# block 1

**Block 1: placement view**

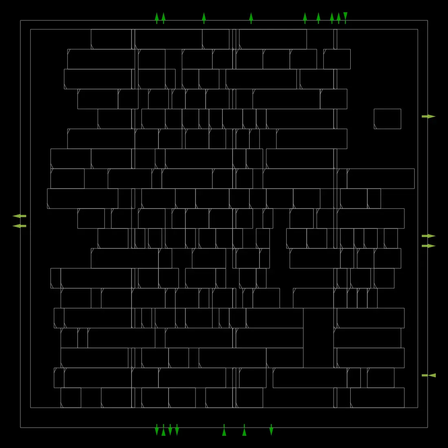
**Block 1: close-up of the layout**

Scale bar: 10 µm. Region (15, 4) to (40, 29) µm. Cells in gray, sequential cells in the stronger gray; small squares are vias.
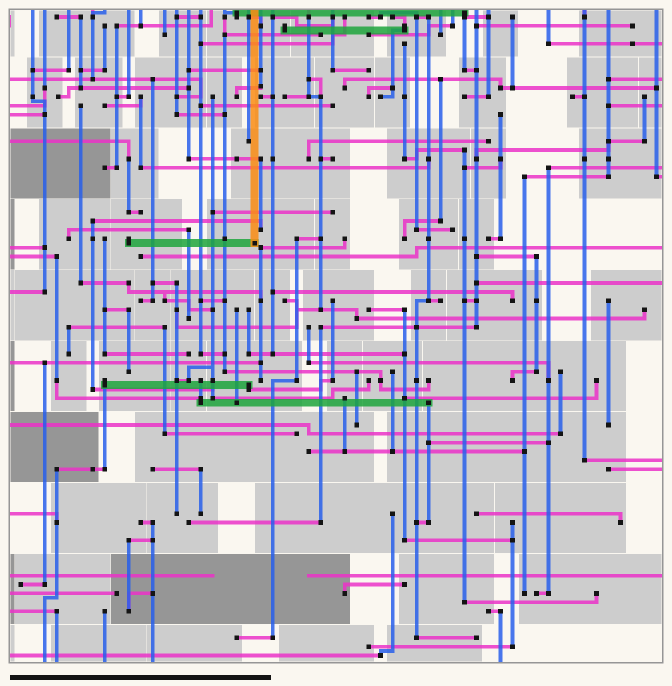
<file path="config.mk">
export PLATFORM = sky130hd
export DESIGN_NAME = aes_128_round_ctrl_flat
export DESIGN_NICKNAME = d
export VERILOG_FILES = /design/src/rtl/aes_128_round_ctrl_pkg.sv /design/src/rtl/aes_128_round_ctrl_if.sv /design/src/rtl/aes_128_round_ctrl.sv /design/src/flat_wrapper.sv
export SDC_FILE = /design/constraint.sdc
export NUM_CORES = 1
export LEC_CHECK = 0
export CORE_UTILIZATION = 45
export DETAILED_ROUTE_END_ITERATION = 8
export GPL_ROUTABILITY_DRIVEN = 0
export GPL_TIMING_DRIVEN = 0
export PLACE_DENSITY = 0.83
export SYNTH_ARGS = -nofsm -noshare
export SYNTH_HDL_FRONTEND = slang
export SYNTH_SLANG_ARGS = --single-unit
</file>
<file path="constraint.sdc">
create_clock -name clk -period 2.1 [get_ports clk]
set_input_delay 0.42 -clock clk [delete_from_list [all_inputs] [get_ports clk]]
set_output_delay 0.42 -clock clk [all_outputs]
set_load 0.05 [all_outputs]
</file>
<file path="src/rtl/aes_128_round_ctrl_pkg.sv">
// Shared definitions for the AES-128 round controller.
//   state_t      : controller FSM states (IDLE, LOAD, ROUND, DONE)
//   NUM_ROUNDS   : number of AES-128 rounds after the initial AddRoundKey
//   rcon_lookup  : key-schedule round constant for a given round number
package aes_128_pkg;

    typedef enum logic [1:0] {
        IDLE  = 2'd0,
        LOAD  = 2'd1,
        ROUND = 2'd2,
        DONE  = 2'd3
    } state_t;

    localparam int NUM_ROUNDS = 10;

    // Rounds 1..10 use the AES Rcon sequence; anything else yields 0 so the
    // key schedule sees no constant outside the round loop.
    function automatic logic [7:0] rcon_lookup(input logic [3:0] idx);
        logic [7:0] rc;
        case (idx)
            4'd1:    rc = 8'h01;
            4'd2:    rc = 8'h02;
            4'd3:    rc = 8'h04;
            4'd4:    rc = 8'h08;
            4'd5:    rc = 8'h10;
            4'd6:    rc = 8'h20;
            4'd7:    rc = 8'h40;
            4'd8:    rc = 8'h80;
            4'd9:    rc = 8'h1B;
            4'd10:   rc = 8'h36;
            default: rc = 8'h00;
        endcase
        return rc;
    endfunction

endpackage

</file>
<file path="src/rtl/aes_128_round_ctrl_if.sv">
// Block handshake between the round controller and its neighbours.
//   in_valid / in_ready   : plaintext+key offered / controller can take it
//   out_valid / out_ready : ciphertext ready / consumer takes it
// master = upstream/downstream environment, slave = controller.
interface aes_128_round_ctrl_if;
    logic in_valid;
    logic in_ready;
    logic out_valid;
    logic out_ready;

    modport master (
        output in_valid,
        output out_ready,
        input  in_ready,
        input  out_valid
    );

    modport slave (
        input  in_valid,
        input  out_ready,
        output in_ready,
        output out_valid
    );
endinterface

</file>
<file path="src/rtl/aes_128_round_ctrl.sv">
// AES-128 round controller: sequences an external round datapath through
// key load, ten rounds and result hand-off, one block in flight at a time.
// Ports:
//   clk        : clock
//   kill_n     : asynchronous active-low reset
//   flush      : synchronous abort, drops the block in flight
//   hs         : in/out valid-ready handshake (slave side)
//   key_ld     : one-cycle pulse, datapath loads key + initial AddRoundKey
//   round_step : one-cycle pulse at the start of every round
//   round_idx  : current round number 0..10
//   rcon       : key-schedule round constant for round_idx
//   mix_bypass : 1 = MixColumns pass-through, 0 = mix
// All outputs are registered.
module aes_128_round_ctrl
    import aes_128_pkg::*;
#(
    parameter int STAGE_LAT = 1
) (
    input  logic                       clk,
    input  logic                       kill_n,
    input  logic                       flush,
    aes_128_round_ctrl_if.slave        hs,
    output logic                       key_ld,
    output logic                       round_step,
    output logic [3:0]                 round_idx,
    output logic [7:0]                 rcon,
    output logic                       mix_bypass
);

    localparam logic [3:0] WAIT_RELOAD = 4'(STAGE_LAT - 1);
    localparam logic [3:0] LAST_ROUND  = 4'(NUM_ROUNDS);

    state_t     state_reg, state_next;
    logic [3:0] idx_reg, idx_next;
    logic [3:0] wait_reg, wait_next;
    logic       step_next;

    logic       in_ready_reg;
    logic       out_valid_reg;
    logic       key_ld_reg;
    logic       round_step_reg;
    logic       mix_bypass_reg;
    logic [7:0] rcon_reg;

    always_comb begin
        state_next = state_reg;
        idx_next   = idx_reg;
        wait_next  = wait_reg;
        step_next  = 1'b0;
        if (flush) begin
            state_next = IDLE;
            idx_next   = 4'd0;
            wait_next  = 4'd0;
        end else begin
            case (state_reg)
                IDLE: begin
                    // Acceptance uses the registered in_ready, which stays low
                    // until the first edge after reset release.
                    if (hs.in_valid && in_ready_reg) begin
                        state_next = LOAD;
                        idx_next   = 4'd0;
                    end
                end
                LOAD: begin
                    state_next = ROUND;
                    idx_next   = 4'd1;
                    wait_next  = WAIT_RELOAD;
                    step_next  = 1'b1;
                end
                ROUND: begin
                    if (wait_reg != 4'd0) begin
                        wait_next = wait_reg - 4'd1;
                    end else if (idx_reg < LAST_ROUND) begin
                        idx_next  = idx_reg + 4'd1;
                        wait_next = WAIT_RELOAD;
                        step_next = 1'b1;
                    end else begin
                        state_next = DONE;
                    end
                end
                DONE: begin
                    if (hs.out_ready) begin
                        state_next = IDLE;
                        idx_next   = 4'd0;
                    end
                end
                default: begin
                    state_next = IDLE;
                    idx_next   = 4'd0;
                    wait_next  = 4'd0;
                end
            endcase
        end
    end

    // Outputs are derived from the next-state values so every output is a
    // flop that lines up with the state it describes.
    always_ff @(posedge clk or negedge kill_n) begin
        if (!kill_n) begin
            state_reg      <= IDLE;
            idx_reg        <= 4'd0;
            wait_reg       <= 4'd0;
            in_ready_reg   <= 1'b0;
            out_valid_reg  <= 1'b0;
            key_ld_reg     <= 1'b0;
            round_step_reg <= 1'b0;
            mix_bypass_reg <= 1'b1;
            rcon_reg       <= 8'h00;
        end else begin
            state_reg      <= state_next;
            idx_reg        <= idx_next;
            wait_reg       <= wait_next;
            in_ready_reg   <= (state_next == IDLE);
            out_valid_reg  <= (state_next == DONE);
            key_ld_reg     <= (state_next == LOAD);
            round_step_reg <= step_next;
            // The final round skips MixColumns; outside ROUND nothing mixes.
            mix_bypass_reg <= !((state_next == ROUND) && (idx_next != LAST_ROUND));
            rcon_reg       <= (state_next == ROUND) ? rcon_lookup(idx_next) : 8'h00;
        end
    end

    assign hs.in_ready  = in_ready_reg;
    assign hs.out_valid = out_valid_reg;
    assign key_ld       = key_ld_reg;
    assign round_step   = round_step_reg;
    assign round_idx    = idx_reg;
    assign rcon         = rcon_reg;
    assign mix_bypass   = mix_bypass_reg;

endmodule
</file>
<file path="src/flat_wrapper.sv">
// flat-port wrapper written by rule: the top's interface ports become plain ports
module aes_128_round_ctrl_flat import aes_128_pkg::*;
#(
    parameter int STAGE_LAT = 1
)
  (clk, kill_n, flush, key_ld, round_step, round_idx, rcon, mix_bypass, hs_in_valid, hs_out_ready, hs_in_ready, hs_out_valid);
  aes_128_round_ctrl_if hs_i ();
  input  logic clk;
  input  logic kill_n;
  input  logic flush;
  output logic key_ld;
  output logic round_step;
  output logic [3:0] round_idx;
  output logic [7:0] rcon;
  output logic mix_bypass;
  input wire logic [$bits(hs_i.in_valid)-1:0] hs_in_valid;
  input wire logic [$bits(hs_i.out_ready)-1:0] hs_out_ready;
  output wire logic [$bits(hs_i.in_ready)-1:0] hs_in_ready;
  output wire logic [$bits(hs_i.out_valid)-1:0] hs_out_valid;
  assign hs_i.in_valid = hs_in_valid;
  assign hs_i.out_ready = hs_out_ready;
  assign hs_in_ready = hs_i.in_ready;
  assign hs_out_valid = hs_i.out_valid;
  aes_128_round_ctrl #(.STAGE_LAT(STAGE_LAT)) u_core (.clk(clk), .kill_n(kill_n), .flush(flush), .hs(hs_i), .key_ld(key_ld), .round_step(round_step), .round_idx(round_idx), .rcon(rcon), .mix_bypass(mix_bypass));
endmodule
</file>
==> qor.yml <==
run_status:
  status: "finished with violations"
  violations: "setup timing"
power:
  ir_worst_vdd_mv: 0.8099
  total_power_w: 0.001856
final_timing:
  timing.final.ws_setup_ns: -0.1456
  relSlewSlack_pct: 33.26
  finalSetupViolations: 7
route:
  wl_per_cell_um: 15.54
  wirelength_um: 3108
  via_per_inst: 5.710
yosys:
  xor_area_share_pct: 0
  logic_family: "AND-OR/OR-AND gates"
  mux_share_pct: 0
  synth-compound-area-share_pct: 21.08
  top_area_cell: "dfrtp_1"
placement:
  placed_area_mm2: 0.001629
die:
  floorplan.tapcells: 31
worst_setup_path:
  reg2reg_slack_ns: -0.15
  crit_start: "u_core.wait_reg[0]"
finish:
  largest_reg_flops: 8
clock_network:
  clock_sinks: 23
  holdBufCountCts: 0
grt:
  grt_pass1_vias: 1140
Notes on 'placement view' of block 1 above:
Layout Utilization: 69.15%
Fill cells: 197
flop count: 23
row cnt: 19

Notes on 'close-up of the layout' of block 1 above:
met2: shown in blue. met3: shown in green. met1: shown in magenta. met4: shown in orange.
Most frequent: clkdlybuf4s50_1 (7), nor2_1 (5), nand2_1 (5). Sequential cells in the window: 1. Netlist names of flops here include u_core.round_step (1). 54 logic cells have their middle in the window.

-- cells in the final DEF, fill, tap and decap left out, types with 3 or more instances in the layout --
master           instances
a21o_1                   3
a21oi_1                  5
buf_4                    9
buf_6                    4
clkbuf_4                 3
clkdlybuf4s50_1         19
dfrtp_1                 18
dfrtp_2                  4
ha_2                     3
ha_4                     5
inv_2                    7
nand2_1                  7
nand4_1                  3
nor2_1                  12
nor2b_1                  3
o21ai_0                  6
-- power by group --
part / switching, W / leakage [nW] / internal (W)
Combinational: 0.000622 / 0.475 / 0.000443
Clock: 0.000140 / 0.0177 / 0.0000714
Sequential: 0.0000681 / 0.305 / 0.000511

# block 2

**Block 2: placement view**

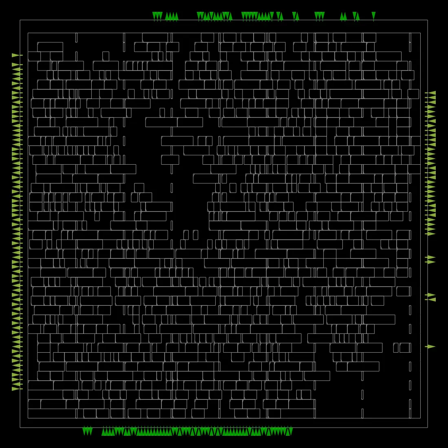
**Block 2: logic cells by family**

Scale bar: 20 µm.
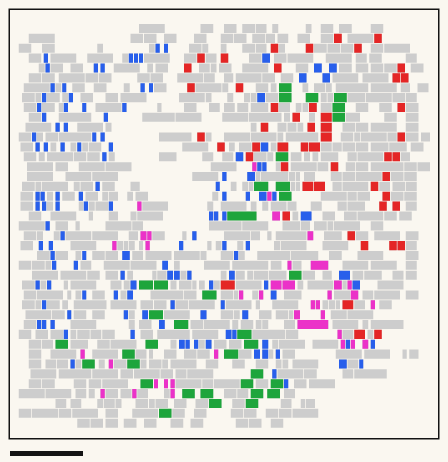
==> src/rtl/mem_stage_pkg.sv <==
// Shared word-size defines plus the access-size and FSM encodings used by the memory stage.
`ifndef MEM_STAGE_DEFS
`define MEM_STAGE_DEFS
`define WORD_WIDTH 32
`define ZEROWORD   32'h0000_0000
`define REG_SIZE   32
`endif

package mem_stage_pkg;

    localparam logic [1:0] MEM_SZ_B = 2'b00;
    localparam logic [1:0] MEM_SZ_H = 2'b01;
    localparam logic [1:0] MEM_SZ_W = 2'b10;

    typedef enum logic [1:0] {
        MS_IDLE = 2'd0,
        MS_WAIT = 2'd1,
        MS_DONE = 2'd2
    } ms_state_t;

    // Little-endian lane enables; loads and stores share the same rule.
    function automatic logic [3:0] lane_enables(input logic [1:0] size, input logic [1:0] lane);
        logic [3:0] be;
        case (size)
            MEM_SZ_B: be = 4'b0001 << lane;
            MEM_SZ_H: be = lane[1] ? 4'b1100 : 4'b0011;
            default:  be = 4'b1111;
        endcase
        return be;
    endfunction

endpackage

==> src/rtl/mem_stage_if.sv <==
// Data-memory req/ack bus between the memory stage (master) and the memory (slave).
interface mem_stage_if;
    logic                   req;
    logic                   we;
    logic [`WORD_WIDTH-1:0] addr;
    logic [3:0]             be;
    logic [`WORD_WIDTH-1:0] wdata;
    logic [`WORD_WIDTH-1:0] rdata;
    logic                   ack;

    modport master (output req, we, addr, be, wdata, input rdata, ack);
    modport slave  (input req, we, addr, be, wdata, output rdata, ack);
endinterface

==> src/rtl/mem_load_align.sv <==
// Picks the addressed lane out of a read word and sign- or zero-extends it to a full word.
module mem_load_align
    import mem_stage_pkg::*;
(
    input  logic [`WORD_WIDTH-1:0] rdata,
    input  logic [1:0]             lane,
    input  logic [1:0]             size,
    input  logic                   is_signed,
    output logic [`WORD_WIDTH-1:0] result
);

    logic [7:0]  lane_byte;
    logic [15:0] lane_half;

    always_comb begin
        lane_byte = rdata[{lane, 3'b000} +: 8];
        lane_half = lane[1] ? rdata[31:16] : rdata[15:0];
        case (size)
            MEM_SZ_B: result = {{24{is_signed & lane_byte[7]}}, lane_byte};
            MEM_SZ_H: result = {{16{is_signed & lane_half[15]}}, lane_half};
            default:  result = rdata;
        endcase
    end

endmodule

==> src/rtl/mem_stage.sv <==
// Memory-access stage: issues loads/stores on the req/ack bus and stalls until ack or timeout.
//   state   | meaning
//   MS_IDLE | no access outstanding; misaligned ops retire here
//   MS_WAIT | request on the bus, waiting for ack or timeout
//   MS_DONE | result held for MEM/WB capture, bus idle
module mem_stage
    import mem_stage_pkg::*;
#(
    parameter int unsigned TIMEOUT_CYCLES = 255
) (
    input  logic                   clk,
    input  logic                   rst,
    input  logic                   validM,
    input  logic                   memReadM,
    input  logic                   memWriteM,
    input  logic [1:0]             memSizeM,
    input  logic                   memSignedM,
    input  logic [`WORD_WIDTH-1:0] aluOutM,
    input  logic [`WORD_WIDTH-1:0] writeDataM,
    output logic [`WORD_WIDTH-1:0] readDataM,
    output logic                   stallM,
    output logic                   misalignM,
    output logic                   busErrM,
    mem_stage_if.master            dmem
);

    localparam logic [7:0] TC_LAST = 8'(TIMEOUT_CYCLES - 1);

    ms_state_t              state, state_nxt;
    logic [7:0]             wait_cnt;
    logic [1:0]             lane_q;
    logic [1:0]             size_q;
    logic                   signed_q;
    logic [`WORD_WIDTH-1:0] rd_q;
    logic [`WORD_WIDTH-1:0] load_word;
    logic [`WORD_WIDTH-1:0] store_word;
    logic                   mem_op;
    logic                   access;
    logic                   timeout;

    assign mem_op    = validM & (memReadM | memWriteM);
    assign misalignM = mem_op & ((memSizeM == 2'b11)
                               | ((memSizeM == MEM_SZ_H) & aluOutM[0])
                               | ((memSizeM == MEM_SZ_W) & (aluOutM[1:0] != 2'b00)));
    assign access    = mem_op & ~misalignM;
    assign timeout   = (wait_cnt == TC_LAST);

    always_comb begin
        case (memSizeM)
            MEM_SZ_B: store_word = {4{writeDataM[7:0]}};
            MEM_SZ_H: store_word = {2{writeDataM[15:0]}};
            default:  store_word = writeDataM;
        endcase
    end

    mem_load_align u_load_align (
        .rdata     (dmem.rdata),
        .lane      (lane_q),
        .size      (size_q),
        .is_signed (signed_q),
        .result    (load_word)
    );

    always_ff @(posedge clk) begin
        if (rst) state <= MS_IDLE;
        else     state <= state_nxt;
    end

    always_comb begin
        state_nxt = state;
        case (state)
            MS_IDLE: if (access) state_nxt = MS_WAIT;
            MS_WAIT: if (dmem.ack || timeout) state_nxt = MS_DONE;
            MS_DONE: state_nxt = MS_IDLE;
            default: state_nxt = MS_IDLE;
        endcase
    end

    always_comb begin
        stallM    = 1'b0;
        readDataM = `ZEROWORD;
        case (state)
            MS_IDLE: stallM = access;
            MS_WAIT: stallM = 1'b1;
            MS_DONE: readDataM = rd_q;
            default: stallM = 1'b0;
        endcase
        if (rst) stallM = 1'b0;
    end

    // Bus outputs stay frozen through WAIT; only req drops when the access finishes.
    always_ff @(posedge clk) begin
        if (rst) begin
            wait_cnt   <= '0;
            dmem.req   <= 1'b0;
            dmem.we    <= 1'b0;
            dmem.addr  <= '0;
            dmem.be    <= '0;
            dmem.wdata <= '0;
            lane_q     <= '0;
            size_q     <= '0;
            signed_q   <= 1'b0;
            rd_q       <= `ZEROWORD;
            busErrM    <= 1'b0;
        end else begin
            busErrM <= 1'b0;
            case (state)
                MS_IDLE: begin
                    wait_cnt <= '0;
                    if (access) begin
                        dmem.req   <= 1'b1;
                        dmem.we    <= memWriteM;
                        dmem.addr  <= {aluOutM[31:2], 2'b00};
                        dmem.be    <= lane_enables(memSizeM, aluOutM[1:0]);
                        dmem.wdata <= memWriteM ? store_word : `ZEROWORD;
                        lane_q     <= aluOutM[1:0];
                        size_q     <= memSizeM;
                        signed_q   <= memSignedM;
                    end
                end
                MS_WAIT: begin
                    wait_cnt <= wait_cnt + 8'd1;
                    if (dmem.ack) begin
                        dmem.req <= 1'b0;
                        rd_q     <= dmem.we ? `ZEROWORD : load_word;
                    end else if (timeout) begin
                        dmem.req <= 1'b0;
                        busErrM  <= 1'b1;
                        rd_q     <= `ZEROWORD;
                    end
                end
                default: ;
            endcase
        end
    end

endmodule
==> src/flat_wrapper.sv <==
// flat-port wrapper written by rule: the top's interface ports become plain ports
module mem_stage_flat import mem_stage_pkg::*;
#(
    parameter int unsigned TIMEOUT_CYCLES = 255
)
  (clk, rst, validM, memReadM, memWriteM, memSizeM, memSignedM, aluOutM, writeDataM, readDataM, stallM, misalignM, busErrM, dmem_req, dmem_we, dmem_addr, dmem_be, dmem_wdata, dmem_rdata, dmem_ack);
  mem_stage_if dmem_i ();
  input  logic clk;
  input  logic rst;
  input  logic validM;
  input  logic memReadM;
  input  logic memWriteM;
  input  logic [1:0] memSizeM;
  input  logic memSignedM;
  input  logic [`WORD_WIDTH-1:0] aluOutM;
  input  logic [`WORD_WIDTH-1:0] writeDataM;
  output logic [`WORD_WIDTH-1:0] readDataM;
  output logic stallM;
  output logic misalignM;
  output logic busErrM;
  output wire logic [$bits(dmem_i.req)-1:0] dmem_req;
  output wire logic [$bits(dmem_i.we)-1:0] dmem_we;
  output wire logic [$bits(dmem_i.addr)-1:0] dmem_addr;
  output wire logic [$bits(dmem_i.be)-1:0] dmem_be;
  output wire logic [$bits(dmem_i.wdata)-1:0] dmem_wdata;
  input wire logic [$bits(dmem_i.rdata)-1:0] dmem_rdata;
  input wire logic [$bits(dmem_i.ack)-1:0] dmem_ack;
  assign dmem_req = dmem_i.req;
  assign dmem_we = dmem_i.we;
  assign dmem_addr = dmem_i.addr;
  assign dmem_be = dmem_i.be;
  assign dmem_wdata = dmem_i.wdata;
  assign dmem_i.rdata = dmem_rdata;
  assign dmem_i.ack = dmem_ack;
  mem_stage #(.TIMEOUT_CYCLES(TIMEOUT_CYCLES)) u_core (.clk(clk), .rst(rst), .validM(validM), .memReadM(memReadM), .memWriteM(memWriteM), .memSizeM(memSizeM), .memSignedM(memSignedM), .aluOutM(aluOutM), .writeDataM(writeDataM), .readDataM(readDataM), .stallM(stallM), .misalignM(misalignM), .busErrM(busErrM), .dmem(dmem_i));
endmodule
==> config.mk <==
export PLATFORM = sky130hd
export DESIGN_NAME = mem_stage_flat
export DESIGN_NICKNAME = d
export VERILOG_FILES = /design/src/rtl/mem_stage_pkg.sv /design/src/rtl/mem_stage_if.sv /design/src/rtl/mem_load_align.sv /design/src/rtl/mem_stage.sv /design/src/flat_wrapper.sv
export SDC_FILE = /design/constraint.sdc
export NUM_CORES = 1
export LEC_CHECK = 0
export ABC_CLOCK_PERIOD_IN_PS = 2000
export CAP_MARGIN = 20
export CORE_MARGIN = 2
export CORE_UTILIZATION = 40
export CTS_CLUSTER_DIAMETER = 50
export DETAILED_ROUTE_END_ITERATION = 16
export GPL_TIMING_DRIVEN = 0
export PLACE_DENSITY_LB_ADDON = 0.25
export SLEW_MARGIN = 20
export SYNTH_ARGS = -nofsm -noshare
export SYNTH_HDL_FRONTEND = slang
export SYNTH_SLANG_ARGS = --single-unit
==> constraint.sdc <==
create_clock -name clk -period 2 [get_ports clk]
set_input_delay 0.2 -clock clk [delete_from_list [all_inputs] [get_ports clk]]
set_output_delay 0.2 -clock clk [all_outputs]
set_load 0.005 [all_outputs]
==> qor.yml <==
yosys:
  synthAdderAreaFrac_pct: 0.4815
  netlist_instances: 590
  synth-compound-area-share_pct: 21.35
  synth_cell_types: 47
  simple_gate_share_pct: 20.41
  top_area_cell: "dfxtp_1"
final_timing:
  relSlewSlack_pct: 37.35
  rsz0062_at_grt: "yes"
die:
  die_w_um: 118.0
  dieArea_mm2: 0.01392
power:
  pwr-share-seq_pct: 40.7
  powerClk_w: 0.00273
  ir_worst_vdd_mv: 0.6260
  top_power_group: "clock"
  p_int_w: 0.004543
  pg_comb_w: 0.000807
hold_path:
  worstHoldPathCells: 3
clock_network:
  clock_sinks: 116
  insertion_delay_ns: 0.42
  holdBufCountCts: 0
worst_setup_path:
  crit_end: "readDataM[11]"
  cp_cell_sequence: "clkbuf_8 -> nor2b_4 -> buf_4 -> clkbuf_8 -> buf_4 -> and2_1 -> clkdlybuf4s15_1"
  arrival_ns: 1.78
  path_max_fanout: 6
  cpMaxStageDelayCell: "dfxtp_4"
run_status:
  status: "complete, no violations"
finish:
  final_cell_mix: "clkdlybuf4s50_1 (170), dfxtp_1 (114), nand2_1 (93), a21oi_1 (72), and2_1 (33)"
  drive_gt1_share_pct: 12.01
  n_fill_cell: 1068
  biggestCellCategory: "multi-input combinational cells"
  buffer_area_share_pct: 29.77
  lay_top_count: "clkdlybuf4s50_1"
  clkCellAreaFrac_pct: 6.483
job:
  cap_violations: 0
grt:
  use_met2_pct: 43.75
  grt_overflow: 0
  gr-usage-all-layers_pct: 25.64
route:
  wl_per_cell_um: 17.66
  wl_met2_um: 8562
placement:
  dp.cells: 968
  portBuffers: 205
About 'placement view' of block 2:
Layout Utilization: 64.74%
TAP cells: 172
area of the core: 0.01267 mm²
post-route insts no fill: 1,013
flop count: 116

About 'logic cells by family' of block 2:
AND and OR gates: shown in red, cells 51, most used and2_1. multiplexers: shown in green, cells 36, most used mux2i_1. NAND gates: shown in blue, cells 125, most used nand2_1. NOR gates: shown in magenta, cells 38, most used nor2_1.

## critical path, delay by kind of cell (launching register included)
family                 cells  cell delay [ns]
buffers and inverters      5             0.68
and+or+nand+nor            2             0.34
DFF                        1             0.34
## per-stage QoR
stage               power, W  util [%]  hold WS (ns)  TNS [ns]  cell area [µm²]
floorplan           0.002790         -        0.2763         0             5201
global placement    0.003233     58.94        0.4399    -31.23             7468
detailed placement  0.003251     58.94        0.4454    -37.96             7468
CTS                 0.006003     64.75        0.2033         0             8204
global route        0.006199     64.74        0.2712   -0.3441             8203
finish              0.005970     64.74        0.2248         0             8203

# block 3

**Block 3: close-up of the layout**

Scale bar: 10 µm. Region (280, 164) to (305, 189) µm. Cells in gray, sequential cells in the stronger gray; small squares are vias.
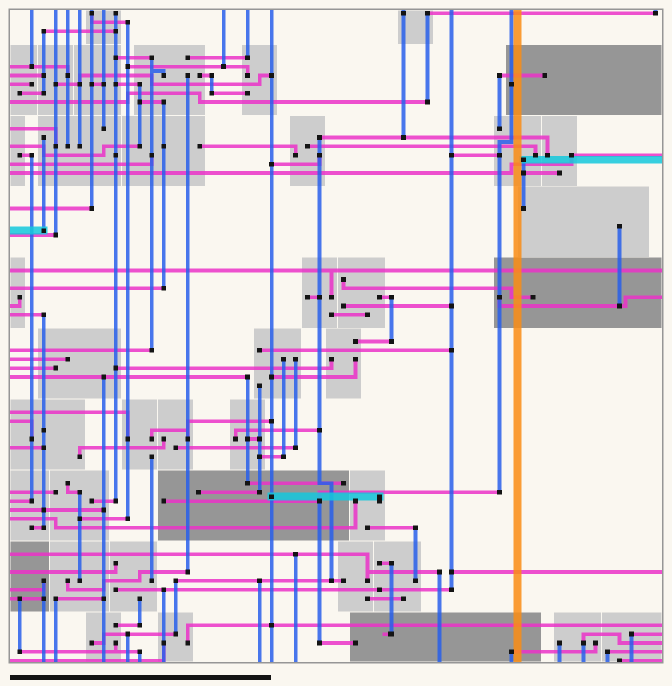
**Block 3: placement view**

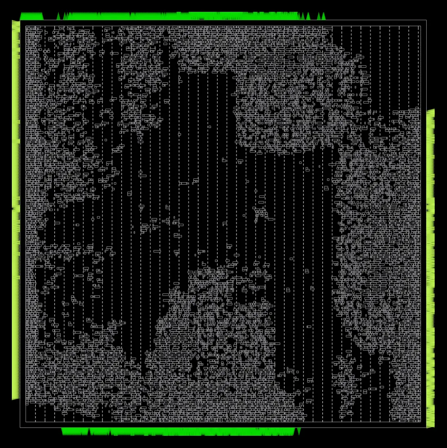
[src/rtl/persp_param_stage_pkg.sv]
// persp_param_stage_pkg
//   Shared constants and types for the perspective parameter stage:
//   coefficient widths, the rewind-term multiplier H_MAX and its scan
//   length MUL_BITS, the control FSM encoding and the packed
//   coefficient-set type.
//   Optional macro PERSP_IDENTITY_RESET_EN: when defined, the reset value
//   of the committed set is an identity mapping instead of all zeros.
package persp_param_stage_pkg;

    localparam int P1_W = 68;   // p1, p4
    localparam int P2_W = 69;   // p2, p5
    localparam int P3_W = 79;   // p3, p6
    localparam int P7_W = 59;
    localparam int P8_W = 60;
    localparam int P9_W = 71;
    localparam int DX_W = 79;   // dec_numx_horiz, dec_numy_horiz
    localparam int DD_W = 71;   // dec_denom_horiz

    localparam int H_MAX    = 639;
    localparam int MUL_BITS = 10;

    typedef enum logic [1:0] {
        ST_IDLE    = 2'd0,
        ST_MULT    = 2'd1,
        ST_PENDING = 2'd2
    } state_e;

    typedef struct packed {
        logic signed [P1_W-1:0] p1;
        logic signed [P2_W-1:0] p2;
        logic signed [P3_W-1:0] p3;
        logic signed [P1_W-1:0] p4;
        logic signed [P2_W-1:0] p5;
        logic signed [P3_W-1:0] p6;
        logic signed [P7_W-1:0] p7;
        logic signed [P8_W-1:0] p8;
        logic signed [P9_W-1:0] p9;
    } coef_set_t;

    // Committed-set value after reset. The identity variant keeps the
    // mapper's denominator (p9) non-zero before the first solver result.
    function automatic coef_set_t reset_coefs();
        coef_set_t c;
        c = '0;
`ifdef PERSP_IDENTITY_RESET_EN
        c.p1 = P1_W'(1);
        c.p5 = P2_W'(1);
        c.p9 = P9_W'(1);
`endif
        return c;
    endfunction

`ifdef PERSP_IDENTITY_RESET_EN
    localparam logic signed [DX_W-1:0] RST_NUMX = DX_W'(H_MAX);
`else
    localparam logic signed [DX_W-1:0] RST_NUMX = '0;
`endif

endpackage

[src/rtl/persp_param_stage_if.sv]
// persp_param_stage_if
//   Solver-to-stage coefficient handshake: params_valid/params_ready plus
//   the nine signed coefficients p1_in..p9_in.
//   master : solver side (drives valid and coefficients)
//   slave  : persp_param_stage side (drives ready)
interface persp_param_stage_if;
    import persp_param_stage_pkg::*;

    logic                   params_valid;
    logic                   params_ready;
    logic signed [P1_W-1:0] p1_in;
    logic signed [P2_W-1:0] p2_in;
    logic signed [P3_W-1:0] p3_in;
    logic signed [P1_W-1:0] p4_in;
    logic signed [P2_W-1:0] p5_in;
    logic signed [P3_W-1:0] p6_in;
    logic signed [P7_W-1:0] p7_in;
    logic signed [P8_W-1:0] p8_in;
    logic signed [P9_W-1:0] p9_in;

    modport master (
        output params_valid, p1_in, p2_in, p3_in, p4_in, p5_in,
               p6_in, p7_in, p8_in, p9_in,
        input  params_ready
    );

    modport slave (
        input  params_valid, p1_in, p2_in, p3_in, p4_in, p5_in,
               p6_in, p7_in, p8_in, p9_in,
        output params_ready
    );

endinterface

[src/rtl/persp_param_stage_const_mult_seq.sv]
// const_mult_seq
//   Sequential shift-add multiply of one signed operand by the constant
//   CONST, scanning one bit of CONST per cycle for NBITS cycles.
//   Ports:
//     clk, rst_n : clock, synchronous active-low reset
//     start      : load operand (sign-extended to OUT_W), clear product
//     operand    : signed multiplicand, sampled when start is high
//     busy       : a bit of CONST is being processed this cycle
//     done       : last bit is being processed this cycle
//     product    : signed CONST*operand, valid once busy drops
module const_mult_seq #(
    parameter int          IN_W  = 68,
    parameter int          OUT_W = 79,
    parameter int unsigned CONST = 639,
    parameter int          NBITS = 10
) (
    input  logic                    clk,
    input  logic                    rst_n,
    input  logic                    start,
    input  logic signed [IN_W-1:0]  operand,
    output logic                    busy,
    output logic                    done,
    output logic signed [OUT_W-1:0] product
);

    localparam int IDX_W = (NBITS > 1) ? $clog2(NBITS) : 1;
    localparam logic [NBITS-1:0] K = NBITS'(CONST);

    logic                    run_q, run_d;
    logic [IDX_W-1:0]        idx_q, idx_d;
    logic signed [OUT_W-1:0] op_q,  op_d;
    logic signed [OUT_W-1:0] acc_q, acc_d;

    always_comb begin
        run_d = run_q;
        idx_d = idx_q;
        op_d  = op_q;
        acc_d = acc_q;
        if (start) begin
            op_d  = {{(OUT_W-IN_W){operand[IN_W-1]}}, operand};
            acc_d = '0;
            idx_d = '0;
            run_d = 1'b1;
        end else if (run_q) begin
            if (K[idx_q]) begin
                acc_d = acc_q + (op_q <<< idx_q);
            end
            if (idx_q == IDX_W'(NBITS-1)) begin
                run_d = 1'b0;
            end else begin
                idx_d = idx_q + 1'b1;
            end
        end
    end

    always_ff @(posedge clk) begin
        if (!rst_n) begin
            run_q <= 1'b0;
            idx_q <= '0;
            op_q  <= '0;
            acc_q <= '0;
        end else begin
            run_q <= run_d;
            idx_q <= idx_d;
            op_q  <= op_d;
            acc_q <= acc_d;
        end
    end

    assign busy    = run_q;
    assign done    = run_q && (idx_q == IDX_W'(NBITS-1));
    assign product = acc_q;

endmodule

[src/rtl/persp_param_stage.sv]
// persp_param_stage
//   Accepts a set of nine inverse-perspective coefficients from the
//   solver, computes the row-rewind terms H_MAX*p1, H_MAX*p4, H_MAX*p7
//   with three sequential shift-add multipliers, and commits all twelve
//   values to the mapper together on a frame_boundary strobe.
//   Ports:
//     clk, rst_n        : clock, synchronous active-low reset
//     bus (slave)       : params_valid/params_ready + p1_in..p9_in
//     frame_boundary    : mapper is on its last pixel of the frame
//     p1_inv..p9_inv    : committed coefficients
//     dec_*_horiz       : committed rewind terms
//     params_loaded     : one-cycle pulse after a commit
//     pending           : computed set waiting for frame_boundary
//   Macro PERSP_IDENTITY_RESET_EN selects identity reset values.
module persp_param_stage
    import persp_param_stage_pkg::*;
(
    input  logic                   clk,
    input  logic                   rst_n,
    persp_param_stage_if.slave     bus,
    input  logic                   frame_boundary,
    output logic signed [P1_W-1:0] p1_inv,
    output logic signed [P2_W-1:0] p2_inv,
    output logic signed [P3_W-1:0] p3_inv,
    output logic signed [P1_W-1:0] p4_inv,
    output logic signed [P2_W-1:0] p5_inv,
    output logic signed [P3_W-1:0] p6_inv,
    output logic signed [P7_W-1:0] p7_inv,
    output logic signed [P8_W-1:0] p8_inv,
    output logic signed [P9_W-1:0] p9_inv,
    output logic signed [DX_W-1:0] dec_numx_horiz,
    output logic signed [DX_W-1:0] dec_numy_horiz,
    output logic signed [DD_W-1:0] dec_denom_horiz,
    output logic                   params_loaded,
    output logic                   pending
);

    localparam coef_set_t RST_COEFS = reset_coefs();

    state_e                  state_q, state_d;
    coef_set_t               sh_q, sh_d;       // shadow of the accepted set
    coef_set_t               inv_q, inv_d;     // committed set
    logic signed [DX_W-1:0]  numx_q, numx_d;
    logic signed [DX_W-1:0]  numy_q, numy_d;
    logic signed [DD_W-1:0]  denom_q, denom_d;
    logic                    loaded_q, loaded_d;

    coef_set_t               in_set;
    logic                    start;
    logic [2:0]              mult_busy, mult_done;
    logic signed [DX_W-1:0]  prod_x, prod_y;
    logic signed [DD_W-1:0]  prod_d;

    assign in_set = {bus.p1_in, bus.p2_in, bus.p3_in, bus.p4_in, bus.p5_in,
                     bus.p6_in, bus.p7_in, bus.p8_in, bus.p9_in};

    // Multipliers sample their operand straight off the bus on the accept
    // edge, in step with the shadow capture.
    const_mult_seq #(.IN_W(P1_W), .OUT_W(DX_W), .CONST(H_MAX), .NBITS(MUL_BITS)) u_mult_x (
        .clk(clk), .rst_n(rst_n), .start(start), .operand(bus.p1_in),
        .busy(mult_busy[0]), .done(mult_done[0]), .product(prod_x)
    );
    const_mult_seq #(.IN_W(P1_W), .OUT_W(DX_W), .CONST(H_MAX), .NBITS(MUL_BITS)) u_mult_y (
        .clk(clk), .rst_n(rst_n), .start(start), .operand(bus.p4_in),
        .busy(mult_busy[1]), .done(mult_done[1]), .product(prod_y)
    );
    const_mult_seq #(.IN_W(P7_W), .OUT_W(DD_W), .CONST(H_MAX), .NBITS(MUL_BITS)) u_mult_d (
        .clk(clk), .rst_n(rst_n), .start(start), .operand(bus.p7_in),
        .busy(mult_busy[2]), .done(mult_done[2]), .product(prod_d)
    );

    always_comb begin
        state_d  = state_q;
        sh_d     = sh_q;
        inv_d    = inv_q;
        numx_d   = numx_q;
        numy_d   = numy_q;
        denom_d  = denom_q;
        loaded_d = 1'b0;
        start    = 1'b0;
        case (state_q)
            ST_IDLE: begin
                if (bus.params_valid) begin
                    sh_d    = in_set;
                    start   = 1'b1;
                    state_d = ST_MULT;
                end
            end
            ST_MULT: begin
                // A strobe here is deliberately ignored; the set is not
                // complete until the last bit has been accumulated.
                if ((&mult_done) || !(|mult_busy)) begin
                    state_d = ST_PENDING;
                end
            end
            ST_PENDING: begin
                if (frame_boundary) begin
                    inv_d    = sh_q;
                    numx_d   = prod_x;
                    numy_d   = prod_y;
                    denom_d  = prod_d;
                    loaded_d = 1'b1;
                    state_d  = ST_IDLE;
                end
            end
            default: state_d = ST_IDLE;
        endcase
    end

    always_ff @(posedge clk) begin
        if (!rst_n) begin
            state_q  <= ST_IDLE;
            sh_q     <= '0;
            inv_q    <= RST_COEFS;
            numx_q   <= RST_NUMX;
            numy_q   <= '0;
            denom_q  <= '0;
            loaded_q <= 1'b0;
        end else begin
            state_q  <= state_d;
            sh_q     <= sh_d;
            inv_q    <= inv_d;
            numx_q   <= numx_d;
            numy_q   <= numy_d;
            denom_q  <= denom_d;
            loaded_q <= loaded_d;
        end
    end

    assign bus.params_ready = (state_q == ST_IDLE);
    assign pending          = (state_q == ST_PENDING);
    assign params_loaded    = loaded_q;

    assign p1_inv          = inv_q.p1;
    assign p2_inv          = inv_q.p2;
    assign p3_inv          = inv_q.p3;
    assign p4_inv          = inv_q.p4;
    assign p5_inv          = inv_q.p5;
    assign p6_inv          = inv_q.p6;
    assign p7_inv          = inv_q.p7;
    assign p8_inv          = inv_q.p8;
    assign p9_inv          = inv_q.p9;
    assign dec_numx_horiz  = numx_q;
    assign dec_numy_horiz  = numy_q;
    assign dec_denom_horiz = denom_q;

endmodule

[src/flat_wrapper.sv]
// flat-port wrapper written by rule: the top's interface ports become plain ports
module persp_param_stage_flat import persp_param_stage_pkg::*;
  (clk, rst_n, frame_boundary, p1_inv, p2_inv, p3_inv, p4_inv, p5_inv, p6_inv, p7_inv, p8_inv, p9_inv, dec_numx_horiz, dec_numy_horiz, dec_denom_horiz, params_loaded, pending, bus_params_valid, bus_p1_in, bus_p2_in, bus_p3_in, bus_p4_in, bus_p5_in, bus_p6_in, bus_p7_in, bus_p8_in, bus_p9_in, bus_params_ready);
  persp_param_stage_if bus_i ();
  input  logic clk;
  input  logic rst_n;
  input  logic frame_boundary;
  output logic signed [P1_W-1:0] p1_inv;
  output logic signed [P2_W-1:0] p2_inv;
  output logic signed [P3_W-1:0] p3_inv;
  output logic signed [P1_W-1:0] p4_inv;
  output logic signed [P2_W-1:0] p5_inv;
  output logic signed [P3_W-1:0] p6_inv;
  output logic signed [P7_W-1:0] p7_inv;
  output logic signed [P8_W-1:0] p8_inv;
  output logic signed [P9_W-1:0] p9_inv;
  output logic signed [DX_W-1:0] dec_numx_horiz;
  output logic signed [DX_W-1:0] dec_numy_horiz;
  output logic signed [DD_W-1:0] dec_denom_horiz;
  output logic params_loaded;
  output logic pending;
  input wire logic [$bits(bus_i.params_valid)-1:0] bus_params_valid;
  input wire logic [$bits(bus_i.p1_in)-1:0] bus_p1_in;
  input wire logic [$bits(bus_i.p2_in)-1:0] bus_p2_in;
  input wire logic [$bits(bus_i.p3_in)-1:0] bus_p3_in;
  input wire logic [$bits(bus_i.p4_in)-1:0] bus_p4_in;
  input wire logic [$bits(bus_i.p5_in)-1:0] bus_p5_in;
  input wire logic [$bits(bus_i.p6_in)-1:0] bus_p6_in;
  input wire logic [$bits(bus_i.p7_in)-1:0] bus_p7_in;
  input wire logic [$bits(bus_i.p8_in)-1:0] bus_p8_in;
  input wire logic [$bits(bus_i.p9_in)-1:0] bus_p9_in;
  output wire logic [$bits(bus_i.params_ready)-1:0] bus_params_ready;
  assign bus_i.params_valid = bus_params_valid;
  assign bus_i.p1_in = bus_p1_in;
  assign bus_i.p2_in = bus_p2_in;
  assign bus_i.p3_in = bus_p3_in;
  assign bus_i.p4_in = bus_p4_in;
  assign bus_i.p5_in = bus_p5_in;
  assign bus_i.p6_in = bus_p6_in;
  assign bus_i.p7_in = bus_p7_in;
  assign bus_i.p8_in = bus_p8_in;
  assign bus_i.p9_in = bus_p9_in;
  assign bus_params_ready = bus_i.params_ready;
  persp_param_stage u_core (.clk(clk), .rst_n(rst_n), .bus(bus_i), .frame_boundary(frame_boundary), .p1_inv(p1_inv), .p2_inv(p2_inv), .p3_inv(p3_inv), .p4_inv(p4_inv), .p5_inv(p5_inv), .p6_inv(p6_inv), .p7_inv(p7_inv), .p8_inv(p8_inv), .p9_inv(p9_inv), .dec_numx_horiz(dec_numx_horiz), .dec_numy_horiz(dec_numy_horiz), .dec_denom_horiz(dec_denom_horiz), .params_loaded(params_loaded), .pending(pending));
endmodule
[config.mk]
export PLATFORM = sky130hd
export DESIGN_NAME = persp_param_stage_flat
export DESIGN_NICKNAME = d
export VERILOG_FILES = /design/src/rtl/persp_param_stage_pkg.sv /design/src/rtl/persp_param_stage_if.sv /design/src/rtl/persp_param_stage_const_mult_seq.sv /design/src/rtl/persp_param_stage.sv /design/src/flat_wrapper.sv
export SDC_FILE = /design/constraint.sdc
export NUM_CORES = 2
export LEC_CHECK = 0
export CAP_MARGIN = 10
export CORE_AREA = 8 8 578 580
export CTS_BUF_LIST = sky130_fd_sc_hd__clkbuf_4 sky130_fd_sc_hd__clkbuf_8
export DETAILED_ROUTE_END_ITERATION = 10
export DIE_AREA = 0 0 586 588
export DONT_BUFFER_PORTS = 1
export SYNTH_ARGS = -nofsm -noshare
export SYNTH_HDL_FRONTEND = slang
export SYNTH_SLANG_ARGS = --single-unit
export TNS_END_PERCENT = 5
[constraint.sdc]
create_clock -name clk -period 6.7 [get_ports clk]
set_input_delay 0.67 -clock clk [delete_from_list [all_inputs] [get_ports clk]]
set_output_delay 0.67 -clock clk [all_outputs]
set_load 0.01 [all_outputs]
==> qor.yml <==
grt:
  top_usage_layer: "met2"
  gr-usage-met3_pct: 4.559
  gr-usage-all-layers_pct: 21.56
route:
  final_antenna_net_count: 0
  wirelength_um: 394500
  wl_met2_um: 183700
  dr.pass1.iters: 6
  wl_per_cell_um: 25.69
  drc: 0
worst_setup_path:
  crit_cells: 16
  r2r-end: "u_core.u_mult_y.product[72]"
  critPathTopFamily: "AND-OR/OR-AND gates"
finish:
  fin_area_mm2: 0.1022
  buffer_area_share_pct: 6.999
  comb_share_pct: 46.58
  ff_count: 1723
  largest-register: "u_core.sh_q"
hold_path:
  hp-class: "in -> reg"
  min_from: "rst_n"
power:
  p_int_w: 0.01822
  leakagePower_nw: 35.32
  p_switching_w: 0.007478
  pwr-share-comb_pct: 12.6
  power_switching_share_pct: 29.10
placement:
  gp_congestion: 0.9369
clock_network:
  h-tree-depth: 5
  post_cts_buffers: 0
  cts_tree: "done"
final_timing:
  min_period_ns: 5.299
  hold_ws_ns: 0.1987
  worstMarginPinSlew_ns: 1.370
  fmax_ghz: 0.1887
run_status:
  status: "complete, no violations"
yosys:
  synth.avg_cell_area_um2: 8.132
  synth_flops: 1723
  synthTopCellsByCount: "nand2_1 (3,545), dfxtp_1 (1,723), a21boi_0 (1,487)"
  synth_chip_area_mm2: 0.08541
  floorplan.nets: 11360
  top_area_cell: "dfxtp_1"
  async_flop_share_pct: 0
die:
  die_w_um: 586
job:
  cap_violations: 0
Notes on 'close-up of the layout' of block 3 above:
met1: shown in magenta. met2: shown in blue. met4: shown in orange. met3: shown in cyan.
Netlist names of flops here include u_core.u_mult_d.product (4). Most frequent: nand2_1 (12), a21oi_1 (6), dfxtp_1 (4). Sequential cells in the window: 4. 34 logic cells have their middle in the window.

Notes on 'placement view' of block 3 above:
Seq/total area: 33.81%
row cnt: 210
TAP cells: 4,346
Fill cells: 34,480

worst register-to-register path, delay by kind of cell (launching register included):
kind | cells | cell delay [ns]
buffers and inverters | 1 | 0.34
adder cells (fa/ha/maj) | 1 | 0.41
AND-OR/OR-AND | 9 | 2.34
AND/OR/NAND/NOR | 3 | 0.61
XOR/XNOR | 1 | 0.15
flip-flops | 1 | 0.88
multiplexers | 1 | 0.42
logic make-up after synthesis:
logic type      Yosys count  synth area share [%]
xor+xnor                189                 1.938
simple gates           4279                 20.03
flops                  1723                 40.39
buf+inv                 891                 3.960
compound gates         2749                 22.11
mux                     436                 8.107
fa+ha+maj               235                 3.469

# block 4

**Block 4: clock network drawn from the DEF**

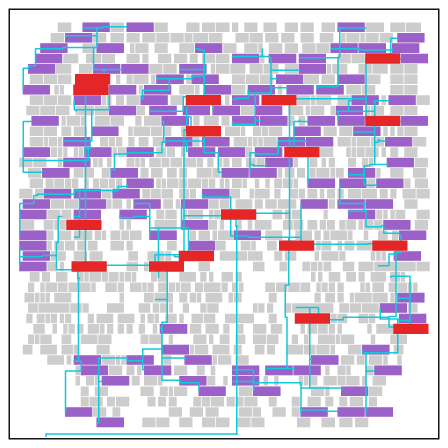
**Block 4: close-up of the layout**

Scale bar: 10 µm. Region (43, 21) to (68, 46) µm. Cells in gray, sequential cells in the stronger gray; small squares are vias.
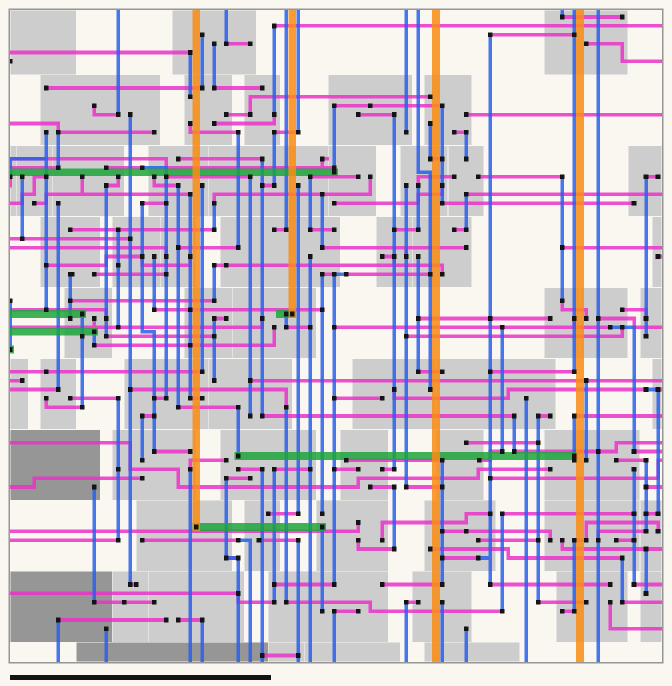
==> src/rtl/shift_sub_div_if.sv <==
// Start/done handshake bundle between the FP divide sequencer (master)
// and the shift-subtract divider (slave).
// Optional: define DIV_STICKY_EN to add the sticky (remainder != 0) signal.
interface shift_sub_div_if #(
    parameter int unsigned WIDTH = 24
);
    logic             start;
    logic [WIDTH-1:0] x;
    logic [WIDTH-1:0] y;
    logic             busy;
    logic             done;
    logic [WIDTH-1:0] q;
    logic [WIDTH-1:0] r;
    logic             dz;
`ifdef DIV_STICKY_EN
    logic             sticky;
`endif

`ifdef DIV_STICKY_EN
    modport master (output start, x, y, input busy, done, q, r, dz, sticky);
    modport slave  (input start, x, y, output busy, done, q, r, dz, sticky);
`else
    modport master (output start, x, y, input busy, done, q, r, dz);
    modport slave  (input start, x, y, output busy, done, q, r, dz);
`endif
endinterface

==> src/rtl/shift_sub_div.sv <==
// Sequential restoring divider (shift-subtract), one quotient bit per clock.
// Produces mantissa quotient/remainder for the FP divide path.
// Optional: define DIV_STICKY_EN to register sticky = (final remainder != 0).
module shift_sub_div #(
    parameter int unsigned WIDTH = 24
) (
    input  logic           clk,
    input  logic           rst_n,
    shift_sub_div_if.slave bus
);
    localparam int unsigned CW = $clog2(WIDTH + 1);

    typedef enum logic [1:0] {
        IDLE,
        CALC,
        DONE
    } state_t;

    state_t           state_q, state_d;
    logic [WIDTH-1:0] rem_q, rem_d;   // partial remainder R
    logic [WIDTH-1:0] quo_q, quo_d;   // dividend/quotient shift register Q
    logic [WIDTH-1:0] div_q, div_d;   // captured divisor D
    logic [CW-1:0]    cnt_q, cnt_d;
    logic [WIDTH-1:0] q_q, q_d;
    logic [WIDTH-1:0] r_q, r_d;
    logic             busy_q, busy_d;
    logic             done_q, done_d;
    logic             dz_q, dz_d;
    logic [WIDTH:0]   trial;
    logic [WIDTH:0]   diff;
`ifdef DIV_STICKY_EN
    logic             sticky_q, sticky_d;
`endif

    // Next-state, datapath iteration and registered-output computation.
    always_comb begin
        state_d = state_q;
        rem_d   = rem_q;
        quo_d   = quo_q;
        div_d   = div_q;
        cnt_d   = cnt_q;
        q_d     = q_q;
        r_d     = r_q;
        dz_d    = dz_q;
`ifdef DIV_STICKY_EN
        sticky_d = sticky_q;
`endif
        trial = {rem_q, quo_q[WIDTH-1]};
        diff  = trial - {1'b0, div_q};

        case (state_q)
            IDLE: begin
                if (bus.start) begin
                    if (bus.y != '0) begin
                        rem_d   = '0;
                        quo_d   = bus.x;
                        div_d   = bus.y;
                        cnt_d   = CW'(WIDTH);
                        state_d = CALC;
                    end else begin
                        q_d     = '1;
                        r_d     = bus.x;
                        dz_d    = 1'b1;
`ifdef DIV_STICKY_EN
                        sticky_d = 1'b0;
`endif
                        state_d = DONE;
                    end
                end
            end
            CALC: begin
                if (!diff[WIDTH]) begin
                    rem_d = diff[WIDTH-1:0];
                    quo_d = {quo_q[WIDTH-2:0], 1'b1};
                end else begin
                    rem_d = trial[WIDTH-1:0];
                    quo_d = {quo_q[WIDTH-2:0], 1'b0};
                end
                cnt_d = cnt_q - 1'b1;
                if (cnt_q == CW'(1)) begin
                    q_d     = quo_d;
                    r_d     = rem_d;
                    dz_d    = 1'b0;
`ifdef DIV_STICKY_EN
                    sticky_d = (rem_d != '0);
`endif
                    state_d = DONE;
                end
            end
            DONE: begin
                state_d = IDLE;
            end
            default: begin
                state_d = IDLE;
            end
        endcase

        // Status flags are registered from the next state so they line up with it.
        busy_d = (state_d != IDLE);
        done_d = (state_d == DONE);
    end

    // State and output registers; synchronous active-low reset aborts any operation.
    always_ff @(posedge clk) begin
        if (!rst_n) begin
            state_q <= IDLE;
            rem_q   <= '0;
            quo_q   <= '0;
            div_q   <= '0;
            cnt_q   <= '0;
            q_q     <= '0;
            r_q     <= '0;
            busy_q  <= 1'b0;
            done_q  <= 1'b0;
            dz_q    <= 1'b0;
`ifdef DIV_STICKY_EN
            sticky_q <= 1'b0;
`endif
        end else begin
            state_q <= state_d;
            rem_q   <= rem_d;
            quo_q   <= quo_d;
            div_q   <= div_d;
            cnt_q   <= cnt_d;
            q_q     <= q_d;
            r_q     <= r_d;
            busy_q  <= busy_d;
            done_q  <= done_d;
            dz_q    <= dz_d;
`ifdef DIV_STICKY_EN
            sticky_q <= sticky_d;
`endif
        end
    end

    assign bus.busy = busy_q;
    assign bus.done = done_q;
    assign bus.q    = q_q;
    assign bus.r    = r_q;
    assign bus.dz   = dz_q;
`ifdef DIV_STICKY_EN
    assign bus.sticky = sticky_q;
`endif
endmodule

==> src/flat_wrapper.sv <==
// flat-port wrapper written by rule: the top's interface ports become plain ports
module shift_sub_div_flat 
#(
    parameter int unsigned WIDTH = 24
)
  (clk, rst_n, bus_start, bus_x, bus_y, bus_busy, bus_done, bus_q, bus_r, bus_dz);
  shift_sub_div_if #(.WIDTH(WIDTH)) bus_i ();
  input  logic clk;
  input  logic rst_n;
  input wire logic [$bits(bus_i.start)-1:0] bus_start;
  input wire logic [$bits(bus_i.x)-1:0] bus_x;
  input wire logic [$bits(bus_i.y)-1:0] bus_y;
  output wire logic [$bits(bus_i.busy)-1:0] bus_busy;
  output wire logic [$bits(bus_i.done)-1:0] bus_done;
  output wire logic [$bits(bus_i.q)-1:0] bus_q;
  output wire logic [$bits(bus_i.r)-1:0] bus_r;
  output wire logic [$bits(bus_i.dz)-1:0] bus_dz;
  assign bus_i.start = bus_start;
  assign bus_i.x = bus_x;
  assign bus_i.y = bus_y;
  assign bus_busy = bus_i.busy;
  assign bus_done = bus_i.done;
  assign bus_q = bus_i.q;
  assign bus_r = bus_i.r;
  assign bus_dz = bus_i.dz;
  shift_sub_div #(.WIDTH(WIDTH)) u_core (.clk(clk), .rst_n(rst_n), .bus(bus_i));
endmodule
==> config.mk <==
export PLATFORM = sky130hd
export DESIGN_NAME = shift_sub_div_flat
export DESIGN_NICKNAME = d
export VERILOG_FILES = /design/src/rtl/shift_sub_div_if.sv /design/src/rtl/shift_sub_div.sv /design/src/flat_wrapper.sv
export SDC_FILE = /design/constraint.sdc
export NUM_CORES = 1
export LEC_CHECK = 0
export ABC_AREA = 0
export CORE_MARGIN = 2
export CORE_UTILIZATION = 59
export DETAILED_ROUTE_END_ITERATION = 16
export PLACE_DENSITY = 0.9
export SLEW_MARGIN = 20
export SYNTH_ARGS = -nofsm -noshare
export SYNTH_HDL_FRONTEND = slang
export SYNTH_SLANG_ARGS = --single-unit
export TNS_END_PERCENT = 100
==> constraint.sdc <==
create_clock -name clk -period 5.9 [get_ports clk]
set_input_delay 0.885 -clock clk [delete_from_list [all_inputs] [get_ports clk]]
set_output_delay 0.885 -clock clk [all_outputs]
set_load 0.01 [all_outputs]
==> qor.yml <==
placement:
  dp.cells: 976
  gp_congestion: 0.9067
  portBuffers: 101
finish:
  drive_gt1_share_pct: 8.439
  fin_area_mm2: 0.008478
  clkCellAreaFrac_pct: 6.995
power:
  p_clk_share_pct: 22.8
  p_switching_w: 0.001936
worst_setup_path:
  cpMaxStageDelayCell: "mux2i_4"
  cp_cell_sequence: "inv_1 -> ha_1 -> inv_1 -> fa_1 -> a211oi_1 -> o211ai_2 -> nand4_1 -> o21ai_2 -> mux2i_4 -> buf_4 -> mux2_1 -> nand2_1 -> a31oi_1"
  critPathCaptureType: "flip-flop"
  startpoint_type: "flip-flop"
final_timing:
  tns_ns: 0
  drv_slew: 0
  hold_ws_ns: 0.4942
clock_network:
  holdBufCountCts: 0
  clkSlewWorstSetupHoldPaths_ns: 0.06
die:
  core_area_mm2: 0.01142
  fp_util_pct: 60.23
  pin_count: 102
yosys:
  simple_gate_share_pct: 15.70
  synth-compound-area-share_pct: 24.12
  mux_share_pct: 9.223
  synth_chip_area_mm2: 0.006878
  synthAdderAreaFrac_pct: 5.021
  async_flop_share_pct: 0
grt:
  grt_pass1_wl_um: 29850
  gr-usage-all-layers_pct: 29.37
route:
  via_per_inst: 6.174
  drc: 0
job:
  cap_violations: 0
hold_path:
  hp-class: "reg -> reg"
run_status:
  status: "complete, no violations"
About 'clock network drawn from the DEF' of block 4:
cells driving clock nets: shown in red, count 17. clock wires: shown in cyan, length 1,600 µm. flip-flops: shown in purple, count 130.
Position of the flops: widely spread.

About 'close-up of the layout' of block 4:
met4: shown in orange. met3: shown in green. met1: shown in magenta. met2: shown in blue.
46 logic cells have their middle in the window. Most frequent: nand2_1 (5), a21oi_1 (5), ha_1 (5). Sequential cells in the window: 1. Netlist names of flops here include u_core.div_q (1).

[layer usage]
metal	routed length, µm	global-route usage, %	share of wire (%)
met1	7773	36.08	42
met2	9016	49.49	49
met3	861	5.171	4.7
met4	725	15.20	3.9
met5	0	0	0
[power by group through the flow]
stage	combinational (W)	clock (W)	sequential, W
after floorplan	0.00199	0	0.00107
after global placement	0.00233	0	0.00109
after detailed placement	0.00239	0	0.00110
after CTS	0.00242	0.00105	0.00108
after global routing	0.00270	0.00109	0.00110
final	0.00246	0.00105	0.00109

# block 5

--- src/rtl/morse_encoder.sv ---
// Morse key-line transmitter: takes a letter index (0=A..25=Z) over valid/ready
// and keys it out as marks and spaces in units of DOT_TICKS clock cycles.
module morse_encoder #(
  parameter int DOT_TICKS = 4,
  parameter int CNT_W     = 8
) (
  input  logic       clk,
  input  logic       rst,
  input  logic       in_valid,
  output logic       in_ready,
  input  logic [4:0] letter,
  output logic       key_out,
  output logic       busy,
  output logic       done,
  output logic       err
);

  localparam logic [CNT_W-1:0] DOT_M1  = CNT_W'(DOT_TICKS - 1);
  localparam logic [CNT_W-1:0] DASH_M1 = CNT_W'(3 * DOT_TICKS - 1);

  typedef enum logic [1:0] {IDLE, MARK, SPACE, LGAP} state_t;

  state_t           state_reg, state_next;
  logic [CNT_W-1:0] tick_reg, tick_next;
  logic [1:0]       elem_reg, elem_next;
  logic [1:0]       last_reg, last_next;
  logic [3:0]       pat_reg, pat_next;
  logic             key_out_reg, key_out_next;
  logic             done_reg, done_next;
  logic             err_reg, err_next;

  logic       rom_ok;
  logic [1:0] rom_last;
  logic [3:0] rom_pat;

  // Pattern is left-aligned: bit 3 is the element sent first, 1 = dash.
  // rom_last is the element count minus one.
  always_comb begin
    rom_ok   = 1'b1;
    rom_last = 2'd0;
    rom_pat  = 4'b0000;
    case (letter)
      5'd0:  begin rom_last = 2'd1; rom_pat = 4'b0100; end // A .-
      5'd1:  begin rom_last = 2'd3; rom_pat = 4'b1000; end // B -...
      5'd2:  begin rom_last = 2'd3; rom_pat = 4'b1010; end // C -.-.
      5'd3:  begin rom_last = 2'd2; rom_pat = 4'b1000; end // D -..
      5'd4:  begin rom_last = 2'd0; rom_pat = 4'b0000; end // E .
      5'd5:  begin rom_last = 2'd3; rom_pat = 4'b0010; end // F ..-.
      5'd6:  begin rom_last = 2'd2; rom_pat = 4'b1100; end // G --.
      5'd7:  begin rom_last = 2'd3; rom_pat = 4'b0000; end // H ....
      5'd8:  begin rom_last = 2'd1; rom_pat = 4'b0000; end // I ..
      5'd9:  begin rom_last = 2'd3; rom_pat = 4'b0111; end // J .---
      5'd10: begin rom_last = 2'd2; rom_pat = 4'b1010; end // K -.-
      5'd11: begin rom_last = 2'd3; rom_pat = 4'b0100; end // L .-..
      5'd12: begin rom_last = 2'd1; rom_pat = 4'b1100; end // M --
      5'd13: begin rom_last = 2'd1; rom_pat = 4'b1000; end // N -.
      5'd14: begin rom_last = 2'd2; rom_pat = 4'b1110; end // O ---
      5'd15: begin rom_last = 2'd3; rom_pat = 4'b0110; end // P .--.
      5'd16: begin rom_last = 2'd3; rom_pat = 4'b1101; end // Q --.-
      5'd17: begin rom_last = 2'd2; rom_pat = 4'b0100; end // R .-.
      5'd18: begin rom_last = 2'd2; rom_pat = 4'b0000; end // S ...
      5'd19: begin rom_last = 2'd0; rom_pat = 4'b1000; end // T -
      5'd20: begin rom_last = 2'd2; rom_pat = 4'b0010; end // U ..-
      5'd21: begin rom_last = 2'd3; rom_pat = 4'b0001; end // V ...-
      5'd22: begin rom_last = 2'd2; rom_pat = 4'b0110; end // W .--
      5'd23: begin rom_last = 2'd3; rom_pat = 4'b1001; end // X -..-
      5'd24: begin rom_last = 2'd3; rom_pat = 4'b1011; end // Y -.--
      5'd25: begin rom_last = 2'd3; rom_pat = 4'b1100; end // Z --..
      default: rom_ok = 1'b0;
    endcase
  end

  always_comb begin
    state_next = state_reg;
    tick_next  = tick_reg;
    elem_next  = elem_reg;
    last_next  = last_reg;
    pat_next   = pat_reg;
    done_next  = 1'b0;
    err_next   = 1'b0;
    case (state_reg)
      IDLE: begin
        if (in_valid) begin
          if (rom_ok) begin
            state_next = MARK;
            elem_next  = 2'd0;
            last_next  = rom_last;
            pat_next   = rom_pat;
            tick_next  = rom_pat[3] ? DASH_M1 : DOT_M1;
          end else begin
            err_next = 1'b1;
          end
        end
      end
      MARK: begin
        if (tick_reg == '0) begin
          if (elem_reg == last_reg) begin
            state_next = LGAP;
            tick_next  = DASH_M1;
          end else begin
            // Shift so bit 3 always holds the element that follows this space.
            state_next = SPACE;
            tick_next  = DOT_M1;
            elem_next  = elem_reg + 2'd1;
            pat_next   = {pat_reg[2:0], 1'b0};
          end
        end else begin
          tick_next = tick_reg - CNT_W'(1);
        end
      end
      SPACE: begin
        if (tick_reg == '0) begin
          state_next = MARK;
          tick_next  = pat_reg[3] ? DASH_M1 : DOT_M1;
        end else begin
          tick_next = tick_reg - CNT_W'(1);
        end
      end
      LGAP: begin
        if (tick_reg == '0) begin
          state_next = IDLE;
          done_next  = 1'b1;
        end else begin
          tick_next = tick_reg - CNT_W'(1);
        end
      end
      default: state_next = IDLE;
    endcase
    key_out_next = (state_next == MARK);
  end

  always_ff @(posedge clk) begin
    if (rst) begin
      state_reg   <= IDLE;
      tick_reg    <= '0;
      elem_reg    <= 2'd0;
      last_reg    <= 2'd0;
      pat_reg     <= 4'b0000;
      key_out_reg <= 1'b0;
      done_reg    <= 1'b0;
      err_reg     <= 1'b0;
    end else begin
      state_reg   <= state_next;
      tick_reg    <= tick_next;
      elem_reg    <= elem_next;
      last_reg    <= last_next;
      pat_reg     <= pat_next;
      key_out_reg <= key_out_next;
      done_reg    <= done_next;
      err_reg     <= err_next;
    end
  end

  assign in_ready = (state_reg == IDLE);
  assign busy     = ~in_ready;
  assign key_out  = key_out_reg;
  assign done     = done_reg;
  assign err      = err_reg;

endmodule

--- config.mk ---
export PLATFORM = sky130hd
export DESIGN_NAME = morse_encoder
export DESIGN_NICKNAME = d
export VERILOG_FILES = /design/src/rtl/morse_encoder.sv
export SDC_FILE = /design/constraint.sdc
export NUM_CORES = 1
export LEC_CHECK = 0
export ABC_AREA = 1
export CORE_UTILIZATION = 52
export DETAILED_ROUTE_END_ITERATION = 8
export PLACE_DENSITY = 0.84
export SYNTH_ARGS = -nofsm -noshare
export SYNTH_HDL_FRONTEND = slang
export SYNTH_SLANG_ARGS = --single-unit
export TNS_END_PERCENT = 10
--- constraint.sdc ---
create_clock -name clk -period 1.7 [get_ports clk]
set_input_delay 0.17 -clock clk [delete_from_list [all_inputs] [get_ports clk]]
set_output_delay 0.17 -clock clk [all_outputs]
set_load 0.02 [all_outputs]
**Block 5: clock network drawn from the DEF**

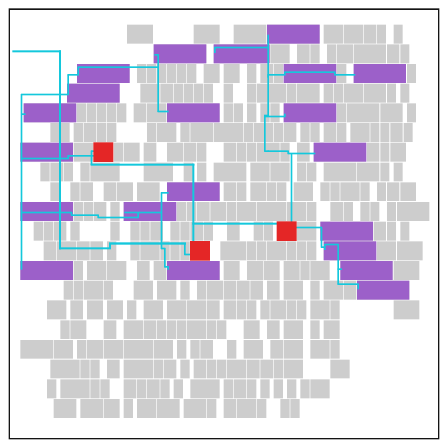
cells driving clock nets: shown in red, count 3. clock wires: shown in cyan, length 282 µm. flip-flops: shown in purple, count 21.
There are 4 routed clock nets.

**Block 5: close-up of the layout**

Scale bar: 10 µm. Region (17, 5) to (42, 30) µm. Cells in gray, sequential cells in the stronger gray; small squares are vias.
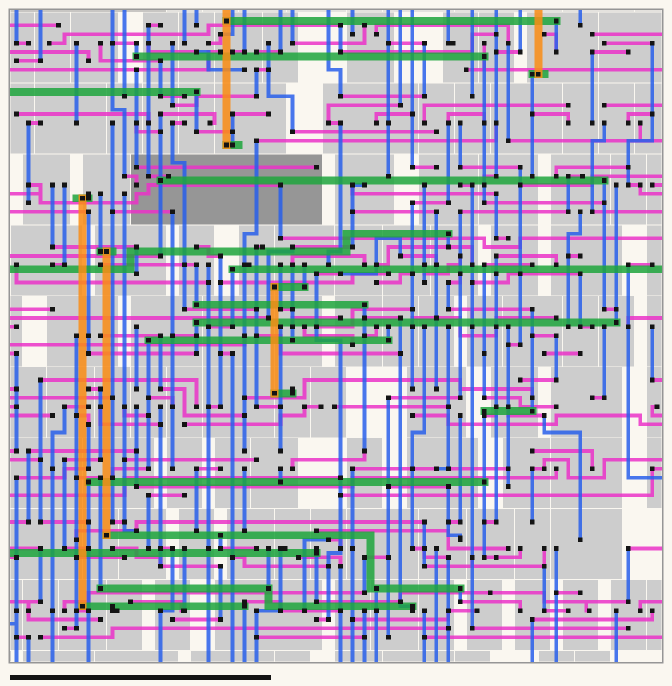
met1: shown in magenta. met3: shown in green. met2: shown in blue. met4: shown in orange.
Most frequent: nand2_1 (22), nor2_1 (16), buf_4 (15). 98 logic cells have their middle in the window. Netlist names of flops here include last_reg (1). Sequential cells in the window: 1.

==> qor.yml <==
clock_network:
  clock_sinks: 21
  insertion_delay_ns: 0.31
  cts_root_buf: "clkbuf_4"
  cts_tree: "done"
  post_cts_resized: 14
  numCtsBuffers: 3
hold_path:
  hp-class: "in -> reg"
final_timing:
  timing.final.ws_setup_ns: -0.002809
  hold_ws_ns: 0.4362
  tns_ns: -0.002809
  drv_slew: 0
  finalSetupViolations: 1
  fmax_ghz: 0.5873
yosys:
  top_cell: "nand2_1"
  synth_flops: 21
  top_area_cell: "dfxtp_1"
  simple_gate_share_pct: 49.70
  synthTopCellsByCount: "nand2_1 (81), nor2_1 (55), inv_1 (31)"
route:
  via_per_inst: 5.217
  wirelength_um: 4730
  wl_per_cell_um: 12.10
power:
  total_power_w: 0.003344
  power_density_mw_per_mm2: 1486
worst_setup_path:
  cp_cell_sequence: "inv_1 -> ha_1 -> nor3b_2 -> nand2_1 -> inv_2 -> buf_4 -> nor2_2 -> nand2_1 -> o211ai_1 -> nand2_1 -> a21oi_2"
  path_max_fanout: 6
  crit_end: "tick_reg[6]"
die:
  die_w_um: 59.08
  fp_util_pct: 55.04
placement:
  portBuffers: 12
  post-dp-hpwl_um: 3482
run_status:
  violations: "setup timing"
  status: "finished with violations"
grt:
  antenna_found_initial: 0
**Block 5: wiring heat map**

The die is cut into 12 by 12 equal tiles; black is low, pale yellow is high, scaled to the fullest tile. Values are wire area over tile area, all layers added.
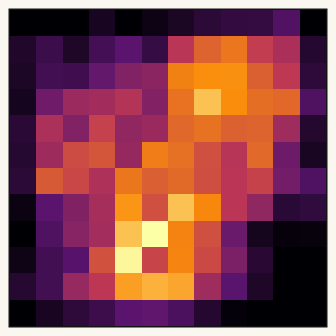
12% of the tiles are nearly empty. The fullest tile reaches 0.63. The mean over all tiles is 0.23. The emptiest ninth of the die: bottom right. 33% of the tiles are over half the peak.

[layer usage]
metal	up-vias	track usage [%]	wire, µm
li1	1047	-	-
met1	893	38.84	2137
met4	0	13.27	140
met5	-	0	0
met2	81	45.94	2101
met3	19	5.677	350
[power breakdown]
group	total [W]	switching, W	internal [W]
sequential	0.000743	0.0000916	0.000652
clock	0.000247	0.000155	0.0000918
combinational	0.00235	0.00140	0.000950
total	0.00334	0.00165	0.00169

# block 6

--- src/rtl/bam_acc_pkg.sv ---
// Shared types, default widths and reference saturating-add helper for the
// approximate-product dot-product accumulator.
package bam_acc_pkg;

    localparam int DEF_PROD_W = 16;
    localparam int DEF_ACC_W  = 24;
    localparam int DEF_LEN_W  = 8;

    typedef enum logic [1:0] {
        ST_IDLE  = 2'd0,
        ST_ACCUM = 2'd1,
        ST_HOLD  = 2'd2
    } acc_state_e;

    // Returns {ovf, sum}; sum clamps to all-ones when the true sum does not fit.
    function automatic logic [DEF_ACC_W:0] sat_add(
        input logic [DEF_ACC_W-1:0]  acc,
        input logic [DEF_PROD_W-1:0] prod
    );
        logic [DEF_ACC_W:0] raw;
        raw = {1'b0, acc} + (DEF_ACC_W+1)'(prod);
        if (raw[DEF_ACC_W]) begin
            return {1'b1, {DEF_ACC_W{1'b1}}};
        end
        return raw;
    endfunction

endpackage

--- src/rtl/bam_dot_accumulator_if.sv ---
// Job control, product stream and result handshake of the dot-product accumulator.
interface bam_dot_accumulator_if
    import bam_acc_pkg::*;
#(
    parameter int PROD_W = DEF_PROD_W,
    parameter int ACC_W  = DEF_ACC_W,
    parameter int LEN_W  = DEF_LEN_W
);
    logic              start;
    logic [LEN_W-1:0]  len;
    logic              in_valid;
    logic              in_ready;
    logic [PROD_W-1:0] in_prod;
    logic              out_valid;
    logic              out_ready;
    logic [ACC_W-1:0]  out_acc;
    logic              out_ovf;
    logic              busy;

    modport master (
        output start, len, in_valid, in_prod, out_ready,
        input  in_ready, out_valid, out_acc, out_ovf, busy
    );

    modport slave (
        input  start, len, in_valid, in_prod, out_ready,
        output in_ready, out_valid, out_acc, out_ovf, busy
    );
endinterface

--- src/rtl/bam_sat_adder.sv ---
// Combinational saturating adder: zero-extended product added to the running
// sum, with the carry-out acting as the overflow indicator.
module bam_sat_adder #(
    parameter int PROD_W = 16,
    parameter int ACC_W  = 24
) (
    input  logic [ACC_W-1:0]  acc_i,
    input  logic [PROD_W-1:0] prod_i,
    output logic [ACC_W-1:0]  sum_o,
    output logic              ovf_o
);
    logic [ACC_W:0] raw;

    assign raw   = {1'b0, acc_i} + (ACC_W+1)'(prod_i);
    assign ovf_o = raw[ACC_W];
    assign sum_o = ovf_o ? {ACC_W{1'b1}} : raw[ACC_W-1:0];
endmodule

--- src/rtl/bam_dot_accumulator.sv ---
// Sums a programmed number of approximate products into a saturating
// accumulator and hands back one result per job.
module bam_dot_accumulator
    import bam_acc_pkg::*;
#(
    parameter int PROD_W = DEF_PROD_W,
    parameter int ACC_W  = DEF_ACC_W,
    parameter int LEN_W  = DEF_LEN_W
) (
    input  logic               clk,
    input  logic               rst_n,
    bam_dot_accumulator_if.slave bus
);
    if (ACC_W < PROD_W) begin : g_width_check
        $error("bam_dot_accumulator: ACC_W (%0d) must be >= PROD_W (%0d)", ACC_W, PROD_W);
    end

    acc_state_e        state_q;
    logic [ACC_W-1:0]  acc_q;
    logic [LEN_W-1:0]  cnt_q;
    logic [LEN_W-1:0]  len_q;
    logic              ovf_q;

    logic              beat;
    logic              last_beat;
    logic [ACC_W-1:0]  sum_d;
    logic              add_ovf;

    assign beat      = bus.in_valid && (state_q == ST_ACCUM);
    assign last_beat = (cnt_q == len_q - LEN_W'(1));

    bam_sat_adder #(
        .PROD_W (PROD_W),
        .ACC_W  (ACC_W)
    ) u_sat_adder (
        .acc_i  (acc_q),
        .prod_i (bus.in_prod),
        .sum_o  (sum_d),
        .ovf_o  (add_ovf)
    );

    always_ff @(posedge clk or negedge rst_n) begin
        if (!rst_n) begin
            state_q <= ST_IDLE;
            acc_q   <= '0;
            cnt_q   <= '0;
            len_q   <= '0;
            ovf_q   <= 1'b0;
        end else begin
            case (state_q)
                ST_IDLE: begin
                    if (bus.start) begin
                        len_q   <= bus.len;
                        acc_q   <= '0;
                        cnt_q   <= '0;
                        ovf_q   <= 1'b0;
                        state_q <= (bus.len != '0) ? ST_ACCUM : ST_HOLD;
                    end
                end
                ST_ACCUM: begin
                    if (beat) begin
                        acc_q <= sum_d;
                        cnt_q <= cnt_q + LEN_W'(1);
                        if (add_ovf) begin
                            ovf_q <= 1'b1;
                        end
                        if (last_beat) begin
                            state_q <= ST_HOLD;
                        end
                    end
                end
                ST_HOLD: begin
                    // Start in the handoff cycle is dropped: only IDLE samples it.
                    if (bus.out_ready) begin
                        state_q <= ST_IDLE;
                    end
                end
                default: state_q <= ST_IDLE;
            endcase
        end
    end

    // acc_q persists after handoff, so out_acc still shows the last result in IDLE.
    assign bus.in_ready  = (state_q == ST_ACCUM);
    assign bus.out_valid = (state_q == ST_HOLD);
    assign bus.out_acc   = acc_q;
    assign bus.out_ovf   = ovf_q;
    assign bus.busy      = (state_q != ST_IDLE);
endmodule
--- src/flat_wrapper.sv ---
// flat-port wrapper written by rule: the top's interface ports become plain ports
module bam_dot_accumulator_flat import bam_acc_pkg::*;
#(
    parameter int PROD_W = DEF_PROD_W,
    parameter int ACC_W  = DEF_ACC_W,
    parameter int LEN_W  = DEF_LEN_W
)
  (clk, rst_n, bus_start, bus_len, bus_in_valid, bus_in_prod, bus_out_ready, bus_in_ready, bus_out_valid, bus_out_acc, bus_out_ovf, bus_busy);
  bam_dot_accumulator_if #(.PROD_W(PROD_W), .ACC_W(ACC_W), .LEN_W(LEN_W)) bus_i ();
  input  logic clk;
  input  logic rst_n;
  input wire logic [$bits(bus_i.start)-1:0] bus_start;
  input wire logic [$bits(bus_i.len)-1:0] bus_len;
  input wire logic [$bits(bus_i.in_valid)-1:0] bus_in_valid;
  input wire logic [$bits(bus_i.in_prod)-1:0] bus_in_prod;
  input wire logic [$bits(bus_i.out_ready)-1:0] bus_out_ready;
  output wire logic [$bits(bus_i.in_ready)-1:0] bus_in_ready;
  output wire logic [$bits(bus_i.out_valid)-1:0] bus_out_valid;
  output wire logic [$bits(bus_i.out_acc)-1:0] bus_out_acc;
  output wire logic [$bits(bus_i.out_ovf)-1:0] bus_out_ovf;
  output wire logic [$bits(bus_i.busy)-1:0] bus_busy;
  assign bus_i.start = bus_start;
  assign bus_i.len = bus_len;
  assign bus_i.in_valid = bus_in_valid;
  assign bus_i.in_prod = bus_in_prod;
  assign bus_i.out_ready = bus_out_ready;
  assign bus_in_ready = bus_i.in_ready;
  assign bus_out_valid = bus_i.out_valid;
  assign bus_out_acc = bus_i.out_acc;
  assign bus_out_ovf = bus_i.out_ovf;
  assign bus_busy = bus_i.busy;
  bam_dot_accumulator #(.PROD_W(PROD_W), .ACC_W(ACC_W), .LEN_W(LEN_W)) u_core (.clk(clk), .rst_n(rst_n), .bus(bus_i));
endmodule
--- config.mk ---
export PLATFORM = sky130hd
export DESIGN_NAME = bam_dot_accumulator_flat
export DESIGN_NICKNAME = d
export VERILOG_FILES = /design/src/rtl/bam_acc_pkg.sv /design/src/rtl/bam_dot_accumulator_if.sv /design/src/rtl/bam_sat_adder.sv /design/src/rtl/bam_dot_accumulator.sv /design/src/flat_wrapper.sv
export SDC_FILE = /design/constraint.sdc
export NUM_CORES = 1
export LEC_CHECK = 0
export ABC_CLOCK_PERIOD_IN_PS = 6350
export CORE_MARGIN = 2
export CORE_UTILIZATION = 40
export CTS_CLUSTER_SIZE = 30
export DETAILED_ROUTE_END_ITERATION = 8
export PLACE_DENSITY = 0.61
export SLEW_MARGIN = 25
export SYNTH_ARGS = -nofsm -noshare
export SYNTH_HDL_FRONTEND = slang
export SYNTH_SLANG_ARGS = --single-unit
--- constraint.sdc ---
create_clock -name clk -period 6.35 [get_ports clk]
set_input_delay 0.9525 -clock clk [delete_from_list [all_inputs] [get_ports clk]]
set_output_delay 0.9525 -clock clk [all_outputs]
set_load 0.05 [all_outputs]
**Block 6: placement view**

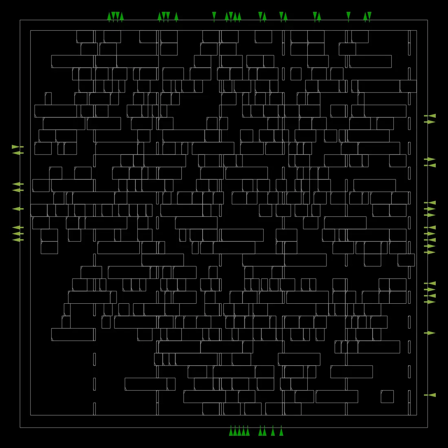
flop count: 43
TAP cells: 99
row cnt: 31

==> qor.yml <==
run_status:
  status: "complete, no violations"
yosys:
  ys.flop_type: "dfrtp_1"
  async_flop_share_pct: 100.0
  synth.avg_cell_area_um2: 8.990
  synth_chip_area_mm2: 0.002913
  logic_family: "AND-OR/OR-AND gates"
  synth_top_area_share_pct: 36.94
power:
  p_int_w: 0.0009068
  powerClk_w: 0.000197
  pg_comb_w: 0.00111
  pwr-share-comb_pct: 62.3
  leakagePower_nw: 1.547
route:
  via_per_inst: 5.599
  wl_per_cell_um: 14.89
  wirelength_um: 7060
finish:
  finalNonFillerCells: 474
  syn_to_final_growth_pct: 25.30
  comb_share_pct: 47.96
  clkbuf_count: 7
  sh_seq_area_pct: 29.48
  nets: 422
  diodes: 0
  logic_gate_count: 260
  drive_gt1_share_pct: 5.600
placement:
  dp.cells: 466
  portBuffers: 56
final_timing:
  fmax_ghz: 0.2546
  relSlewSlack_pct: 51.60
clock_network:
  post_cts_resized: 0
  cts_buffer_depth: 2
  numCtsBuffers: 5
  clock_sinks: 43
hold_path:
  hp-class: "reg -> reg"
  whs_endpoint: "u_core.bus.out_ovf"
die:
  pin_count: 57
grt:
  grt_max_degree: 44
  gr-usage-all-layers_pct: 18.97
  antenna_found_initial: 0
worst_setup_path:
  crit_start: "bus_in_prod[0]"
  r2r-end: "u_core.bus.out_acc[3]"
  path_max_fanout: 21
==> per-layer routing <==
layer | vias to the layer above | routed length, µm | share of wire [%] | GRT usage, %
met2 | 58 | 3083 | 44 | 28.42
met3 | 4 | 336 | 4.8 | 4.709
met4 | 0 | 36 | 0.51 | 2.849
li1 | 1315 | - | - | -
met1 | 1277 | 3603 | 51 | 28.25
met5 | - | 0 | 0 | 0
==> registers in the layout (all words and copies together) (netlist names) <==
signal              count
u_core.bus.out_acc     24
u_core.cnt_q            8
u_core.len_q            8
u_core.state_q          2
u_core.bus.out_ovf      1

# block 7

**Block 7: placement view**

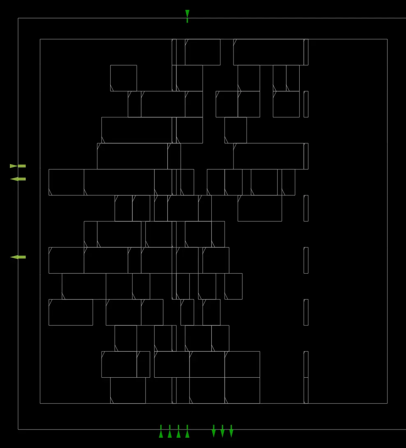
**Block 7: wiring heat map**

The die is cut into 8 by 9 equal tiles; black is low, pale yellow is high, scaled to the fullest tile. Values are wire area over tile area, all layers added.
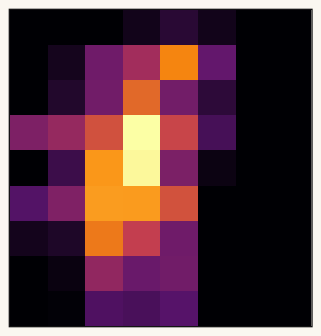
**Block 7: logic cells by family**

Scale bar: 10 µm.
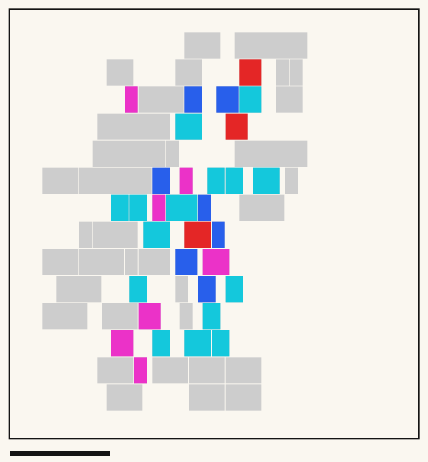
<file path="src/rtl/pc_ctrl.sv">
// pc_ctrl: fetch-stage PC control FSM (IDLE / RUN / FLUSH / HALT).
// Parameters: FLUSH_CYCLES (1..7) cycles of flush per taken branch,
//             CNT_WIDTH width of the stalled-cycle counter.
// Ports: clk, rst (sync, active-high), trigger (run enable), stall,
//        branch_taken, halt -> pc_en, pcsrc, flush (combinational),
//        state (registered FSM encoding), stall_cnt (only with PC_CTRL_PERF_EN).
// Optional feature macro: PC_CTRL_PERF_EN enables the stall_cnt port/counter.
module pc_ctrl #(
  parameter int unsigned FLUSH_CYCLES = 2,
  parameter int unsigned CNT_WIDTH    = 32
) (
  input  logic       clk,
  input  logic       rst,
  input  logic       trigger,
  input  logic       stall,
  input  logic       branch_taken,
  input  logic       halt,
  output logic       pc_en,
  output logic       pcsrc,
  output logic       flush,
  output logic [1:0] state
`ifdef PC_CTRL_PERF_EN
  ,
  output logic [CNT_WIDTH-1:0] stall_cnt
`endif
);

  localparam int unsigned FCNT_W = 3;

  typedef enum logic [1:0] {
    IDLE  = 2'b00,
    RUN   = 2'b01,
    FLUSH = 2'b10,
    HALT  = 2'b11
  } state_e;

  state_e            state_q, state_d;
  logic [FCNT_W-1:0] fcnt_q, fcnt_d;

`ifdef PC_CTRL_PERF_EN
  logic                 stall_hit;
  logic [CNT_WIDTH-1:0] stall_cnt_q, stall_cnt_d;
`endif

  // Next-state, flush counter and combinational outputs.
  always_comb begin
    state_d = state_q;
    fcnt_d  = fcnt_q;
    pc_en   = 1'b0;
    pcsrc   = 1'b0;
    flush   = 1'b0;
`ifdef PC_CTRL_PERF_EN
    stall_hit = 1'b0;
`endif
    case (state_q)
      IDLE: begin
        if (trigger) state_d = RUN;
      end
      RUN: begin
        if (!trigger) begin
          flush   = 1'b1;
          state_d = IDLE;
        end else if (branch_taken) begin
          // Redirect now; extra flush cycles only when FLUSH_CYCLES > 1.
          pc_en = 1'b1;
          pcsrc = 1'b1;
          flush = 1'b1;
          if (FLUSH_CYCLES > 1) begin
            state_d = FLUSH;
            fcnt_d  = FCNT_W'(FLUSH_CYCLES - 1);
          end
        end else if (halt) begin
          state_d = HALT;
        end else if (stall) begin
`ifdef PC_CTRL_PERF_EN
          stall_hit = 1'b1;
`endif
        end else begin
          pc_en = 1'b1;
        end
      end
      FLUSH: begin
        flush = 1'b1;
        if (!trigger) begin
          state_d = IDLE;
          fcnt_d  = '0;
        end else begin
          pc_en  = 1'b1;
          fcnt_d = fcnt_q - FCNT_W'(1);
          if (fcnt_q <= FCNT_W'(1)) begin
            state_d = RUN;
            fcnt_d  = '0;
          end
        end
      end
      HALT: begin
      end
      default: begin
        state_d = IDLE;
        fcnt_d  = '0;
      end
    endcase
    // Reset forces the PC controls quiet for the whole reset cycle.
    if (rst) begin
      pc_en = 1'b0;
      pcsrc = 1'b0;
      flush = 1'b0;
    end
  end

  // State and flush counter registers.
  always_ff @(posedge clk) begin
    if (rst) begin
      state_q <= IDLE;
      fcnt_q  <= '0;
    end else begin
      state_q <= state_d;
      fcnt_q  <= fcnt_d;
    end
  end

  assign state = state_q;

`ifdef PC_CTRL_PERF_EN
  // Saturating count of RUN cycles resolved as a stall.
  always_comb begin
    stall_cnt_d = stall_cnt_q;
    if (stall_hit && (stall_cnt_q != '1)) stall_cnt_d = stall_cnt_q + CNT_WIDTH'(1);
  end

  always_ff @(posedge clk) begin
    if (rst) stall_cnt_q <= '0;
    else     stall_cnt_q <= stall_cnt_d;
  end

  assign stall_cnt = stall_cnt_q;
`endif

endmodule

</file>
<file path="config.mk">
export PLATFORM = sky130hd
export DESIGN_NAME = pc_ctrl
export DESIGN_NICKNAME = d
export VERILOG_FILES = /design/src/rtl/pc_ctrl.sv
export SDC_FILE = /design/constraint.sdc
export NUM_CORES = 1
export LEC_CHECK = 0
export CAP_MARGIN = 20
export CORE_AREA = 2 2 39 41
export CTS_CLUSTER_SIZE = 8
export DETAILED_ROUTE_END_ITERATION = 10
export DIE_AREA = 0 0 41 43
export PLACE_DENSITY = 0.61
export RECOVER_POWER = 25
export SLEW_MARGIN = 0
export SYNTH_ARGS = -nofsm -noshare
export SYNTH_HDL_FRONTEND = slang
export SYNTH_SLANG_ARGS = --single-unit
</file>
<file path="constraint.sdc">
create_clock -name clk -period 5 [get_ports clk]
set_clock_uncertainty 0.05 [all_clocks]
set_input_delay 1.5 -clock clk [delete_from_list [all_inputs] [get_ports clk]]
set_output_delay 1.5 -clock clk [all_outputs]
set_load 0.005 [all_outputs]
</file>
==> qor.yml <==
finish:
  final_core_util_pct: 39.51
  nets: 79
  biggestCellCategory: "multi-input combinational cells"
  n_all_inverters: 7
route:
  dr.max_layer_used: "met4"
  wl_per_cell_um: 10.40
clock_network:
  clock_sinks: 5
  numCtsBuffers: 3
worst_setup_path:
  path_max_fanout: 8
  cp_cell_sequence: "clkdlybuf4s50_1 -> nand2b_1 -> a211oi_1 -> clkdlybuf4s50_1"
  critical_path_class: "in -> out"
  critPathCaptureType: "primary output"
  worst-path-buf-inv: 2
placement:
  dp_slack_ns: 0.4222
grt:
  top_usage_layer: "met1"
power:
  pwr-share-seq_pct: 37.4
run_status:
  status: "complete, no violations"
job:
  tool_warnings: 30
yosys:
  ys_cells: 53
die:
  die_h_um: 43
hold_path:
  hp-class: "reg -> reg"
## Picture notes: 'placement view' of block 7
Fill cells: 143
TAP cells: 16
post-route insts no fill: 82

## Picture notes: 'wiring heat map' of block 7
The emptiest ninth of the die: bottom right. The mean over all tiles is 0.077. 17% of the tiles are over half the peak.

## Picture notes: 'logic cells by family' of block 7
inverting AOI/OAI gates: shown in cyan, cells 15, most used o21ai_0. NOR gates: shown in magenta, cells 7, most used nor2_1. AND and OR gates: shown in red, cells 3. NAND gates: shown in blue, cells 7, most used nand3_1.

==> through the flow <==
stage	power [W]	area (µm²)
after global placement	0.00007418	520.5
final	0.0001184	546.8
after detailed placement	0.00007421	520.5
after global routing	0.0001290	546.8
after floorplan	0.00006181	404.1
after CTS	0.0001212	546.8
==> path summary, 6_finish.rpt <==
check	from	slack [ns]	cells after the start	endpoint
setup reg to reg	state[1]	3.15	6	state[1]
hold reg to reg	state[0]	0.49	2	state[0]
setup / recovery	rst	0.42	4	pc_en
hold / removal	state[0]	0.49	2	state[0]
==> registers in the layout (all words and copies together), names as in the netlist <==
name,count
state,2
fcnt_q,3

# block 8

**Block 8: wiring heat map**

The die is cut into 15 by 18 equal tiles; black is low, pale yellow is high, scaled to the fullest tile. Values are wire area over tile area, all layers added.
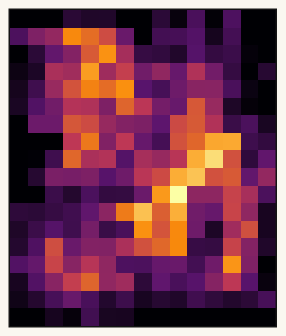
**Block 8: clock network drawn from the DEF**

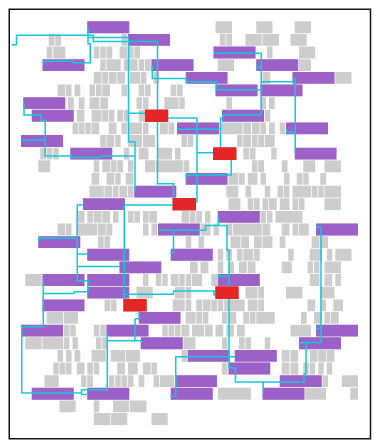
===== config.mk =====
export PLATFORM = sky130hd
export DESIGN_NAME = atomik_reset_sequencer
export DESIGN_NICKNAME = d
export VERILOG_FILES = /design/src/rtl/atomik_reset_sequencer.sv
export SDC_FILE = /design/constraint.sdc
export NUM_CORES = 1
export LEC_CHECK = 0
export ABC_AREA = 1
export CORE_ASPECT_RATIO = 1.2
export CORE_MARGIN = 2
export CORE_UTILIZATION = 42
export CTS_BUF_LIST = sky130_fd_sc_hd__clkbuf_8
export DETAILED_ROUTE_END_ITERATION = 10
export PLACE_DENSITY_LB_ADDON = 0.12
export SETUP_SLACK_MARGIN = 0.05
export SKIP_LAST_GASP = 1
export SLEW_MARGIN = 5
export SYNTH_ARGS = -nofsm -noshare
export SYNTH_HDL_FRONTEND = slang
export SYNTH_SLANG_ARGS = --single-unit

===== constraint.sdc =====
create_clock -name clk -period 2 [get_ports clk]
set_input_delay 0.3 -clock clk [delete_from_list [all_inputs] [get_ports clk]]
set_output_delay 0.3 -clock clk [all_outputs]
set_load 0.01 [all_outputs]

===== src/rtl/atomik_reset_sequencer.sv =====
// Node bring-up manager: power-on delay, filtered PLL lock, then staggered release of N_DOM
// reset domains with per-domain gating; re-sequences through HOLD on lock loss or soft reset.
module atomik_reset_sequencer #(
  parameter int unsigned POR_CYCLES  = 65535,
  parameter int unsigned N_DOM       = 3,
  parameter int unsigned GAP_CYCLES  = 256,
  parameter int unsigned LOCK_FILTER = 16,
  parameter int unsigned SYNC_STAGES = 2
) (
  input  logic             clk,
  input  logic             rst_n,
  input  logic             pll_lock,
  input  logic [N_DOM-1:0] dom_enable,
  input  logic [N_DOM-1:0] force_en,
  input  logic             soft_rst_req,
  output logic [N_DOM-1:0] dom_rst_n,
  output logic             sys_ready,
  output logic [2:0]       seq_state,
  output logic [7:0]       lock_loss_cnt
);

  typedef enum logic [2:0] {
    StPor      = 3'd0,
    StWaitLock = 3'd1,
    StRelease  = 3'd2,
    StRun      = 3'd3,
    StHold     = 3'd4
  } state_e;

  localparam int unsigned PorW  = $clog2(POR_CYCLES + 1);
  localparam int unsigned FiltW = $clog2(LOCK_FILTER + 1);
  localparam int unsigned GapW  = (GAP_CYCLES > 1) ? $clog2(GAP_CYCLES) : 1;

  localparam logic [PorW-1:0]  PorMax  = PorW'(POR_CYCLES);
  localparam logic [FiltW-1:0] FiltMax = FiltW'(LOCK_FILTER);
  localparam logic [GapW-1:0]  GapLast = GapW'(GAP_CYCLES - 1);
  localparam logic [N_DOM-1:0] DomOne  = N_DOM'(1);

  state_e                 state_q, state_d;
  logic [PorW-1:0]        por_q, por_d;
  logic [FiltW-1:0]       filt_q, filt_d;
  logic [GapW-1:0]        gap_q, gap_d;
  logic [N_DOM-1:0]       rel_q, rel_d;
  logic [7:0]             llc_q, llc_d;
  logic [SYNC_STAGES-1:0] sync_q;
  logic                   lock_s;

  assign lock_s = sync_q[SYNC_STAGES-1];

  always_comb begin
    state_d = state_q;
    por_d   = por_q;
    filt_d  = filt_q;
    gap_d   = gap_q;
    rel_d   = rel_q;
    llc_d   = llc_q;
    unique case (state_q)
      StPor: begin
        if (por_q == PorMax) begin
          state_d = StWaitLock;
        end else begin
          por_d = por_q + 1'b1;
        end
      end
      StWaitLock: begin
        if (filt_q == FiltMax) begin
          state_d = StRelease;
          rel_d   = DomOne;
          gap_d   = '0;
          filt_d  = '0;
        end else if (lock_s) begin
          filt_d = filt_q + 1'b1;
        end else begin
          filt_d = '0;
        end
      end
      StRelease, StRun: begin
        if (!lock_s || soft_rst_req) begin
          state_d = StHold;
          rel_d   = '0;
          gap_d   = '0;
          // Lock loss counts even when it coincides with a soft reset request.
          if (!lock_s && (llc_q != 8'hff)) begin
            llc_d = llc_q + 1'b1;
          end
        end else if (state_q == StRelease) begin
          if (gap_q == GapLast) begin
            gap_d = '0;
            if (rel_q[N_DOM-1]) begin
              state_d = StRun;
            end else begin
              rel_d = (rel_q << 1) | DomOne;
            end
          end else begin
            gap_d = gap_q + 1'b1;
          end
        end
      end
      StHold: begin
        if (gap_q == GapLast) begin
          state_d = StWaitLock;
          gap_d   = '0;
          filt_d  = '0;
        end else begin
          gap_d = gap_q + 1'b1;
        end
      end
      default: state_d = StPor;
    endcase
  end

  always_ff @(posedge clk or negedge rst_n) begin
    if (!rst_n) begin
      state_q   <= StPor;
      por_q     <= '0;
      filt_q    <= '0;
      gap_q     <= '0;
      rel_q     <= '0;
      llc_q     <= '0;
      sync_q    <= '0;
      dom_rst_n <= '0;
    end else begin
      state_q   <= state_d;
      por_q     <= por_d;
      filt_q    <= filt_d;
      gap_q     <= gap_d;
      rel_q     <= rel_d;
      llc_q     <= llc_d;
      sync_q    <= {sync_q[SYNC_STAGES-2:0], pll_lock};
      // Built from the next mask so a fault drops every domain on the same edge as HOLD.
      dom_rst_n <= rel_d & (dom_enable | force_en);
    end
  end

  assign sys_ready     = (state_q == StRun);
  assign seq_state     = state_q;
  assign lock_loss_cnt = llc_q;

endmodule


==> qor.yml <==
run_status:
  status: "complete, no violations"
grt:
  use_met2_pct: 28.33
  antenna_found_initial: 0
  met1_usage_pct: 22.07
  gr-usage-all-layers_pct: 16.82
  grt_pass1_wl_um: 9646
clock_network:
  numCtsBuffers: 5
  h-tree-depth: 2
  clock_sinks: 48
worst_setup_path:
  crit_start: "seq_state[2]"
  critPathCaptureType: "primary output"
  regToRegStartpoint: "por_q[0]"
  crit_cells: 4
  cp_cell_sequence: "nor2_4 -> nand2_1 -> inv_1 -> clkdlybuf4s50_1"
  worst-path-buf-inv: 2
  ff2ff_path_depth: 9
  cpMaxStageDelayCell: "clkdlybuf4s50_1"
final_timing:
  rsz0062_at_grt: "no"
  fmax_ghz: 0.5478
finish:
  clkCellAreaFrac_pct: 2.872
  largest_reg_flops: 16
  mi_logic_area_mm2: 0.001311
  largest-register: "por_q"
  fin_area_mm2: 0.003181
power:
  ir_worst_vdd_mv: 0.2757
die:
  fp_util_pct: 42.96
yosys:
  topCellsByArea: "dfrtp_1 (44%), nand2_1 (15%), nand3_1 (5.9%), inv_1 (5.7%), nor2_1 (5.0%)"
  synth-compound-area-share_pct: 7.459
  xor_area_share_pct: 4.190
  simple_gate_share_pct: 34.30
  synth.avg_cell_area_um2: 7.612
  synth_cell_types: 28
route:
  wirelength_um: 5551
  via_per_inst: 4.790
  wl_met2_um: 2730
About 'wiring heat map' of block 8:
20% of the tiles are over half the peak. 14% of the tiles are nearly empty. The emptiest ninth of the die: top right. The fullest tile reaches 0.40. The mean over all tiles is 0.12.

About 'clock network drawn from the DEF' of block 8:
clock wires: shown in cyan, length 672 µm. flip-flops: shown in purple, count 48. cells driving clock nets: shown in red, count 5.
Position of the flops: widely spread. There are 6 routed clock nets.

power by group:
group          switching [W]  leakage, nW  internal [W]
sequential        0.00000191        0.642      0.000973
combinational      0.0000279        0.878     0.0000233
clock               0.000330       0.0473      0.000276
cells in the mapped netlist, drive strengths merged:
cell / number
nand4: 11
a21oi: 6
nand3b: 2
nor3: 6
buf: 3
dfrtp: 48
o21a: 2
xnor2: 5
nand2: 114
inv: 45
nand3: 34
clkinv: 1
o21ai: 21
o21bai: 4
nor2: 42
xor2: 8
ha: 5

# block 9

--- src/rtl/conv_bias_streamer.sv ---
// conv_bias_streamer: pulls NUM_WORDS bias words over valid/ready and replays them as a strobed stream
// with a sticky done flag and a running XOR checksum.
module conv_bias_streamer #(
    parameter int DATA_W    = 16,
    parameter int NUM_WORDS = 32,
    parameter int IDX_W     = 5
) (
    input  logic              i_clk,
    input  logic              i_rst_n,
    input  logic              i_start,
    input  logic [DATA_W-1:0] i_src_data,
    input  logic              i_src_valid,
    output logic              o_src_ready,
    output logic [DATA_W-1:0] o_data_output,
    output logic              o_data_valid,
    output logic [IDX_W-1:0]  o_word_idx,
    output logic              o_busy,
    output logic              o_done,
    output logic [DATA_W-1:0] o_checksum
);
    typedef enum logic [1:0] {IDLE, LOAD, DONE} state_t;
    localparam logic [IDX_W:0] LAST = (IDX_W+1)'(NUM_WORDS-1);
    state_t            r_state;
    state_t            w_next;
    logic              r_start_d;
    logic [IDX_W:0]    r_cnt;
    logic [DATA_W-1:0] r_data;
    logic              r_valid;
    logic [IDX_W-1:0]  r_idx;
    logic [DATA_W-1:0] r_cksum;
    logic              w_start_edge;
    logic              w_hs;

    assign w_start_edge = i_start & ~r_start_d;
    assign w_hs         = i_src_valid & (r_state == LOAD);

    always_ff @(posedge i_clk) begin
        if (!i_rst_n) r_state <= IDLE;
        else          r_state <= w_next;
    end

    // src_ready depends only on the registered state, never on src_valid
    always_comb begin
        w_next      = r_state;
        o_src_ready = 1'b0;
        o_busy      = 1'b0;
        o_done      = 1'b0;
        case (r_state)
            IDLE: w_next = w_start_edge ? LOAD : IDLE;
            LOAD: begin
                o_src_ready = 1'b1;
                o_busy      = 1'b1;
                w_next      = (w_hs && r_cnt == LAST) ? DONE : LOAD;
            end
            DONE: begin
                o_done = 1'b1;
                w_next = w_start_edge ? LOAD : DONE;
            end
            default: w_next = IDLE;
        endcase
    end

    always_ff @(posedge i_clk) begin
        if (!i_rst_n) begin
            r_start_d <= 1'b0;
            r_cnt     <= '0;
            r_data    <= '0;
            r_valid   <= 1'b0;
            r_idx     <= '0;
            r_cksum   <= '0;
        end else begin
            r_start_d <= i_start;
            r_valid   <= w_hs;
            if (w_hs) begin
                r_data  <= i_src_data;
                r_idx   <= r_cnt[IDX_W-1:0];
                r_cksum <= r_cksum ^ i_src_data;
                r_cnt   <= r_cnt + 1'b1;
            end
            if (w_start_edge && r_state != LOAD) begin
                r_cnt   <= '0;
                r_cksum <= '0;
            end
        end
    end

    assign o_data_output = r_data;
    assign o_data_valid  = r_valid;
    assign o_word_idx    = r_idx;
    assign o_checksum    = r_cksum;
endmodule

--- config.mk ---
export PLATFORM = sky130hd
export DESIGN_NAME = conv_bias_streamer
export DESIGN_NICKNAME = d
export VERILOG_FILES = /design/src/rtl/conv_bias_streamer.sv
export SDC_FILE = /design/constraint.sdc
export NUM_CORES = 1
export LEC_CHECK = 0
export CORE_ASPECT_RATIO = 0.75
export CORE_MARGIN = 3
export CORE_UTILIZATION = 30
export DETAILED_ROUTE_END_ITERATION = 16
export PLACE_DENSITY_LB_ADDON = 0.2
export SYNTH_ARGS = -nofsm -noshare
export SYNTH_HDL_FRONTEND = slang
export SYNTH_SLANG_ARGS = --single-unit
--- constraint.sdc ---
create_clock -name i_clk -period 1.3 [get_ports i_clk]
set_input_delay 0.26 -clock i_clk [delete_from_list [all_inputs] [get_ports i_clk]]
set_output_delay 0.26 -clock i_clk [all_outputs]
set_load 0.005 [all_outputs]
**Block 9: placement view**

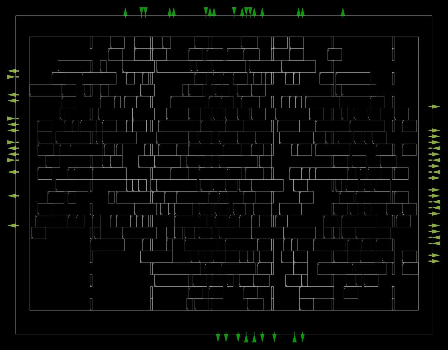
Fill cells: 525
Seq/total area: 33.72%
area of the core: 0.005554 mm²

==> qor.yml <==
run_status:
  status: "finished with violations"
  violations: "setup timing"
finish:
  lay_top_count: "dlygate4sd2_1"
  drive_gt1_share_pct: 30.28
  clkCellAreaFrac_pct: 3.531
  final_cell_mix: "dlygate4sd2_1 (39), nand2_1 (31), buf_4 (28), dfxtp_2 (28), a21oi_1 (25)"
  mi_logic_area_um2: 833.3
yosys:
  top_cell: "dfxtp_1"
  synth.avg_cell_area_um2: 9.306
  synth_chip_area_mm2: 0.001787
  synth-compound-area-share_pct: 10.01
final_timing:
  min_period_ns: 1.305
  finalSetupViolations: 1
  finalHoldViolCount: 0
  timing.final.ws_setup_ns: -0.005125
grt:
  gr-usage-met3_pct: 4.227
  met1_usage_pct: 21.59
  use_met2_pct: 19.94
die:
  floorplan.tapcells: 75
  pin_count: 61
placement:
  placed_area_mm2: 0.002636
route:
  via_per_inst: 4.604
clock_network:
  post_cts_resized: 81
worst_setup_path:
  critical_path_class: "reg -> reg"
**Block 9: close-up of the layout**

Scale bar: 10 µm. Region (35, 9) to (60, 34) µm. Cells in gray, sequential cells in the stronger gray; small squares are vias.
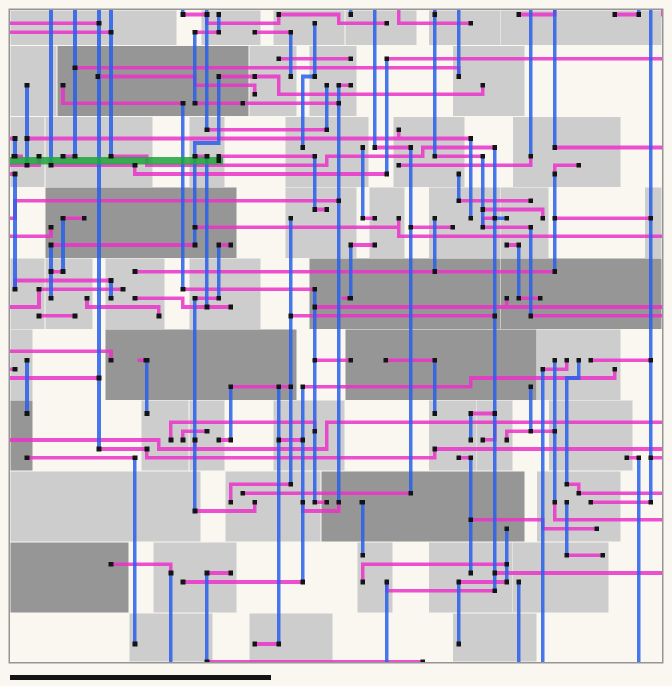
met2: shown in blue. met3: shown in green. met1: shown in magenta.
Netlist names of flops here include r_cnt (4), o_checksum (2), o_data_output (2). 44 logic cells have their middle in the window. Most frequent: dfxtp_1 (6). Sequential cells in the window: 8.

## final timing paths
check,startpoint,end,cells after the start
worst min register to register,o_data_output[12],o_data_output[12],2
worst max register to register,r_cnt[4],r_state[1],3
worst max-delay path,r_cnt[4],r_state[1],3
worst min-delay path,o_data_output[12],o_data_output[12],2
## power breakdown
group | switching [W] | total (W) | internal [W]
logic | 0.000203 | 0.000443 | 0.000240
clock network | 0.000458 | 0.00102 | 0.000564
registers | 0.0000260 | 0.00152 | 0.00149
total | 0.000686 | 0.00298 | 0.00230

# block 10

===== config.mk =====
export PLATFORM = sky130hd
export DESIGN_NAME = multdiv_error_logger_flat
export DESIGN_NICKNAME = d
export VERILOG_FILES = /design/src/rtl/multdiv_error_logger_pkg.sv /design/src/rtl/multdiv_error_logger_if.sv /design/src/rtl/multdiv_error_logger_sat_counter.sv /design/src/rtl/multdiv_error_logger.sv /design/src/flat_wrapper.sv
export SDC_FILE = /design/constraint.sdc
export NUM_CORES = 1
export LEC_CHECK = 0
export CORE_AREA = 5 5 144 146
export CTS_CLUSTER_DIAMETER = 30
export DETAILED_ROUTE_END_ITERATION = 8
export DIE_AREA = 0 0 149 151
export PLACE_DENSITY = 0.72
export SLEW_MARGIN = 20
export SYNTH_ARGS = -nofsm -noshare
export SYNTH_HDL_FRONTEND = slang
export SYNTH_HIERARCHICAL = 1
export SYNTH_SLANG_ARGS = --single-unit

===== constraint.sdc =====
create_clock -name clock -period 2.02 [get_ports clock]
set_clock_uncertainty 0.05 [all_clocks]
set_input_delay 0.404 -clock clock [delete_from_list [all_inputs] [get_ports clock]]
set_output_delay 0.404 -clock clock [all_outputs]
set_load 0.01 [all_outputs]

===== src/rtl/multdiv_error_logger_pkg.sv =====
// Shared constants and types for the mult/div residue-error logger:
// opcodes, FSM encodings and the captured-operation snapshot record.
package multdiv_error_logger_pkg;

  localparam logic [4:0] OPC_MULT = 5'b00110;
  localparam logic [4:0] OPC_DIV  = 5'b00111;

  typedef enum logic [1:0] {
    ST_IDLE   = 2'b00,
    ST_LOGGED = 2'b01,
    ST_ALERT  = 2'b10
  } state_e;

  typedef struct packed {
    logic [4:0]  opcode;
    logic [31:0] a;
    logic [15:0] b;
    logic [31:0] result;
    logic [31:0] rem;
  } snap_t;

  function automatic logic is_muldiv(input logic [4:0] op);
    return (op == OPC_MULT) || (op == OPC_DIV);
  endfunction

endpackage


===== src/rtl/multdiv_error_logger_if.sv =====
// Completion bus from the mult/div datapath into the error logger.
interface multdiv_error_logger_if;
  import multdiv_error_logger_pkg::*;

  logic        inValid;
  logic [4:0]  inOpcode;
  logic [31:0] inA;
  logic [15:0] inB;
  logic [31:0] inMultDivResult;
  logic [31:0] inRemainder;
  logic        inError;

  modport master (
    output inValid, inOpcode, inA, inB, inMultDivResult, inRemainder, inError
  );

  modport slave (
    input  inValid, inOpcode, inA, inB, inMultDivResult, inRemainder, inError
  );
endinterface


===== src/rtl/multdiv_error_logger_sat_counter.sv =====
// Saturating up-counter. A clear restarts the count; an increment in the
// same cycle counts as the first event of the new run.
module sat_counter #(
  parameter int W = 16
) (
  input  logic         clock,
  input  logic         reset,
  input  logic         inc,
  input  logic         clr,
  output logic [W-1:0] count_o
);

  logic [W-1:0] cnt_q, cnt_d;

  always_comb begin
    cnt_d = cnt_q;
    if (clr)
      cnt_d = inc ? W'(1) : '0;
    else if (inc && (cnt_q != '1))
      cnt_d = cnt_q + W'(1);
  end

  always_ff @(posedge clock or negedge reset) begin
    if (!reset) cnt_q <= '0;
    else        cnt_q <= cnt_d;
  end

  assign count_o = cnt_q;

endmodule


===== src/rtl/multdiv_error_logger.sv =====
// Counts checked mult/div operations and residue errors, snapshots the first
// failing operation and raises a level interrupt once enough errors are pending.
module multdiv_error_logger
  import multdiv_error_logger_pkg::*;
#(
  parameter int COUNT_WIDTH   = 16,
  parameter int ERR_THRESHOLD = 1
) (
  input  logic                   clock,
  input  logic                   reset,
  multdiv_error_logger_if.slave  bus,
  input  logic                   inIrqAck,
  input  logic                   inClear,
  output logic [COUNT_WIDTH-1:0] outOpCount,
  output logic [COUNT_WIDTH-1:0] outErrorCount,
  output logic                   outSnapValid,
  output logic [4:0]             outSnapOpcode,
  output logic [31:0]            outSnapA,
  output logic [15:0]            outSnapB,
  output logic [31:0]            outSnapResult,
  output logic [31:0]            outSnapRemainder,
  output logic                   outIrq,
  output logic [1:0]             outState
);

  localparam logic [COUNT_WIDTH-1:0] THR = COUNT_WIDTH'(ERR_THRESHOLD);

  state_e                 state_q, state_d;
  logic                   snap_valid_q, snap_valid_d;
  snap_t                  snap_q, snap_d, cur_op;
  logic                   op_evt, err_evt, ack;
  logic [COUNT_WIDTH-1:0] pend_cnt, pend_inc;
  logic                   thr_hit;

  assign op_evt  = bus.inValid && is_muldiv(bus.inOpcode);
  assign err_evt = op_evt && bus.inError;
  assign ack     = inIrqAck && (state_q == ST_ALERT);

  assign cur_op = '{opcode: bus.inOpcode, a: bus.inA, b: bus.inB,
                    result: bus.inMultDivResult, rem: bus.inRemainder};

  sat_counter #(.W(COUNT_WIDTH)) u_op_cnt (
    .clock, .reset, .inc(op_evt && !inClear), .clr(inClear), .count_o(outOpCount)
  );

  sat_counter #(.W(COUNT_WIDTH)) u_err_cnt (
    .clock, .reset, .inc(err_evt && !inClear), .clr(inClear), .count_o(outErrorCount)
  );

  // An ack with a coincident error restarts the pending run at 1.
  sat_counter #(.W(COUNT_WIDTH)) u_pend_cnt (
    .clock, .reset, .inc(err_evt && !inClear), .clr(inClear || ack), .count_o(pend_cnt)
  );

  // Pending count as it will stand after this cycle's error is counted.
  assign pend_inc = (pend_cnt == '1) ? pend_cnt : pend_cnt + COUNT_WIDTH'(1);
  assign thr_hit  = (pend_inc >= THR);

  always_comb begin
    state_d      = state_q;
    snap_valid_d = snap_valid_q;
    snap_d       = snap_q;
    case (state_q)
      ST_IDLE: if (err_evt) begin
        snap_d       = cur_op;
        snap_valid_d = 1'b1;
        state_d      = thr_hit ? ST_ALERT : ST_LOGGED;
      end
      ST_LOGGED: if (err_evt && thr_hit) state_d = ST_ALERT;
      ST_ALERT: if (inIrqAck) begin
        state_d      = ST_IDLE;
        snap_valid_d = 1'b0;
      end
      default: begin
        state_d      = ST_IDLE;
        snap_valid_d = 1'b0;
      end
    endcase
    if (inClear) begin
      state_d      = ST_IDLE;
      snap_valid_d = 1'b0;
      snap_d       = '0;
    end
  end

  always_ff @(posedge clock or negedge reset) begin
    if (!reset) begin
      state_q      <= ST_IDLE;
      snap_valid_q <= 1'b0;
      snap_q       <= '0;
    end else begin
      state_q      <= state_d;
      snap_valid_q <= snap_valid_d;
      snap_q       <= snap_d;
    end
  end

  assign outSnapValid     = snap_valid_q;
  assign outSnapOpcode    = snap_q.opcode;
  assign outSnapA         = snap_q.a;
  assign outSnapB         = snap_q.b;
  assign outSnapResult    = snap_q.result;
  assign outSnapRemainder = snap_q.rem;
  assign outIrq           = (state_q == ST_ALERT);
  assign outState         = state_q;

endmodule


===== src/flat_wrapper.sv =====
// flat-port wrapper written by rule: the top's interface ports become plain ports
module multdiv_error_logger_flat import multdiv_error_logger_pkg::*;
#(
  parameter int COUNT_WIDTH   = 16,
  parameter int ERR_THRESHOLD = 1
)
  (clock, reset, inIrqAck, inClear, outOpCount, outErrorCount, outSnapValid, outSnapOpcode, outSnapA, outSnapB, outSnapResult, outSnapRemainder, outIrq, outState, bus_inValid, bus_inOpcode, bus_inA, bus_inB, bus_inMultDivResult, bus_inRemainder, bus_inError);
  multdiv_error_logger_if bus_i ();
  input  logic clock;
  input  logic reset;
  input  logic inIrqAck;
  input  logic inClear;
  output logic [COUNT_WIDTH-1:0] outOpCount;
  output logic [COUNT_WIDTH-1:0] outErrorCount;
  output logic outSnapValid;
  output logic [4:0] outSnapOpcode;
  output logic [31:0] outSnapA;
  output logic [15:0] outSnapB;
  output logic [31:0] outSnapResult;
  output logic [31:0] outSnapRemainder;
  output logic outIrq;
  output logic [1:0] outState;
  input wire logic [$bits(bus_i.inValid)-1:0] bus_inValid;
  input wire logic [$bits(bus_i.inOpcode)-1:0] bus_inOpcode;
  input wire logic [$bits(bus_i.inA)-1:0] bus_inA;
  input wire logic [$bits(bus_i.inB)-1:0] bus_inB;
  input wire logic [$bits(bus_i.inMultDivResult)-1:0] bus_inMultDivResult;
  input wire logic [$bits(bus_i.inRemainder)-1:0] bus_inRemainder;
  input wire logic [$bits(bus_i.inError)-1:0] bus_inError;
  assign bus_i.inValid = bus_inValid;
  assign bus_i.inOpcode = bus_inOpcode;
  assign bus_i.inA = bus_inA;
  assign bus_i.inB = bus_inB;
  assign bus_i.inMultDivResult = bus_inMultDivResult;
  assign bus_i.inRemainder = bus_inRemainder;
  assign bus_i.inError = bus_inError;
  multdiv_error_logger #(.COUNT_WIDTH(COUNT_WIDTH), .ERR_THRESHOLD(ERR_THRESHOLD)) u_core (.clock(clock), .reset(reset), .bus(bus_i), .inIrqAck(inIrqAck), .inClear(inClear), .outOpCount(outOpCount), .outErrorCount(outErrorCount), .outSnapValid(outSnapValid), .outSnapOpcode(outSnapOpcode), .outSnapA(outSnapA), .outSnapB(outSnapB), .outSnapResult(outSnapResult), .outSnapRemainder(outSnapRemainder), .outIrq(outIrq), .outState(outState));
endmodule

**Block 10: clock network drawn from the DEF**

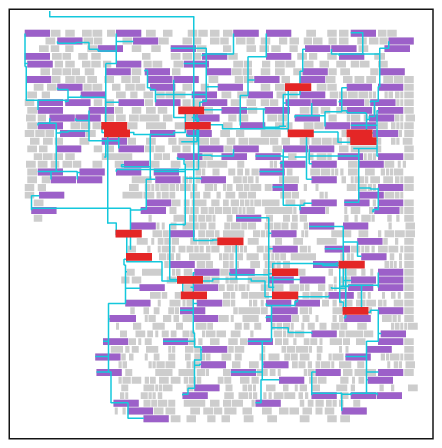
flip-flops: shown in purple, count 168. cells driving clock nets: shown in red, count 17. clock wires: shown in cyan, length 2,090 µm.
There are 18 routed clock nets. Position of the flops: widely spread.

==> qor.yml <==
worst_setup_path:
  cp_cell_sequence: "dlygate4sd2_1 -> and4bb_2 -> nand2_2 -> nor2_4 -> and2_4 -> nand3_2 -> or2_4 -> or4_1 -> a21oi_1"
  regToRegStartpoint: "u_core/u_pend_cnt/count_o[1]"
  crit_start: "bus_inOpcode[3]"
clock_network:
  h-tree-depth: 4
  post_cts_buffers: 3
  clock_sinks: 168
  clkSlewWorstSetupHoldPaths_ns: 0.07
finish:
  final_cell_mix: "clkdlybuf4s50_1 (268), dfrtp_1 (165), nand2_1 (92), a22o_1 (77), buf_4 (74)"
route:
  wl_per_cell_um: 18.62
final_timing:
  finalSetupViolations: 0
  fin_crit_sh_pct: 98.70
  hold_ws_ns: 0.4235
run_status:
  status: "complete, no violations"
yosys:
  ys.warnings.count: 6
  synth-compound-area-share_pct: 18.50
  synth_flops: 168
  synthTopCellsByCount: "dfrtp_1 (168), nand2_1 (93), a22o_1 (77)"
  synth_area_mm2: 0.007709
  synth_chip_area_mm2: 0.007709
placement:
  dp_slack_ns: -0.5812
  portBuffers: 275
power:
  pwr-share-comb_pct: 7.2
**Block 10: placement view**

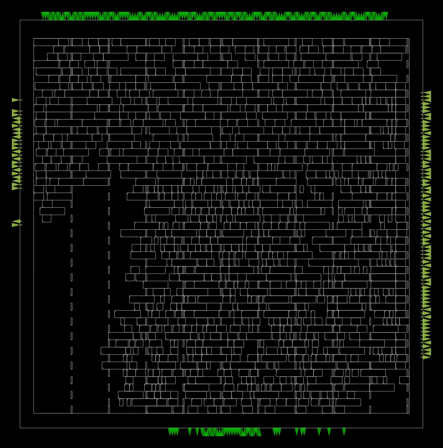
Fill cells: 1,561
Seq/total area: 34.56%
area of the core: 0.01927 mm²

[metal layers]
layer  routed length, µm  global-route usage (%)  vias up
li1                    -                       -     3376
met1               10160                   27.06     3507
met2               13030                   36.25      200
met3                1308                   5.117       27
met4                 487                   5.767        0
met5                   0                       0        -
[registers in the layout, summed over array words and instances (netlist names)]
register                   cells
u_core/u_pend_cnt/count_o     16
u_core/outSnapValid            1
u_core/outSnapB               16
u_core/outState                2
u_core/outSnapRemainder       32
u_core/outSnapOpcode           5
u_core/u_op_cnt/count_o       16
u_core/outSnapResult          32
u_core/u_err_cnt/count_o      16
u_core/outSnapA               32

# block 11

--- config.mk ---
export PLATFORM = sky130hd
export DESIGN_NAME = ofdm_tx_cmd_sched
export DESIGN_NICKNAME = d
export VERILOG_FILES = /design/src/rtl/ofdm_tx_cmd_sched.sv
export SDC_FILE = /design/constraint.sdc
export NUM_CORES = 1
export LEC_CHECK = 0
export CAP_MARGIN = 20
export CORE_ASPECT_RATIO = 1.1
export CORE_MARGIN = 5
export CORE_UTILIZATION = 33
export CTS_BUF_LIST = sky130_fd_sc_hd__clkbuf_8
export DETAILED_ROUTE_END_ITERATION = 8
export PLACE_DENSITY = 0.73
export SLEW_MARGIN = 20
export SYNTH_ARGS = -nofsm -noshare
export SYNTH_HDL_FRONTEND = slang
export SYNTH_SLANG_ARGS = --single-unit
--- constraint.sdc ---
create_clock -name clk -period 3.9 [get_ports clk]
set_clock_uncertainty 0.1 [all_clocks]
set_input_delay 0.78 -clock clk [delete_from_list [all_inputs] [get_ports clk]]
set_output_delay 0.78 -clock clk [all_outputs]
set_load 0.02 [all_outputs]
--- src/rtl/ofdm_tx_cmd_sched.sv ---
// Command scheduler in front of the OFDM TX core: arbitrates host FIFO commands
// against periodic beacon commands, gates host commands on data availability
// and enforces a programmable idle gap after every accepted command.
module ofdm_tx_cmd_sched #(
  parameter int unsigned GAP_W  = 16,
  parameter int unsigned PER_W  = 24,
  parameter int unsigned DCNT_W = 10
) (
  input  logic              clk,
  input  logic              rstn,
  input  logic              sched_enable,
  input  logic [GAP_W-1:0]  gap_cycles,
  input  logic              beacon_enable,
  input  logic [PER_W-1:0]  beacon_period,
  input  logic [31:0]       beacon_cmd,
  input  logic              host_cmd_empty,
  input  logic [31:0]       host_cmd_data,
  output logic              host_cmd_rd,
  input  logic [DCNT_W-1:0] dataq_count,
  output logic              tx_cmd_valid,
  input  logic              tx_cmd_ready,
  output logic [31:0]       tx_cmd_bits,
  output logic              tx_cmd_src,
  output logic              sched_busy,
  output logic [15:0]       beacon_miss_cnt
);

  localparam int unsigned CMP_W = (DCNT_W > 8) ? DCNT_W : 8;

  typedef enum logic [1:0] {S_IDLE, S_ISSUE, S_GAP} state_t;

  state_t            r_state, w_state_nxt;
  logic [GAP_W-1:0]  r_gap;
  logic [PER_W-1:0]  r_bcnt;
  logic              r_pend;
  logic [15:0]       r_miss;
  logic [31:0]       r_bits;
  logic              r_src;

  logic              w_bon, w_tick, w_bclr, w_host_elig, w_grant, w_hs;
  logic [CMP_W-1:0]  w_dcnt_ext, w_len_ext;

  assign w_bon       = beacon_enable && (beacon_period != '0);
  assign w_tick      = w_bon && (r_bcnt == '0);
  assign w_bclr      = w_hs && r_src;
  assign w_dcnt_ext  = CMP_W'(dataq_count);
  assign w_len_ext   = CMP_W'(host_cmd_data[7:0]);
  assign w_host_elig = !host_cmd_empty && (w_dcnt_ext >= w_len_ext);

  always_ff @(posedge clk or negedge rstn) begin
    if (!rstn) r_state <= S_IDLE;
    else       r_state <= w_state_nxt;
  end

  always_comb begin
    w_state_nxt  = r_state;
    w_grant      = 1'b0;
    w_hs         = 1'b0;
    tx_cmd_valid = 1'b0;
    host_cmd_rd  = 1'b0;
    unique case (r_state)
      S_IDLE: begin
        if (sched_enable && (r_pend || w_host_elig)) begin
          w_grant     = 1'b1;
          w_state_nxt = S_ISSUE;
        end
      end
      S_ISSUE: begin
        tx_cmd_valid = 1'b1;
        if (tx_cmd_ready) begin
          w_hs        = 1'b1;
          host_cmd_rd = !r_src && !host_cmd_empty;
          w_state_nxt = S_GAP;
        end
      end
      S_GAP: begin
        if (r_gap == '0) w_state_nxt = S_IDLE;
      end
      default: w_state_nxt = S_IDLE;
    endcase
  end

  always_ff @(posedge clk or negedge rstn) begin
    if (!rstn) begin
      r_bits <= '0;
      r_src  <= 1'b0;
      r_gap  <= '0;
    end else begin
      if (w_grant) begin
        r_bits <= r_pend ? beacon_cmd : host_cmd_data;
        r_src  <= r_pend;
      end
      if (w_hs)                                    r_gap <= gap_cycles;
      else if (r_state == S_GAP && r_gap != '0)    r_gap <= r_gap - 1'b1;
    end
  end

  // A tick coinciding with the beacon handshake re-arms the pend without a miss.
  always_ff @(posedge clk or negedge rstn) begin
    if (!rstn) begin
      r_bcnt <= '0;
      r_pend <= 1'b0;
      r_miss <= '0;
    end else if (!w_bon) begin
      r_bcnt <= '0;
      r_pend <= 1'b0;
    end else begin
      if (r_bcnt == '0) r_bcnt <= beacon_period - 1'b1;
      else              r_bcnt <= r_bcnt - 1'b1;
      if (w_tick) begin
        if (r_pend && !w_bclr && r_miss != '1) r_miss <= r_miss + 1'b1;
        r_pend <= 1'b1;
      end else if (w_bclr) begin
        r_pend <= 1'b0;
      end
    end
  end

  assign tx_cmd_bits     = r_bits;
  assign tx_cmd_src      = r_src;
  assign sched_busy      = (r_state != S_IDLE);
  assign beacon_miss_cnt = r_miss;

endmodule

**Block 11: close-up of the layout**

Scale bar: 10 µm. Region (51, 29) to (76, 54) µm. Cells in gray, sequential cells in the stronger gray; small squares are vias.
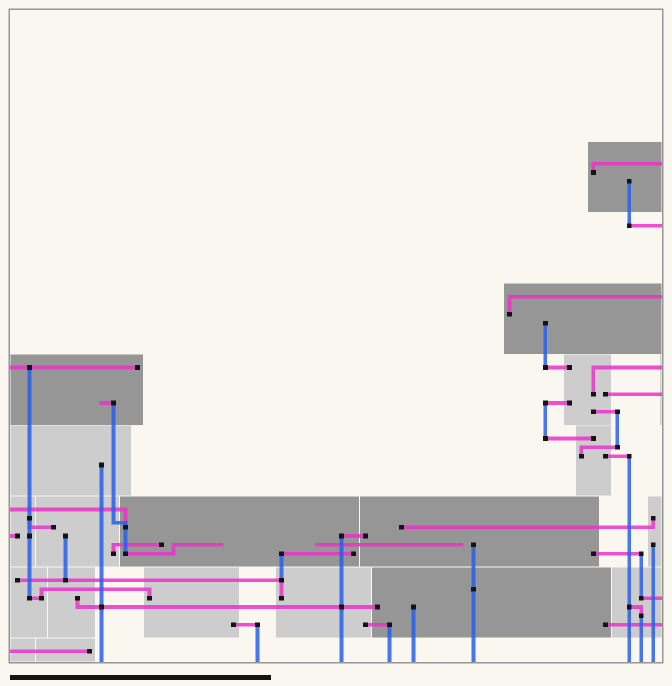
met2: shown in blue. met1: shown in magenta.
Sequential cells in the window: 5. Most frequent: dfrtp_1 (5), xnor2_1 (2), clkdlybuf4s50_1 (2). Netlist names of flops here include r_gap (3), beacon_miss_cnt (2). 15 logic cells have their middle in the window.

**Block 11: wiring heat map**

The die is cut into 26 by 28 equal tiles; black is low, pale yellow is high, scaled to the fullest tile. Values are wire area over tile area, all layers added.
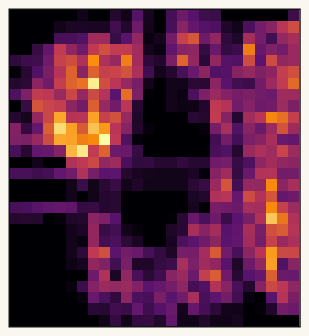
The emptiest ninth of the die: bottom left. The fullest tile reaches 0.57. 13% of the tiles are over half the peak. 22% of the tiles are nearly empty. The mean over all tiles is 0.14.

-- synthesized netlist by cell type (all sizes together), types with 4 or more instances --
cell type	n
a211oi	6
a21o	9
a21oi	47
a31oi	7
and2	4
and4	6
buf	4
clkbuf	15
dfrtp	92
ha	10
inv	18
nand2	25
nand2b	6
nand3	8
nand4	12
nor2	122
nor3	23
nor4	20
o21a	7
o21ai	13
o22ai	33
or3	5
or4	7
xnor2	24
xor2	11
-- critical path: stages, from the launching register on --
cell and delay (ns):
dfrtp_1 0.46, or4_1 0.70, or4_4 0.62, nor2_4 0.39, a31oi_1 0.15, nor4_1 0.38, a21oi_1 0.12, o21a_1 0.17
==> qor.yml <==
clock_network:
  post_cts_buffers: 0
  cts_root_buf: "clkbuf_8"
  holdBufCountCts: 0
  cts_tree: "done"
finish:
  n_fill_cell: 1442
  final_core_util_pct: 47.77
  mi_logic_area_mm2: 0.002580
  diodes: 0
  regArea_mm2: 0.002302
  sh_seq_area_pct: 32.14
  syn_to_final_growth_pct: 42.55
  final_cell_mix: "clkdlybuf4s50_1 (170), nor2_1 (121), dfrtp_1 (92), a21oi_1 (46), o22ai_1 (32)"
  nets: 867
grt:
  gr-usage-all-layers_pct: 16.62
  top_usage_layer: "met2"
  grt_max_degree: 78
  use_met2_pct: 27.53
  antenna_found_initial: 0
route:
  wirelength_um: 15010
  vias: 4895
  dr.pass1.iters: 4
placement:
  gp_congestion: 0.9094
  placed_area_mm2: 0.006987
power:
  p_clk_share_pct: 19.0
  top_power_group: "combinational cells"
  pg_comb_w: 0.00142
  p_switching_w: 0.001284
  seq_power_w: 0.00117
  leakagePower_nw: 3.050
worst_setup_path:
  startpoint_type: "flip-flop"
  r2r-end: "r_bcnt[13]"
  critPathCaptureType: "flip-flop"
yosys:
  synth.avg_cell_area_um2: 8.925
  synth_chip_area_mm2: 0.005025
  simple_gate_share_pct: 25.17
  synth-compound-area-share_pct: 16.81
  ys_seq_share_pct: 45.82
die:
  pin_count: 172
  dieArea_mm2: 0.01780
  die_h_um: 139.4
final_timing:
  finalSetupViolations: 0
  worstMarginPinSlew_ns: 0.7377
run_status:
  status: "complete, no violations"

# block 12

**Block 12: clock network drawn from the DEF**

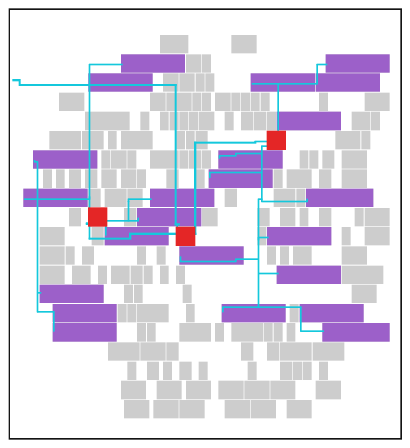
===== config.mk =====
export PLATFORM = sky130hd
export DESIGN_NAME = spi_master_arb
export DESIGN_NICKNAME = d
export VERILOG_FILES = /design/src/rtl/spi_pkg.sv /design/src/rtl/spi_rr_arbiter.sv /design/src/rtl/spi_master_arb.sv
export SDC_FILE = /design/constraint.sdc
export NUM_CORES = 1
export LEC_CHECK = 0
export ABC_AREA = 1
export CAP_MARGIN = 10
export CORE_ASPECT_RATIO = 1.1
export CORE_UTILIZATION = 40
export DETAILED_ROUTE_END_ITERATION = 10
export GPL_ROUTABILITY_DRIVEN = 0
export PLACE_DENSITY = 0.67
export SLEW_MARGIN = 0
export SYNTH_ARGS = -nofsm -noshare
export SYNTH_HDL_FRONTEND = slang
export SYNTH_SLANG_ARGS = --single-unit

===== constraint.sdc =====
create_clock -name i_clock -period 2.3 [get_ports i_clock]
set_input_delay 0.345 -clock i_clock [delete_from_list [all_inputs] [get_ports i_clock]]
set_output_delay 0.345 -clock i_clock [all_outputs]
set_load 0.005 [all_outputs]

===== src/rtl/spi_pkg.sv =====
// Shared types and constants for the arbitrated SPI master (mode CPOL=1, CPHA=0).
package spi_pkg;

  typedef enum logic [2:0] {
    IDLE,
    SETUP,
    LOW,
    HIGH,
    GAP
  } spi_state_t;

  localparam logic SPI_CPOL       = 1'b1;
  localparam logic SPI_CPHA       = 1'b0;
  localparam int   SPI_FRAME_BITS = 8;

  // Counter width for a count range of n values; never narrower than one bit.
  function automatic int cnt_width(input int n);
    return (n > 1) ? $clog2(n) : 1;
  endfunction

endpackage


===== src/rtl/spi_rr_arbiter.sv =====
// Two-way round-robin arbiter: on a tie the requester not granted last wins.
module spi_rr_arbiter (
  input  logic       clk,
  input  logic       rst,
  input  logic [1:0] request,
  input  logic       update,
  output logic [1:0] winner
);

  logic last_one;  // requester 1 was granted last

  always_comb begin
    // NOTE: every combinational output gets a default first so no latch is inferred.
    winner = 2'b00;
    case (request)
      2'b01:   winner = 2'b01;
      2'b10:   winner = 2'b10;
      2'b11:   winner = last_one ? 2'b01 : 2'b10;
      default: winner = 2'b00;
    endcase
  end

  // Reset value makes requester 0 win the first tie.
  always_ff @(posedge clk or posedge rst) begin
    // NOTE: sequential state uses non-blocking assignments only.
    if (rst) begin
      last_one <= 1'b1;
    end else if (update && (winner != 2'b00)) begin
      last_one <= winner[1];
    end
  end

endmodule


===== src/rtl/spi_master_arb.sv =====
// SPI master (CPOL=1, CPHA=0, LSB first) shared by two requesters via round-robin.
module spi_master_arb
  import spi_pkg::*;
#(
  parameter int CLK_DIV    = 2,
  parameter int GAP_CYCLES = 2
) (
  input  logic       i_clock,
  input  logic       i_reset,
  input  logic [1:0] i_req,
  input  logic [7:0] i_data0,
  input  logic [7:0] i_data1,
  output logic [1:0] o_grant,
  output logic [1:0] o_done,
  output logic       o_sclk,
  output logic       o_mosi,
  output logic       o_select,
  output logic       o_busy
);

  localparam int CNT_W = cnt_width((CLK_DIV > GAP_CYCLES) ? CLK_DIV : GAP_CYCLES);
  localparam int BIT_W = $clog2(SPI_FRAME_BITS + 1);

  localparam logic [CNT_W-1:0] DIV_LOAD = CNT_W'(CLK_DIV - 1);
  localparam logic [CNT_W-1:0] GAP_LOAD = CNT_W'(GAP_CYCLES - 1);
  localparam logic [BIT_W-1:0] ALL_BITS = BIT_W'(SPI_FRAME_BITS);

  spi_state_t                state, state_next;
  logic [CNT_W-1:0]          cnt;
  logic [BIT_W-1:0]          bit_cnt;
  logic [SPI_FRAME_BITS-1:0] shreg;
  logic [1:0]                owner;
  logic [1:0]                win;
  logic [7:0]                cap;
  logic                      start;
  logic                      tick;
  logic                      advance;

  spi_rr_arbiter u_arb (
    .clk     (i_clock),
    .rst     (i_reset),
    .request (i_req),
    .update  (start),
    .winner  (win)
  );

  assign start = (state == IDLE) && (i_req != 2'b00);
  assign tick  = (cnt == '0);
  assign cap   = win[1] ? i_data1 : i_data0;
  // With CPHA=0 the next bit launches on the edge that leaves LOW.
  assign advance = (state == LOW) && tick && (SPI_CPHA == 1'b0);

  always_comb begin
    state_next = state;
    o_sclk     = SPI_CPOL;
    o_select   = 1'b1;
    o_busy     = (state != IDLE);
    case (state)
      IDLE:    if (i_req != 2'b00) state_next = SETUP;
      SETUP: begin
        o_select = 1'b0;
        if (tick) state_next = LOW;
      end
      LOW: begin
        o_select = 1'b0;
        o_sclk   = ~SPI_CPOL;
        if (tick) state_next = HIGH;
      end
      HIGH: begin
        o_select = 1'b0;
        if (tick) state_next = (bit_cnt == ALL_BITS) ? GAP : LOW;
      end
      GAP:     if (tick) state_next = IDLE;
      default: state_next = IDLE;
    endcase
  end

  always_ff @(posedge i_clock or posedge i_reset) begin
    if (i_reset) begin
      state   <= IDLE;
      cnt     <= '0;
      bit_cnt <= '0;
      shreg   <= '0;
      owner   <= 2'b00;
      o_mosi  <= 1'b1;
      o_grant <= 2'b00;
      o_done  <= 2'b00;
    end else begin
      state   <= state_next;
      o_grant <= 2'b00;
      o_done  <= 2'b00;

      // Divider reloads on every state change and counts down to terminal zero.
      if (state_next != state) begin
        cnt <= (state_next == GAP) ? GAP_LOAD : DIV_LOAD;
      end else if (cnt != '0) begin
        cnt <= cnt - 1'b1;
      end

      if (start) begin
        o_grant <= win;
        owner   <= win;
        shreg   <= cap;
        o_mosi  <= cap[0];
        bit_cnt <= '0;
      end

      // Count falling SCLK edges; each one is a bit sampled by the slave.
      if ((state_next == LOW) && (state != LOW)) begin
        bit_cnt <= bit_cnt + 1'b1;
      end

      // Arithmetic shift keeps the last bit on MOSI after the final advance.
      if (advance) begin
        shreg  <= {shreg[SPI_FRAME_BITS-1], shreg[SPI_FRAME_BITS-1:1]};
        o_mosi <= shreg[1];
      end

      if ((state == HIGH) && tick && (bit_cnt == ALL_BITS)) begin
        o_done <= owner;
      end
    end
  end

endmodule


==> qor.yml <==
finish:
  drive_gt1_share_pct: 19.10
  top_regs: "shreg x7, bit_cnt x4, state x3"
  finalNonFillerCells: 211
yosys:
  synth_cell_types: 25
  topCellsByArea: "dfrtp_1 (42%), nand2_1 (9.6%), o211ai_2 (6.0%), inv_1 (5.1%), dfstp_2 (4.2%)"
  netlist_instances: 146
  synthTopCellsByCount: "nand2_1 (32), dfrtp_1 (21), inv_1 (17)"
  floorplan.nets: 168
power:
  p_clk_share_pct: 10.4
  pwr-share-seq_pct: 37.9
worst_setup_path:
  crit_end: "o_sclk"
  reg2reg_slack_ns: 0.83
  startpoint_type: "flip-flop"
  cp.required_ns: 1.96
  worst-path-buf-inv: 3
placement:
  dp_slack_ns: 0.4604
die:
  rows: 20
final_timing:
  finalHoldViolCount: 0
  relSlewSlack_pct: 80.93
clock_network:
  cts_buffer_depth: 2
  post_cts_resized: 0
run_status:
  status: "complete, no violations"
About 'clock network drawn from the DEF' of block 12:
clock wires: shown in cyan, length 268 µm. cells driving clock nets: shown in red, count 3. flip-flops: shown in purple, count 23.
There are 4 routed clock nets.

power groups by stage:
stage	Combinational, W	Sequential (W)	Clock [W]
final	0.000924	0.000677	0.000186
after global routing	0.00104	0.000695	0.000207
after CTS	0.000939	0.000677	0.000194
after detailed placement	0.000934	0.000686	0
after global placement	0.000909	0.000680	0
after floorplan	0.000694	0.000664	0
worst reg2reg max path: stages, from the launching register on:
cell and delay (ns):
dfrtp_1 0.46, nor2_2 0.18, nand3_2 0.27, nand2_2 0.19
nand2_4 0.09, nand3_4 0.08, nand3_1 0.08, nand2_1 0.07

# block 13

===== config.mk =====
export PLATFORM = sky130hd
export DESIGN_NAME = uart_rx_param
export DESIGN_NICKNAME = d
export VERILOG_FILES = /design/src/rtl/uart_pkg.sv /design/src/rtl/uart_rx_sampler.sv /design/src/rtl/uart_rx_param.sv
export SDC_FILE = /design/constraint.sdc
export NUM_CORES = 1
export LEC_CHECK = 0
export CAP_MARGIN = 10
export CORE_ASPECT_RATIO = 1.5
export CORE_MARGIN = 5
export CORE_UTILIZATION = 56
export CTS_CLUSTER_DIAMETER = 60
export DETAILED_ROUTE_END_ITERATION = 16
export PLACE_DENSITY = 0.81
export SYNTH_ARGS = -nofsm -noshare
export SYNTH_HDL_FRONTEND = slang
export SYNTH_SLANG_ARGS = --single-unit

===== constraint.sdc =====
create_clock -name CLK -period 2.6 [get_ports CLK]
set_clock_uncertainty 0.05 [all_clocks]
set_input_delay 0.39 -clock CLK [delete_from_list [all_inputs] [get_ports CLK]]
set_output_delay 0.39 -clock CLK [all_outputs]
set_load 0.02 [all_outputs]

===== src/rtl/uart_pkg.sv =====
// Shared UART definitions: receiver state encoding, width limits and the parity helper
// used by both the RX and TX sides.
package uart_pkg;

   localparam int MAX_DATA_W = 9;

   typedef enum logic [2:0] {
      SYNC,
      IDLE,
      START,
      DATA,
      PARITY,
      STOP,
      ERROR
   } rx_state_t;

   // Parity bit that a transmitter appends to the low 'width' bits of data.
   function automatic logic parity_bit(input logic [MAX_DATA_W-1:0] data,
                                       input int width,
                                       input logic odd);
      logic p;
      p = odd;
      for (int i = 0; i < MAX_DATA_W; i++) begin
         if (i < width) p ^= data[i];
      end
      return p;
   endfunction

   function automatic int mid_tick(input int oversample);
      return oversample / 2 - 1;
   endfunction

endpackage


===== src/rtl/uart_rx_sampler.sv =====
// Line synchroniser, per-bit tick counter and bit decision strobe for the UART receiver.
// UART_RX_MAJORITY_EN selects a 2-of-3 vote around mid-bit instead of a single sample.
module uart_rx_sampler
   import uart_pkg::*;
#(
   parameter int P_OVERSAMPLE = 16
)
(
   input  logic CLK,
   input  logic reset_n,
   input  logic serial_in,
   input  logic baud_tick,
   input  logic cnt_clr,
   output logic line_s,
   output logic bit_stb,
   output logic bit_val
);

   localparam int CNT_W = $clog2(P_OVERSAMPLE);
   localparam logic [CNT_W-1:0] CNT_LAST = CNT_W'(P_OVERSAMPLE - 1);
   localparam logic [CNT_W-1:0] CNT_MID  = CNT_W'(mid_tick(P_OVERSAMPLE));
   localparam logic [CNT_W-1:0] CNT_DEC  = CNT_W'(mid_tick(P_OVERSAMPLE) + 1);

   logic             sync_1;
   logic [CNT_W-1:0] tick_cnt;
   logic             s_mid;

   always_ff @(posedge CLK or negedge reset_n) begin
      if (!reset_n) begin
         sync_1 <= 1'b1;
         line_s <= 1'b1;
      end else begin
         sync_1 <= serial_in;
         line_s <= sync_1;
      end
   end

   always_ff @(posedge CLK or negedge reset_n) begin
      if (!reset_n) begin
         tick_cnt <= '0;
      end else if (cnt_clr) begin
         tick_cnt <= '0;
      end else if (baud_tick) begin
         tick_cnt <= (tick_cnt == CNT_LAST) ? '0 : tick_cnt + 1'b1;
      end
   end

   // The decision is always made one tick after mid so both sampling modes share latency.
   assign bit_stb = baud_tick && !cnt_clr && (tick_cnt == CNT_DEC);

`ifdef UART_RX_MAJORITY_EN
   localparam logic [CNT_W-1:0] CNT_EARLY = CNT_W'(mid_tick(P_OVERSAMPLE) - 1);

   logic s_early;

   always_ff @(posedge CLK or negedge reset_n) begin
      if (!reset_n) begin
         s_early <= 1'b0;
         s_mid   <= 1'b0;
      end else if (baud_tick) begin
         if (tick_cnt == CNT_EARLY) s_early <= line_s;
         if (tick_cnt == CNT_MID)   s_mid   <= line_s;
      end
   end

   assign bit_val = (s_early & s_mid) | (s_early & line_s) | (s_mid & line_s);
`else
   always_ff @(posedge CLK or negedge reset_n) begin
      if (!reset_n) begin
         s_mid <= 1'b0;
      end else if (baud_tick && (tick_cnt == CNT_MID)) begin
         s_mid <= line_s;
      end
   end

   assign bit_val = s_mid;
`endif

endmodule


===== src/rtl/uart_rx_param.sv =====
// Parametrised UART receiver: idle qualification, framing/parity checks, one-entry
// ready/valid holding register and sticky error flags. Optional macro: UART_RX_MAJORITY_EN.
module uart_rx_param
   import uart_pkg::*;
#(
   parameter int P_DATA_W      = 8,
   parameter int P_OVERSAMPLE  = 16,
   parameter int P_REG_MODE_TH = 160
)
(
   input  logic                CLK,
   input  logic                reset_n,
   input  logic                serial_in,
   input  logic                baud_tick,
   input  logic                parity_en,
   input  logic                parity_odd,
   input  logic                two_stop,
   input  logic                err_clr,
   output logic [P_DATA_W-1:0] Do,
   output logic                valid,
   input  logic                ready,
   output logic                frame_err,
   output logic                parity_err,
   output logic                overrun,
   output logic                busy
);

   localparam int SYNC_W = $clog2(P_REG_MODE_TH + 1);
   localparam int BIT_W  = $clog2(P_DATA_W);
   localparam logic [SYNC_W-1:0] SYNC_LAST = SYNC_W'(P_REG_MODE_TH - 1);
   localparam logic [BIT_W-1:0]  BIT_LAST  = BIT_W'(P_DATA_W - 1);

   rx_state_t state_q, state_d;

   logic                line_s, bit_stb, bit_val;
   logic [SYNC_W-1:0]   sync_cnt;
   logic [BIT_W-1:0]    bit_cnt;
   logic                stop_idx;
   logic [P_DATA_W-1:0] shift_q;
   logic                cfg_parity_en, cfg_parity_odd, cfg_two_stop;
   logic                par_bad, par_mismatch;
   logic                start_det, shift_en, par_sample, stop_next, load_req, set_frame_err;

   assign busy = (state_q == START) || (state_q == DATA) ||
                 (state_q == PARITY) || (state_q == STOP);

   uart_rx_sampler #(
      .P_OVERSAMPLE (P_OVERSAMPLE)
   ) u_sampler (
      .CLK       (CLK),
      .reset_n   (reset_n),
      .serial_in (serial_in),
      .baud_tick (baud_tick),
      .cnt_clr   (!busy),
      .line_s    (line_s),
      .bit_stb   (bit_stb),
      .bit_val   (bit_val)
   );

   assign par_mismatch = bit_val != parity_bit(MAX_DATA_W'(shift_q), P_DATA_W, cfg_parity_odd);

   always_ff @(posedge CLK or negedge reset_n) begin
      if (!reset_n) state_q <= SYNC;
      else          state_q <= state_d;
   end

   always_comb begin
      state_d       = state_q;
      start_det     = 1'b0;
      shift_en      = 1'b0;
      par_sample    = 1'b0;
      stop_next     = 1'b0;
      load_req      = 1'b0;
      set_frame_err = 1'b0;
      unique case (state_q)
         SYNC: begin
            if (baud_tick && line_s && (sync_cnt == SYNC_LAST)) state_d = IDLE;
         end
         IDLE: begin
            if (baud_tick && !line_s) begin
               state_d   = START;
               start_det = 1'b1;
            end
         end
         START: begin
            if (bit_stb) begin
               if (bit_val) begin
                  state_d       = ERROR;
                  set_frame_err = 1'b1;
               end else begin
                  state_d = DATA;
               end
            end
         end
         DATA: begin
            if (bit_stb) begin
               shift_en = 1'b1;
               if (bit_cnt == BIT_LAST) state_d = cfg_parity_en ? PARITY : STOP;
            end
         end
         PARITY: begin
            if (bit_stb) begin
               par_sample = 1'b1;
               state_d    = STOP;
            end
         end
         STOP: begin
            if (bit_stb) begin
               if (!bit_val) begin
                  state_d       = ERROR;
                  set_frame_err = 1'b1;
               end else if (cfg_two_stop && !stop_idx) begin
                  stop_next = 1'b1;
               end else begin
                  state_d  = IDLE;
                  load_req = !par_bad;
               end
            end
         end
         ERROR: begin
            if (err_clr) state_d = SYNC;
         end
         default: state_d = SYNC;
      endcase
   end

   // Frame datapath: idle qualifier, per-frame configuration snapshot and shift register.
   always_ff @(posedge CLK or negedge reset_n) begin
      if (!reset_n) begin
         sync_cnt       <= '0;
         bit_cnt        <= '0;
         stop_idx       <= 1'b0;
         shift_q        <= '0;
         cfg_parity_en  <= 1'b0;
         cfg_parity_odd <= 1'b0;
         cfg_two_stop   <= 1'b0;
         par_bad        <= 1'b0;
      end else begin
         if (state_q != SYNC || !line_s) sync_cnt <= '0;
         else if (baud_tick)             sync_cnt <= sync_cnt + 1'b1;
         if (start_det) begin
            cfg_parity_en  <= parity_en;
            cfg_parity_odd <= parity_odd;
            cfg_two_stop   <= two_stop;
            bit_cnt        <= '0;
            stop_idx       <= 1'b0;
            par_bad        <= 1'b0;
         end
         if (shift_en) begin
            shift_q <= {bit_val, shift_q[P_DATA_W-1:1]};
            bit_cnt <= bit_cnt + 1'b1;
         end
         if (par_sample && par_mismatch) par_bad  <= 1'b1;
         if (stop_next)                  stop_idx <= 1'b1;
      end
   end

   // Holding register and sticky flags; a set in the same cycle as err_clr wins.
   always_ff @(posedge CLK or negedge reset_n) begin
      if (!reset_n) begin
         Do         <= '0;
         valid      <= 1'b0;
         frame_err  <= 1'b0;
         parity_err <= 1'b0;
         overrun    <= 1'b0;
      end else begin
         if (load_req && (!valid || ready)) begin
            Do    <= shift_q;
            valid <= 1'b1;
         end else if (valid && ready) begin
            valid <= 1'b0;
         end
         if (err_clr) begin
            frame_err  <= 1'b0;
            parity_err <= 1'b0;
            overrun    <= 1'b0;
         end
         if (set_frame_err)                  frame_err  <= 1'b1;
         if (par_sample && par_mismatch)     parity_err <= 1'b1;
         if (load_req && valid && !ready)    overrun    <= 1'b1;
      end
   end

endmodule


==> qor.yml <==
grt:
  gr-usage-all-layers_pct: 16.66
  met1_usage_pct: 18.86
  grt_pass1_wl_um: 7403
finish:
  final_cell_mix: "dfrtp_1 (44), clkdlybuf4s50_1 (20), nand2_1 (17)"
  nets: 248
  diodes: 0
  lay_top_count: "dfrtp_1"
power:
  pwr-share-seq_pct: 56.4
  power_density_mw_per_mm2: 485.1
  seq_power_w: 0.000730
  p_clk_share_pct: 39.8
  pwr-share-comb_pct: 3.7
yosys:
  topCellsByArea: "dfrtp_1 (48%), mux2_2 (6.4%), mux2_4 (5.2%), ha_1 (3.8%), xnor2_1 (3.8%)"
  synthAdderAreaFrac_pct: 3.813
  synth_chip_area_mm2: 0.002297
  top_area_cell: "dfrtp_1"
  synthTopCellsByCount: "dfrtp_1 (44), nand2_1 (17), inv_1 (13), mux2_2 (13), nor2_1 (13)"
  edf_count: 0
  simple_gate_share_pct: 14.16
route:
  final_antenna_net_count: 0
  dr.pass1.iters: 4
  met1_length_um: 1650
worst_setup_path:
  cp_cell_sequence: "xnor2_1 -> inv_1 -> clkdlybuf4s50_1"
  regToRegStartpoint: "u_sampler.tick_cnt[0]"
  reg2reg_slack_ns: 0.32
  crit_start: "state_q[1]"
run_status:
  status: "complete, no violations"
clock_network:
  cts_root_buf: "clkbuf_8"
  clock_sinks: 46
die:
  die_h_um: 88.44
  rows: 28
  dieArea_mm2: 0.005509
final_timing:
  relSlewSlack_pct: 34.17
  timing.final.ws_setup_ns: 0.2633
  rsz0062_at_grt: "no"
placement:
  post-dp-hpwl_um: 2979
  gp_congestion: 0.8180
  dp.cells: 270
  portBuffers: 21
cell type report:
type / instances / area [µm²] / area share (%)
clock buffer: 5 / 68.82 / 2.581
clock inverter: 3 / 40.04 / 1.502
inverter: 13 / 48.80 / 1.830
multi-input combinational: 140 / 1056 / 39.61
sequential: 46 / 1154 / 43.27
tap: 45 / 56.30 / 2.112
timing repair buffer: 26 / 242.7 / 9.104
registers in the layout, indices dropped and copies added, names as in the netlist, 3 cells and up:
| signal | count |
|---|---|
| bit_cnt | 3 |
| sync_cnt | 8 |
| shift_q | 8 |
| u_sampler.tick_cnt | 4 |
| Do | 8 |
| state_q | 3 |
**Block 13: wiring heat map**

The die is cut into 12 by 18 equal tiles; black is low, pale yellow is high, scaled to the fullest tile. Values are wire area over tile area, all layers added.
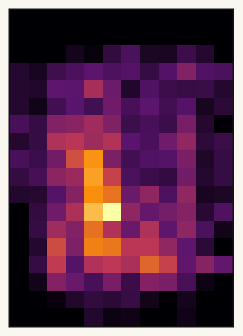
The emptiest ninth of the die: top left. The densest ninth of the die: middle. 23% of the tiles are nearly empty.

**Block 13: close-up of the layout**

Scale bar: 10 µm. Region (19, 14) to (44, 39) µm. Cells in gray, sequential cells in the stronger gray; small squares are vias.
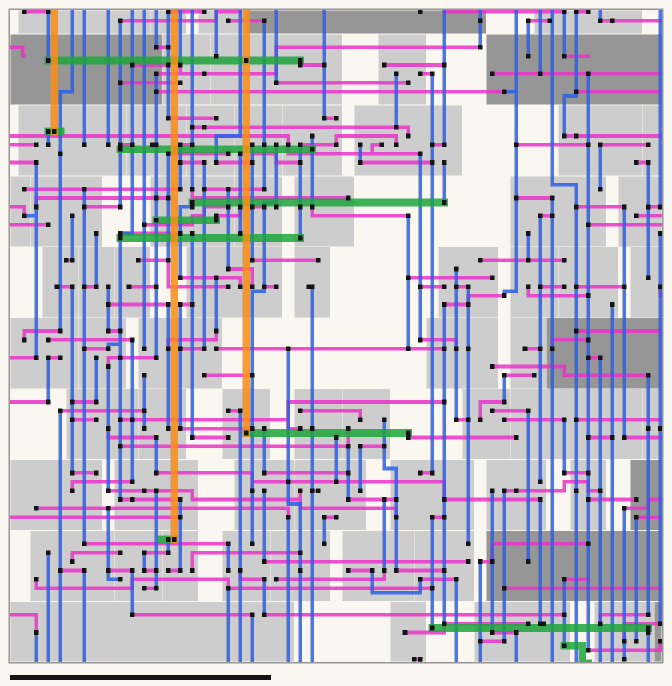
met3: shown in green. met1: shown in magenta. met4: shown in orange. met2: shown in blue.
Most frequent: inv_1 (5), o21ai_0 (5), a21oi_1 (4). 57 logic cells have their middle in the window. Sequential cells in the window: 3.


# block 14

**src/rtl/biu_constants_pkg.sv**
```systemverilog
// BIU transfer encodings: access size and burst type, plus a helper that
// maps a beat count onto the matching burst type.
package biu_constants_pkg;

    typedef enum logic [2:0] {
        BYTE  = 3'b000,
        HWORD = 3'b001,
        WORD  = 3'b010,
        DWORD = 3'b011,
        QWORD = 3'b100
    } biu_size_t;

    typedef enum logic [2:0] {
        SINGLE = 3'b000,
        INCR   = 3'b001,
        WRAP4  = 3'b010,
        INCR4  = 3'b011,
        WRAP8  = 3'b100,
        INCR8  = 3'b101,
        WRAP16 = 3'b110,
        INCR16 = 3'b111
    } biu_type_t;

    // Fixed-length burst matching one cache line; unsupported lengths fall back to INCR
    function automatic biu_type_t biu_burst_type(input int unsigned beats, input logic wrap);
        case (beats)
            4:       return wrap ? WRAP4  : INCR4;
            8:       return wrap ? WRAP8  : INCR8;
            16:      return wrap ? WRAP16 : INCR16;
            default: return INCR;
        endcase
    endfunction

endpackage

```
**src/rtl/riscv_cache_pkg.sv**
```systemverilog
// Cache-to-BIU command encoding and the line-transfer engine state enum.
package riscv_cache_pkg;

    typedef enum logic [1:0] {
        BIUCMD_NOP      = 2'b00,
        BIUCMD_READWAY  = 2'b01,
        BIUCMD_WRITEWAY = 2'b10
    } biucmd_t;

    typedef enum logic [1:0] {
        ST_IDLE  = 2'b00,
        ST_REQ   = 2'b01,
        ST_BURST = 2'b10,
        ST_DONE  = 2'b11
    } xfer_state_t;

endpackage

```
**src/rtl/riscv_cache_biu_xfer.sv**
```systemverilog
// Line-transfer engine: one BIU burst per cache fill/evict command.
// Define RV_CACHE_CRITICAL_WORD_FIRST_EN for wrapping, critical-word-first fills.
module riscv_cache_biu_xfer
    import riscv_cache_pkg::*;
    import biu_constants_pkg::*;
#(
    parameter int unsigned XLEN       = 32,
    parameter int unsigned PLEN       = XLEN,
    parameter int unsigned BLOCK_SIZE = XLEN
) (
    input  logic                      rst_ni,
    input  logic                      clk_i,

    input  biucmd_t                   biucmd_i,
    input  logic [PLEN-1:0]           biucmd_adr_i,
    input  logic                      biucmd_dirty_i,
    input  logic [BLOCK_SIZE*8-1:0]   evict_line_i,
    output logic                      biucmd_busy_o,
    output logic                      biucmd_ack_o,
    output logic                      biucmd_err_o,
    output logic [BLOCK_SIZE*8-1:0]   biu_line_o,
    output logic                      biu_line_dirty_o,

    output logic                      biu_stb_o,
    input  logic                      biu_stb_ack_i,
    input  logic                      biu_d_ack_i,
    input  logic                      biu_err_i,
    output logic [PLEN-1:0]           biu_adri_o,
    output logic                      biu_we_o,
    output biu_size_t                 biu_size_o,
    output biu_type_t                 biu_type_o,
    output logic [XLEN-1:0]           biu_d_o,
    input  logic [XLEN-1:0]           biu_q_i
);

    localparam int unsigned BLK_BITS = BLOCK_SIZE * 8;
    localparam int unsigned BEATS    = BLK_BITS / XLEN;
    localparam int unsigned CNT_W    = $clog2(BEATS);
    localparam int unsigned WORD_OFF = $clog2(XLEN / 8);

`ifdef RV_CACHE_CRITICAL_WORD_FIRST_EN
    localparam logic CWF = 1'b1;
`else
    localparam logic CWF = 1'b0;
`endif

    localparam biu_type_t BURST_TYPE = biu_burst_type(BEATS, CWF);

    xfer_state_t         state_q, state_d;
    logic [CNT_W-1:0]    cnt_q, cnt_d;
    logic [CNT_W-1:0]    ptr_q, ptr_d;
    logic                we_q, we_d;
    logic                busy_q, busy_d;
    logic                ack_q, ack_d;
    logic                err_q, err_d;
    logic                stb_q, stb_d;
    logic                dirty_q, dirty_d;
    logic [BLK_BITS-1:0] line_q, line_d;
    logic [BLK_BITS-1:0] evict_q, evict_d;
    logic [XLEN-1:0]     d_q, d_d;
    logic [PLEN-1:0]     adri_q, adri_d;
    biu_type_t           type_q, type_d;
    logic                rd_c;
    logic                beat_c;

    // Next-state, datapath and output logic
    always_comb begin
        state_d = state_q;
        cnt_d   = cnt_q;
        ptr_d   = ptr_q;
        we_d    = we_q;
        busy_d  = busy_q;
        ack_d   = 1'b0;
        err_d   = 1'b0;
        stb_d   = stb_q;
        dirty_d = dirty_q;
        line_d  = line_q;
        evict_d = evict_q;
        d_d     = d_q;
        adri_d  = adri_q;
        type_d  = type_q;
        rd_c    = (biucmd_i == BIUCMD_READWAY);
        beat_c  = 1'b0;

        case (state_q)
            ST_IDLE: begin
                if (biucmd_i != BIUCMD_NOP) begin
                    state_d = ST_REQ;
                    stb_d   = 1'b1;
                    busy_d  = 1'b1;
                    we_d    = ~rd_c;
                    dirty_d = biucmd_dirty_i;
                    evict_d = evict_line_i;
                    cnt_d   = '0;
                    type_d  = BURST_TYPE;
                    // Only wrapping fills start mid-line; evicts always start at word 0
                    if (CWF && rd_c) begin
                        ptr_d  = biucmd_adr_i[WORD_OFF +: CNT_W];
                        adri_d = biucmd_adr_i & ~PLEN'(XLEN / 8 - 1);
                    end else begin
                        ptr_d  = '0;
                        adri_d = biucmd_adr_i & ~PLEN'(BLOCK_SIZE - 1);
                    end
                    if (!rd_c) d_d = evict_line_i[XLEN-1:0];
                end
            end
            ST_REQ: begin
                if (biu_err_i) begin
                    stb_d   = 1'b0;
                    err_d   = 1'b1;
                    state_d = ST_DONE;
                end else if (biu_stb_ack_i) begin
                    stb_d   = 1'b0;
                    state_d = ST_BURST;
                    beat_c  = biu_d_ack_i;
                end
            end
            ST_BURST: begin
                if (biu_err_i) begin
                    err_d   = 1'b1;
                    state_d = ST_DONE;
                end else if (biu_d_ack_i) begin
                    beat_c = 1'b1;
                    if (cnt_q == CNT_W'(BEATS - 1)) begin
                        ack_d   = 1'b1;
                        state_d = ST_DONE;
                    end
                end
            end
            ST_DONE: begin
                busy_d  = 1'b0;
                state_d = ST_IDLE;
            end
            default: state_d = ST_IDLE;
        endcase

        // One data beat: store fill word or advance write data
        if (beat_c) begin
            cnt_d = cnt_q + CNT_W'(1);
            ptr_d = ptr_q + CNT_W'(1);
            if (!we_q) line_d[ptr_q*XLEN +: XLEN] = biu_q_i;
            else       d_d = evict_q[ptr_d*XLEN +: XLEN];
        end
    end

    always_ff @(posedge clk_i or negedge rst_ni) begin
        if (!rst_ni) begin
            state_q <= ST_IDLE;
            cnt_q   <= '0;
            ptr_q   <= '0;
            we_q    <= 1'b0;
            busy_q  <= 1'b0;
            ack_q   <= 1'b0;
            err_q   <= 1'b0;
            stb_q   <= 1'b0;
            dirty_q <= 1'b0;
            line_q  <= '0;
            evict_q <= '0;
            d_q     <= '0;
            adri_q  <= '0;
            type_q  <= SINGLE;
        end else begin
            state_q <= state_d;
            cnt_q   <= cnt_d;
            ptr_q   <= ptr_d;
            we_q    <= we_d;
            busy_q  <= busy_d;
            ack_q   <= ack_d;
            err_q   <= err_d;
            stb_q   <= stb_d;
            dirty_q <= dirty_d;
            line_q  <= line_d;
            evict_q <= evict_d;
            d_q     <= d_d;
            adri_q  <= adri_d;
            type_q  <= type_d;
        end
    end

    assign biucmd_busy_o    = busy_q;
    assign biucmd_ack_o     = ack_q;
    assign biucmd_err_o     = err_q;
    assign biu_line_o       = line_q;
    assign biu_line_dirty_o = dirty_q;
    assign biu_stb_o        = stb_q;
    assign biu_adri_o       = adri_q;
    assign biu_we_o         = we_q;
    assign biu_size_o       = WORD;
    assign biu_type_o       = type_q;
    assign biu_d_o          = d_q;

endmodule

```
**config.mk**
```make
export PLATFORM = sky130hd
export DESIGN_NAME = riscv_cache_biu_xfer
export DESIGN_NICKNAME = d
export VERILOG_FILES = /design/src/rtl/biu_constants_pkg.sv /design/src/rtl/riscv_cache_pkg.sv /design/src/rtl/riscv_cache_biu_xfer.sv
export SDC_FILE = /design/constraint.sdc
export NUM_CORES = 1
export LEC_CHECK = 0
export ABC_AREA = 1
export CELL_PAD_IN_SITES_DETAIL_PLACEMENT = 1
export CELL_PAD_IN_SITES_GLOBAL_PLACEMENT = 1
export CORE_ASPECT_RATIO = 1.2
export CORE_UTILIZATION = 36
export DETAILED_ROUTE_END_ITERATION = 10
export HOLD_SLACK_MARGIN = 0.06
export PLACE_DENSITY = 0.82
export SYNTH_ARGS = -nofsm -noshare
export SYNTH_HDL_FRONTEND = slang
export SYNTH_SLANG_ARGS = --single-unit
```
**constraint.sdc**
```tcl
create_clock -name clk_i -period 3.4 [get_ports clk_i]
set_input_delay 0.34 -clock clk_i [delete_from_list [all_inputs] [get_ports clk_i]]
set_output_delay 0.34 -clock clk_i [all_outputs]
set_load 0.005 [all_outputs]
```
**Block 14: close-up of the layout**

Scale bar: 10 µm. Region (113, 78) to (138, 103) µm. Cells in gray, sequential cells in the stronger gray; small squares are vias.
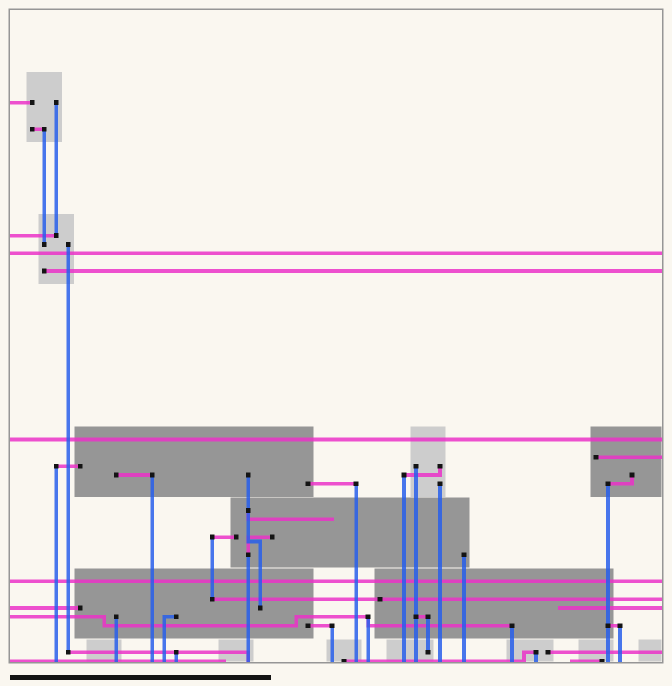
met1: shown in magenta. met2: shown in blue.
Most frequent: dfrtp_1 (4), nor2_1 (2), nand2_1 (1). Sequential cells in the window: 4. Netlist names of flops here include evict_q (4). 7 logic cells have their middle in the window.

**Block 14: wiring heat map**

The die is cut into 25 by 30 equal tiles; black is low, pale yellow is high, scaled to the fullest tile. Values are wire area over tile area, all layers added.
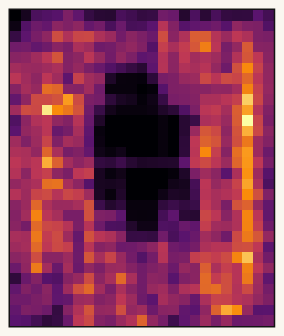
The mean over all tiles is 0.23. 5.2% of the tiles are nearly empty. 19% of the tiles are over half the peak. The fullest tile reaches 0.65. The emptiest ninth of the die: middle.

**Block 14: logic cells by family**

Scale bar: 100 µm.
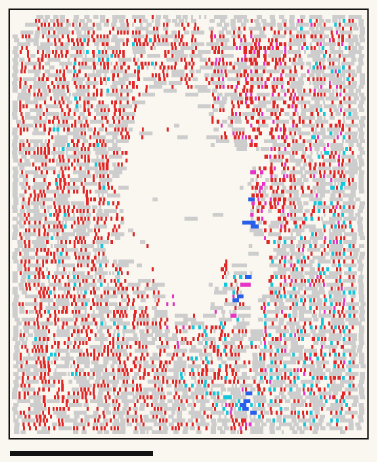
NAND gates: shown in red, cells 2,030, most used nand2_1, where widely spread. adder and majority cells: shown in blue, cells 11, most used ha_1. inverting AOI/OAI gates: shown in cyan, cells 251, most used o21ai_1, where widely spread. NOR gates: shown in magenta, cells 159, most used nor2_1.

==> qor.yml <==
clock_network:
  post_cts_resized: 0
  h-tree-depth: 3
  cts_buffer_depth: 3
  clock_sinks: 586
  insertion_delay_ns: 0.62
finish:
  final_core_util_pct: 49.51
  clkCellAreaFrac_pct: 5.861
  n_fill_cell: 8758
  ff_count: 586
  finalNonFillerCells: 4967
  buffer_area_share_pct: 19.62
  logic_gate_count: 2461
  biggestCellCategory: "sequential cells"
final_timing:
  relSlewSlack_pct: 25.94
  finalHoldViolCount: 0
grt:
  grt_max_degree: 160
  top_usage_layer: "met2"
  grt_pass1_vias: 26720
yosys:
  ys.flop_type: "dfrtp_1"
  ys.warnings.count: 0
  synth_flops: 586
  topCellsByArea: "dfrtp_1 (55%), nand2_1 (23%), nand3_1 (6.1%), o21ai_1 (2.3%), nand4_1 (2.2%)"
  mux_share_pct: 0
  synth_area_mm2: 0.02665
  synthTopCellsByCount: "nand2_1 (1,603), dfrtp_1 (586), nand3_1 (326)"
  netlist_instances: 3440
power:
  total_power_w: 0.02872
  powerClk_w: 0.00712
  p_int_w: 0.01704
worst_setup_path:
  critical_path_class: "reg -> reg"
  crit_top_cell: "nand2_1"
  cpMaxStageDelayCell: "dfrtp_1"
  r2r-end: "biu_line_o[23]"
  regToRegStartpoint: "state_q[1]"
  path_max_fanout: 59
  critPathTopFamily: "simple AND/OR/NAND/NOR gates"
  cp_cell_sequence: "inv_1 -> ha_1 -> nand2_1 -> nand2_1 -> nand3_2 -> nor2_8 -> buf_4 -> nand2_2 -> buf_4 -> nand2_1 -> o21ai_0"
  crit_end: "biu_line_o[23]"
hold_path:
  hp-class: "in -> reg"
  min_from: "evict_line_i[92]"
run_status:
  status: "complete, no violations"
die:
  die_h_um: 300.0
route:
  drc: 0
  wirelength_um: 105300
job:
  cap_violations: 0
## cells in the final DEF (no fill, tap or decap), types with 4 or more instances in the layout
master / n
clkdlybuf4s50_1: 644
nand2_1: 1600
buf_4: 43
clkinv_2: 6
ha_1: 9
nor2_1: 150
diode_2: 17
inv_1: 142
o21ai_0: 117
nand3_1: 326
nor2_2: 5
clkbuf_8: 13
clkbuf_1: 20
nand2_2: 8
o21ai_1: 123
buf_12: 14
clkinv_8: 4
dfrtp_1: 585
conb_1: 9
o21ai_2: 5
clkbuf_16: 67
nand4_1: 95

# block 15

==> src/rtl/hilo_muldiv_ctrl_if.sv <==
// hilo_muldiv_ctrl_if: decode-side handshake and HI/LO result bus for the HI/LO sequencer
interface hilo_muldiv_ctrl_if;
  logic        op_valid;
  logic [2:0]  op;
  logic [31:0] rs_data;
  logic [31:0] rt_data;
  logic        rd_req;
  logic        flush;
  logic        op_ready;
  logic        busy;
  logic        stall;
  logic        done;
  logic [63:0] hilo_out;
  modport master (output op_valid, op, rs_data, rt_data, rd_req, flush,
                  input  op_ready, busy, stall, done, hilo_out);
  modport slave  (input  op_valid, op, rs_data, rt_data, rd_req, flush,
                  output op_ready, busy, stall, done, hilo_out);
endinterface

==> src/rtl/hilo_muldiv_ctrl.sv <==
// hilo_muldiv_ctrl: HI/LO sequencer with multi-cycle mul/div and MTHI/MTLO.
// HILO_FWD_EN: forward the completing result onto hilo_out and drop the rd_req stall in that cycle.
module hilo_muldiv_ctrl #(
  parameter int MUL_LAT = 4
) (
  input logic                clk,
  input logic                rst,
  hilo_muldiv_ctrl_if.slave  bus
);
  typedef enum logic [1:0] {IDLE, MUL, DIV} state_t;
  state_t      r_state, w_next;
  logic [63:0] r_hilo;
  logic [31:0] r_a, r_b, r_quo, r_rem, r_dvs;
  logic [4:0]  r_cnt;
  logic        r_sgn, r_qneg, r_rneg, r_fix, r_done;
  logic        w_acc, w_is_mul, w_is_div, w_sgn_in, w_fin, w_wr, w_ge, w_msgn;
  logic [31:0] w_ma, w_mb, w_q, w_r;
  logic [32:0] w_sh, w_sub;
  logic [63:0] w_prod, w_dres, w_res;
  assign w_acc    = (r_state == IDLE) & bus.op_valid & ~bus.flush;
  assign w_is_mul = (bus.op == 3'b001) | (bus.op == 3'b010);
  assign w_is_div = (bus.op == 3'b011) | (bus.op == 3'b100);
  assign w_sgn_in = (bus.op == 3'b001) | (bus.op == 3'b011);
  assign w_fin    = ((r_state == MUL) & (r_cnt == 5'd0)) | ((r_state == DIV) & r_fix);
  assign w_wr     = w_fin & ~bus.flush;
  // The IDLE path feeds the multiplier straight from the operands so MUL_LAT==1 can write at accept.
  assign w_ma   = (r_state == IDLE) ? bus.rs_data : r_a;
  assign w_mb   = (r_state == IDLE) ? bus.rt_data : r_b;
  assign w_msgn = (r_state == IDLE) ? w_sgn_in : r_sgn;
  assign w_prod = {{32{w_msgn & w_ma[31]}}, w_ma} * {{32{w_msgn & w_mb[31]}}, w_mb};
  assign w_sh   = {r_rem, r_quo[31]};
  assign w_sub  = w_sh - {1'b0, r_dvs};
  assign w_ge   = ~w_sub[32];
  assign w_q    = r_qneg ? -r_quo : r_quo;
  assign w_r    = r_rneg ? -r_rem : r_rem;
  assign w_dres = (r_b == 32'd0) ? {r_a, 32'hFFFF_FFFF} : {w_r, w_q};
  assign w_res  = (r_state == DIV) ? w_dres : w_prod;
  always_comb begin
    w_next = r_state;
    w_next = (r_state == IDLE) ? ((w_acc & w_is_div) ? DIV :
                                  (w_acc & w_is_mul & (MUL_LAT > 1)) ? MUL : IDLE) :
             (bus.flush | w_fin) ? IDLE : r_state;
  end
  always_ff @(posedge clk) begin
    if (rst) r_state <= IDLE;
    else     r_state <= w_next;
  end
  always_ff @(posedge clk) begin
    if (rst) begin
      r_hilo <= '0;
      r_a    <= '0;
      r_b    <= '0;
      r_quo  <= '0;
      r_rem  <= '0;
      r_dvs  <= '0;
      r_cnt  <= '0;
      r_sgn  <= 1'b0;
      r_qneg <= 1'b0;
      r_rneg <= 1'b0;
      r_fix  <= 1'b0;
      r_done <= 1'b0;
    end else begin
      r_done <= 1'b0;
      if (w_acc) begin
        if (bus.op == 3'b101) r_hilo[63:32] <= bus.rs_data;
        if (bus.op == 3'b110) r_hilo[31:0]  <= bus.rs_data;
        if (w_is_mul && MUL_LAT == 1) begin
          r_hilo <= w_prod;
          r_done <= 1'b1;
        end
        r_a    <= bus.rs_data;
        r_b    <= bus.rt_data;
        r_sgn  <= w_sgn_in;
        r_cnt  <= w_is_div ? 5'd31 : 5'(MUL_LAT - 1);
        r_quo  <= (w_sgn_in & bus.rs_data[31]) ? -bus.rs_data : bus.rs_data;
        r_dvs  <= (w_sgn_in & bus.rt_data[31]) ? -bus.rt_data : bus.rt_data;
        r_rem  <= '0;
        r_qneg <= w_sgn_in & (bus.rs_data[31] ^ bus.rt_data[31]);
        r_rneg <= w_sgn_in & bus.rs_data[31];
        r_fix  <= (bus.rt_data == 32'd0);
      end else if (w_wr) begin
        r_hilo <= w_res;
        r_done <= 1'b1;
      end else if (r_state == MUL) begin
        r_cnt <= r_cnt - 5'd1;
      end else if (r_state == DIV) begin
        r_rem <= w_ge ? w_sub[31:0] : w_sh[31:0];
        r_quo <= {r_quo[30:0], w_ge};
        r_cnt <= r_cnt - 5'd1;
        if (r_cnt == 5'd0) r_fix <= 1'b1;
      end
    end
  end
  assign bus.op_ready = (r_state == IDLE);
  assign bus.busy     = (r_state != IDLE);
  assign bus.done     = r_done;
`ifdef HILO_FWD_EN
  assign bus.hilo_out = w_wr ? w_res : r_hilo;
  assign bus.stall    = bus.busy & (bus.op_valid | (bus.rd_req & ~w_wr));
`else
  assign bus.hilo_out = r_hilo;
  assign bus.stall    = bus.busy & (bus.op_valid | bus.rd_req);
`endif
endmodule

==> src/flat_wrapper.sv <==
// flat-port wrapper written by rule: the top's interface ports become plain ports
module hilo_muldiv_ctrl_flat 
#(
  parameter int MUL_LAT = 4
)
  (clk, rst, bus_op_valid, bus_op, bus_rs_data, bus_rt_data, bus_rd_req, bus_flush, bus_op_ready, bus_busy, bus_stall, bus_done, bus_hilo_out);
  hilo_muldiv_ctrl_if bus_i ();
  input logic clk;
  input logic rst;
  input wire logic [$bits(bus_i.op_valid)-1:0] bus_op_valid;
  input wire logic [$bits(bus_i.op)-1:0] bus_op;
  input wire logic [$bits(bus_i.rs_data)-1:0] bus_rs_data;
  input wire logic [$bits(bus_i.rt_data)-1:0] bus_rt_data;
  input wire logic [$bits(bus_i.rd_req)-1:0] bus_rd_req;
  input wire logic [$bits(bus_i.flush)-1:0] bus_flush;
  output wire logic [$bits(bus_i.op_ready)-1:0] bus_op_ready;
  output wire logic [$bits(bus_i.busy)-1:0] bus_busy;
  output wire logic [$bits(bus_i.stall)-1:0] bus_stall;
  output wire logic [$bits(bus_i.done)-1:0] bus_done;
  output wire logic [$bits(bus_i.hilo_out)-1:0] bus_hilo_out;
  assign bus_i.op_valid = bus_op_valid;
  assign bus_i.op = bus_op;
  assign bus_i.rs_data = bus_rs_data;
  assign bus_i.rt_data = bus_rt_data;
  assign bus_i.rd_req = bus_rd_req;
  assign bus_i.flush = bus_flush;
  assign bus_op_ready = bus_i.op_ready;
  assign bus_busy = bus_i.busy;
  assign bus_stall = bus_i.stall;
  assign bus_done = bus_i.done;
  assign bus_hilo_out = bus_i.hilo_out;
  hilo_muldiv_ctrl #(.MUL_LAT(MUL_LAT)) u_core (.clk(clk), .rst(rst), .bus(bus_i));
endmodule
==> config.mk <==
export PLATFORM = sky130hd
export DESIGN_NAME = hilo_muldiv_ctrl_flat
export DESIGN_NICKNAME = d
export VERILOG_FILES = /design/src/rtl/hilo_muldiv_ctrl_if.sv /design/src/rtl/hilo_muldiv_ctrl.sv /design/src/flat_wrapper.sv
export SDC_FILE = /design/constraint.sdc
export NUM_CORES = 2
export LEC_CHECK = 0
export ABC_AREA = 0
export CORE_UTILIZATION = 45
export CTS_CLUSTER_DIAMETER = 30
export DETAILED_ROUTE_END_ITERATION = 7
export GPL_TIMING_DRIVEN = 0
export PLACE_DENSITY = 0.73
export SLEW_MARGIN = 20
export SYNTH_ARGS = -nofsm -noshare
export SYNTH_HDL_FRONTEND = slang
export SYNTH_SLANG_ARGS = --single-unit
export TNS_END_PERCENT = 1
==> constraint.sdc <==
create_clock -name clk -period 9.7 [get_ports clk]
set_input_delay 0.97 -clock clk [delete_from_list [all_inputs] [get_ports clk]]
set_output_delay 0.97 -clock clk [all_outputs]
set_load 0.005 [all_outputs]
**Block 15: close-up of the layout**

Scale bar: 10 µm. Region (160, 91) to (185, 116) µm. Cells in gray, sequential cells in the stronger gray; small squares are vias.
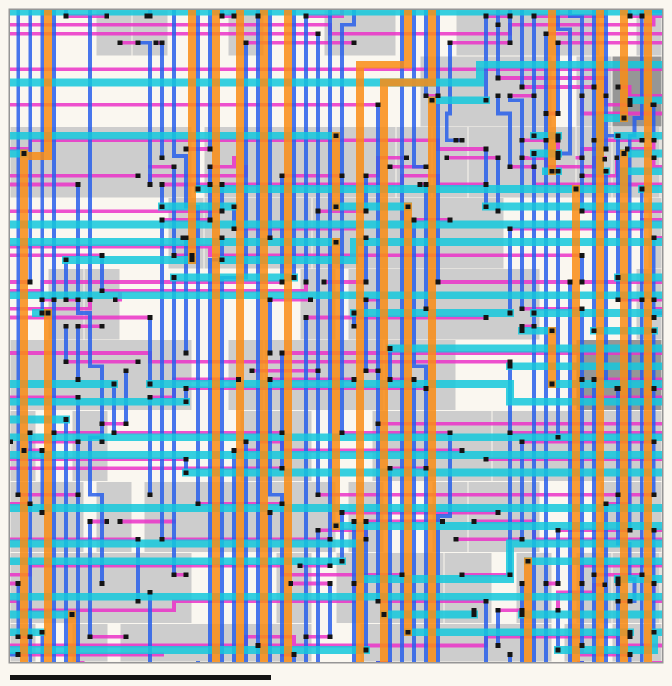
met4: shown in orange. met1: shown in magenta. met3: shown in cyan. met2: shown in blue.
Most frequent: inv_1 (13), fa_1 (9), nand2_1 (8). 48 logic cells have their middle in the window. Sequential cells in the window: 0.

==> qor.yml <==
run_status:
  status: "finished with violations"
  violations: "setup timing"
clock_network:
  post_cts_resized: 283
  h-tree-depth: 2
final_timing:
  timing.final.ws_setup_ns: -0.01352
  finalSetupViolations: 1
  clock_skew_ns: 0.06385
  hold_ws_ns: 0.4583
  rsz0062_at_grt: "yes"
yosys:
  async_flop_share_pct: 0
  mux_share_pct: 2.378
  ys_seq_share_pct: 8.899
  edf_count: 0
worst_setup_path:
  crit_cells: 27
  crit_top_cell: "fa_1"
  critPathTopFamily: "adder cells"
  crit_end: "u_core.bus.hilo_out[56]"
  regToRegStartpoint: "u_core.r_state[1]"
finish:
  diodes: 4
  clkCellAreaFrac_pct: 2.771
  n_fill_cell: 11260
  signal_buffers: 519
  sh_seq_area_pct: 7.882
  mi_logic_area_mm2: 0.04310
  lay_top_count: "inv_1"
hold_path:
  hp-class: "reg -> reg"
placement:
  gp_congestion: 1.114
  dp.cells: 7889
route:
  vias: 48090
  dr.max_layer_used: "met5"
  dr.pass1.iters: 8
grt:
  grt_overflow: 0
die:
  rows: 125
  die_w_um: 344.8
[sequential cells by signal, summed over array words and instances, names as in the netlist]
name and flops:
u_core.bus.done 1, u_core.bus.hilo_out 64, u_core.r_a 32, u_core.r_b 31, u_core.r_cnt 5, u_core.r_dvs 32, u_core.r_fix 1, u_core.r_qneg 1
u_core.r_quo 32, u_core.r_rem 32, u_core.r_rneg 1, u_core.r_sgn 1, u_core.r_state 2

# block 16

<file path="src/rtl/mux4x1_scan_ctrl_pkg.sv">
// Shared types and helpers for the 4:1 mux scan controller.
// The optional MUX_SCAN_CONTINUOUS_EN build uses the same definitions.
package mux4x1_scan_ctrl_pkg;

  typedef enum logic [1:0] {
    StIdle   = 2'd0,
    StSettle = 2'd1,
    StSample = 2'd2,
    StDone   = 2'd3
  } scan_state_e;

  localparam int unsigned NumCh = 4;

  // Wide enough to hold 0..dwell.
  function automatic int unsigned cnt_width(input int unsigned dwell);
    return $clog2(dwell + 1);
  endfunction

endpackage

</file>
<file path="src/rtl/mux4x1_scan_ctrl_dwell_cnt.sv">
// Settle counter: counts enabled cycles and flags the last one of each dwell window.
// The counter wraps to zero when it reaches that last cycle.
module scan_dwell_cnt
  import mux4x1_scan_ctrl_pkg::*;
#(
  parameter int unsigned DWELL = 2
) (
  input  logic clk,
  input  logic rst,
  input  logic clr,
  input  logic en,
  output logic tc
);

  localparam int unsigned CntW = cnt_width(DWELL);
  localparam logic [CntW-1:0] LastCnt = CntW'(DWELL - 1);

  logic [CntW-1:0] cnt_q, cnt_d;

  assign tc = (cnt_q == LastCnt);

  always_comb begin
    cnt_d = cnt_q;
    if (clr) begin
      cnt_d = '0;
    end else if (en) begin
      cnt_d = tc ? '0 : cnt_q + CntW'(1);
    end
  end

  always_ff @(posedge clk) begin
    if (rst) begin
      cnt_q <= '0;
    end else begin
      cnt_q <= cnt_d;
    end
  end

endmodule

</file>
<file path="src/rtl/mux4x1_scan_ctrl.sv">
// Steps the mux selects through channels 0..3, samples f after a settle time, and
// presents the four samples as a parallel word. Define MUX_SCAN_CONTINUOUS_EN for free-running scans.
module mux4x1_scan_ctrl
  import mux4x1_scan_ctrl_pkg::*;
#(
  parameter int unsigned DWELL = 2
) (
  input  logic       clk,
  input  logic       rst,
  input  logic       start,
  input  logic       f,
`ifdef MUX_SCAN_CONTINUOUS_EN
  input  logic       stop,
`endif
  output logic       sel0,
  output logic       sel1,
  output logic       busy,
  output logic [3:0] data,
  output logic       done
);

  localparam logic [1:0] LastCh = 2'(NumCh - 1);

  if (DWELL < 1 || DWELL > 255) begin : g_bad_dwell
    $error("mux4x1_scan_ctrl: DWELL must be in 1..255");
  end

  scan_state_e state_q, state_d;
  logic [1:0]  ch_q, ch_d;
  logic [2:0]  shadow_q, shadow_d;
  logic [3:0]  data_q, data_d;
  logic        busy_q, busy_d;
  logic        done_q, done_d;
  logic        cnt_clr, cnt_en, cnt_tc;
  logic        stop_seen;

  scan_dwell_cnt #(
    .DWELL(DWELL)
  ) u_dwell_cnt (
    .clk(clk),
    .rst(rst),
    .clr(cnt_clr),
    .en (cnt_en),
    .tc (cnt_tc)
  );

`ifdef MUX_SCAN_CONTINUOUS_EN
  logic stop_q, stop_d;

  // A stop request anywhere outside idle is remembered until the scan finishes.
  always_comb begin
    stop_d = stop_q;
    if (state_q == StIdle) begin
      stop_d = 1'b0;
    end else if (stop) begin
      stop_d = 1'b1;
    end
  end

  assign stop_seen = stop_q | stop;
`else
  assign stop_seen = 1'b1;
`endif

  always_comb begin
    state_d  = state_q;
    ch_d     = ch_q;
    shadow_d = shadow_q;
    data_d   = data_q;
    cnt_clr  = 1'b0;
    cnt_en   = 1'b0;
    unique case (state_q)
      StIdle: begin
        cnt_clr = 1'b1;
        ch_d    = '0;
        if (start) begin
          state_d = StSettle;
        end
      end
      StSettle: begin
        cnt_en = 1'b1;
        if (cnt_tc) begin
          state_d = StSample;
        end
      end
      StSample: begin
        unique case (ch_q)
          2'd0:    shadow_d[0] = f;
          2'd1:    shadow_d[1] = f;
          2'd2:    shadow_d[2] = f;
          default: ;
        endcase
        if (ch_q == LastCh) begin
          data_d  = {f, shadow_q};
          // Parking ch at 0 keeps the selects at 00 in DONE and IDLE.
          ch_d    = '0;
          state_d = StDone;
        end else begin
          ch_d    = ch_q + 2'd1;
          state_d = StSettle;
        end
      end
      StDone: begin
        cnt_clr = 1'b1;
        state_d = stop_seen ? StIdle : StSettle;
      end
      default: state_d = StIdle;
    endcase
    busy_d = (state_d == StSettle) || (state_d == StSample);
    done_d = (state_d == StDone);
  end

  always_ff @(posedge clk) begin
    if (rst) begin
      state_q  <= StIdle;
      ch_q     <= '0;
      shadow_q <= '0;
      data_q   <= '0;
      busy_q   <= 1'b0;
      done_q   <= 1'b0;
`ifdef MUX_SCAN_CONTINUOUS_EN
      stop_q   <= 1'b0;
`endif
    end else begin
      state_q  <= state_d;
      ch_q     <= ch_d;
      shadow_q <= shadow_d;
      data_q   <= data_d;
      busy_q   <= busy_d;
      done_q   <= done_d;
`ifdef MUX_SCAN_CONTINUOUS_EN
      stop_q   <= stop_d;
`endif
    end
  end

  assign sel0 = ch_q[0];
  assign sel1 = ch_q[1];
  assign busy = busy_q;
  assign done = done_q;
  assign data = data_q;

endmodule

</file>
<file path="config.mk">
export PLATFORM = sky130hd
export DESIGN_NAME = mux4x1_scan_ctrl
export DESIGN_NICKNAME = d
export VERILOG_FILES = /design/src/rtl/mux4x1_scan_ctrl_pkg.sv /design/src/rtl/mux4x1_scan_ctrl_dwell_cnt.sv /design/src/rtl/mux4x1_scan_ctrl.sv
export SDC_FILE = /design/constraint.sdc
export NUM_CORES = 1
export LEC_CHECK = 0
export ABC_AREA = 0
export CELL_PAD_IN_SITES_DETAIL_PLACEMENT = 1
export CELL_PAD_IN_SITES_GLOBAL_PLACEMENT = 1
export CORE_MARGIN = 3
export CORE_UTILIZATION = 35
export DETAILED_ROUTE_END_ITERATION = 12
export HOLD_SLACK_MARGIN = 0.06
export PLACE_DENSITY_LB_ADDON = 0.1
export SYNTH_ARGS = -nofsm -noshare
export SYNTH_HDL_FRONTEND = slang
export SYNTH_SLANG_ARGS = --single-unit
</file>
<file path="constraint.sdc">
create_clock -name clk -period 2 [get_ports clk]
set_input_delay 0.2 -clock clk [delete_from_list [all_inputs] [get_ports clk]]
set_output_delay 0.2 -clock clk [all_outputs]
set_load 0.005 [all_outputs]
</file>
==> qor.yml <==
yosys:
  ys_cells: 67
  async_flop_share_pct: 0
  ys.flop_type: "dfxtp_1"
  simple_gate_share_pct: 25.39
  xor_area_share_pct: 0
finish:
  ff_count: 15
  syn_to_final_growth_pct: 24.81
  nets: 91
  regArea_um2: 300.3
power:
  leakagePower_nw: 0.2934
  p_int_w: 0.0004002
  pwr-share-comb_pct: 7.2
  seq_power_w: 0.000312
route:
  drt_first_iter_violations: 2
  wl_met2_um: 567
die:
  die_h_um: 48.95
  fp_util_pct: 40.06
final_timing:
  tns_ns: 0
run_status:
  status: "complete, no violations"
hold_path:
  hp-class: "reg -> reg"
  min_from: "data[0]"
  whs_endpoint: "data[0]"
  worstHoldPathCells: 2
placement:
  placed_area_um2: 778.2
clock_network:
  clkSlewWorstSetupHoldPaths_ns: 0.09
-- worst max-delay path, cell delays in order (launching register included) --
cell	delay [ns]
dfxtp_1	0.44
ha_1	0.30
nand3b_1	0.20
o21ai_1	0.16
ha_1	0.25
nor2b_1	0.13
-- sequential cells by signal, indices dropped and copies added (netlist names) --
name and flops:
shadow_q 3, busy 1, data 4, state_q 2, u_dwell_cnt.cnt_q 2, done 1
ch_q 2
**Block 16: clock network drawn from the DEF**

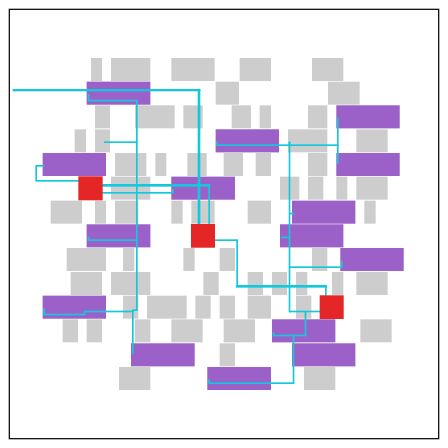
cells driving clock nets: shown in red, count 3. flip-flops: shown in purple, count 15. clock wires: shown in cyan, length 227 µm.
There are 4 routed clock nets.


# block 17

**Block 17: clock network drawn from the DEF**

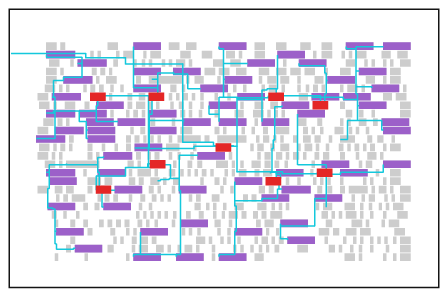
**Block 17: wiring heat map**

The die is cut into 28 by 18 equal tiles; black is low, pale yellow is high, scaled to the fullest tile. Values are wire area over tile area, all layers added.
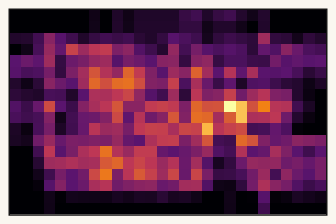
[src/rtl/oam_dma.sv]
// OAM DMA engine: owns FF46 and, once written, masters the bus to copy
// LENGTH bytes from a source page into OAM at FE00.
module oam_dma #(
    parameter int SETUP_CYCLES = 4,
    parameter int READ_CYCLES  = 2,
    parameter int WRITE_CYCLES = 2,
    parameter int LENGTH       = 160
) (
    input  logic        clock,
    input  logic        reset,
    input  logic [15:0] A_cpu,
    input  logic [7:0]  Di_cpu,
    input  logic        wr_cpu_n,
    output logic        cs_dma,
    output logic [7:0]  Do_reg,
    output logic [15:0] A_dma,
    input  logic [7:0]  Di_dma,
    output logic [7:0]  Do_dma,
    output logic        rd_dma_n,
    output logic        wr_dma_n,
    output logic        dma_active
);

    localparam logic [1:0] S_IDLE  = 2'd0;
    localparam logic [1:0] S_SETUP = 2'd1;
    localparam logic [1:0] S_READ  = 2'd2;
    localparam logic [1:0] S_WRITE = 2'd3;

    localparam logic [15:0] SETUP_LAST = 16'(SETUP_CYCLES - 1);
    localparam logic [15:0] READ_LAST  = 16'(READ_CYCLES - 1);
    localparam logic [15:0] WRITE_LAST = 16'(WRITE_CYCLES - 1);
    localparam logic [7:0]  IDX_LAST   = 8'(LENGTH - 1);

    logic [1:0]  state;
    logic [15:0] cnt;
    logic [7:0]  idx;
    logic [7:0]  idx_next;
    logic [7:0]  src_page;
    logic [7:0]  eff_page;
    logic        hit;
    logic        hit_q;
    logic        trigger;

    assign cs_dma   = (A_cpu == 16'hFF46);
    assign hit      = cs_dma && !wr_cpu_n;
    // Edge-detect the write so a strobe held across several clocks fires once.
    assign trigger  = hit && !hit_q;
    // Pages E0-FF fold onto the C0-DF echo region.
    assign eff_page = (src_page >= 8'hE0) ? (src_page - 8'h20) : src_page;
    assign idx_next = idx + 8'd1;

    // NOTE: every register here updates with <=; the trigger branch sits ahead of
    // the state case so a retrigger aborts any byte in flight on the same edge.
    always_ff @(posedge clock or negedge reset) begin
        if (!reset) begin
            state      <= S_IDLE;
            cnt        <= '0;
            idx        <= '0;
            src_page   <= '0;
            hit_q      <= 1'b0;
            Do_reg     <= 8'hFF;
            A_dma      <= 16'h0000;
            Do_dma     <= 8'h00;
            rd_dma_n   <= 1'b1;
            wr_dma_n   <= 1'b1;
            dma_active <= 1'b0;
        end else begin
            hit_q <= hit;
            if (trigger) begin
                Do_reg     <= Di_cpu;
                src_page   <= Di_cpu;
                idx        <= '0;
                cnt        <= '0;
                state      <= S_SETUP;
                A_dma      <= 16'h0000;
                rd_dma_n   <= 1'b1;
                wr_dma_n   <= 1'b1;
                dma_active <= 1'b0;
            end else begin
                case (state)
                    S_SETUP: begin
                        if (cnt == SETUP_LAST) begin
                            cnt        <= '0;
                            state      <= S_READ;
                            A_dma      <= {eff_page, idx};
                            rd_dma_n   <= 1'b0;
                            dma_active <= 1'b1;
                        end else begin
                            cnt <= cnt + 16'd1;
                        end
                    end
                    S_READ: begin
                        if (cnt == READ_LAST) begin
                            cnt      <= '0;
                            state    <= S_WRITE;
                            Do_dma   <= Di_dma;
                            A_dma    <= 16'hFE00 + {8'h00, idx};
                            rd_dma_n <= 1'b1;
                            wr_dma_n <= 1'b0;
                        end else begin
                            cnt <= cnt + 16'd1;
                        end
                    end
                    S_WRITE: begin
                        if (cnt == WRITE_LAST) begin
                            cnt      <= '0;
                            wr_dma_n <= 1'b1;
                            if (idx == IDX_LAST) begin
                                state      <= S_IDLE;
                                A_dma      <= 16'h0000;
                                Do_dma     <= 8'h00;
                                dma_active <= 1'b0;
                            end else begin
                                idx      <= idx_next;
                                state    <= S_READ;
                                A_dma    <= {eff_page, idx_next};
                                rd_dma_n <= 1'b0;
                            end
                        end else begin
                            cnt <= cnt + 16'd1;
                        end
                    end
                    default: state <= S_IDLE;
                endcase
            end
        end
    end

endmodule
[config.mk]
export PLATFORM = sky130hd
export DESIGN_NAME = oam_dma
export DESIGN_NICKNAME = d
export VERILOG_FILES = /design/src/rtl/oam_dma.sv
export SDC_FILE = /design/constraint.sdc
export NUM_CORES = 1
export LEC_CHECK = 0
export ABC_AREA = 1
export CELL_PAD_IN_SITES_DETAIL_PLACEMENT = 1
export CELL_PAD_IN_SITES_GLOBAL_PLACEMENT = 1
export CORE_ASPECT_RATIO = 0.6
export CORE_MARGIN = 8
export CORE_UTILIZATION = 43
export CTS_BUF_LIST = sky130_fd_sc_hd__clkbuf_8
export CTS_CLUSTER_DIAMETER = 150
export DETAILED_ROUTE_END_ITERATION = 12
export PLACE_DENSITY_LB_ADDON = 0.1
export RECOVER_POWER = 25
export SYNTH_ARGS = -nofsm -noshare
export SYNTH_HDL_FRONTEND = slang
export SYNTH_SLANG_ARGS = --single-unit
export TNS_END_PERCENT = 100
[constraint.sdc]
create_clock -name clock -period 3.6 [get_ports clock]
set_clock_uncertainty 0.1 [all_clocks]
set_input_delay 0.54 -clock clock [delete_from_list [all_inputs] [get_ports clock]]
set_output_delay 0.54 -clock clock [all_outputs]
set_load 0.1 [all_outputs]
==> qor.yml <==
job:
  tool_warnings: 27
  cap_violations: 1
yosys:
  ys.warnings.count: 0
  synth_top_area_share_pct: 39.14
  top_area_cell: "dfrtp_1"
  synthAdderAreaFrac_pct: 1.305
  ys_cells: 488
  edf_count: 0
worst_setup_path:
  path_max_fanout: 28
  crit_end: "src_page[1]"
  regToRegStartpoint: "idx[0]"
  crit_start: "reset"
  startpoint_type: "input port"
power:
  p_switching_w: 0.001459
  power_switching_share_pct: 46.59
  power_density_mw_per_mm2: 647.5
  pg_comb_w: 0.00133
  leakagePower_nw: 2.254
  total_power_w: 0.003131
finish:
  syn_to_final_growth_pct: 26.06
  final_core_util_pct: 56.31
  nets: 599
  regArea_mm2: 0.001764
  signal_buffers: 74
run_status:
  violations: "capacitance limit, slew limit"
  status: "finished with violations"
clock_network:
  insertion_delay_ns: 0.36
  clkSlewWorstSetupHoldPaths_ns: 0.08
  clock_sinks: 70
  h-tree-depth: 3
final_timing:
  worstMarginPinSlew_ns: 1.655
  drv_slew: 29
  rsz0062_at_grt: "no"
grt:
  gr-usage-all-layers_pct: 20.55
  grt_pass1_vias: 3848
die:
  dieArea_mm2: 0.01230
  fp_util_pct: 44.67
route:
  drt_first_iter_violations: 206
placement:
  portBuffers: 70
Notes on 'clock network drawn from the DEF' of block 17 above:
clock wires: shown in cyan, length 1,000 µm. cells driving clock nets: shown in red, count 9. flip-flops: shown in purple, count 70.
There are 10 routed clock nets. Position of the flops: widely spread.

Notes on 'wiring heat map' of block 17 above:
The densest ninth of the die: middle. The emptiest ninth of the die: top right. 11% of the tiles are over half the peak. The fullest tile reaches 0.61. 15% of the tiles are nearly empty.

-- through the flow --
stage / instances / setup slack [ns] / area [µm²] / hold WS, ns
CTS: 677 / 0.9025 / 4845 / 0.07082
detailed placement: 661 / 0.6975 / 4613 / 0.3668
global route: 677 / 0.5538 / 4836 / 0.4119
global placement: 661 / 0.7901 / 4613 / 0.3578
floorplan: 488 / 0.5433 / 3836 / 0.1444
finish: 677 / 0.8988 / 4836 / 0.3565
-- metal layers --
metal	wire length, µm	vias up
li1	-	1734
met1	5546	1762
met2	5410	102
met3	826	12
met4	109	0
met5	0	-

# block 18

## src/rtl/xy_resource_ni.sv

```systemverilog
// Resource-side network interface of an XY mesh node: packs PE requests into
// packets for the switch, and buffers address-checked packets from the switch for the PE.
module xy_resource_ni #(
  parameter int X_CORD          = 0,
  parameter int Y_CORD          = 0,
  parameter int PCKT_XADDR_W    = 4,
  parameter int PCKT_YADDR_W    = 4,
  parameter int PCKT_DATA_W     = 8,
  parameter int PCKT_W          = PCKT_XADDR_W + PCKT_YADDR_W + PCKT_DATA_W,
  parameter int RX_FIFO_DEPTH_W = 2,
  parameter int CNT_W           = 16
) (
  input  logic                    clk_i,
  input  logic                    rst_i,
  input  logic                    pe_tx_vld_i,
  output logic                    pe_tx_rdy_o,
  input  logic [PCKT_XADDR_W-1:0] pe_tx_x_i,
  input  logic [PCKT_YADDR_W-1:0] pe_tx_y_i,
  input  logic [PCKT_DATA_W-1:0]  pe_tx_data_i,
  output logic                    sw_wr_en_o,
  output logic [PCKT_W-1:0]       sw_pckt_o,
  input  logic                    sw_full_i,
  input  logic                    sw_wr_en_i,
  input  logic [PCKT_W-1:0]       sw_pckt_i,
  output logic                    rx_full_o,
  output logic                    rx_overflow_o,
  output logic                    pe_rx_vld_o,
  input  logic                    pe_rx_rdy_i,
  output logic [PCKT_DATA_W-1:0]  pe_rx_data_o,
  output logic [CNT_W-1:0]        tx_cnt_o,
  output logic [CNT_W-1:0]        rx_cnt_o,
  output logic [CNT_W-1:0]        drop_cnt_o,
  output logic [CNT_W-1:0]        misroute_cnt_o
);

  localparam int DEPTH = 1 << RX_FIFO_DEPTH_W;
  localparam int CW    = RX_FIFO_DEPTH_W + 1;

  typedef enum logic {IDLE, SEND} tx_state_e;

  function automatic logic [CNT_W-1:0] sat_inc(input logic [CNT_W-1:0] v);
    return (&v) ? v : v + CNT_W'(1);
  endfunction

  // ---------------- Tx path ----------------
  tx_state_e         state, state_nxt;
  logic [PCKT_W-1:0] hold, hold_nxt;
  logic              accept;

  // NOTE: combinational blocks assign every output a default first so no latch is inferred.
  always_comb begin
    pe_tx_rdy_o = (state == IDLE) | ~sw_full_i;
    sw_wr_en_o  = (state == SEND) & ~sw_full_i;
    sw_pckt_o   = (state == SEND) ? hold : '0;
    accept      = pe_tx_vld_i & pe_tx_rdy_o;
    state_nxt   = state;
    hold_nxt    = hold;
    // An accept while writing reloads the hold register and keeps SEND for full throughput.
    if (accept) begin
      hold_nxt  = {pe_tx_x_i, pe_tx_y_i, pe_tx_data_i};
      state_nxt = SEND;
    end else if (sw_wr_en_o) begin
      state_nxt = IDLE;
    end
  end

  // NOTE: sequential state uses non-blocking assignments so all registers update together.
  always_ff @(posedge clk_i or posedge rst_i) begin
    if (rst_i) begin
      state    <= IDLE;
      hold     <= '0;
      tx_cnt_o <= '0;
    end else begin
      state <= state_nxt;
      hold  <= hold_nxt;
      if (sw_wr_en_o) tx_cnt_o <= sat_inc(tx_cnt_o);
    end
  end

  // ---------------- Rx path ----------------
  logic [PCKT_DATA_W-1:0]     mem [DEPTH];
  logic [RX_FIFO_DEPTH_W-1:0] wr_ptr, rd_ptr;
  logic [CW-1:0]              count, count_nxt;
  logic                       addr_match, push, pop;

  assign addr_match = (sw_pckt_i[PCKT_W-1 -: PCKT_XADDR_W] == PCKT_XADDR_W'(X_CORD)) &&
                      (sw_pckt_i[PCKT_DATA_W+PCKT_YADDR_W-1 -: PCKT_YADDR_W] == PCKT_YADDR_W'(Y_CORD));
  // Full comes from the current count, so a same-cycle pop never frees room for a push.
  assign push         = sw_wr_en_i & addr_match & ~rx_full_o;
  assign pop          = pe_rx_vld_o & pe_rx_rdy_i;
  assign pe_rx_vld_o  = (count != '0);
  assign pe_rx_data_o = mem[rd_ptr];

  always_comb begin
    count_nxt = count;
    case ({push, pop})
      2'b10:   count_nxt = count + CW'(1);
      2'b01:   count_nxt = count - CW'(1);
      default: count_nxt = count;
    endcase
  end

  always_ff @(posedge clk_i or posedge rst_i) begin
    if (rst_i) begin
      wr_ptr         <= '0;
      rd_ptr         <= '0;
      count          <= '0;
      rx_full_o      <= 1'b0;
      rx_overflow_o  <= 1'b0;
      rx_cnt_o       <= '0;
      drop_cnt_o     <= '0;
      misroute_cnt_o <= '0;
    end else begin
      count         <= count_nxt;
      rx_full_o     <= (count_nxt == CW'(DEPTH));
      rx_overflow_o <= sw_wr_en_i & addr_match & rx_full_o;
      if (push) begin
        wr_ptr   <= wr_ptr + 1'b1;
        rx_cnt_o <= sat_inc(rx_cnt_o);
      end
      if (pop) rd_ptr <= rd_ptr + 1'b1;
      if (sw_wr_en_i & ~addr_match) misroute_cnt_o <= sat_inc(misroute_cnt_o);
      if (sw_wr_en_i & addr_match & rx_full_o) drop_cnt_o <= sat_inc(drop_cnt_o);
    end
  end

  // NOTE: storage is not reset; emptiness is tracked by the pointers and count alone.
  always_ff @(posedge clk_i) begin
    if (push) mem[wr_ptr] <= sw_pckt_i[PCKT_DATA_W-1:0];
  end

endmodule
```

## config.mk

```make
export PLATFORM = sky130hd
export DESIGN_NAME = xy_resource_ni
export DESIGN_NICKNAME = d
export VERILOG_FILES = /design/src/rtl/xy_resource_ni.sv
export SDC_FILE = /design/constraint.sdc
export NUM_CORES = 1
export LEC_CHECK = 0
export CORE_ASPECT_RATIO = 0.6
export CORE_UTILIZATION = 53
export CTS_BUF_LIST = sky130_fd_sc_hd__clkbuf_16
export DETAILED_ROUTE_END_ITERATION = 12
export GPL_ROUTABILITY_DRIVEN = 0
export PLACE_DENSITY = 0.91
export SLEW_MARGIN = 40
export SYNTH_ARGS = -nofsm -noshare
export SYNTH_HDL_FRONTEND = slang
export SYNTH_SLANG_ARGS = --single-unit
```

## constraint.sdc

```tcl
create_clock -name clk_i -period 4.1 [get_ports clk_i]
set_clock_uncertainty 0.1 [all_clocks]
set_input_delay 0.41 -clock clk_i [delete_from_list [all_inputs] [get_ports clk_i]]
set_output_delay 0.41 -clock clk_i [all_outputs]
set_load 0.005 [all_outputs]
```

**Block 18: close-up of the layout**

Scale bar: 10 µm. Region (54, 12) to (79, 37) µm. Cells in gray, sequential cells in the stronger gray; small squares are vias.
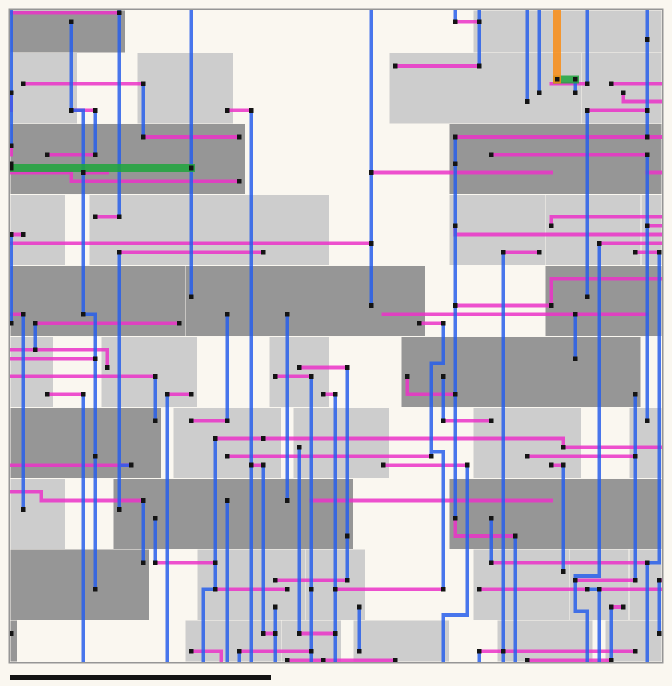
met4: shown in orange. met2: shown in blue. met1: shown in magenta. met3: shown in green.
33 logic cells have their middle in the window. Netlist names of flops here include hold (5), misroute_cnt_o (2), tx_cnt_o (2). Sequential cells in the window: 9. Most frequent: dfrtp_1 (9), clkdlybuf4s50_1 (9), and2_1 (5).

==> qor.yml <==
route:
  final_antenna_net_count: 0
  drc: 0
worst_setup_path:
  cp.required_ns: 4.31
  arrival_ns: 2.91
  critical_path_class: "in -> reg"
clock_network:
  cts_buffer_depth: 2
  cts_root_buf: "clkbuf_16"
  post_cts_resized: 0
  clock_sinks: 122
finish:
  clkbuf_count: 19
  sh_seq_area_pct: 43.09
  comb_share_pct: 28.14
  fin_area_mm2: 0.007457
  ff_count: 122
  logic_gate_count: 270
  drive_gt1_share_pct: 13.56
  finalNonFillerCells: 703
die:
  die_w_um: 132.3
grt:
  antenna_found_initial: 0
  grt_pass1_wl_um: 19540
yosys:
  simple_gate_share_pct: 16.79
  netlist_instances: 412
  floorplan.nets: 460
power:
  p_int_w: 0.002806
  top_power_group: "registers"
  leakagePower_nw: 3.015
  total_power_w: 0.003787
  powerClk_w: 0.00151
run_status:
  status: "complete, no violations"
final_timing:
  tns_ns: 0
  rsz0062_at_grt: "no"
  worstMarginPinSlew_ns: 0.7101
[state kept, by name (all words and copies together), names as in the netlist]
name,flops
misroute_cnt_o,16
hold,16
count,3
drop_cnt_o,16
tx_cnt_o,16
rd_ptr,2
wr_ptr,2
state,1
rx_cnt_o,16
rx_full_o,1
mem,32
rx_overflow_o,1
[metal layers]
| metal | vias up | global-route usage [%] | part of all wire, % |
|---|---|---|---|
| met5 | - | 0 | 0 |
| met3 | 15 | 6.376 | 4.8 |
| met1 | 1912 | 30.97 | 44 |
| met4 | 0 | 8.391 | 1.3 |
| li1 | 1786 | - | - |
| met2 | 119 | 40.84 | 50 |

# block 19

[src/rtl/imem_loader_if.sv]
// Instruction-field handshake and byte-write bus between a host loader and
// the instruction memory write port.
interface imem_loader_if #(
    parameter int ADDR_W = 7
);
    logic              in_valid;
    logic              in_ready;
    logic [3:0]        in_opcode;
    logic [4:0]        in_rd;
    logic [4:0]        in_rs1;
    logic [4:0]        in_rs2;
    logic              wr_en;
    logic [ADDR_W-1:0] wr_addr;
    logic [7:0]        wr_data;

    // Loader side: consumes instruction fields, drives the memory write port.
    modport master (
        input  in_valid, in_opcode, in_rd, in_rs1, in_rs2,
        output in_ready, wr_en, wr_addr, wr_data
    );

    // Host/memory side.
    modport slave (
        output in_valid, in_opcode, in_rd, in_rs1, in_rs2,
        input  in_ready, wr_en, wr_addr, wr_data
    );
endinterface

[src/rtl/imem_loader.sv]
// Instruction encoder/loader: accepts decoded fields and writes each
// instruction as four bytes {opcode, rd, rs1, rs2} into instruction memory.
module imem_loader #(
    parameter int ADDR_W     = 7,
    parameter int MEM_BYTES  = 128,
    parameter int BASE_ADDR  = 0,
    parameter int MAX_OPCODE = 4
) (
    input  logic          clk,
    input  logic          reset,
    input  logic          clear,
    imem_loader_if.master bus,
    output logic          busy,
    output logic          done,
    output logic          full,
    output logic          err_opcode,
    output logic [5:0]    instr_count
);
    typedef enum logic [2:0] {
        IDLE = 3'd0,
        W0   = 3'd1,
        W1   = 3'd2,
        W2   = 3'd3,
        W3   = 3'd4
    } state_t;

    localparam logic [ADDR_W-1:0] BASE_C   = ADDR_W'(BASE_ADDR);
    localparam logic [ADDR_W:0]   END_C    = (ADDR_W+1)'(MEM_BYTES);
    localparam logic [3:0]        MAX_OP_C = 4'(MAX_OPCODE);

    state_t            state_r, state_s;
    logic [3:0]        opcode_r;
    logic [4:0]        rd_r, rs1_r, rs2_r;
    logic [ADDR_W-1:0] ptr_r, ptr_s;
    logic [ADDR_W:0]   ptr_inc_s;
    logic              full_r, full_s;
    logic              err_r, err_s;
    logic [5:0]        count_r, count_s;
    logic              wr_en_r, wr_en_s;
    logic [ADDR_W-1:0] wr_addr_r, wr_addr_s;
    logic [7:0]        wr_data_r, wr_data_s;
    logic              busy_r, busy_s;
    logic              done_r, done_s;
    logic              ready_s, accept_s, legal_s;

    function automatic logic opcode_legal(input logic [3:0] op);
        return (op != 4'd0) && (op <= MAX_OP_C);
    endfunction

    assign ready_s   = (state_r == IDLE) && !full_r && !reset;
    assign accept_s  = bus.in_valid && ready_s;
    assign legal_s   = opcode_legal(bus.in_opcode);
    // One extra bit so the end-of-region test works even when ptr wraps to 0.
    assign ptr_inc_s = {1'b0, ptr_r} + (ADDR_W+1)'(4);

    // Next-state: one W state per clock, clear always returns to IDLE.
    always_comb begin
        state_s = state_r;
        if (clear) begin
            state_s = IDLE;
        end else begin
            case (state_r)
                IDLE: begin
                    if (accept_s && legal_s) begin
                        state_s = W0;
                    end else begin
                        state_s = IDLE;
                    end
                end
                W0:      state_s = W1;
                W1:      state_s = W2;
                W2:      state_s = W3;
                W3:      state_s = IDLE;
                default: state_s = IDLE;
            endcase
        end
    end

    // Write-port values for the state being entered; W0 takes the live opcode.
    always_comb begin
        wr_en_s   = 1'b0;
        wr_addr_s = '0;
        wr_data_s = 8'h00;
        busy_s    = 1'b0;
        done_s    = 1'b0;
        case (state_s)
            W0: begin
                wr_en_s   = 1'b1;
                busy_s    = 1'b1;
                wr_addr_s = ptr_r;
                wr_data_s = {4'h0, bus.in_opcode};
            end
            W1: begin
                wr_en_s   = 1'b1;
                busy_s    = 1'b1;
                wr_addr_s = ptr_r + ADDR_W'(1);
                wr_data_s = {3'b000, rd_r};
            end
            W2: begin
                wr_en_s   = 1'b1;
                busy_s    = 1'b1;
                wr_addr_s = ptr_r + ADDR_W'(2);
                wr_data_s = {3'b000, rs1_r};
            end
            W3: begin
                wr_en_s   = 1'b1;
                busy_s    = 1'b1;
                done_s    = 1'b1;
                wr_addr_s = ptr_r + ADDR_W'(3);
                wr_data_s = {3'b000, rs2_r};
            end
            default: begin
                wr_en_s = 1'b0;
            end
        endcase
    end

    // Session bookkeeping: pointer, count, full and sticky opcode error.
    always_comb begin
        ptr_s   = ptr_r;
        count_s = count_r;
        full_s  = full_r;
        err_s   = err_r;
        if (clear) begin
            ptr_s   = BASE_C;
            count_s = 6'd0;
            full_s  = 1'b0;
            err_s   = 1'b0;
        end else if (state_r == W3) begin
            ptr_s   = ptr_inc_s[ADDR_W-1:0];
            count_s = count_r + 6'd1;
            full_s  = full_r || (ptr_inc_s >= END_C);
        end else if (accept_s && !legal_s) begin
            err_s = 1'b1;
        end else begin
            err_s = err_r;
        end
    end

    // State, holding and output registers.
    always_ff @(posedge clk or posedge reset) begin
        if (reset) begin
            state_r   <= IDLE;
            opcode_r  <= 4'h0;
            rd_r      <= 5'd0;
            rs1_r     <= 5'd0;
            rs2_r     <= 5'd0;
            ptr_r     <= BASE_C;
            count_r   <= 6'd0;
            full_r    <= 1'b0;
            err_r     <= 1'b0;
            wr_en_r   <= 1'b0;
            wr_addr_r <= '0;
            wr_data_r <= 8'h00;
            busy_r    <= 1'b0;
            done_r    <= 1'b0;
        end else begin
            state_r <= state_s;
            if (accept_s) begin
                opcode_r <= bus.in_opcode;
                rd_r     <= bus.in_rd;
                rs1_r    <= bus.in_rs1;
                rs2_r    <= bus.in_rs2;
            end
            ptr_r     <= ptr_s;
            count_r   <= count_s;
            full_r    <= full_s;
            err_r     <= err_s;
            wr_en_r   <= wr_en_s;
            wr_addr_r <= wr_addr_s;
            wr_data_r <= wr_data_s;
            busy_r    <= busy_s;
            done_r    <= done_s;
        end
    end

    assign bus.in_ready = ready_s;
    assign bus.wr_en    = wr_en_r;
    assign bus.wr_addr  = wr_addr_r;
    assign bus.wr_data  = wr_data_r;
    assign busy         = busy_r;
    assign done         = done_r;
    assign full         = full_r;
    assign err_opcode   = err_r;
    assign instr_count  = count_r;
endmodule

[src/flat_wrapper.sv]
// flat-port wrapper written by rule: the top's interface ports become plain ports
module imem_loader_flat 
#(
    parameter int ADDR_W     = 7,
    parameter int MEM_BYTES  = 128,
    parameter int BASE_ADDR  = 0,
    parameter int MAX_OPCODE = 4
)
  (clk, reset, clear, busy, done, full, err_opcode, instr_count, bus_in_valid, bus_in_opcode, bus_in_rd, bus_in_rs1, bus_in_rs2, bus_in_ready, bus_wr_en, bus_wr_addr, bus_wr_data);
  imem_loader_if #(.ADDR_W(ADDR_W)) bus_i ();
  input  logic clk;
  input  logic reset;
  input  logic clear;
  output logic busy;
  output logic done;
  output logic full;
  output logic err_opcode;
  output logic [5:0] instr_count;
  input wire logic [$bits(bus_i.in_valid)-1:0] bus_in_valid;
  input wire logic [$bits(bus_i.in_opcode)-1:0] bus_in_opcode;
  input wire logic [$bits(bus_i.in_rd)-1:0] bus_in_rd;
  input wire logic [$bits(bus_i.in_rs1)-1:0] bus_in_rs1;
  input wire logic [$bits(bus_i.in_rs2)-1:0] bus_in_rs2;
  output wire logic [$bits(bus_i.in_ready)-1:0] bus_in_ready;
  output wire logic [$bits(bus_i.wr_en)-1:0] bus_wr_en;
  output wire logic [$bits(bus_i.wr_addr)-1:0] bus_wr_addr;
  output wire logic [$bits(bus_i.wr_data)-1:0] bus_wr_data;
  assign bus_i.in_valid = bus_in_valid;
  assign bus_i.in_opcode = bus_in_opcode;
  assign bus_i.in_rd = bus_in_rd;
  assign bus_i.in_rs1 = bus_in_rs1;
  assign bus_i.in_rs2 = bus_in_rs2;
  assign bus_in_ready = bus_i.in_ready;
  assign bus_wr_en = bus_i.wr_en;
  assign bus_wr_addr = bus_i.wr_addr;
  assign bus_wr_data = bus_i.wr_data;
  imem_loader #(.ADDR_W(ADDR_W), .MEM_BYTES(MEM_BYTES), .BASE_ADDR(BASE_ADDR), .MAX_OPCODE(MAX_OPCODE)) u_core (.clk(clk), .reset(reset), .clear(clear), .bus(bus_i), .busy(busy), .done(done), .full(full), .err_opcode(err_opcode), .instr_count(instr_count));
endmodule
[config.mk]
export PLATFORM = sky130hd
export DESIGN_NAME = imem_loader_flat
export DESIGN_NICKNAME = d
export VERILOG_FILES = /design/src/rtl/imem_loader_if.sv /design/src/rtl/imem_loader.sv /design/src/flat_wrapper.sv
export SDC_FILE = /design/constraint.sdc
export NUM_CORES = 1
export LEC_CHECK = 0
export ABC_AREA = 0
export CAP_MARGIN = 20
export CORE_ASPECT_RATIO = 0.7
export CORE_MARGIN = 2
export CORE_UTILIZATION = 48
export CTS_BUF_LIST = sky130_fd_sc_hd__clkbuf_4 sky130_fd_sc_hd__clkbuf_8 sky130_fd_sc_hd__clkbuf_16
export DETAILED_ROUTE_END_ITERATION = 7
export GPL_TIMING_DRIVEN = 0
export PLACE_DENSITY = 0.83
export REMOVE_ABC_BUFFERS = 1
export SLEW_MARGIN = 20
export SYNTH_ARGS = -nofsm -noshare
export SYNTH_HDL_FRONTEND = slang
export SYNTH_SLANG_ARGS = --single-unit
[constraint.sdc]
create_clock -name clk -period 2.6 [get_ports clk]
set_clock_uncertainty 0.1 [all_clocks]
set_input_delay 0.52 -clock clk [delete_from_list [all_inputs] [get_ports clk]]
set_output_delay 0.52 -clock clk [all_outputs]
set_load 0.005 [all_outputs]
**Block 19: placement view**

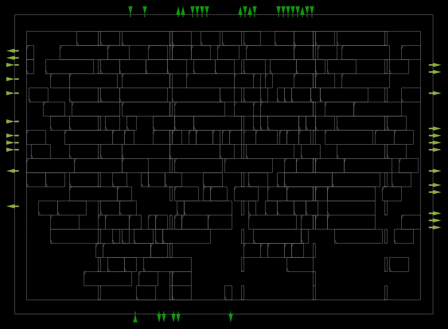
row cnt: 19
area of the core: 0.003923 mm²
flop count: 45
post-route insts no fill: 255

**Block 19: wiring heat map**

The die is cut into 16 by 12 equal tiles; black is low, pale yellow is high, scaled to the fullest tile. Values are wire area over tile area, all layers added.
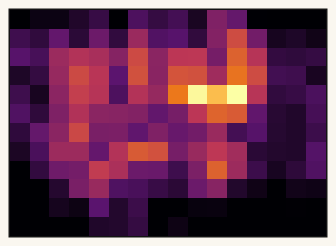
The mean over all tiles is 0.14. The densest ninth of the die: middle. The fullest tile reaches 0.57.

==> qor.yml <==
worst_setup_path:
  cpMaxStageDelayCell: "or4_4"
  crit_end: "bus_in_ready"
finish:
  regArea_mm2: 0.001129
  largest_reg_flops: 7
  nets: 229
  n_all_inverters: 2
route:
  wl_per_cell_um: 15.77
  met1_length_um: 1624
  dr.max_layer_used: "met4"
  drc: 0
run_status:
  status: "complete, no violations"
grt:
  antenna_found_initial: 0
  use_met2_pct: 32.26
  grt_pass1_vias: 1439
placement:
  dp_slack_ns: -0.2134
  gp_congestion: 0.8203
yosys:
  top_area_cell: "dfrtp_1"
  ys.warnings.count: 0
  synth_chip_area_mm2: 0.001971
  top_cell: "dfrtp_1"
  synth_area_mm2: 0.001971
  synth.avg_cell_area_um2: 12.55
  topCellsByArea: "dfrtp_1 (57%), mux2_4 (6.9%), mux2_2 (4.6%), nor2_1 (4.2%), xor2_1 (3.1%)"
  ys.flop_type: "dfrtp_1"
final_timing:
  drv_slew: 0
  fmax_ghz: 0.3942
  rsz0062_at_grt: "no"
clock_network:
  cts_root_buf: "clkbuf_8"
  clock_sinks: 45
  cts_buffer_depth: 2
  post_cts_buffers: 2
job:
  tool_warnings: 27
die:
  die_h_um: 57.61
power:
  leakagePower_nw: 1.171
  p_switching_w: 0.0003365
[logic make-up (layout without fill, tap and decap cells)]
group	after synthesis	in the layout	synth area share (%)
buffers and inverters	14	58	4.191
DFF	45	45	57.14
adders and majority gates	3	3	1.905
AOI/OAI and AO/OA	10	10	4.635
muxes	22	22	13.97
xor gates and xnor gates	10	10	4.445
other	1	3	0.1903
and+or+nand+nor	52	52	13.52
[worst max-delay path: cells and delay by family]
kind	cells	cell delay [ns]
buffers and inverters	2	0.76
AND/OR/NAND/NOR	2	0.63

# block 20

<file path="config.mk">
export PLATFORM = sky130hd
export DESIGN_NAME = inst_fetch
export DESIGN_NICKNAME = d
export VERILOG_FILES = /design/src/rtl/cpu_pkg.sv /design/src/rtl/fetch_fifo.sv /design/src/rtl/inst_fetch.sv
export SDC_FILE = /design/constraint.sdc
export NUM_CORES = 1
export LEC_CHECK = 0
export CELL_PAD_IN_SITES_DETAIL_PLACEMENT = 1
export CELL_PAD_IN_SITES_GLOBAL_PLACEMENT = 1
export CORE_MARGIN = 1
export CORE_UTILIZATION = 52
export CTS_BUF_LIST = sky130_fd_sc_hd__clkbuf_2
export DETAILED_ROUTE_END_ITERATION = 6
export GPL_TIMING_DRIVEN = 0
export HOLD_SLACK_MARGIN = 0.02
export PLACE_DENSITY = 0.86
export SYNTH_ARGS = -nofsm -noshare
export SYNTH_HDL_FRONTEND = slang
export SYNTH_SLANG_ARGS = --single-unit
</file>
<file path="constraint.sdc">
create_clock -name clk -period 5.96 [get_ports clk]
set_clock_uncertainty 0.1 [all_clocks]
set_input_delay 1.788 -clock clk [delete_from_list [all_inputs] [get_ports clk]]
set_output_delay 1.788 -clock clk [all_outputs]
set_load 0.1 [all_outputs]
</file>
<file path="src/rtl/cpu_pkg.sv">
// Shared types and constants for the instruction fetch front end.
package cpu_pkg;

  typedef enum logic [1:0] {
    S_FETCH = 2'd0,
    S_WAIT  = 2'd1,
    S_DROP  = 2'd2
  } fetch_state_t;

  localparam int DEPTH_DEF  = 4;
  localparam int ADDR_W_DEF = 8;

  // Instruction byte layout seen by the decoder.
  localparam int OPC_MSB = 7;
  localparam int OPC_LSB = 4;
  localparam int OPR_MSB = 3;
  localparam int OPR_LSB = 0;

endpackage

</file>
<file path="src/rtl/fetch_fifo.sv">
// Prefetch buffer of {instruction, pc} pairs. The flush input overrides push and pop,
// and the head outputs read as zero while the buffer is empty.
module fetch_fifo
  import cpu_pkg::*;
#(
  parameter int DEPTH  = DEPTH_DEF,
  parameter int ADDR_W = ADDR_W_DEF
) (
  input  logic                   clk,
  input  logic                   reset,
  input  logic                   push,
  input  logic                   pop,
  input  logic                   flush,
  input  logic [7:0]             push_inst,
  input  logic [ADDR_W-1:0]      push_pc,
  output logic [7:0]             head_inst,
  output logic [ADDR_W-1:0]      head_pc,
  output logic [$clog2(DEPTH):0] count
);

  localparam int PTR_W = $clog2(DEPTH);

  logic [7:0]        mem_inst [DEPTH];
  logic [ADDR_W-1:0] mem_pc   [DEPTH];
  logic [PTR_W-1:0]  wr_ptr;
  logic [PTR_W-1:0]  rd_ptr;

  always_ff @(posedge clk or posedge reset) begin
    if (reset) begin
      wr_ptr <= '0;
      rd_ptr <= '0;
      count  <= '0;
    end else if (flush) begin
      wr_ptr <= '0;
      rd_ptr <= '0;
      count  <= '0;
    end else begin
      if (push) wr_ptr <= wr_ptr + PTR_W'(1);
      if (pop)  rd_ptr <= rd_ptr + PTR_W'(1);
      case ({push, pop})
        2'b10:   count <= count + 1'b1;
        2'b01:   count <= count - 1'b1;
        default: count <= count;
      endcase
    end
  end

  always_ff @(posedge clk) begin
    if (push && !flush) begin
      mem_inst[wr_ptr] <= push_inst;
      mem_pc[wr_ptr]   <= push_pc;
    end
  end

  assign head_inst = (count != '0) ? mem_inst[rd_ptr] : '0;
  assign head_pc   = (count != '0) ? mem_pc[rd_ptr]   : '0;

endmodule

</file>
<file path="src/rtl/inst_fetch.sv">
// Instruction fetch unit: one outstanding memory request, prefetch buffer, redirect flush.
//   state   | meaning
//   S_FETCH | issue a request at fetch_pc when the buffer has room
//   S_WAIT  | request outstanding, address held until imem_ack
//   S_DROP  | redirected while outstanding; hold old address, discard its ack
module inst_fetch
  import cpu_pkg::*;
#(
  parameter int DEPTH  = DEPTH_DEF,
  parameter int ADDR_W = ADDR_W_DEF
) (
  input  logic              clk,
  input  logic              reset,
  output logic              imem_req,
  output logic [ADDR_W-1:0] imem_addr,
  input  logic              imem_ack,
  input  logic [7:0]        imem_rdata,
  output logic [7:0]        inst,
  output logic [ADDR_W-1:0] inst_pc,
  output logic              inst_valid,
  input  logic              inst_ready,
  input  logic              redirect,
  input  logic [ADDR_W-1:0] redirect_pc
);

  localparam int CNT_W = $clog2(DEPTH) + 1;

  fetch_state_t      state, state_nx;
  logic [ADDR_W-1:0] fetch_pc, fetch_pc_nx;
  logic [ADDR_W-1:0] req_addr, req_addr_nx;
  logic [CNT_W-1:0]  count;
  logic              push;
  logic              pop;
  logic              has_room;

  // Only one request is ever in flight and FETCH never has one pending, so room is just count.
  assign has_room   = count < CNT_W'(DEPTH);
  assign inst_valid = count != '0;
  assign pop        = inst_valid && inst_ready && !redirect;

  always_comb begin
    state_nx    = state;
    fetch_pc_nx = fetch_pc;
    req_addr_nx = req_addr;
    push        = 1'b0;
    imem_req    = 1'b0;
    imem_addr   = req_addr;
    case (state)
      S_FETCH: begin
        imem_addr = fetch_pc;
        imem_req  = has_room && !reset;
        if (imem_req) begin
          req_addr_nx = fetch_pc;
          if (imem_ack) begin
            push = !redirect;
            if (!redirect) fetch_pc_nx = fetch_pc + ADDR_W'(1);
          end else begin
            state_nx = redirect ? S_DROP : S_WAIT;
          end
        end
        if (redirect) fetch_pc_nx = redirect_pc;
      end
      S_WAIT: begin
        imem_req = 1'b1;
        if (imem_ack) begin
          push     = !redirect;
          state_nx = S_FETCH;
          if (!redirect) fetch_pc_nx = fetch_pc + ADDR_W'(1);
        end else if (redirect) begin
          state_nx = S_DROP;
        end
        if (redirect) fetch_pc_nx = redirect_pc;
      end
      S_DROP: begin
        imem_req = 1'b1;
        if (imem_ack) state_nx = S_FETCH;
        if (redirect) fetch_pc_nx = redirect_pc;
      end
      default: state_nx = S_FETCH;
    endcase
  end

  always_ff @(posedge clk or posedge reset) begin
    if (reset) begin
      state    <= S_FETCH;
      fetch_pc <= '0;
      req_addr <= '0;
    end else begin
      state    <= state_nx;
      fetch_pc <= fetch_pc_nx;
      req_addr <= req_addr_nx;
    end
  end

  fetch_fifo #(
    .DEPTH  (DEPTH),
    .ADDR_W (ADDR_W)
  ) u_fifo (
    .clk       (clk),
    .reset     (reset),
    .push      (push),
    .pop       (pop),
    .flush     (redirect),
    .push_inst (imem_rdata),
    .push_pc   (fetch_pc),
    .head_inst (inst),
    .head_pc   (inst_pc),
    .count     (count)
  );

endmodule

</file>
==> qor.yml <==
run_status:
  status: "complete, no violations"
clock_network:
  insertion_delay_ns: 0.53
  numCtsBuffers: 9
  holdBufCountCts: 0
final_timing:
  rsz0062_at_grt: "no"
  timing.final.ws_setup_ns: 0.2681
  worstMarginPinSlew_ns: 1.007
route:
  dr.pass1.iters: 4
  wl_per_cell_um: 20.23
yosys:
  simple_gate_share_pct: 8.302
  edf_count: 64
  synth_area_mm2: 0.003994
  top_area_cell: "edfxtp_1"
die:
  rows: 31
  pin_count: 47
worst_setup_path:
  worst-path-buf-inv: 3
  cpMaxStageDelayCell: "dlygate4sd2_1"
  cp.required_ns: 4.07
  r2r-end: "u_fifo.count[2]"
  critPathCaptureType: "primary output"
  crit_top_cell: "nor2_1"
finish:
  diodes: 0
  sh_seq_area_pct: 54.34
  buffer_area_share_pct: 11.05
  fin_area_mm2: 0.004688
  biggestCellCategory: "sequential cells"
  drive_gt1_share_pct: 20.77
  n_all_inverters: 8
  regArea_mm2: 0.002547
job:
  tool_warnings: 32
grt:
  gr-usage-all-layers_pct: 22.96
placement:
  dp_slack_ns: -0.04494
hold_path:
  worstHoldPathCells: 1
  whs_endpoint: "req_addr[5]"
  hp-class: "reg -> reg"
==> routing by layer <==
metal	GRT usage [%]	routed length (µm)	up-vias
met5	0	0	-
met4	7.359	114	0
met3	4.479	292	9
met2	39.53	4332	66
met1	29.59	3594	1226
li1	-	-	1072
==> repair_timing <==
action,CTS,global route
endpoints found under the hold margin,0,0
setup endpoints to repair,1,0
gates resized,1,0
==> stage by stage <==
stage          setup TNS [ns]  util [%]
2_1_floorplan               0         -
3_3_place_gp                0     62.31
3_5_place_dp         -0.04494     62.31
4_1_cts                     0     63.95
5_1_grt                     0     63.95
6_report                    0     63.95
**Block 20: close-up of the layout**

Scale bar: 10 µm. Region (32, 14) to (57, 39) µm. Cells in gray, sequential cells in the stronger gray; small squares are vias.
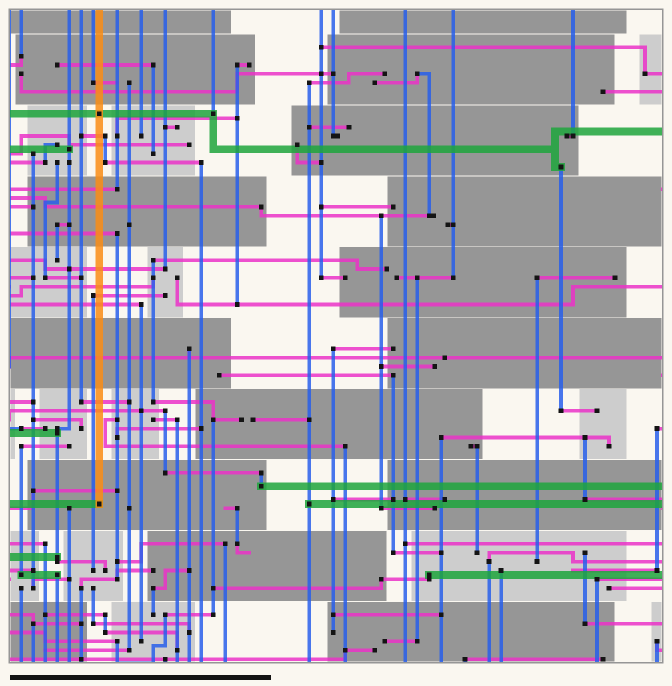
met3: shown in green. met2: shown in blue. met4: shown in orange. met1: shown in magenta.
Sequential cells in the window: 13. Most frequent: edfxtp_1 (9), dfrtp_1 (4), a2bb2oi_1 (3). 24 logic cells have their middle in the window. Netlist names of flops here include u_fifo.mem_pc (9), fetch_pc (4).

**Block 20: clock network drawn from the DEF**

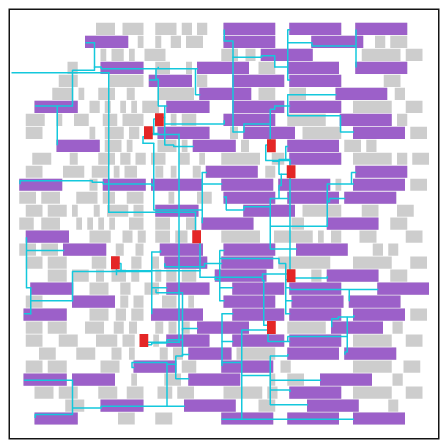
cells driving clock nets: shown in red, count 9. flip-flops: shown in purple, count 89. clock wires: shown in cyan, length 1,050 µm.
Position of the flops: widely spread. There are 10 routed clock nets.


# block 21

File: src/rtl/b_ext_pipe.sv
// Two-stage execute unit for the unary Zbb ops cpop(w), clz(w), ctz(w), orc.b and rev8.
// Stage 1 captures the op; stage 2 holds the registered result that drives the outputs.
module b_ext_pipe #(
    parameter int WIDTH = 64,
    parameter int TAG_W = 5
) (
    input  logic             clk,
    input  logic             rst_n,
    input  logic             flush,
    input  logic             in_valid,
    output logic             in_ready,
    input  logic [2:0]       in_op,
    input  logic [WIDTH-1:0] in_a,
    input  logic [TAG_W-1:0] in_tag,
    output logic             out_valid,
    input  logic             out_ready,
    output logic [WIDTH-1:0] out_result,
    output logic [TAG_W-1:0] out_tag,
    output logic             busy
);

    logic             vld_p1;
    logic [2:0]       op_p1;
    logic [WIDTH-1:0] a_p1;
    logic [TAG_W-1:0] tag_p1;
    logic [WIDTH-1:0] res_p1;

    logic             vld_p2;
    logic [WIDTH-1:0] res_p2;
    logic [TAG_W-1:0] tag_p2;

    logic s2_accept;
    logic s1_adv;

    function automatic logic [6:0] popcnt64(input logic [63:0] v);
        logic [6:0] n;
        n = '0;
        for (int i = 0; i < 64; i++) n = n + {6'd0, v[i]};
        return n;
    endfunction

    // Word forms reuse these by padding the unused half with ones, so an
    // all-zero low word naturally counts to 32.
    function automatic logic [6:0] clz64(input logic [63:0] v);
        logic [6:0] n;
        logic       hit;
        n   = '0;
        hit = 1'b0;
        for (int i = 63; i >= 0; i--) begin
            if (v[i]) hit = 1'b1;
            else if (!hit) n = n + 7'd1;
        end
        return n;
    endfunction

    function automatic logic [6:0] ctz64(input logic [63:0] v);
        logic [6:0] n;
        logic       hit;
        n   = '0;
        hit = 1'b0;
        for (int i = 0; i < 64; i++) begin
            if (v[i]) hit = 1'b1;
            else if (!hit) n = n + 7'd1;
        end
        return n;
    endfunction

    function automatic logic [63:0] orc_b(input logic [63:0] v);
        logic [63:0] r;
        for (int i = 0; i < 8; i++) r[8*i +: 8] = {8{|v[8*i +: 8]}};
        return r;
    endfunction

    function automatic logic [63:0] rev8(input logic [63:0] v);
        logic [63:0] r;
        for (int i = 0; i < 8; i++) r[8*i +: 8] = v[8*(7-i) +: 8];
        return r;
    endfunction

    assign s2_accept = !vld_p2 || out_ready;
    assign s1_adv    = vld_p1 && s2_accept;
    assign in_ready  = !vld_p1 || s1_adv;

    assign out_valid  = vld_p2;
    assign out_result = res_p2;
    assign out_tag    = tag_p2;
    assign busy       = vld_p1 || vld_p2;

    // Stage 1 -> stage 2: compute from the captured op
    always_comb begin
        res_p1 = '0;
        unique case (op_p1)
            3'b000: res_p1 = WIDTH'(popcnt64(a_p1));
            3'b001: res_p1 = WIDTH'(popcnt64({32'd0, a_p1[31:0]}));
            3'b010: res_p1 = WIDTH'(clz64(a_p1));
            3'b011: res_p1 = WIDTH'(clz64({a_p1[31:0], 32'hFFFF_FFFF}));
            3'b100: res_p1 = WIDTH'(ctz64(a_p1));
            3'b101: res_p1 = WIDTH'(ctz64({32'hFFFF_FFFF, a_p1[31:0]}));
            3'b110: res_p1 = orc_b(a_p1);
            3'b111: res_p1 = rev8(a_p1);
        endcase
    end

    always_ff @(posedge clk) begin
        if (!rst_n) begin
            vld_p1 <= 1'b0;
            vld_p2 <= 1'b0;
            op_p1  <= '0;
            a_p1   <= '0;
            tag_p1 <= '0;
            res_p2 <= '0;
            tag_p2 <= '0;
        end else if (flush) begin
            vld_p1 <= 1'b0;
            vld_p2 <= 1'b0;
        end else begin
            // Input -> stage 1
            if (in_ready) vld_p1 <= in_valid;
            if (in_valid && in_ready) begin
                op_p1  <= in_op;
                a_p1   <= in_a;
                tag_p1 <= in_tag;
            end
            // Stage 1 -> stage 2
            if (s2_accept) vld_p2 <= vld_p1;
            if (s1_adv) begin
                res_p2 <= res_p1;
                tag_p2 <= tag_p1;
            end
        end
    end

endmodule
File: config.mk
export PLATFORM = sky130hd
export DESIGN_NAME = b_ext_pipe
export DESIGN_NICKNAME = d
export VERILOG_FILES = /design/src/rtl/b_ext_pipe.sv
export SDC_FILE = /design/constraint.sdc
export NUM_CORES = 1
export LEC_CHECK = 0
export CAP_MARGIN = 25
export CELL_PAD_IN_SITES_DETAIL_PLACEMENT = 0
export CELL_PAD_IN_SITES_GLOBAL_PLACEMENT = 1
export CORE_MARGIN = 2
export CORE_UTILIZATION = 30
export CTS_CLUSTER_DIAMETER = 200
export DETAILED_ROUTE_END_ITERATION = 10
export PLACE_DENSITY_LB_ADDON = 0.1
export SLEW_MARGIN = 5
export SYNTH_ARGS = -nofsm -noshare
export SYNTH_HDL_FRONTEND = slang
export SYNTH_SLANG_ARGS = --single-unit
File: constraint.sdc
create_clock -name clk -period 64.1 [get_ports clk]
set_clock_uncertainty 0.05 [all_clocks]
set_input_delay 12.82 -clock clk [delete_from_list [all_inputs] [get_ports clk]]
set_output_delay 12.82 -clock clk [all_outputs]
set_load 0.02 [all_outputs]
**Block 21: clock network drawn from the DEF**

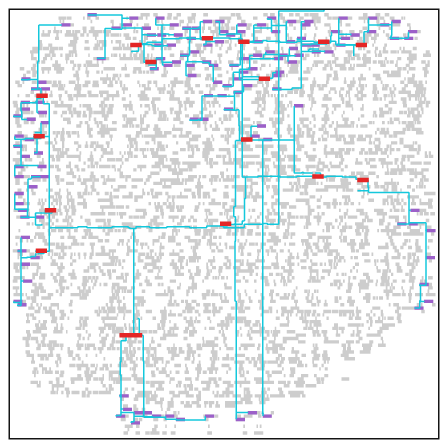
cells driving clock nets: shown in red, count 17. clock wires: shown in cyan, length 3,810 µm. flip-flops: shown in purple, count 143.
There are 18 routed clock nets. Position of the flops: widely spread.

==> qor.yml <==
clock_network:
  cts_buffer_depth: 2
  holdBufCountCts: 0
  clock_sinks: 143
  cts_root_buf: "clkbuf_16"
die:
  core_area_mm2: 0.1159
  fp_util_pct: 30.13
  pin_count: 149
worst_setup_path:
  cp.required_ns: 64.49
  path_max_fanout: 17
  startpoint_type: "flip-flop"
  critPathCaptureType: "flip-flop"
finish:
  syn_to_final_growth_pct: 11.66
  mi_logic_area_mm2: 0.03067
yosys:
  synth_top_area_share_pct: 11.96
  synthAdderAreaFrac_pct: 9.617
  xor_area_share_pct: 24.66
  ys_seq_share_pct: 8.198
  simple_gate_share_pct: 29.44
  floorplan.nets: 5174
  synth_flops: 143
final_timing:
  tns_ns: 0
  min_period_ns: 42.40
  relSlewSlack_pct: 22.72
placement:
  dp.cells: 6455
  dp_slack_ns: 21.91
job:
  cap_violations: 0
run_status:
  status: "complete, no violations"
grt:
  use_met2_pct: 42.37
route:
  via_per_inst: 5.456
## state kept, by name, summed over array words and instances, names as in the netlist
| signal | cells |
|---|---|
| a_p1 | 64 |
| vld_p1 | 1 |
| op_p1 | 3 |
| out_result | 64 |
| out_valid | 1 |
| tag_p1 | 5 |
| out_tag | 5 |
## layout make-up
class	count	area share [%]
timing repair buffer	260	5.937
clock buffer	19	1.162
inverter	166	1.598
multi-input combinational	4364	78.66
antenna	1	0.006418
clock inverter	11	0.4011
tap	1524	4.890
sequential	143	7.342

# block 22

[config.mk]
export PLATFORM = sky130hd
export DESIGN_NAME = regfile_port_ctrl
export DESIGN_NICKNAME = d
export VERILOG_FILES = /design/src/rtl/regfile_port_ctrl.sv
export SDC_FILE = /design/constraint.sdc
export NUM_CORES = 1
export LEC_CHECK = 0
export CORE_MARGIN = 4
export CORE_UTILIZATION = 40
export DETAILED_ROUTE_END_ITERATION = 8
export HOLD_SLACK_MARGIN = 0.15
export PLACE_DENSITY = 0.85
export SETUP_SLACK_MARGIN = 0.1
export SLEW_MARGIN = 0
export SYNTH_ARGS = -nofsm -noshare
export SYNTH_HDL_FRONTEND = slang
export SYNTH_SLANG_ARGS = --single-unit
[constraint.sdc]
create_clock -name clk -period 14.15 [get_ports clk]
set_input_delay 4.245 -clock clk [delete_from_list [all_inputs] [get_ports clk]]
set_output_delay 4.245 -clock clk [all_outputs]
set_load 0.03 [all_outputs]
[src/rtl/regfile_port_ctrl.sv]
// Register-file access controller: operand fetch, writeback port and busy scoreboard.
// Stalls RAW/WAW hazards; BYPASS_EN forwards same-cycle writeback data into the fetch.
module regfile_port_ctrl #(
  parameter bit BYPASS_EN = 1'b1
) (
  input  logic        clk,
  input  logic        reset_n,
  input  logic        req_valid,
  output logic        req_ready,
  input  logic [4:0]  req_rs1,
  input  logic [4:0]  req_rs2,
  input  logic        req_use_rs1,
  input  logic        req_use_rs2,
  input  logic [4:0]  req_rd,
  input  logic        req_has_rd,
  output logic        op_valid,
  input  logic        op_ready,
  output logic [31:0] op_a,
  output logic [31:0] op_b,
  input  logic        wb_valid,
  input  logic [4:0]  wb_rd,
  input  logic [31:0] wb_data,
  output logic        rf_rd0_en,
  output logic [4:0]  rf_rd0_addr,
  input  logic [31:0] rf_rd0_data,
  output logic        rf_rd1_en,
  output logic [4:0]  rf_rd1_addr,
  input  logic [31:0] rf_rd1_data,
  output logic        rf_wr_en,
  output logic [4:0]  rf_wr_addr,
  output logic [31:0] rf_wr_data,
  output logic [31:0] sb_busy,
  output logic        err_wb_unexp
);

  localparam int unsigned XLEN = 32;
  localparam int unsigned AW   = 5;
  localparam int unsigned NREG = 32;

  typedef enum logic {
    S_EMPTY = 1'b0,
    S_FULL  = 1'b1
  } state_t;

  state_t            r_state;
  state_t            w_state_nxt;
  logic [XLEN-1:0]   r_op_a;
  logic [XLEN-1:0]   r_op_b;
  logic [XLEN-1:0]   w_op_a_nxt;
  logic [XLEN-1:0]   w_op_b_nxt;
  logic [NREG-1:0]   r_busy;
  logic [NREG-1:0]   w_clr;
  logic [NREG-1:0]   w_set;
  logic [NREG-1:0]   w_busy_nxt;
  logic              r_err;
  logic              w_err_set;
  logic              w_haz_rs1;
  logic              w_haz_rs2;
  logic              w_haz_rd;
  logic              w_accept;

  // Operand select: x0/unused reads as zero, then writeback bypass, then regfile.
  function automatic logic [XLEN-1:0] sel_opnd(
    input logic            use_src,
    input logic [AW-1:0]   idx,
    input logic [XLEN-1:0] rf_data,
    input logic            byp_hit,
    input logic [XLEN-1:0] byp_data
  );
    if (!use_src || idx == '0) sel_opnd = '0;
    else if (BYPASS_EN && byp_hit) sel_opnd = byp_data;
    else sel_opnd = rf_data;
  endfunction

  assign rf_rd0_addr = req_rs1;
  assign rf_rd1_addr = req_rs2;
  assign rf_rd0_en   = req_valid && req_use_rs1;
  assign rf_rd1_en   = req_valid && req_use_rs2;

  assign rf_wr_en    = wb_valid && (wb_rd != '0);
  assign rf_wr_addr  = wb_rd;
  assign rf_wr_data  = wb_data;

  assign w_clr = wb_valid ? (NREG'(1) << wb_rd) : '0;

  // A same-cycle writeback always releases WAW; it releases RAW only with bypass.
  always_comb begin
    w_haz_rs1 = req_use_rs1 && (req_rs1 != '0) && r_busy[req_rs1] &&
                !(BYPASS_EN && w_clr[req_rs1]);
    w_haz_rs2 = req_use_rs2 && (req_rs2 != '0) && r_busy[req_rs2] &&
                !(BYPASS_EN && w_clr[req_rs2]);
    w_haz_rd  = req_has_rd && (req_rd != '0) && r_busy[req_rd] && !w_clr[req_rd];
  end

  assign req_ready = ((r_state == S_EMPTY) || op_ready) &&
                     !(w_haz_rs1 || w_haz_rs2 || w_haz_rd);
  assign w_accept  = req_valid && req_ready;

  // Set is OR'ed after the clear so an accept wins over a writeback to the same index.
  assign w_set      = (w_accept && req_has_rd && (req_rd != '0)) ? (NREG'(1) << req_rd) : '0;
  assign w_busy_nxt = ((r_busy & ~w_clr) | w_set) & ~NREG'(1);
  assign w_err_set  = wb_valid && (wb_rd != '0) && !r_busy[wb_rd];

  always_comb begin
    w_state_nxt = r_state;
    w_op_a_nxt  = r_op_a;
    w_op_b_nxt  = r_op_b;
    if (r_state == S_EMPTY) begin
      if (w_accept) w_state_nxt = S_FULL;
    end else begin
      if (!w_accept && op_ready) w_state_nxt = S_EMPTY;
    end
    if (w_accept) begin
      w_op_a_nxt = sel_opnd(req_use_rs1, req_rs1, rf_rd0_data, w_clr[req_rs1], wb_data);
      w_op_b_nxt = sel_opnd(req_use_rs2, req_rs2, rf_rd1_data, w_clr[req_rs2], wb_data);
    end
  end

  always_ff @(posedge clk or negedge reset_n) begin
    if (!reset_n) begin
      r_state <= S_EMPTY;
      r_op_a  <= '0;
      r_op_b  <= '0;
      r_busy  <= '0;
      r_err   <= 1'b0;
    end else begin
      r_state <= w_state_nxt;
      r_op_a  <= w_op_a_nxt;
      r_op_b  <= w_op_b_nxt;
      r_busy  <= w_busy_nxt;
      r_err   <= r_err || w_err_set;
    end
  end

  assign op_valid     = (r_state == S_FULL);
  assign op_a         = r_op_a;
  assign op_b         = r_op_b;
  assign sb_busy      = r_busy;
  assign err_wb_unexp = r_err;

endmodule

**Block 22: close-up of the layout**

Scale bar: 10 µm. Region (55, 28) to (80, 53) µm. Cells in gray, sequential cells in the stronger gray; small squares are vias.
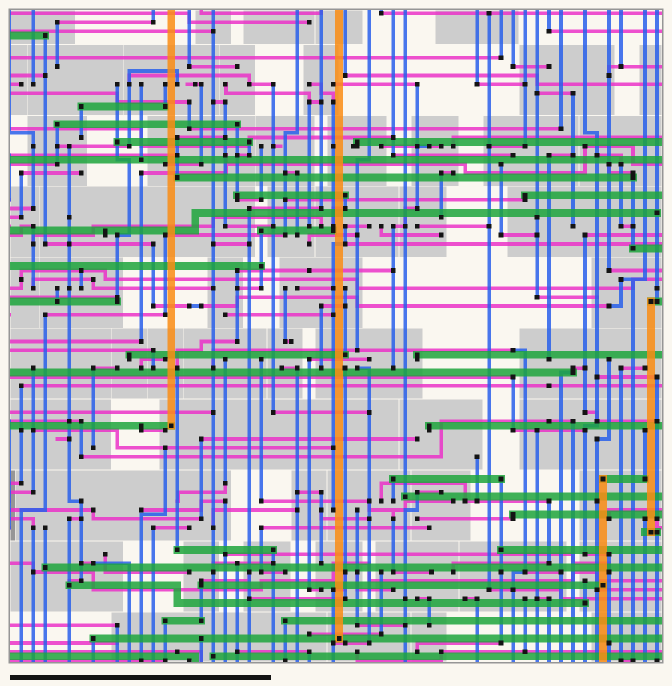
met4: shown in orange. met2: shown in blue. met1: shown in magenta. met3: shown in green.
Most frequent: mux4_2 (7). 44 logic cells have their middle in the window. Sequential cells in the window: 0.

**Block 22: placement view**

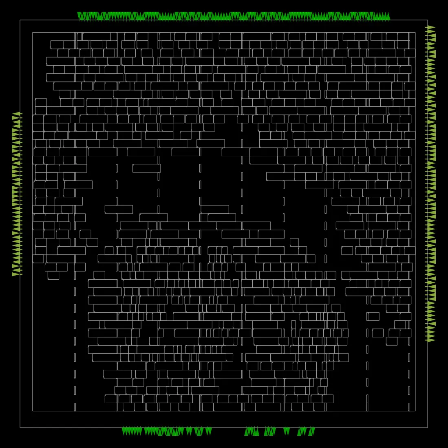
row cnt: 46
Fill cells: 1,306
Layout Utilization: 57.75%
post-route insts no fill: 969

==> qor.yml <==
clock_network:
  numCtsBuffers: 9
  clock_sinks: 97
job:
  cap_violations: 0
  tool_warnings: 26
route:
  met1_length_um: 8949
  drc: 0
worst_setup_path:
  regToRegStartpoint: "sb_busy[19]"
  startpoint_type: "input port"
  slowest_delay_ns: 0.89
yosys:
  simple_gate_share_pct: 6.626
  synth_area_mm2: 0.006420
  synthTopCellsByCount: "dfrtp_1 (97), mux2_2 (67), a32o_1 (64)"
grt:
  gr-usage-met3_pct: 6.967
  grt_max_degree: 78
final_timing:
  tns_ns: 0
placement:
  dp_slack_ns: 1.257
die:
  die_w_um: 134.7
  fp_util_pct: 40.56
finish:
  nets: 873
  diodes: 0
power:
  powerClk_w: 0.000229
  power_density_mw_per_mm2: 116.2
  pwr-share-seq_pct: 35.7
  ir_worst_vdd_mv: 0.07961
run_status:
  status: "complete, no violations"
## critical path: cells and delay by family
| family | cells | cell delay (ns) |
|---|---|---|
| buffers and inverters | 5 | 2.56 |
| multiplexers | 3 | 1.08 |
| AND-OR/OR-AND | 1 | 0.13 |
| AND/OR/NAND/NOR | 2 | 0.57 |
## final cells by class
class,count,area (µm²),share of cell area (%)
timing repair buffer,282,2793,30.55
inverter,5,18.77,0.2053
clock inverter,5,40.04,0.4380
multi-input combinational,354,3363,36.79
clock buffer,10,229.0,2.505
tap,216,270.3,2.956
sequential,97,2427,26.55

# block 23

### src/rtl/parking_gate_if.sv
// Parking gate sensor/event bundle.
// master drives requests and space flags, slave drives barriers and events.
interface parking_gate_if;
  logic entry_req;
  logic entry_is_uni;
  logic exit_req;
  logic exit_is_uni;
  logic is_vacated_space;
  logic is_uni_vacated_space;
  logic car_entered;
  logic is_uni_car_entered;
  logic car_exited;
  logic is_uni_car_exited;
  logic entry_barrier_open;
  logic exit_barrier_open;
  logic entry_denied;

  modport master (
    output entry_req, entry_is_uni,
    output exit_req, exit_is_uni,
    output is_vacated_space,
    output is_uni_vacated_space,
    input  car_entered, is_uni_car_entered,
    input  car_exited, is_uni_car_exited,
    input  entry_barrier_open,
    input  exit_barrier_open,
    input  entry_denied
  );

  modport slave (
    input  entry_req, entry_is_uni,
    input  exit_req, exit_is_uni,
    input  is_vacated_space,
    input  is_uni_vacated_space,
    output car_entered, is_uni_car_entered,
    output car_exited, is_uni_car_exited,
    output entry_barrier_open,
    output exit_barrier_open,
    output entry_denied
  );
endinterface

### src/rtl/parking_gate_sequencer.sv
// Entry/exit barrier sequencer with debounce and space check.
// Exit events win a same-cycle collision; entry waits one cycle.
module parking_gate_sequencer #(
  parameter int DEBOUNCE    = 3,
  parameter int OPEN_CYCLES = 4
) (
  input logic           clk,
  input logic           rst,
  parking_gate_if.slave gate
);

  localparam logic [3:0] DB_LAST = 4'(DEBOUNCE - 1);
  localparam logic [7:0] OC_LAST = 8'(OPEN_CYCLES - 1);

  typedef enum logic [2:0] {
    EN_IDLE, EN_DEB, EN_CHECK, EN_OPEN,
    EN_PULSE, EN_DENY, EN_CLEAR
  } en_state_t;

  typedef enum logic [2:0] {
    EX_IDLE, EX_DEB, EX_OPEN,
    EX_PULSE, EX_CLEAR
  } ex_state_t;

  en_state_t  en_state, en_next;
  logic [3:0] en_dcnt, en_dcnt_n;
  logic [7:0] en_ocnt, en_ocnt_n;
  logic       en_uni, en_uni_n;

  ex_state_t  ex_state, ex_next;
  logic [3:0] ex_dcnt, ex_dcnt_n;
  logic [7:0] ex_ocnt, ex_ocnt_n;
  logic       ex_uni, ex_uni_n;

  logic       en_pass;

  // Entry FSM state and counters
  always_ff @(posedge clk or posedge rst) begin
    if (rst) begin
      en_state <= EN_IDLE;
      en_dcnt  <= '0;
      en_ocnt  <= '0;
      en_uni   <= 1'b0;
    end else begin
      en_state <= en_next;
      en_dcnt  <= en_dcnt_n;
      en_ocnt  <= en_ocnt_n;
      en_uni   <= en_uni_n;
    end
  end

  // Exit FSM state and counters
  always_ff @(posedge clk or posedge rst) begin
    if (rst) begin
      ex_state <= EX_IDLE;
      ex_dcnt  <= '0;
      ex_ocnt  <= '0;
      ex_uni   <= 1'b0;
    end else begin
      ex_state <= ex_next;
      ex_dcnt  <= ex_dcnt_n;
      ex_ocnt  <= ex_ocnt_n;
      ex_uni   <= ex_uni_n;
    end
  end

  // Entry next state: debounce, space check, open, event
  always_comb begin
    en_next   = en_state;
    en_dcnt_n = en_dcnt;
    en_ocnt_n = en_ocnt;
    en_uni_n  = en_uni;
    en_pass   = en_uni ? gate.is_uni_vacated_space
                       : gate.is_vacated_space;
    unique case (en_state)
      EN_IDLE: begin
        en_dcnt_n = '0;
        en_ocnt_n = '0;
        en_uni_n  = 1'b0;
        if (gate.entry_req) en_next = EN_DEB;
      end
      EN_DEB: begin
        if (!gate.entry_req) begin
          en_next   = EN_IDLE;
          en_dcnt_n = '0;
        end else if (en_dcnt == DB_LAST) begin
          en_next   = EN_CHECK;
          en_dcnt_n = '0;
          en_uni_n  = gate.entry_is_uni;
        end else begin
          en_dcnt_n = en_dcnt + 4'd1;
        end
      end
      EN_CHECK: begin
        en_ocnt_n = '0;
        en_next   = en_pass ? EN_OPEN : EN_DENY;
      end
      EN_OPEN: begin
        if (!gate.entry_req) begin
          en_next = EN_IDLE;
        end else if (en_ocnt == OC_LAST) begin
          en_next = EN_PULSE;
        end else begin
          en_ocnt_n = en_ocnt + 8'd1;
        end
      end
      EN_PULSE: begin
        if (ex_state != EX_PULSE) en_next = EN_CLEAR;
      end
      EN_DENY: begin
        if (!gate.entry_req) en_next = EN_IDLE;
      end
      EN_CLEAR: begin
        if (!gate.entry_req) en_next = EN_IDLE;
      end
      default: en_next = EN_IDLE;
    endcase
  end

  // Exit next state: debounce, open, event
  always_comb begin
    ex_next   = ex_state;
    ex_dcnt_n = ex_dcnt;
    ex_ocnt_n = ex_ocnt;
    ex_uni_n  = ex_uni;
    unique case (ex_state)
      EX_IDLE: begin
        ex_dcnt_n = '0;
        ex_ocnt_n = '0;
        ex_uni_n  = 1'b0;
        if (gate.exit_req) ex_next = EX_DEB;
      end
      EX_DEB: begin
        if (!gate.exit_req) begin
          ex_next   = EX_IDLE;
          ex_dcnt_n = '0;
        end else if (ex_dcnt == DB_LAST) begin
          ex_next   = EX_OPEN;
          ex_dcnt_n = '0;
          ex_ocnt_n = '0;
          ex_uni_n  = gate.exit_is_uni;
        end else begin
          ex_dcnt_n = ex_dcnt + 4'd1;
        end
      end
      EX_OPEN: begin
        if (!gate.exit_req) begin
          ex_next = EX_IDLE;
        end else if (ex_ocnt == OC_LAST) begin
          ex_next = EX_PULSE;
        end else begin
          ex_ocnt_n = ex_ocnt + 8'd1;
        end
      end
      EX_PULSE: ex_next = EX_CLEAR;
      EX_CLEAR: begin
        if (!gate.exit_req) ex_next = EX_IDLE;
      end
      default: ex_next = EX_IDLE;
    endcase
  end

  // Outputs decode from state so reset clears them at once
  always_comb begin
    gate.entry_barrier_open = (en_state == EN_OPEN);
    gate.exit_barrier_open  = (ex_state == EX_OPEN);
    gate.car_exited         = (ex_state == EX_PULSE);
    gate.is_uni_car_exited  = (ex_state == EX_PULSE)
                              && ex_uni;
    gate.car_entered        = (en_state == EN_PULSE)
                              && (ex_state != EX_PULSE);
    gate.is_uni_car_entered = (en_state == EN_PULSE)
                              && (ex_state != EX_PULSE)
                              && en_uni;
    gate.entry_denied       = (en_state == EN_DENY)
                              && gate.entry_req;
  end

endmodule

### src/flat_wrapper.sv
// flat-port wrapper written by rule: the top's interface ports become plain ports
module parking_gate_sequencer_flat 
#(
  parameter int DEBOUNCE    = 3,
  parameter int OPEN_CYCLES = 4
)
  (clk, rst, gate_entry_req, gate_entry_is_uni, gate_exit_req, gate_exit_is_uni, gate_is_vacated_space, gate_is_uni_vacated_space, gate_car_entered, gate_is_uni_car_entered, gate_car_exited, gate_is_uni_car_exited, gate_entry_barrier_open, gate_exit_barrier_open, gate_entry_denied);
  parking_gate_if gate_i ();
  input logic clk;
  input logic rst;
  input wire logic [$bits(gate_i.entry_req)-1:0] gate_entry_req;
  input wire logic [$bits(gate_i.entry_is_uni)-1:0] gate_entry_is_uni;
  input wire logic [$bits(gate_i.exit_req)-1:0] gate_exit_req;
  input wire logic [$bits(gate_i.exit_is_uni)-1:0] gate_exit_is_uni;
  input wire logic [$bits(gate_i.is_vacated_space)-1:0] gate_is_vacated_space;
  input wire logic [$bits(gate_i.is_uni_vacated_space)-1:0] gate_is_uni_vacated_space;
  output wire logic [$bits(gate_i.car_entered)-1:0] gate_car_entered;
  output wire logic [$bits(gate_i.is_uni_car_entered)-1:0] gate_is_uni_car_entered;
  output wire logic [$bits(gate_i.car_exited)-1:0] gate_car_exited;
  output wire logic [$bits(gate_i.is_uni_car_exited)-1:0] gate_is_uni_car_exited;
  output wire logic [$bits(gate_i.entry_barrier_open)-1:0] gate_entry_barrier_open;
  output wire logic [$bits(gate_i.exit_barrier_open)-1:0] gate_exit_barrier_open;
  output wire logic [$bits(gate_i.entry_denied)-1:0] gate_entry_denied;
  assign gate_i.entry_req = gate_entry_req;
  assign gate_i.entry_is_uni = gate_entry_is_uni;
  assign gate_i.exit_req = gate_exit_req;
  assign gate_i.exit_is_uni = gate_exit_is_uni;
  assign gate_i.is_vacated_space = gate_is_vacated_space;
  assign gate_i.is_uni_vacated_space = gate_is_uni_vacated_space;
  assign gate_car_entered = gate_i.car_entered;
  assign gate_is_uni_car_entered = gate_i.is_uni_car_entered;
  assign gate_car_exited = gate_i.car_exited;
  assign gate_is_uni_car_exited = gate_i.is_uni_car_exited;
  assign gate_entry_barrier_open = gate_i.entry_barrier_open;
  assign gate_exit_barrier_open = gate_i.exit_barrier_open;
  assign gate_entry_denied = gate_i.entry_denied;
  parking_gate_sequencer #(.DEBOUNCE(DEBOUNCE), .OPEN_CYCLES(OPEN_CYCLES)) u_core (.clk(clk), .rst(rst), .gate(gate_i));
endmodule
### config.mk
export PLATFORM = sky130hd
export DESIGN_NAME = parking_gate_sequencer_flat
export DESIGN_NICKNAME = d
export VERILOG_FILES = /design/src/rtl/parking_gate_if.sv /design/src/rtl/parking_gate_sequencer.sv /design/src/flat_wrapper.sv
export SDC_FILE = /design/constraint.sdc
export NUM_CORES = 1
export LEC_CHECK = 0
export CAP_MARGIN = 20
export CORE_MARGIN = 4
export CORE_UTILIZATION = 52
export CTS_CLUSTER_SIZE = 28
export DETAILED_ROUTE_END_ITERATION = 8
export DONT_BUFFER_PORTS = 1
export PLACE_DENSITY = 0.7
export SYNTH_ARGS = -nofsm -noshare
export SYNTH_HDL_FRONTEND = slang
export SYNTH_SLANG_ARGS = --single-unit
### constraint.sdc
create_clock -name clk -period 1.8 [get_ports clk]
set_input_delay 0.54 -clock clk [delete_from_list [all_inputs] [get_ports clk]]
set_output_delay 0.54 -clock clk [all_outputs]
set_load 0.01 [all_outputs]
**Block 23: placement view**

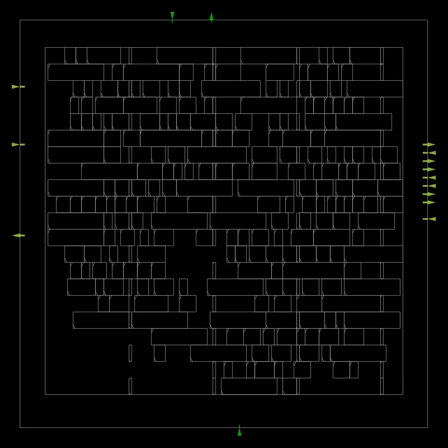
flop count: 32
Fill cells: 283
Seq/total area: 35.23%
area of the core: 0.003363 mm²
post-route insts no fill: 285

**Block 23: close-up of the layout**

Scale bar: 10 µm. Region (21, 8) to (46, 33) µm. Cells in gray, sequential cells in the stronger gray; small squares are vias.
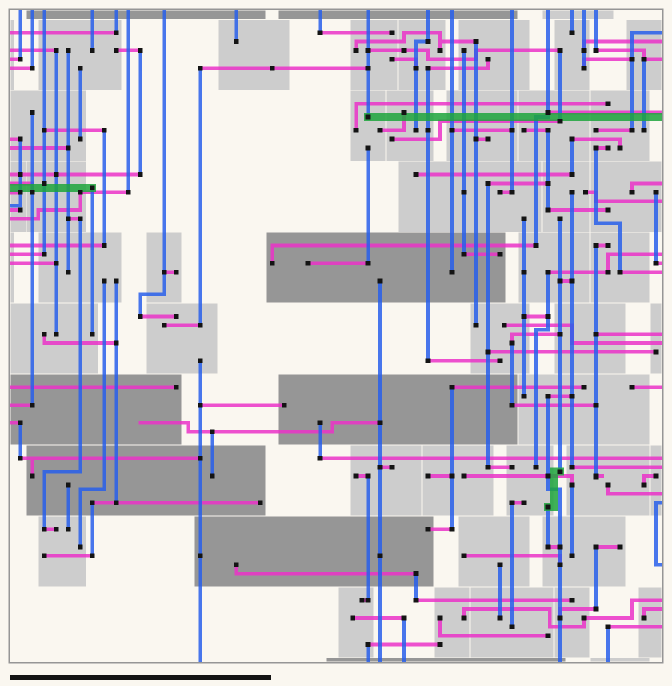
met2: shown in blue. met3: shown in green. met1: shown in magenta.
Sequential cells in the window: 5. Most frequent: buf_4 (8), dfrtp_1 (5), nand3_1 (4). Netlist names of flops here include u_core.en_ocnt (3), u_core.ex_ocnt (2). 40 logic cells have their middle in the window.

**Block 23: clock network drawn from the DEF**

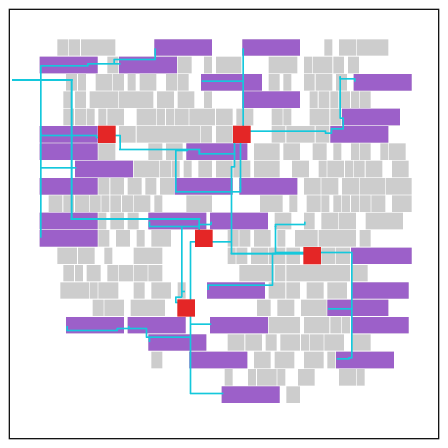
cells driving clock nets: shown in red, count 5. flip-flops: shown in purple, count 32. clock wires: shown in cyan, length 398 µm.
There are 6 routed clock nets. Position of the flops: widely spread.

==> qor.yml <==
run_status:
  status: "finished with violations"
  violations: "setup timing"
finish:
  regArea_um2: 805.8
  comb_share_pct: 46.66
  final_cell_mix: "buf_4 (32), dfrtp_1 (28), nand2_1 (21), o21ai_0 (16), nor2_1 (15)"
  n_all_inverters: 9
  syn_to_final_growth_pct: 25.98
final_timing:
  finalSetupViolations: 8
  worstMarginPinSlew_ns: 0.4053
  min_period_ns: 1.967
  timing.final.ws_setup_ns: -0.1669
  clock_skew_ns: 0.007015
  finalHoldViolCount: 0
clock_network:
  insertion_delay_ns: 0.32
  post_cts_resized: 18
  holdBufCountCts: 0
  h-tree-depth: 2
yosys:
  ys.flop_type: "dfrtp_1"
  top_cell: "dfrtp_1"
  synth_chip_area_mm2: 0.001815
  async_flop_share_pct: 100.0
  logic_family: "simple AND/OR/NAND/NOR gates"
power:
  p_switching_w: 0.0006389
  power_switching_share_pct: 34.63
  total_power_w: 0.001845
  pwr-share-comb_pct: 34.6
worst_setup_path:
  ff2ff_path_depth: 6
route:
  drc: 0
  via_per_inst: 5.761
job:
  cap_violations: 0
grt:
  grt_overflow: 0
placement:
  gp_congestion: 0.9003
  dp_slack_ns: -0.1893
die:
  pin_count: 15
## flip-flops by register name, summed over array words and instances (netlist names)
signal and flops:
u_core.ex_state 3, u_core.en_ocnt 8, u_core.en_state 3, u_core.ex_uni 1
u_core.en_uni 1, u_core.en_dcnt 4, u_core.ex_ocnt 8, u_core.ex_dcnt 4
## layer usage
metal	track usage, %	share of wire [%]	vias up	wire [µm]
met5	0	0	-	0
li1	-	-	798	-
met3	5.902	5.4	4	225
met2	34.23	53	44	2186
met1	22.81	41	796	1705
met4	9.620	0.84	0	35

# block 24

**Block 24: logic cells by family**

Scale bar: 20 µm.
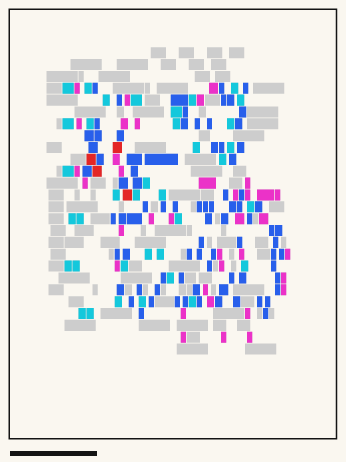
`config.mk`:
```
export PLATFORM = sky130hd
export DESIGN_NAME = mux_scan_ctrl
export DESIGN_NICKNAME = d
export VERILOG_FILES = /design/src/rtl/mux_scan_ctrl.sv
export SDC_FILE = /design/constraint.sdc
export NUM_CORES = 1
export LEC_CHECK = 0
export ABC_AREA = 1
export CAP_MARGIN = 5
export CORE_ASPECT_RATIO = 1.4
export CORE_MARGIN = 8
export CORE_UTILIZATION = 35
export CTS_BUF_LIST = sky130_fd_sc_hd__clkbuf_2
export CTS_CLUSTER_SIZE = 40
export DETAILED_ROUTE_END_ITERATION = 6
export SETUP_SLACK_MARGIN = 0.15
export SLEW_MARGIN = 20
export SYNTH_ARGS = -nofsm -noshare
export SYNTH_HDL_FRONTEND = slang
export SYNTH_SLANG_ARGS = --single-unit
```
`constraint.sdc`:
```
create_clock -name clk -period 5.3 [get_ports clk]
set_input_delay 0.53 -clock clk [delete_from_list [all_inputs] [get_ports clk]]
set_output_delay 0.53 -clock clk [all_outputs]
set_load 0.02 [all_outputs]
```
`src/rtl/mux_scan_ctrl.sv`:
```
// mux_scan_ctrl
//   Upstream sequencer for a 4:1 mux. It steps the select through channels
//   0..3 and holds each one for a programmable dwell. The mux output is
//   sampled on the last cycle of each dwell, and the four samples are
//   assembled into a frame word. It runs single-shot or continuously, and
//   the scan can be aborted.
//
// Ports
//   clk          rising-edge clock
//   rst          synchronous reset, active-high
//   start        begin a scan (IDLE only)
//   abort        terminate a scan (SCAN only); beats a coincident sample
//   cont         1 = wrap to ch0 after ch3, 0 = stop after one frame
//   dwell        cycles per channel, latched at frame start; 0 acts as 1
//   mux_op       mux output, combinational from sel
//   sel          mux select
//   busy         high while scanning
//   sample_valid 1-cycle pulse per sampled channel
//   sample_ch    channel of the latest sample
//   sample_bit   value of the latest sample
//   frame        last complete frame, bit i = channel i
//   frame_valid  1-cycle pulse when frame updates
module mux_scan_ctrl #(
  parameter int DWELL_W = 8
) (
  input  logic               clk,
  input  logic               rst,
  input  logic               start,
  input  logic               abort,
  input  logic               cont,
  input  logic [DWELL_W-1:0] dwell,
  input  logic               mux_op,
  output logic [1:0]         sel,
  output logic               busy,
  output logic               sample_valid,
  output logic [1:0]         sample_ch,
  output logic               sample_bit,
  output logic [3:0]         frame,
  output logic               frame_valid
);

  localparam logic [DWELL_W-1:0] ONE = {{(DWELL_W-1){1'b0}}, 1'b1};

  typedef enum logic {IDLE, SCAN} state_t;

  state_t             state, state_d;
  logic [DWELL_W-1:0] cnt, cnt_d, dwell_q, dwell_q_d, dwell_eff;
  // ch3 never lands in work: it goes straight from mux_op into frame
  logic [2:0]         work, work_d;
  logic [1:0]         sel_d, sample_ch_d;
  logic               busy_d, sample_valid_d, sample_bit_d, frame_valid_d;
  logic [3:0]         frame_d;
  logic               last;

  assign dwell_eff = (dwell == '0) ? ONE : dwell;
  // dwell_q is never 0 once latched, so dwell_q-1 cannot wrap
  assign last      = (cnt == (dwell_q - ONE));

  always_comb begin
    state_d        = state;
    cnt_d          = cnt;
    dwell_q_d      = dwell_q;
    work_d         = work;
    sel_d          = sel;
    busy_d         = busy;
    sample_valid_d = 1'b0;
    sample_ch_d    = sample_ch;
    sample_bit_d   = sample_bit;
    frame_d        = frame;
    frame_valid_d  = 1'b0;
    case (state)
      IDLE: begin
        if (start) begin
          state_d   = SCAN;
          dwell_q_d = dwell_eff;
          sel_d     = 2'd0;
          cnt_d     = '0;
          busy_d    = 1'b1;
        end
      end
      SCAN: begin
        if (abort) begin
          state_d = IDLE;
          busy_d  = 1'b0;
          sel_d   = 2'd0;
          cnt_d   = '0;
          work_d  = '0;
        end else if (last) begin
          sample_valid_d = 1'b1;
          sample_ch_d    = sel;
          sample_bit_d   = mux_op;
          cnt_d          = '0;
          if (sel != 2'd3) begin
            work_d[sel] = mux_op;
            sel_d       = sel + 2'd1;
          end else begin
            frame_d       = {mux_op, work};
            frame_valid_d = 1'b1;
            sel_d         = 2'd0;
            if (cont) begin
              dwell_q_d = dwell_eff;
            end else begin
              state_d = IDLE;
              busy_d  = 1'b0;
            end
          end
        end else begin
          cnt_d = cnt + ONE;
        end
      end
      default: state_d = IDLE;
    endcase
  end

  always_ff @(posedge clk) begin
    if (rst) begin
      state        <= IDLE;
      cnt          <= '0;
      dwell_q      <= '0;
      work         <= '0;
      sel          <= 2'd0;
      busy         <= 1'b0;
      sample_valid <= 1'b0;
      sample_ch    <= 2'd0;
      sample_bit   <= 1'b0;
      frame        <= 4'd0;
      frame_valid  <= 1'b0;
    end else begin
      state        <= state_d;
      cnt          <= cnt_d;
      dwell_q      <= dwell_q_d;
      work         <= work_d;
      sel          <= sel_d;
      busy         <= busy_d;
      sample_valid <= sample_valid_d;
      sample_ch    <= sample_ch_d;
      sample_bit   <= sample_bit_d;
      frame        <= frame_d;
      frame_valid  <= frame_valid_d;
    end
  end

endmodule

```
==> qor.yml <==
run_status:
  status: "complete, no violations"
worst_setup_path:
  r2r-end: "dwell_q[0]"
  slowest_delay_ns: 0.40
  ff2ff_path_depth: 12
finish:
  biggestCellCategory: "multi-input combinational cells"
  top_regs: "cnt x8, dwell_q x8, frame x4"
  buffer_area_share_pct: 12.17
  final_cell_mix: "nand2_1 (49), dfxtp_1 (32), nor2_1 (27), inv_1 (25), clkdlybuf4s50_1 (25)"
  nets: 286
final_timing:
  finalHoldViolCount: 0
  rsz0062_at_grt: "no"
yosys:
  ys.warnings.count: 0
  synth_cell_types: 25
  topCellsByArea: "dfxtp_1 (38%), nand2_1 (11%), a21oi_1 (6.8%), nand3_1 (6.8%), nor2_1 (6.0%)"
  top_cell: "nand2_1"
  synth_area_mm2: 0.001689
power:
  leakagePower_nw: 0.8179
  seq_power_w: 0.000255
grt:
  grt_pass1_wl_um: 6741
placement:
  gp_congestion: 0.7681
route:
  drt_first_iter_violations: 73
  wl_met2_um: 1923
clock_network:
  clock_sinks: 32
  post_cts_resized: 0
About 'logic cells by family' of block 24:
NAND gates: shown in blue, cells 82, most used nand2_1. NOR gates: shown in magenta, cells 36, most used nor2_1. inverting AOI/OAI gates: shown in cyan, cells 36, most used a21oi_1. AND and OR gates: shown in red, cells 4, most used or2_2.

[kinds of logic (layout without fill, tap and decap cells)]
| group | Yosys count | in the layout | share of synthesized area [%] |
|---|---|---|---|
| buf+inv | 31 | 61 | 6.889 |
| compound gates | 36 | 36 | 11.41 |
| fa+ha+maj | 6 | 6 | 4.444 |
| simple gates | 122 | 122 | 34.15 |
| flops | 32 | 32 | 37.93 |
| xor+xnor | 10 | 10 | 5.186 |


==> screenshots <==
Wiring heat map.
Plate I
The die is cut into 29 by 29 equal tiles; black is low, pale yellow is high, scaled to the fullest tile. Values are wire area over tile area, all layers added.
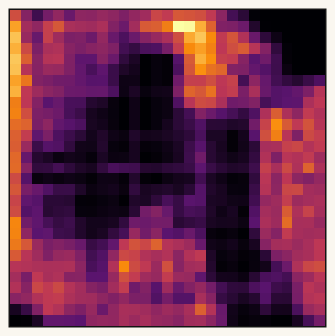
Plate II
The die is cut into 27 by 27 equal tiles; black is low, pale yellow is high, scaled to the fullest tile. Values are wire area over tile area, all layers added.
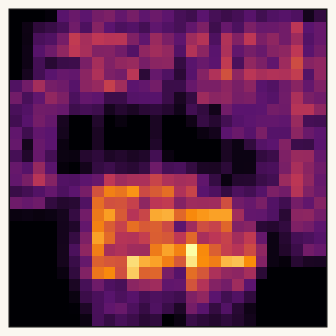
Plate III
The die is cut into 35 by 35 equal tiles; black is low, pale yellow is high, scaled to the fullest tile. Values are wire area over tile area, all layers added.
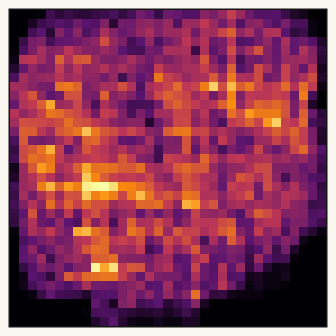
Plate IV
The die is cut into 15 by 20 equal tiles; black is low, pale yellow is high, scaled to the fullest tile. Values are wire area over tile area, all layers added.
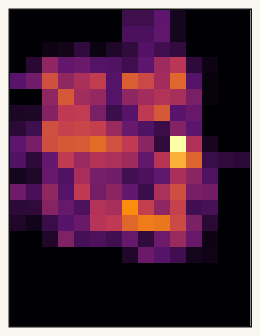
Plate V
The die is cut into 18 by 18 equal tiles; black is low, pale yellow is high, scaled to the fullest tile. Values are wire area over tile area, all layers added.
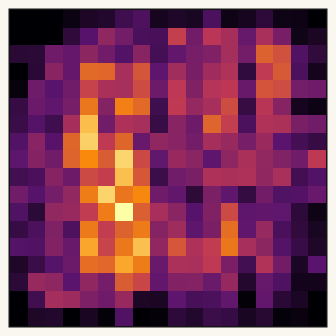
Plate VI
The die is cut into 19 by 15 equal tiles; black is low, pale yellow is high, scaled to the fullest tile. Values are wire area over tile area, all layers added.
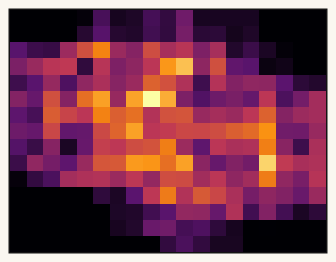
Block 21 is Plate III.
Block 20 is Plate V.
Block 3 is Plate I.
Block 24 is Plate IV.
Block 22 is Plate II.
Block 9 is Plate VI.


==> layout pictures side by side <==
Clock network drawn from the DEF.
(a)
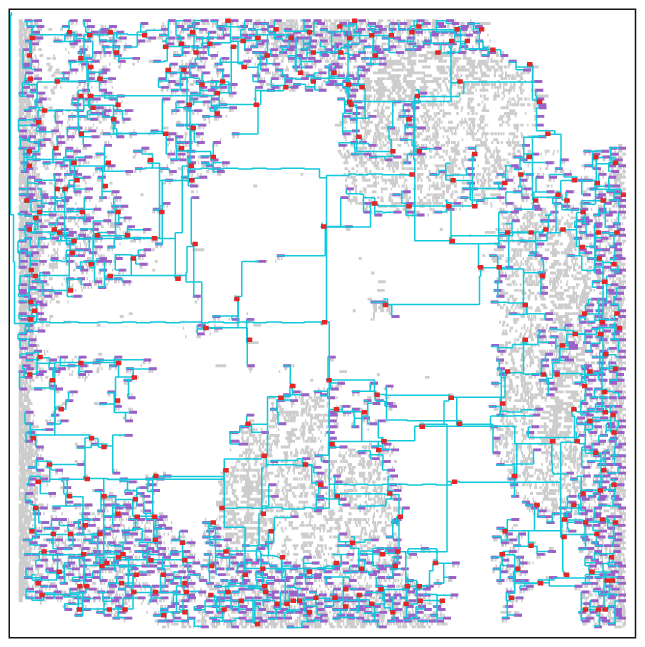
(b)
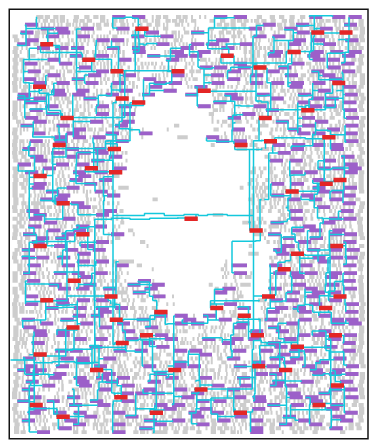
(c)
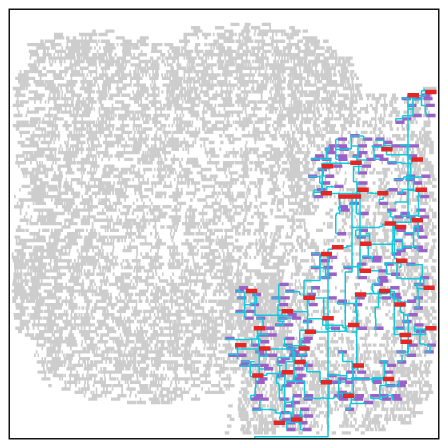
(d)
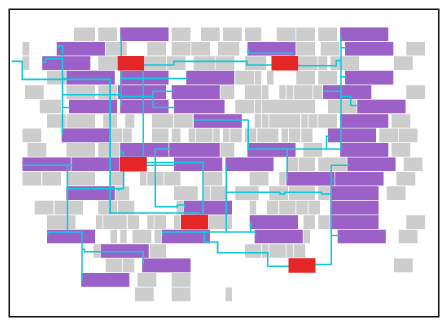
(e)
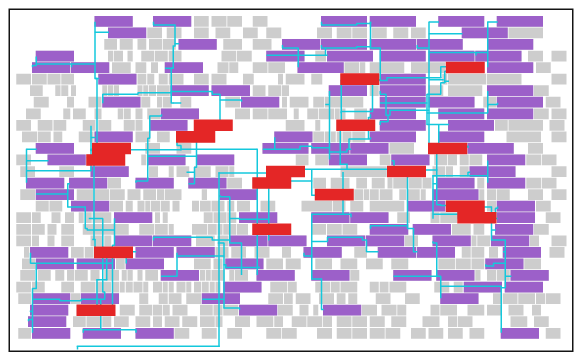
(f)
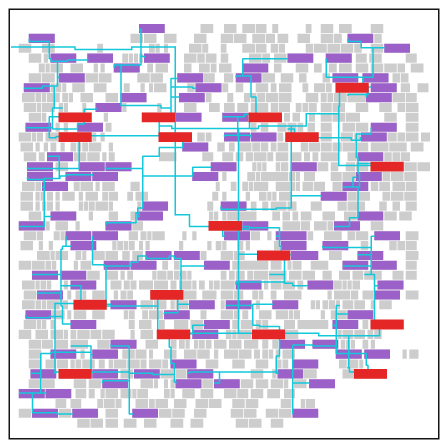
block 14: (b)
block 18: (e)
block 2: (f)
block 15: (c)
block 3: (a)
block 19: (d)

Power figures rest on the tool's default switching activity, not on a simulated workload.
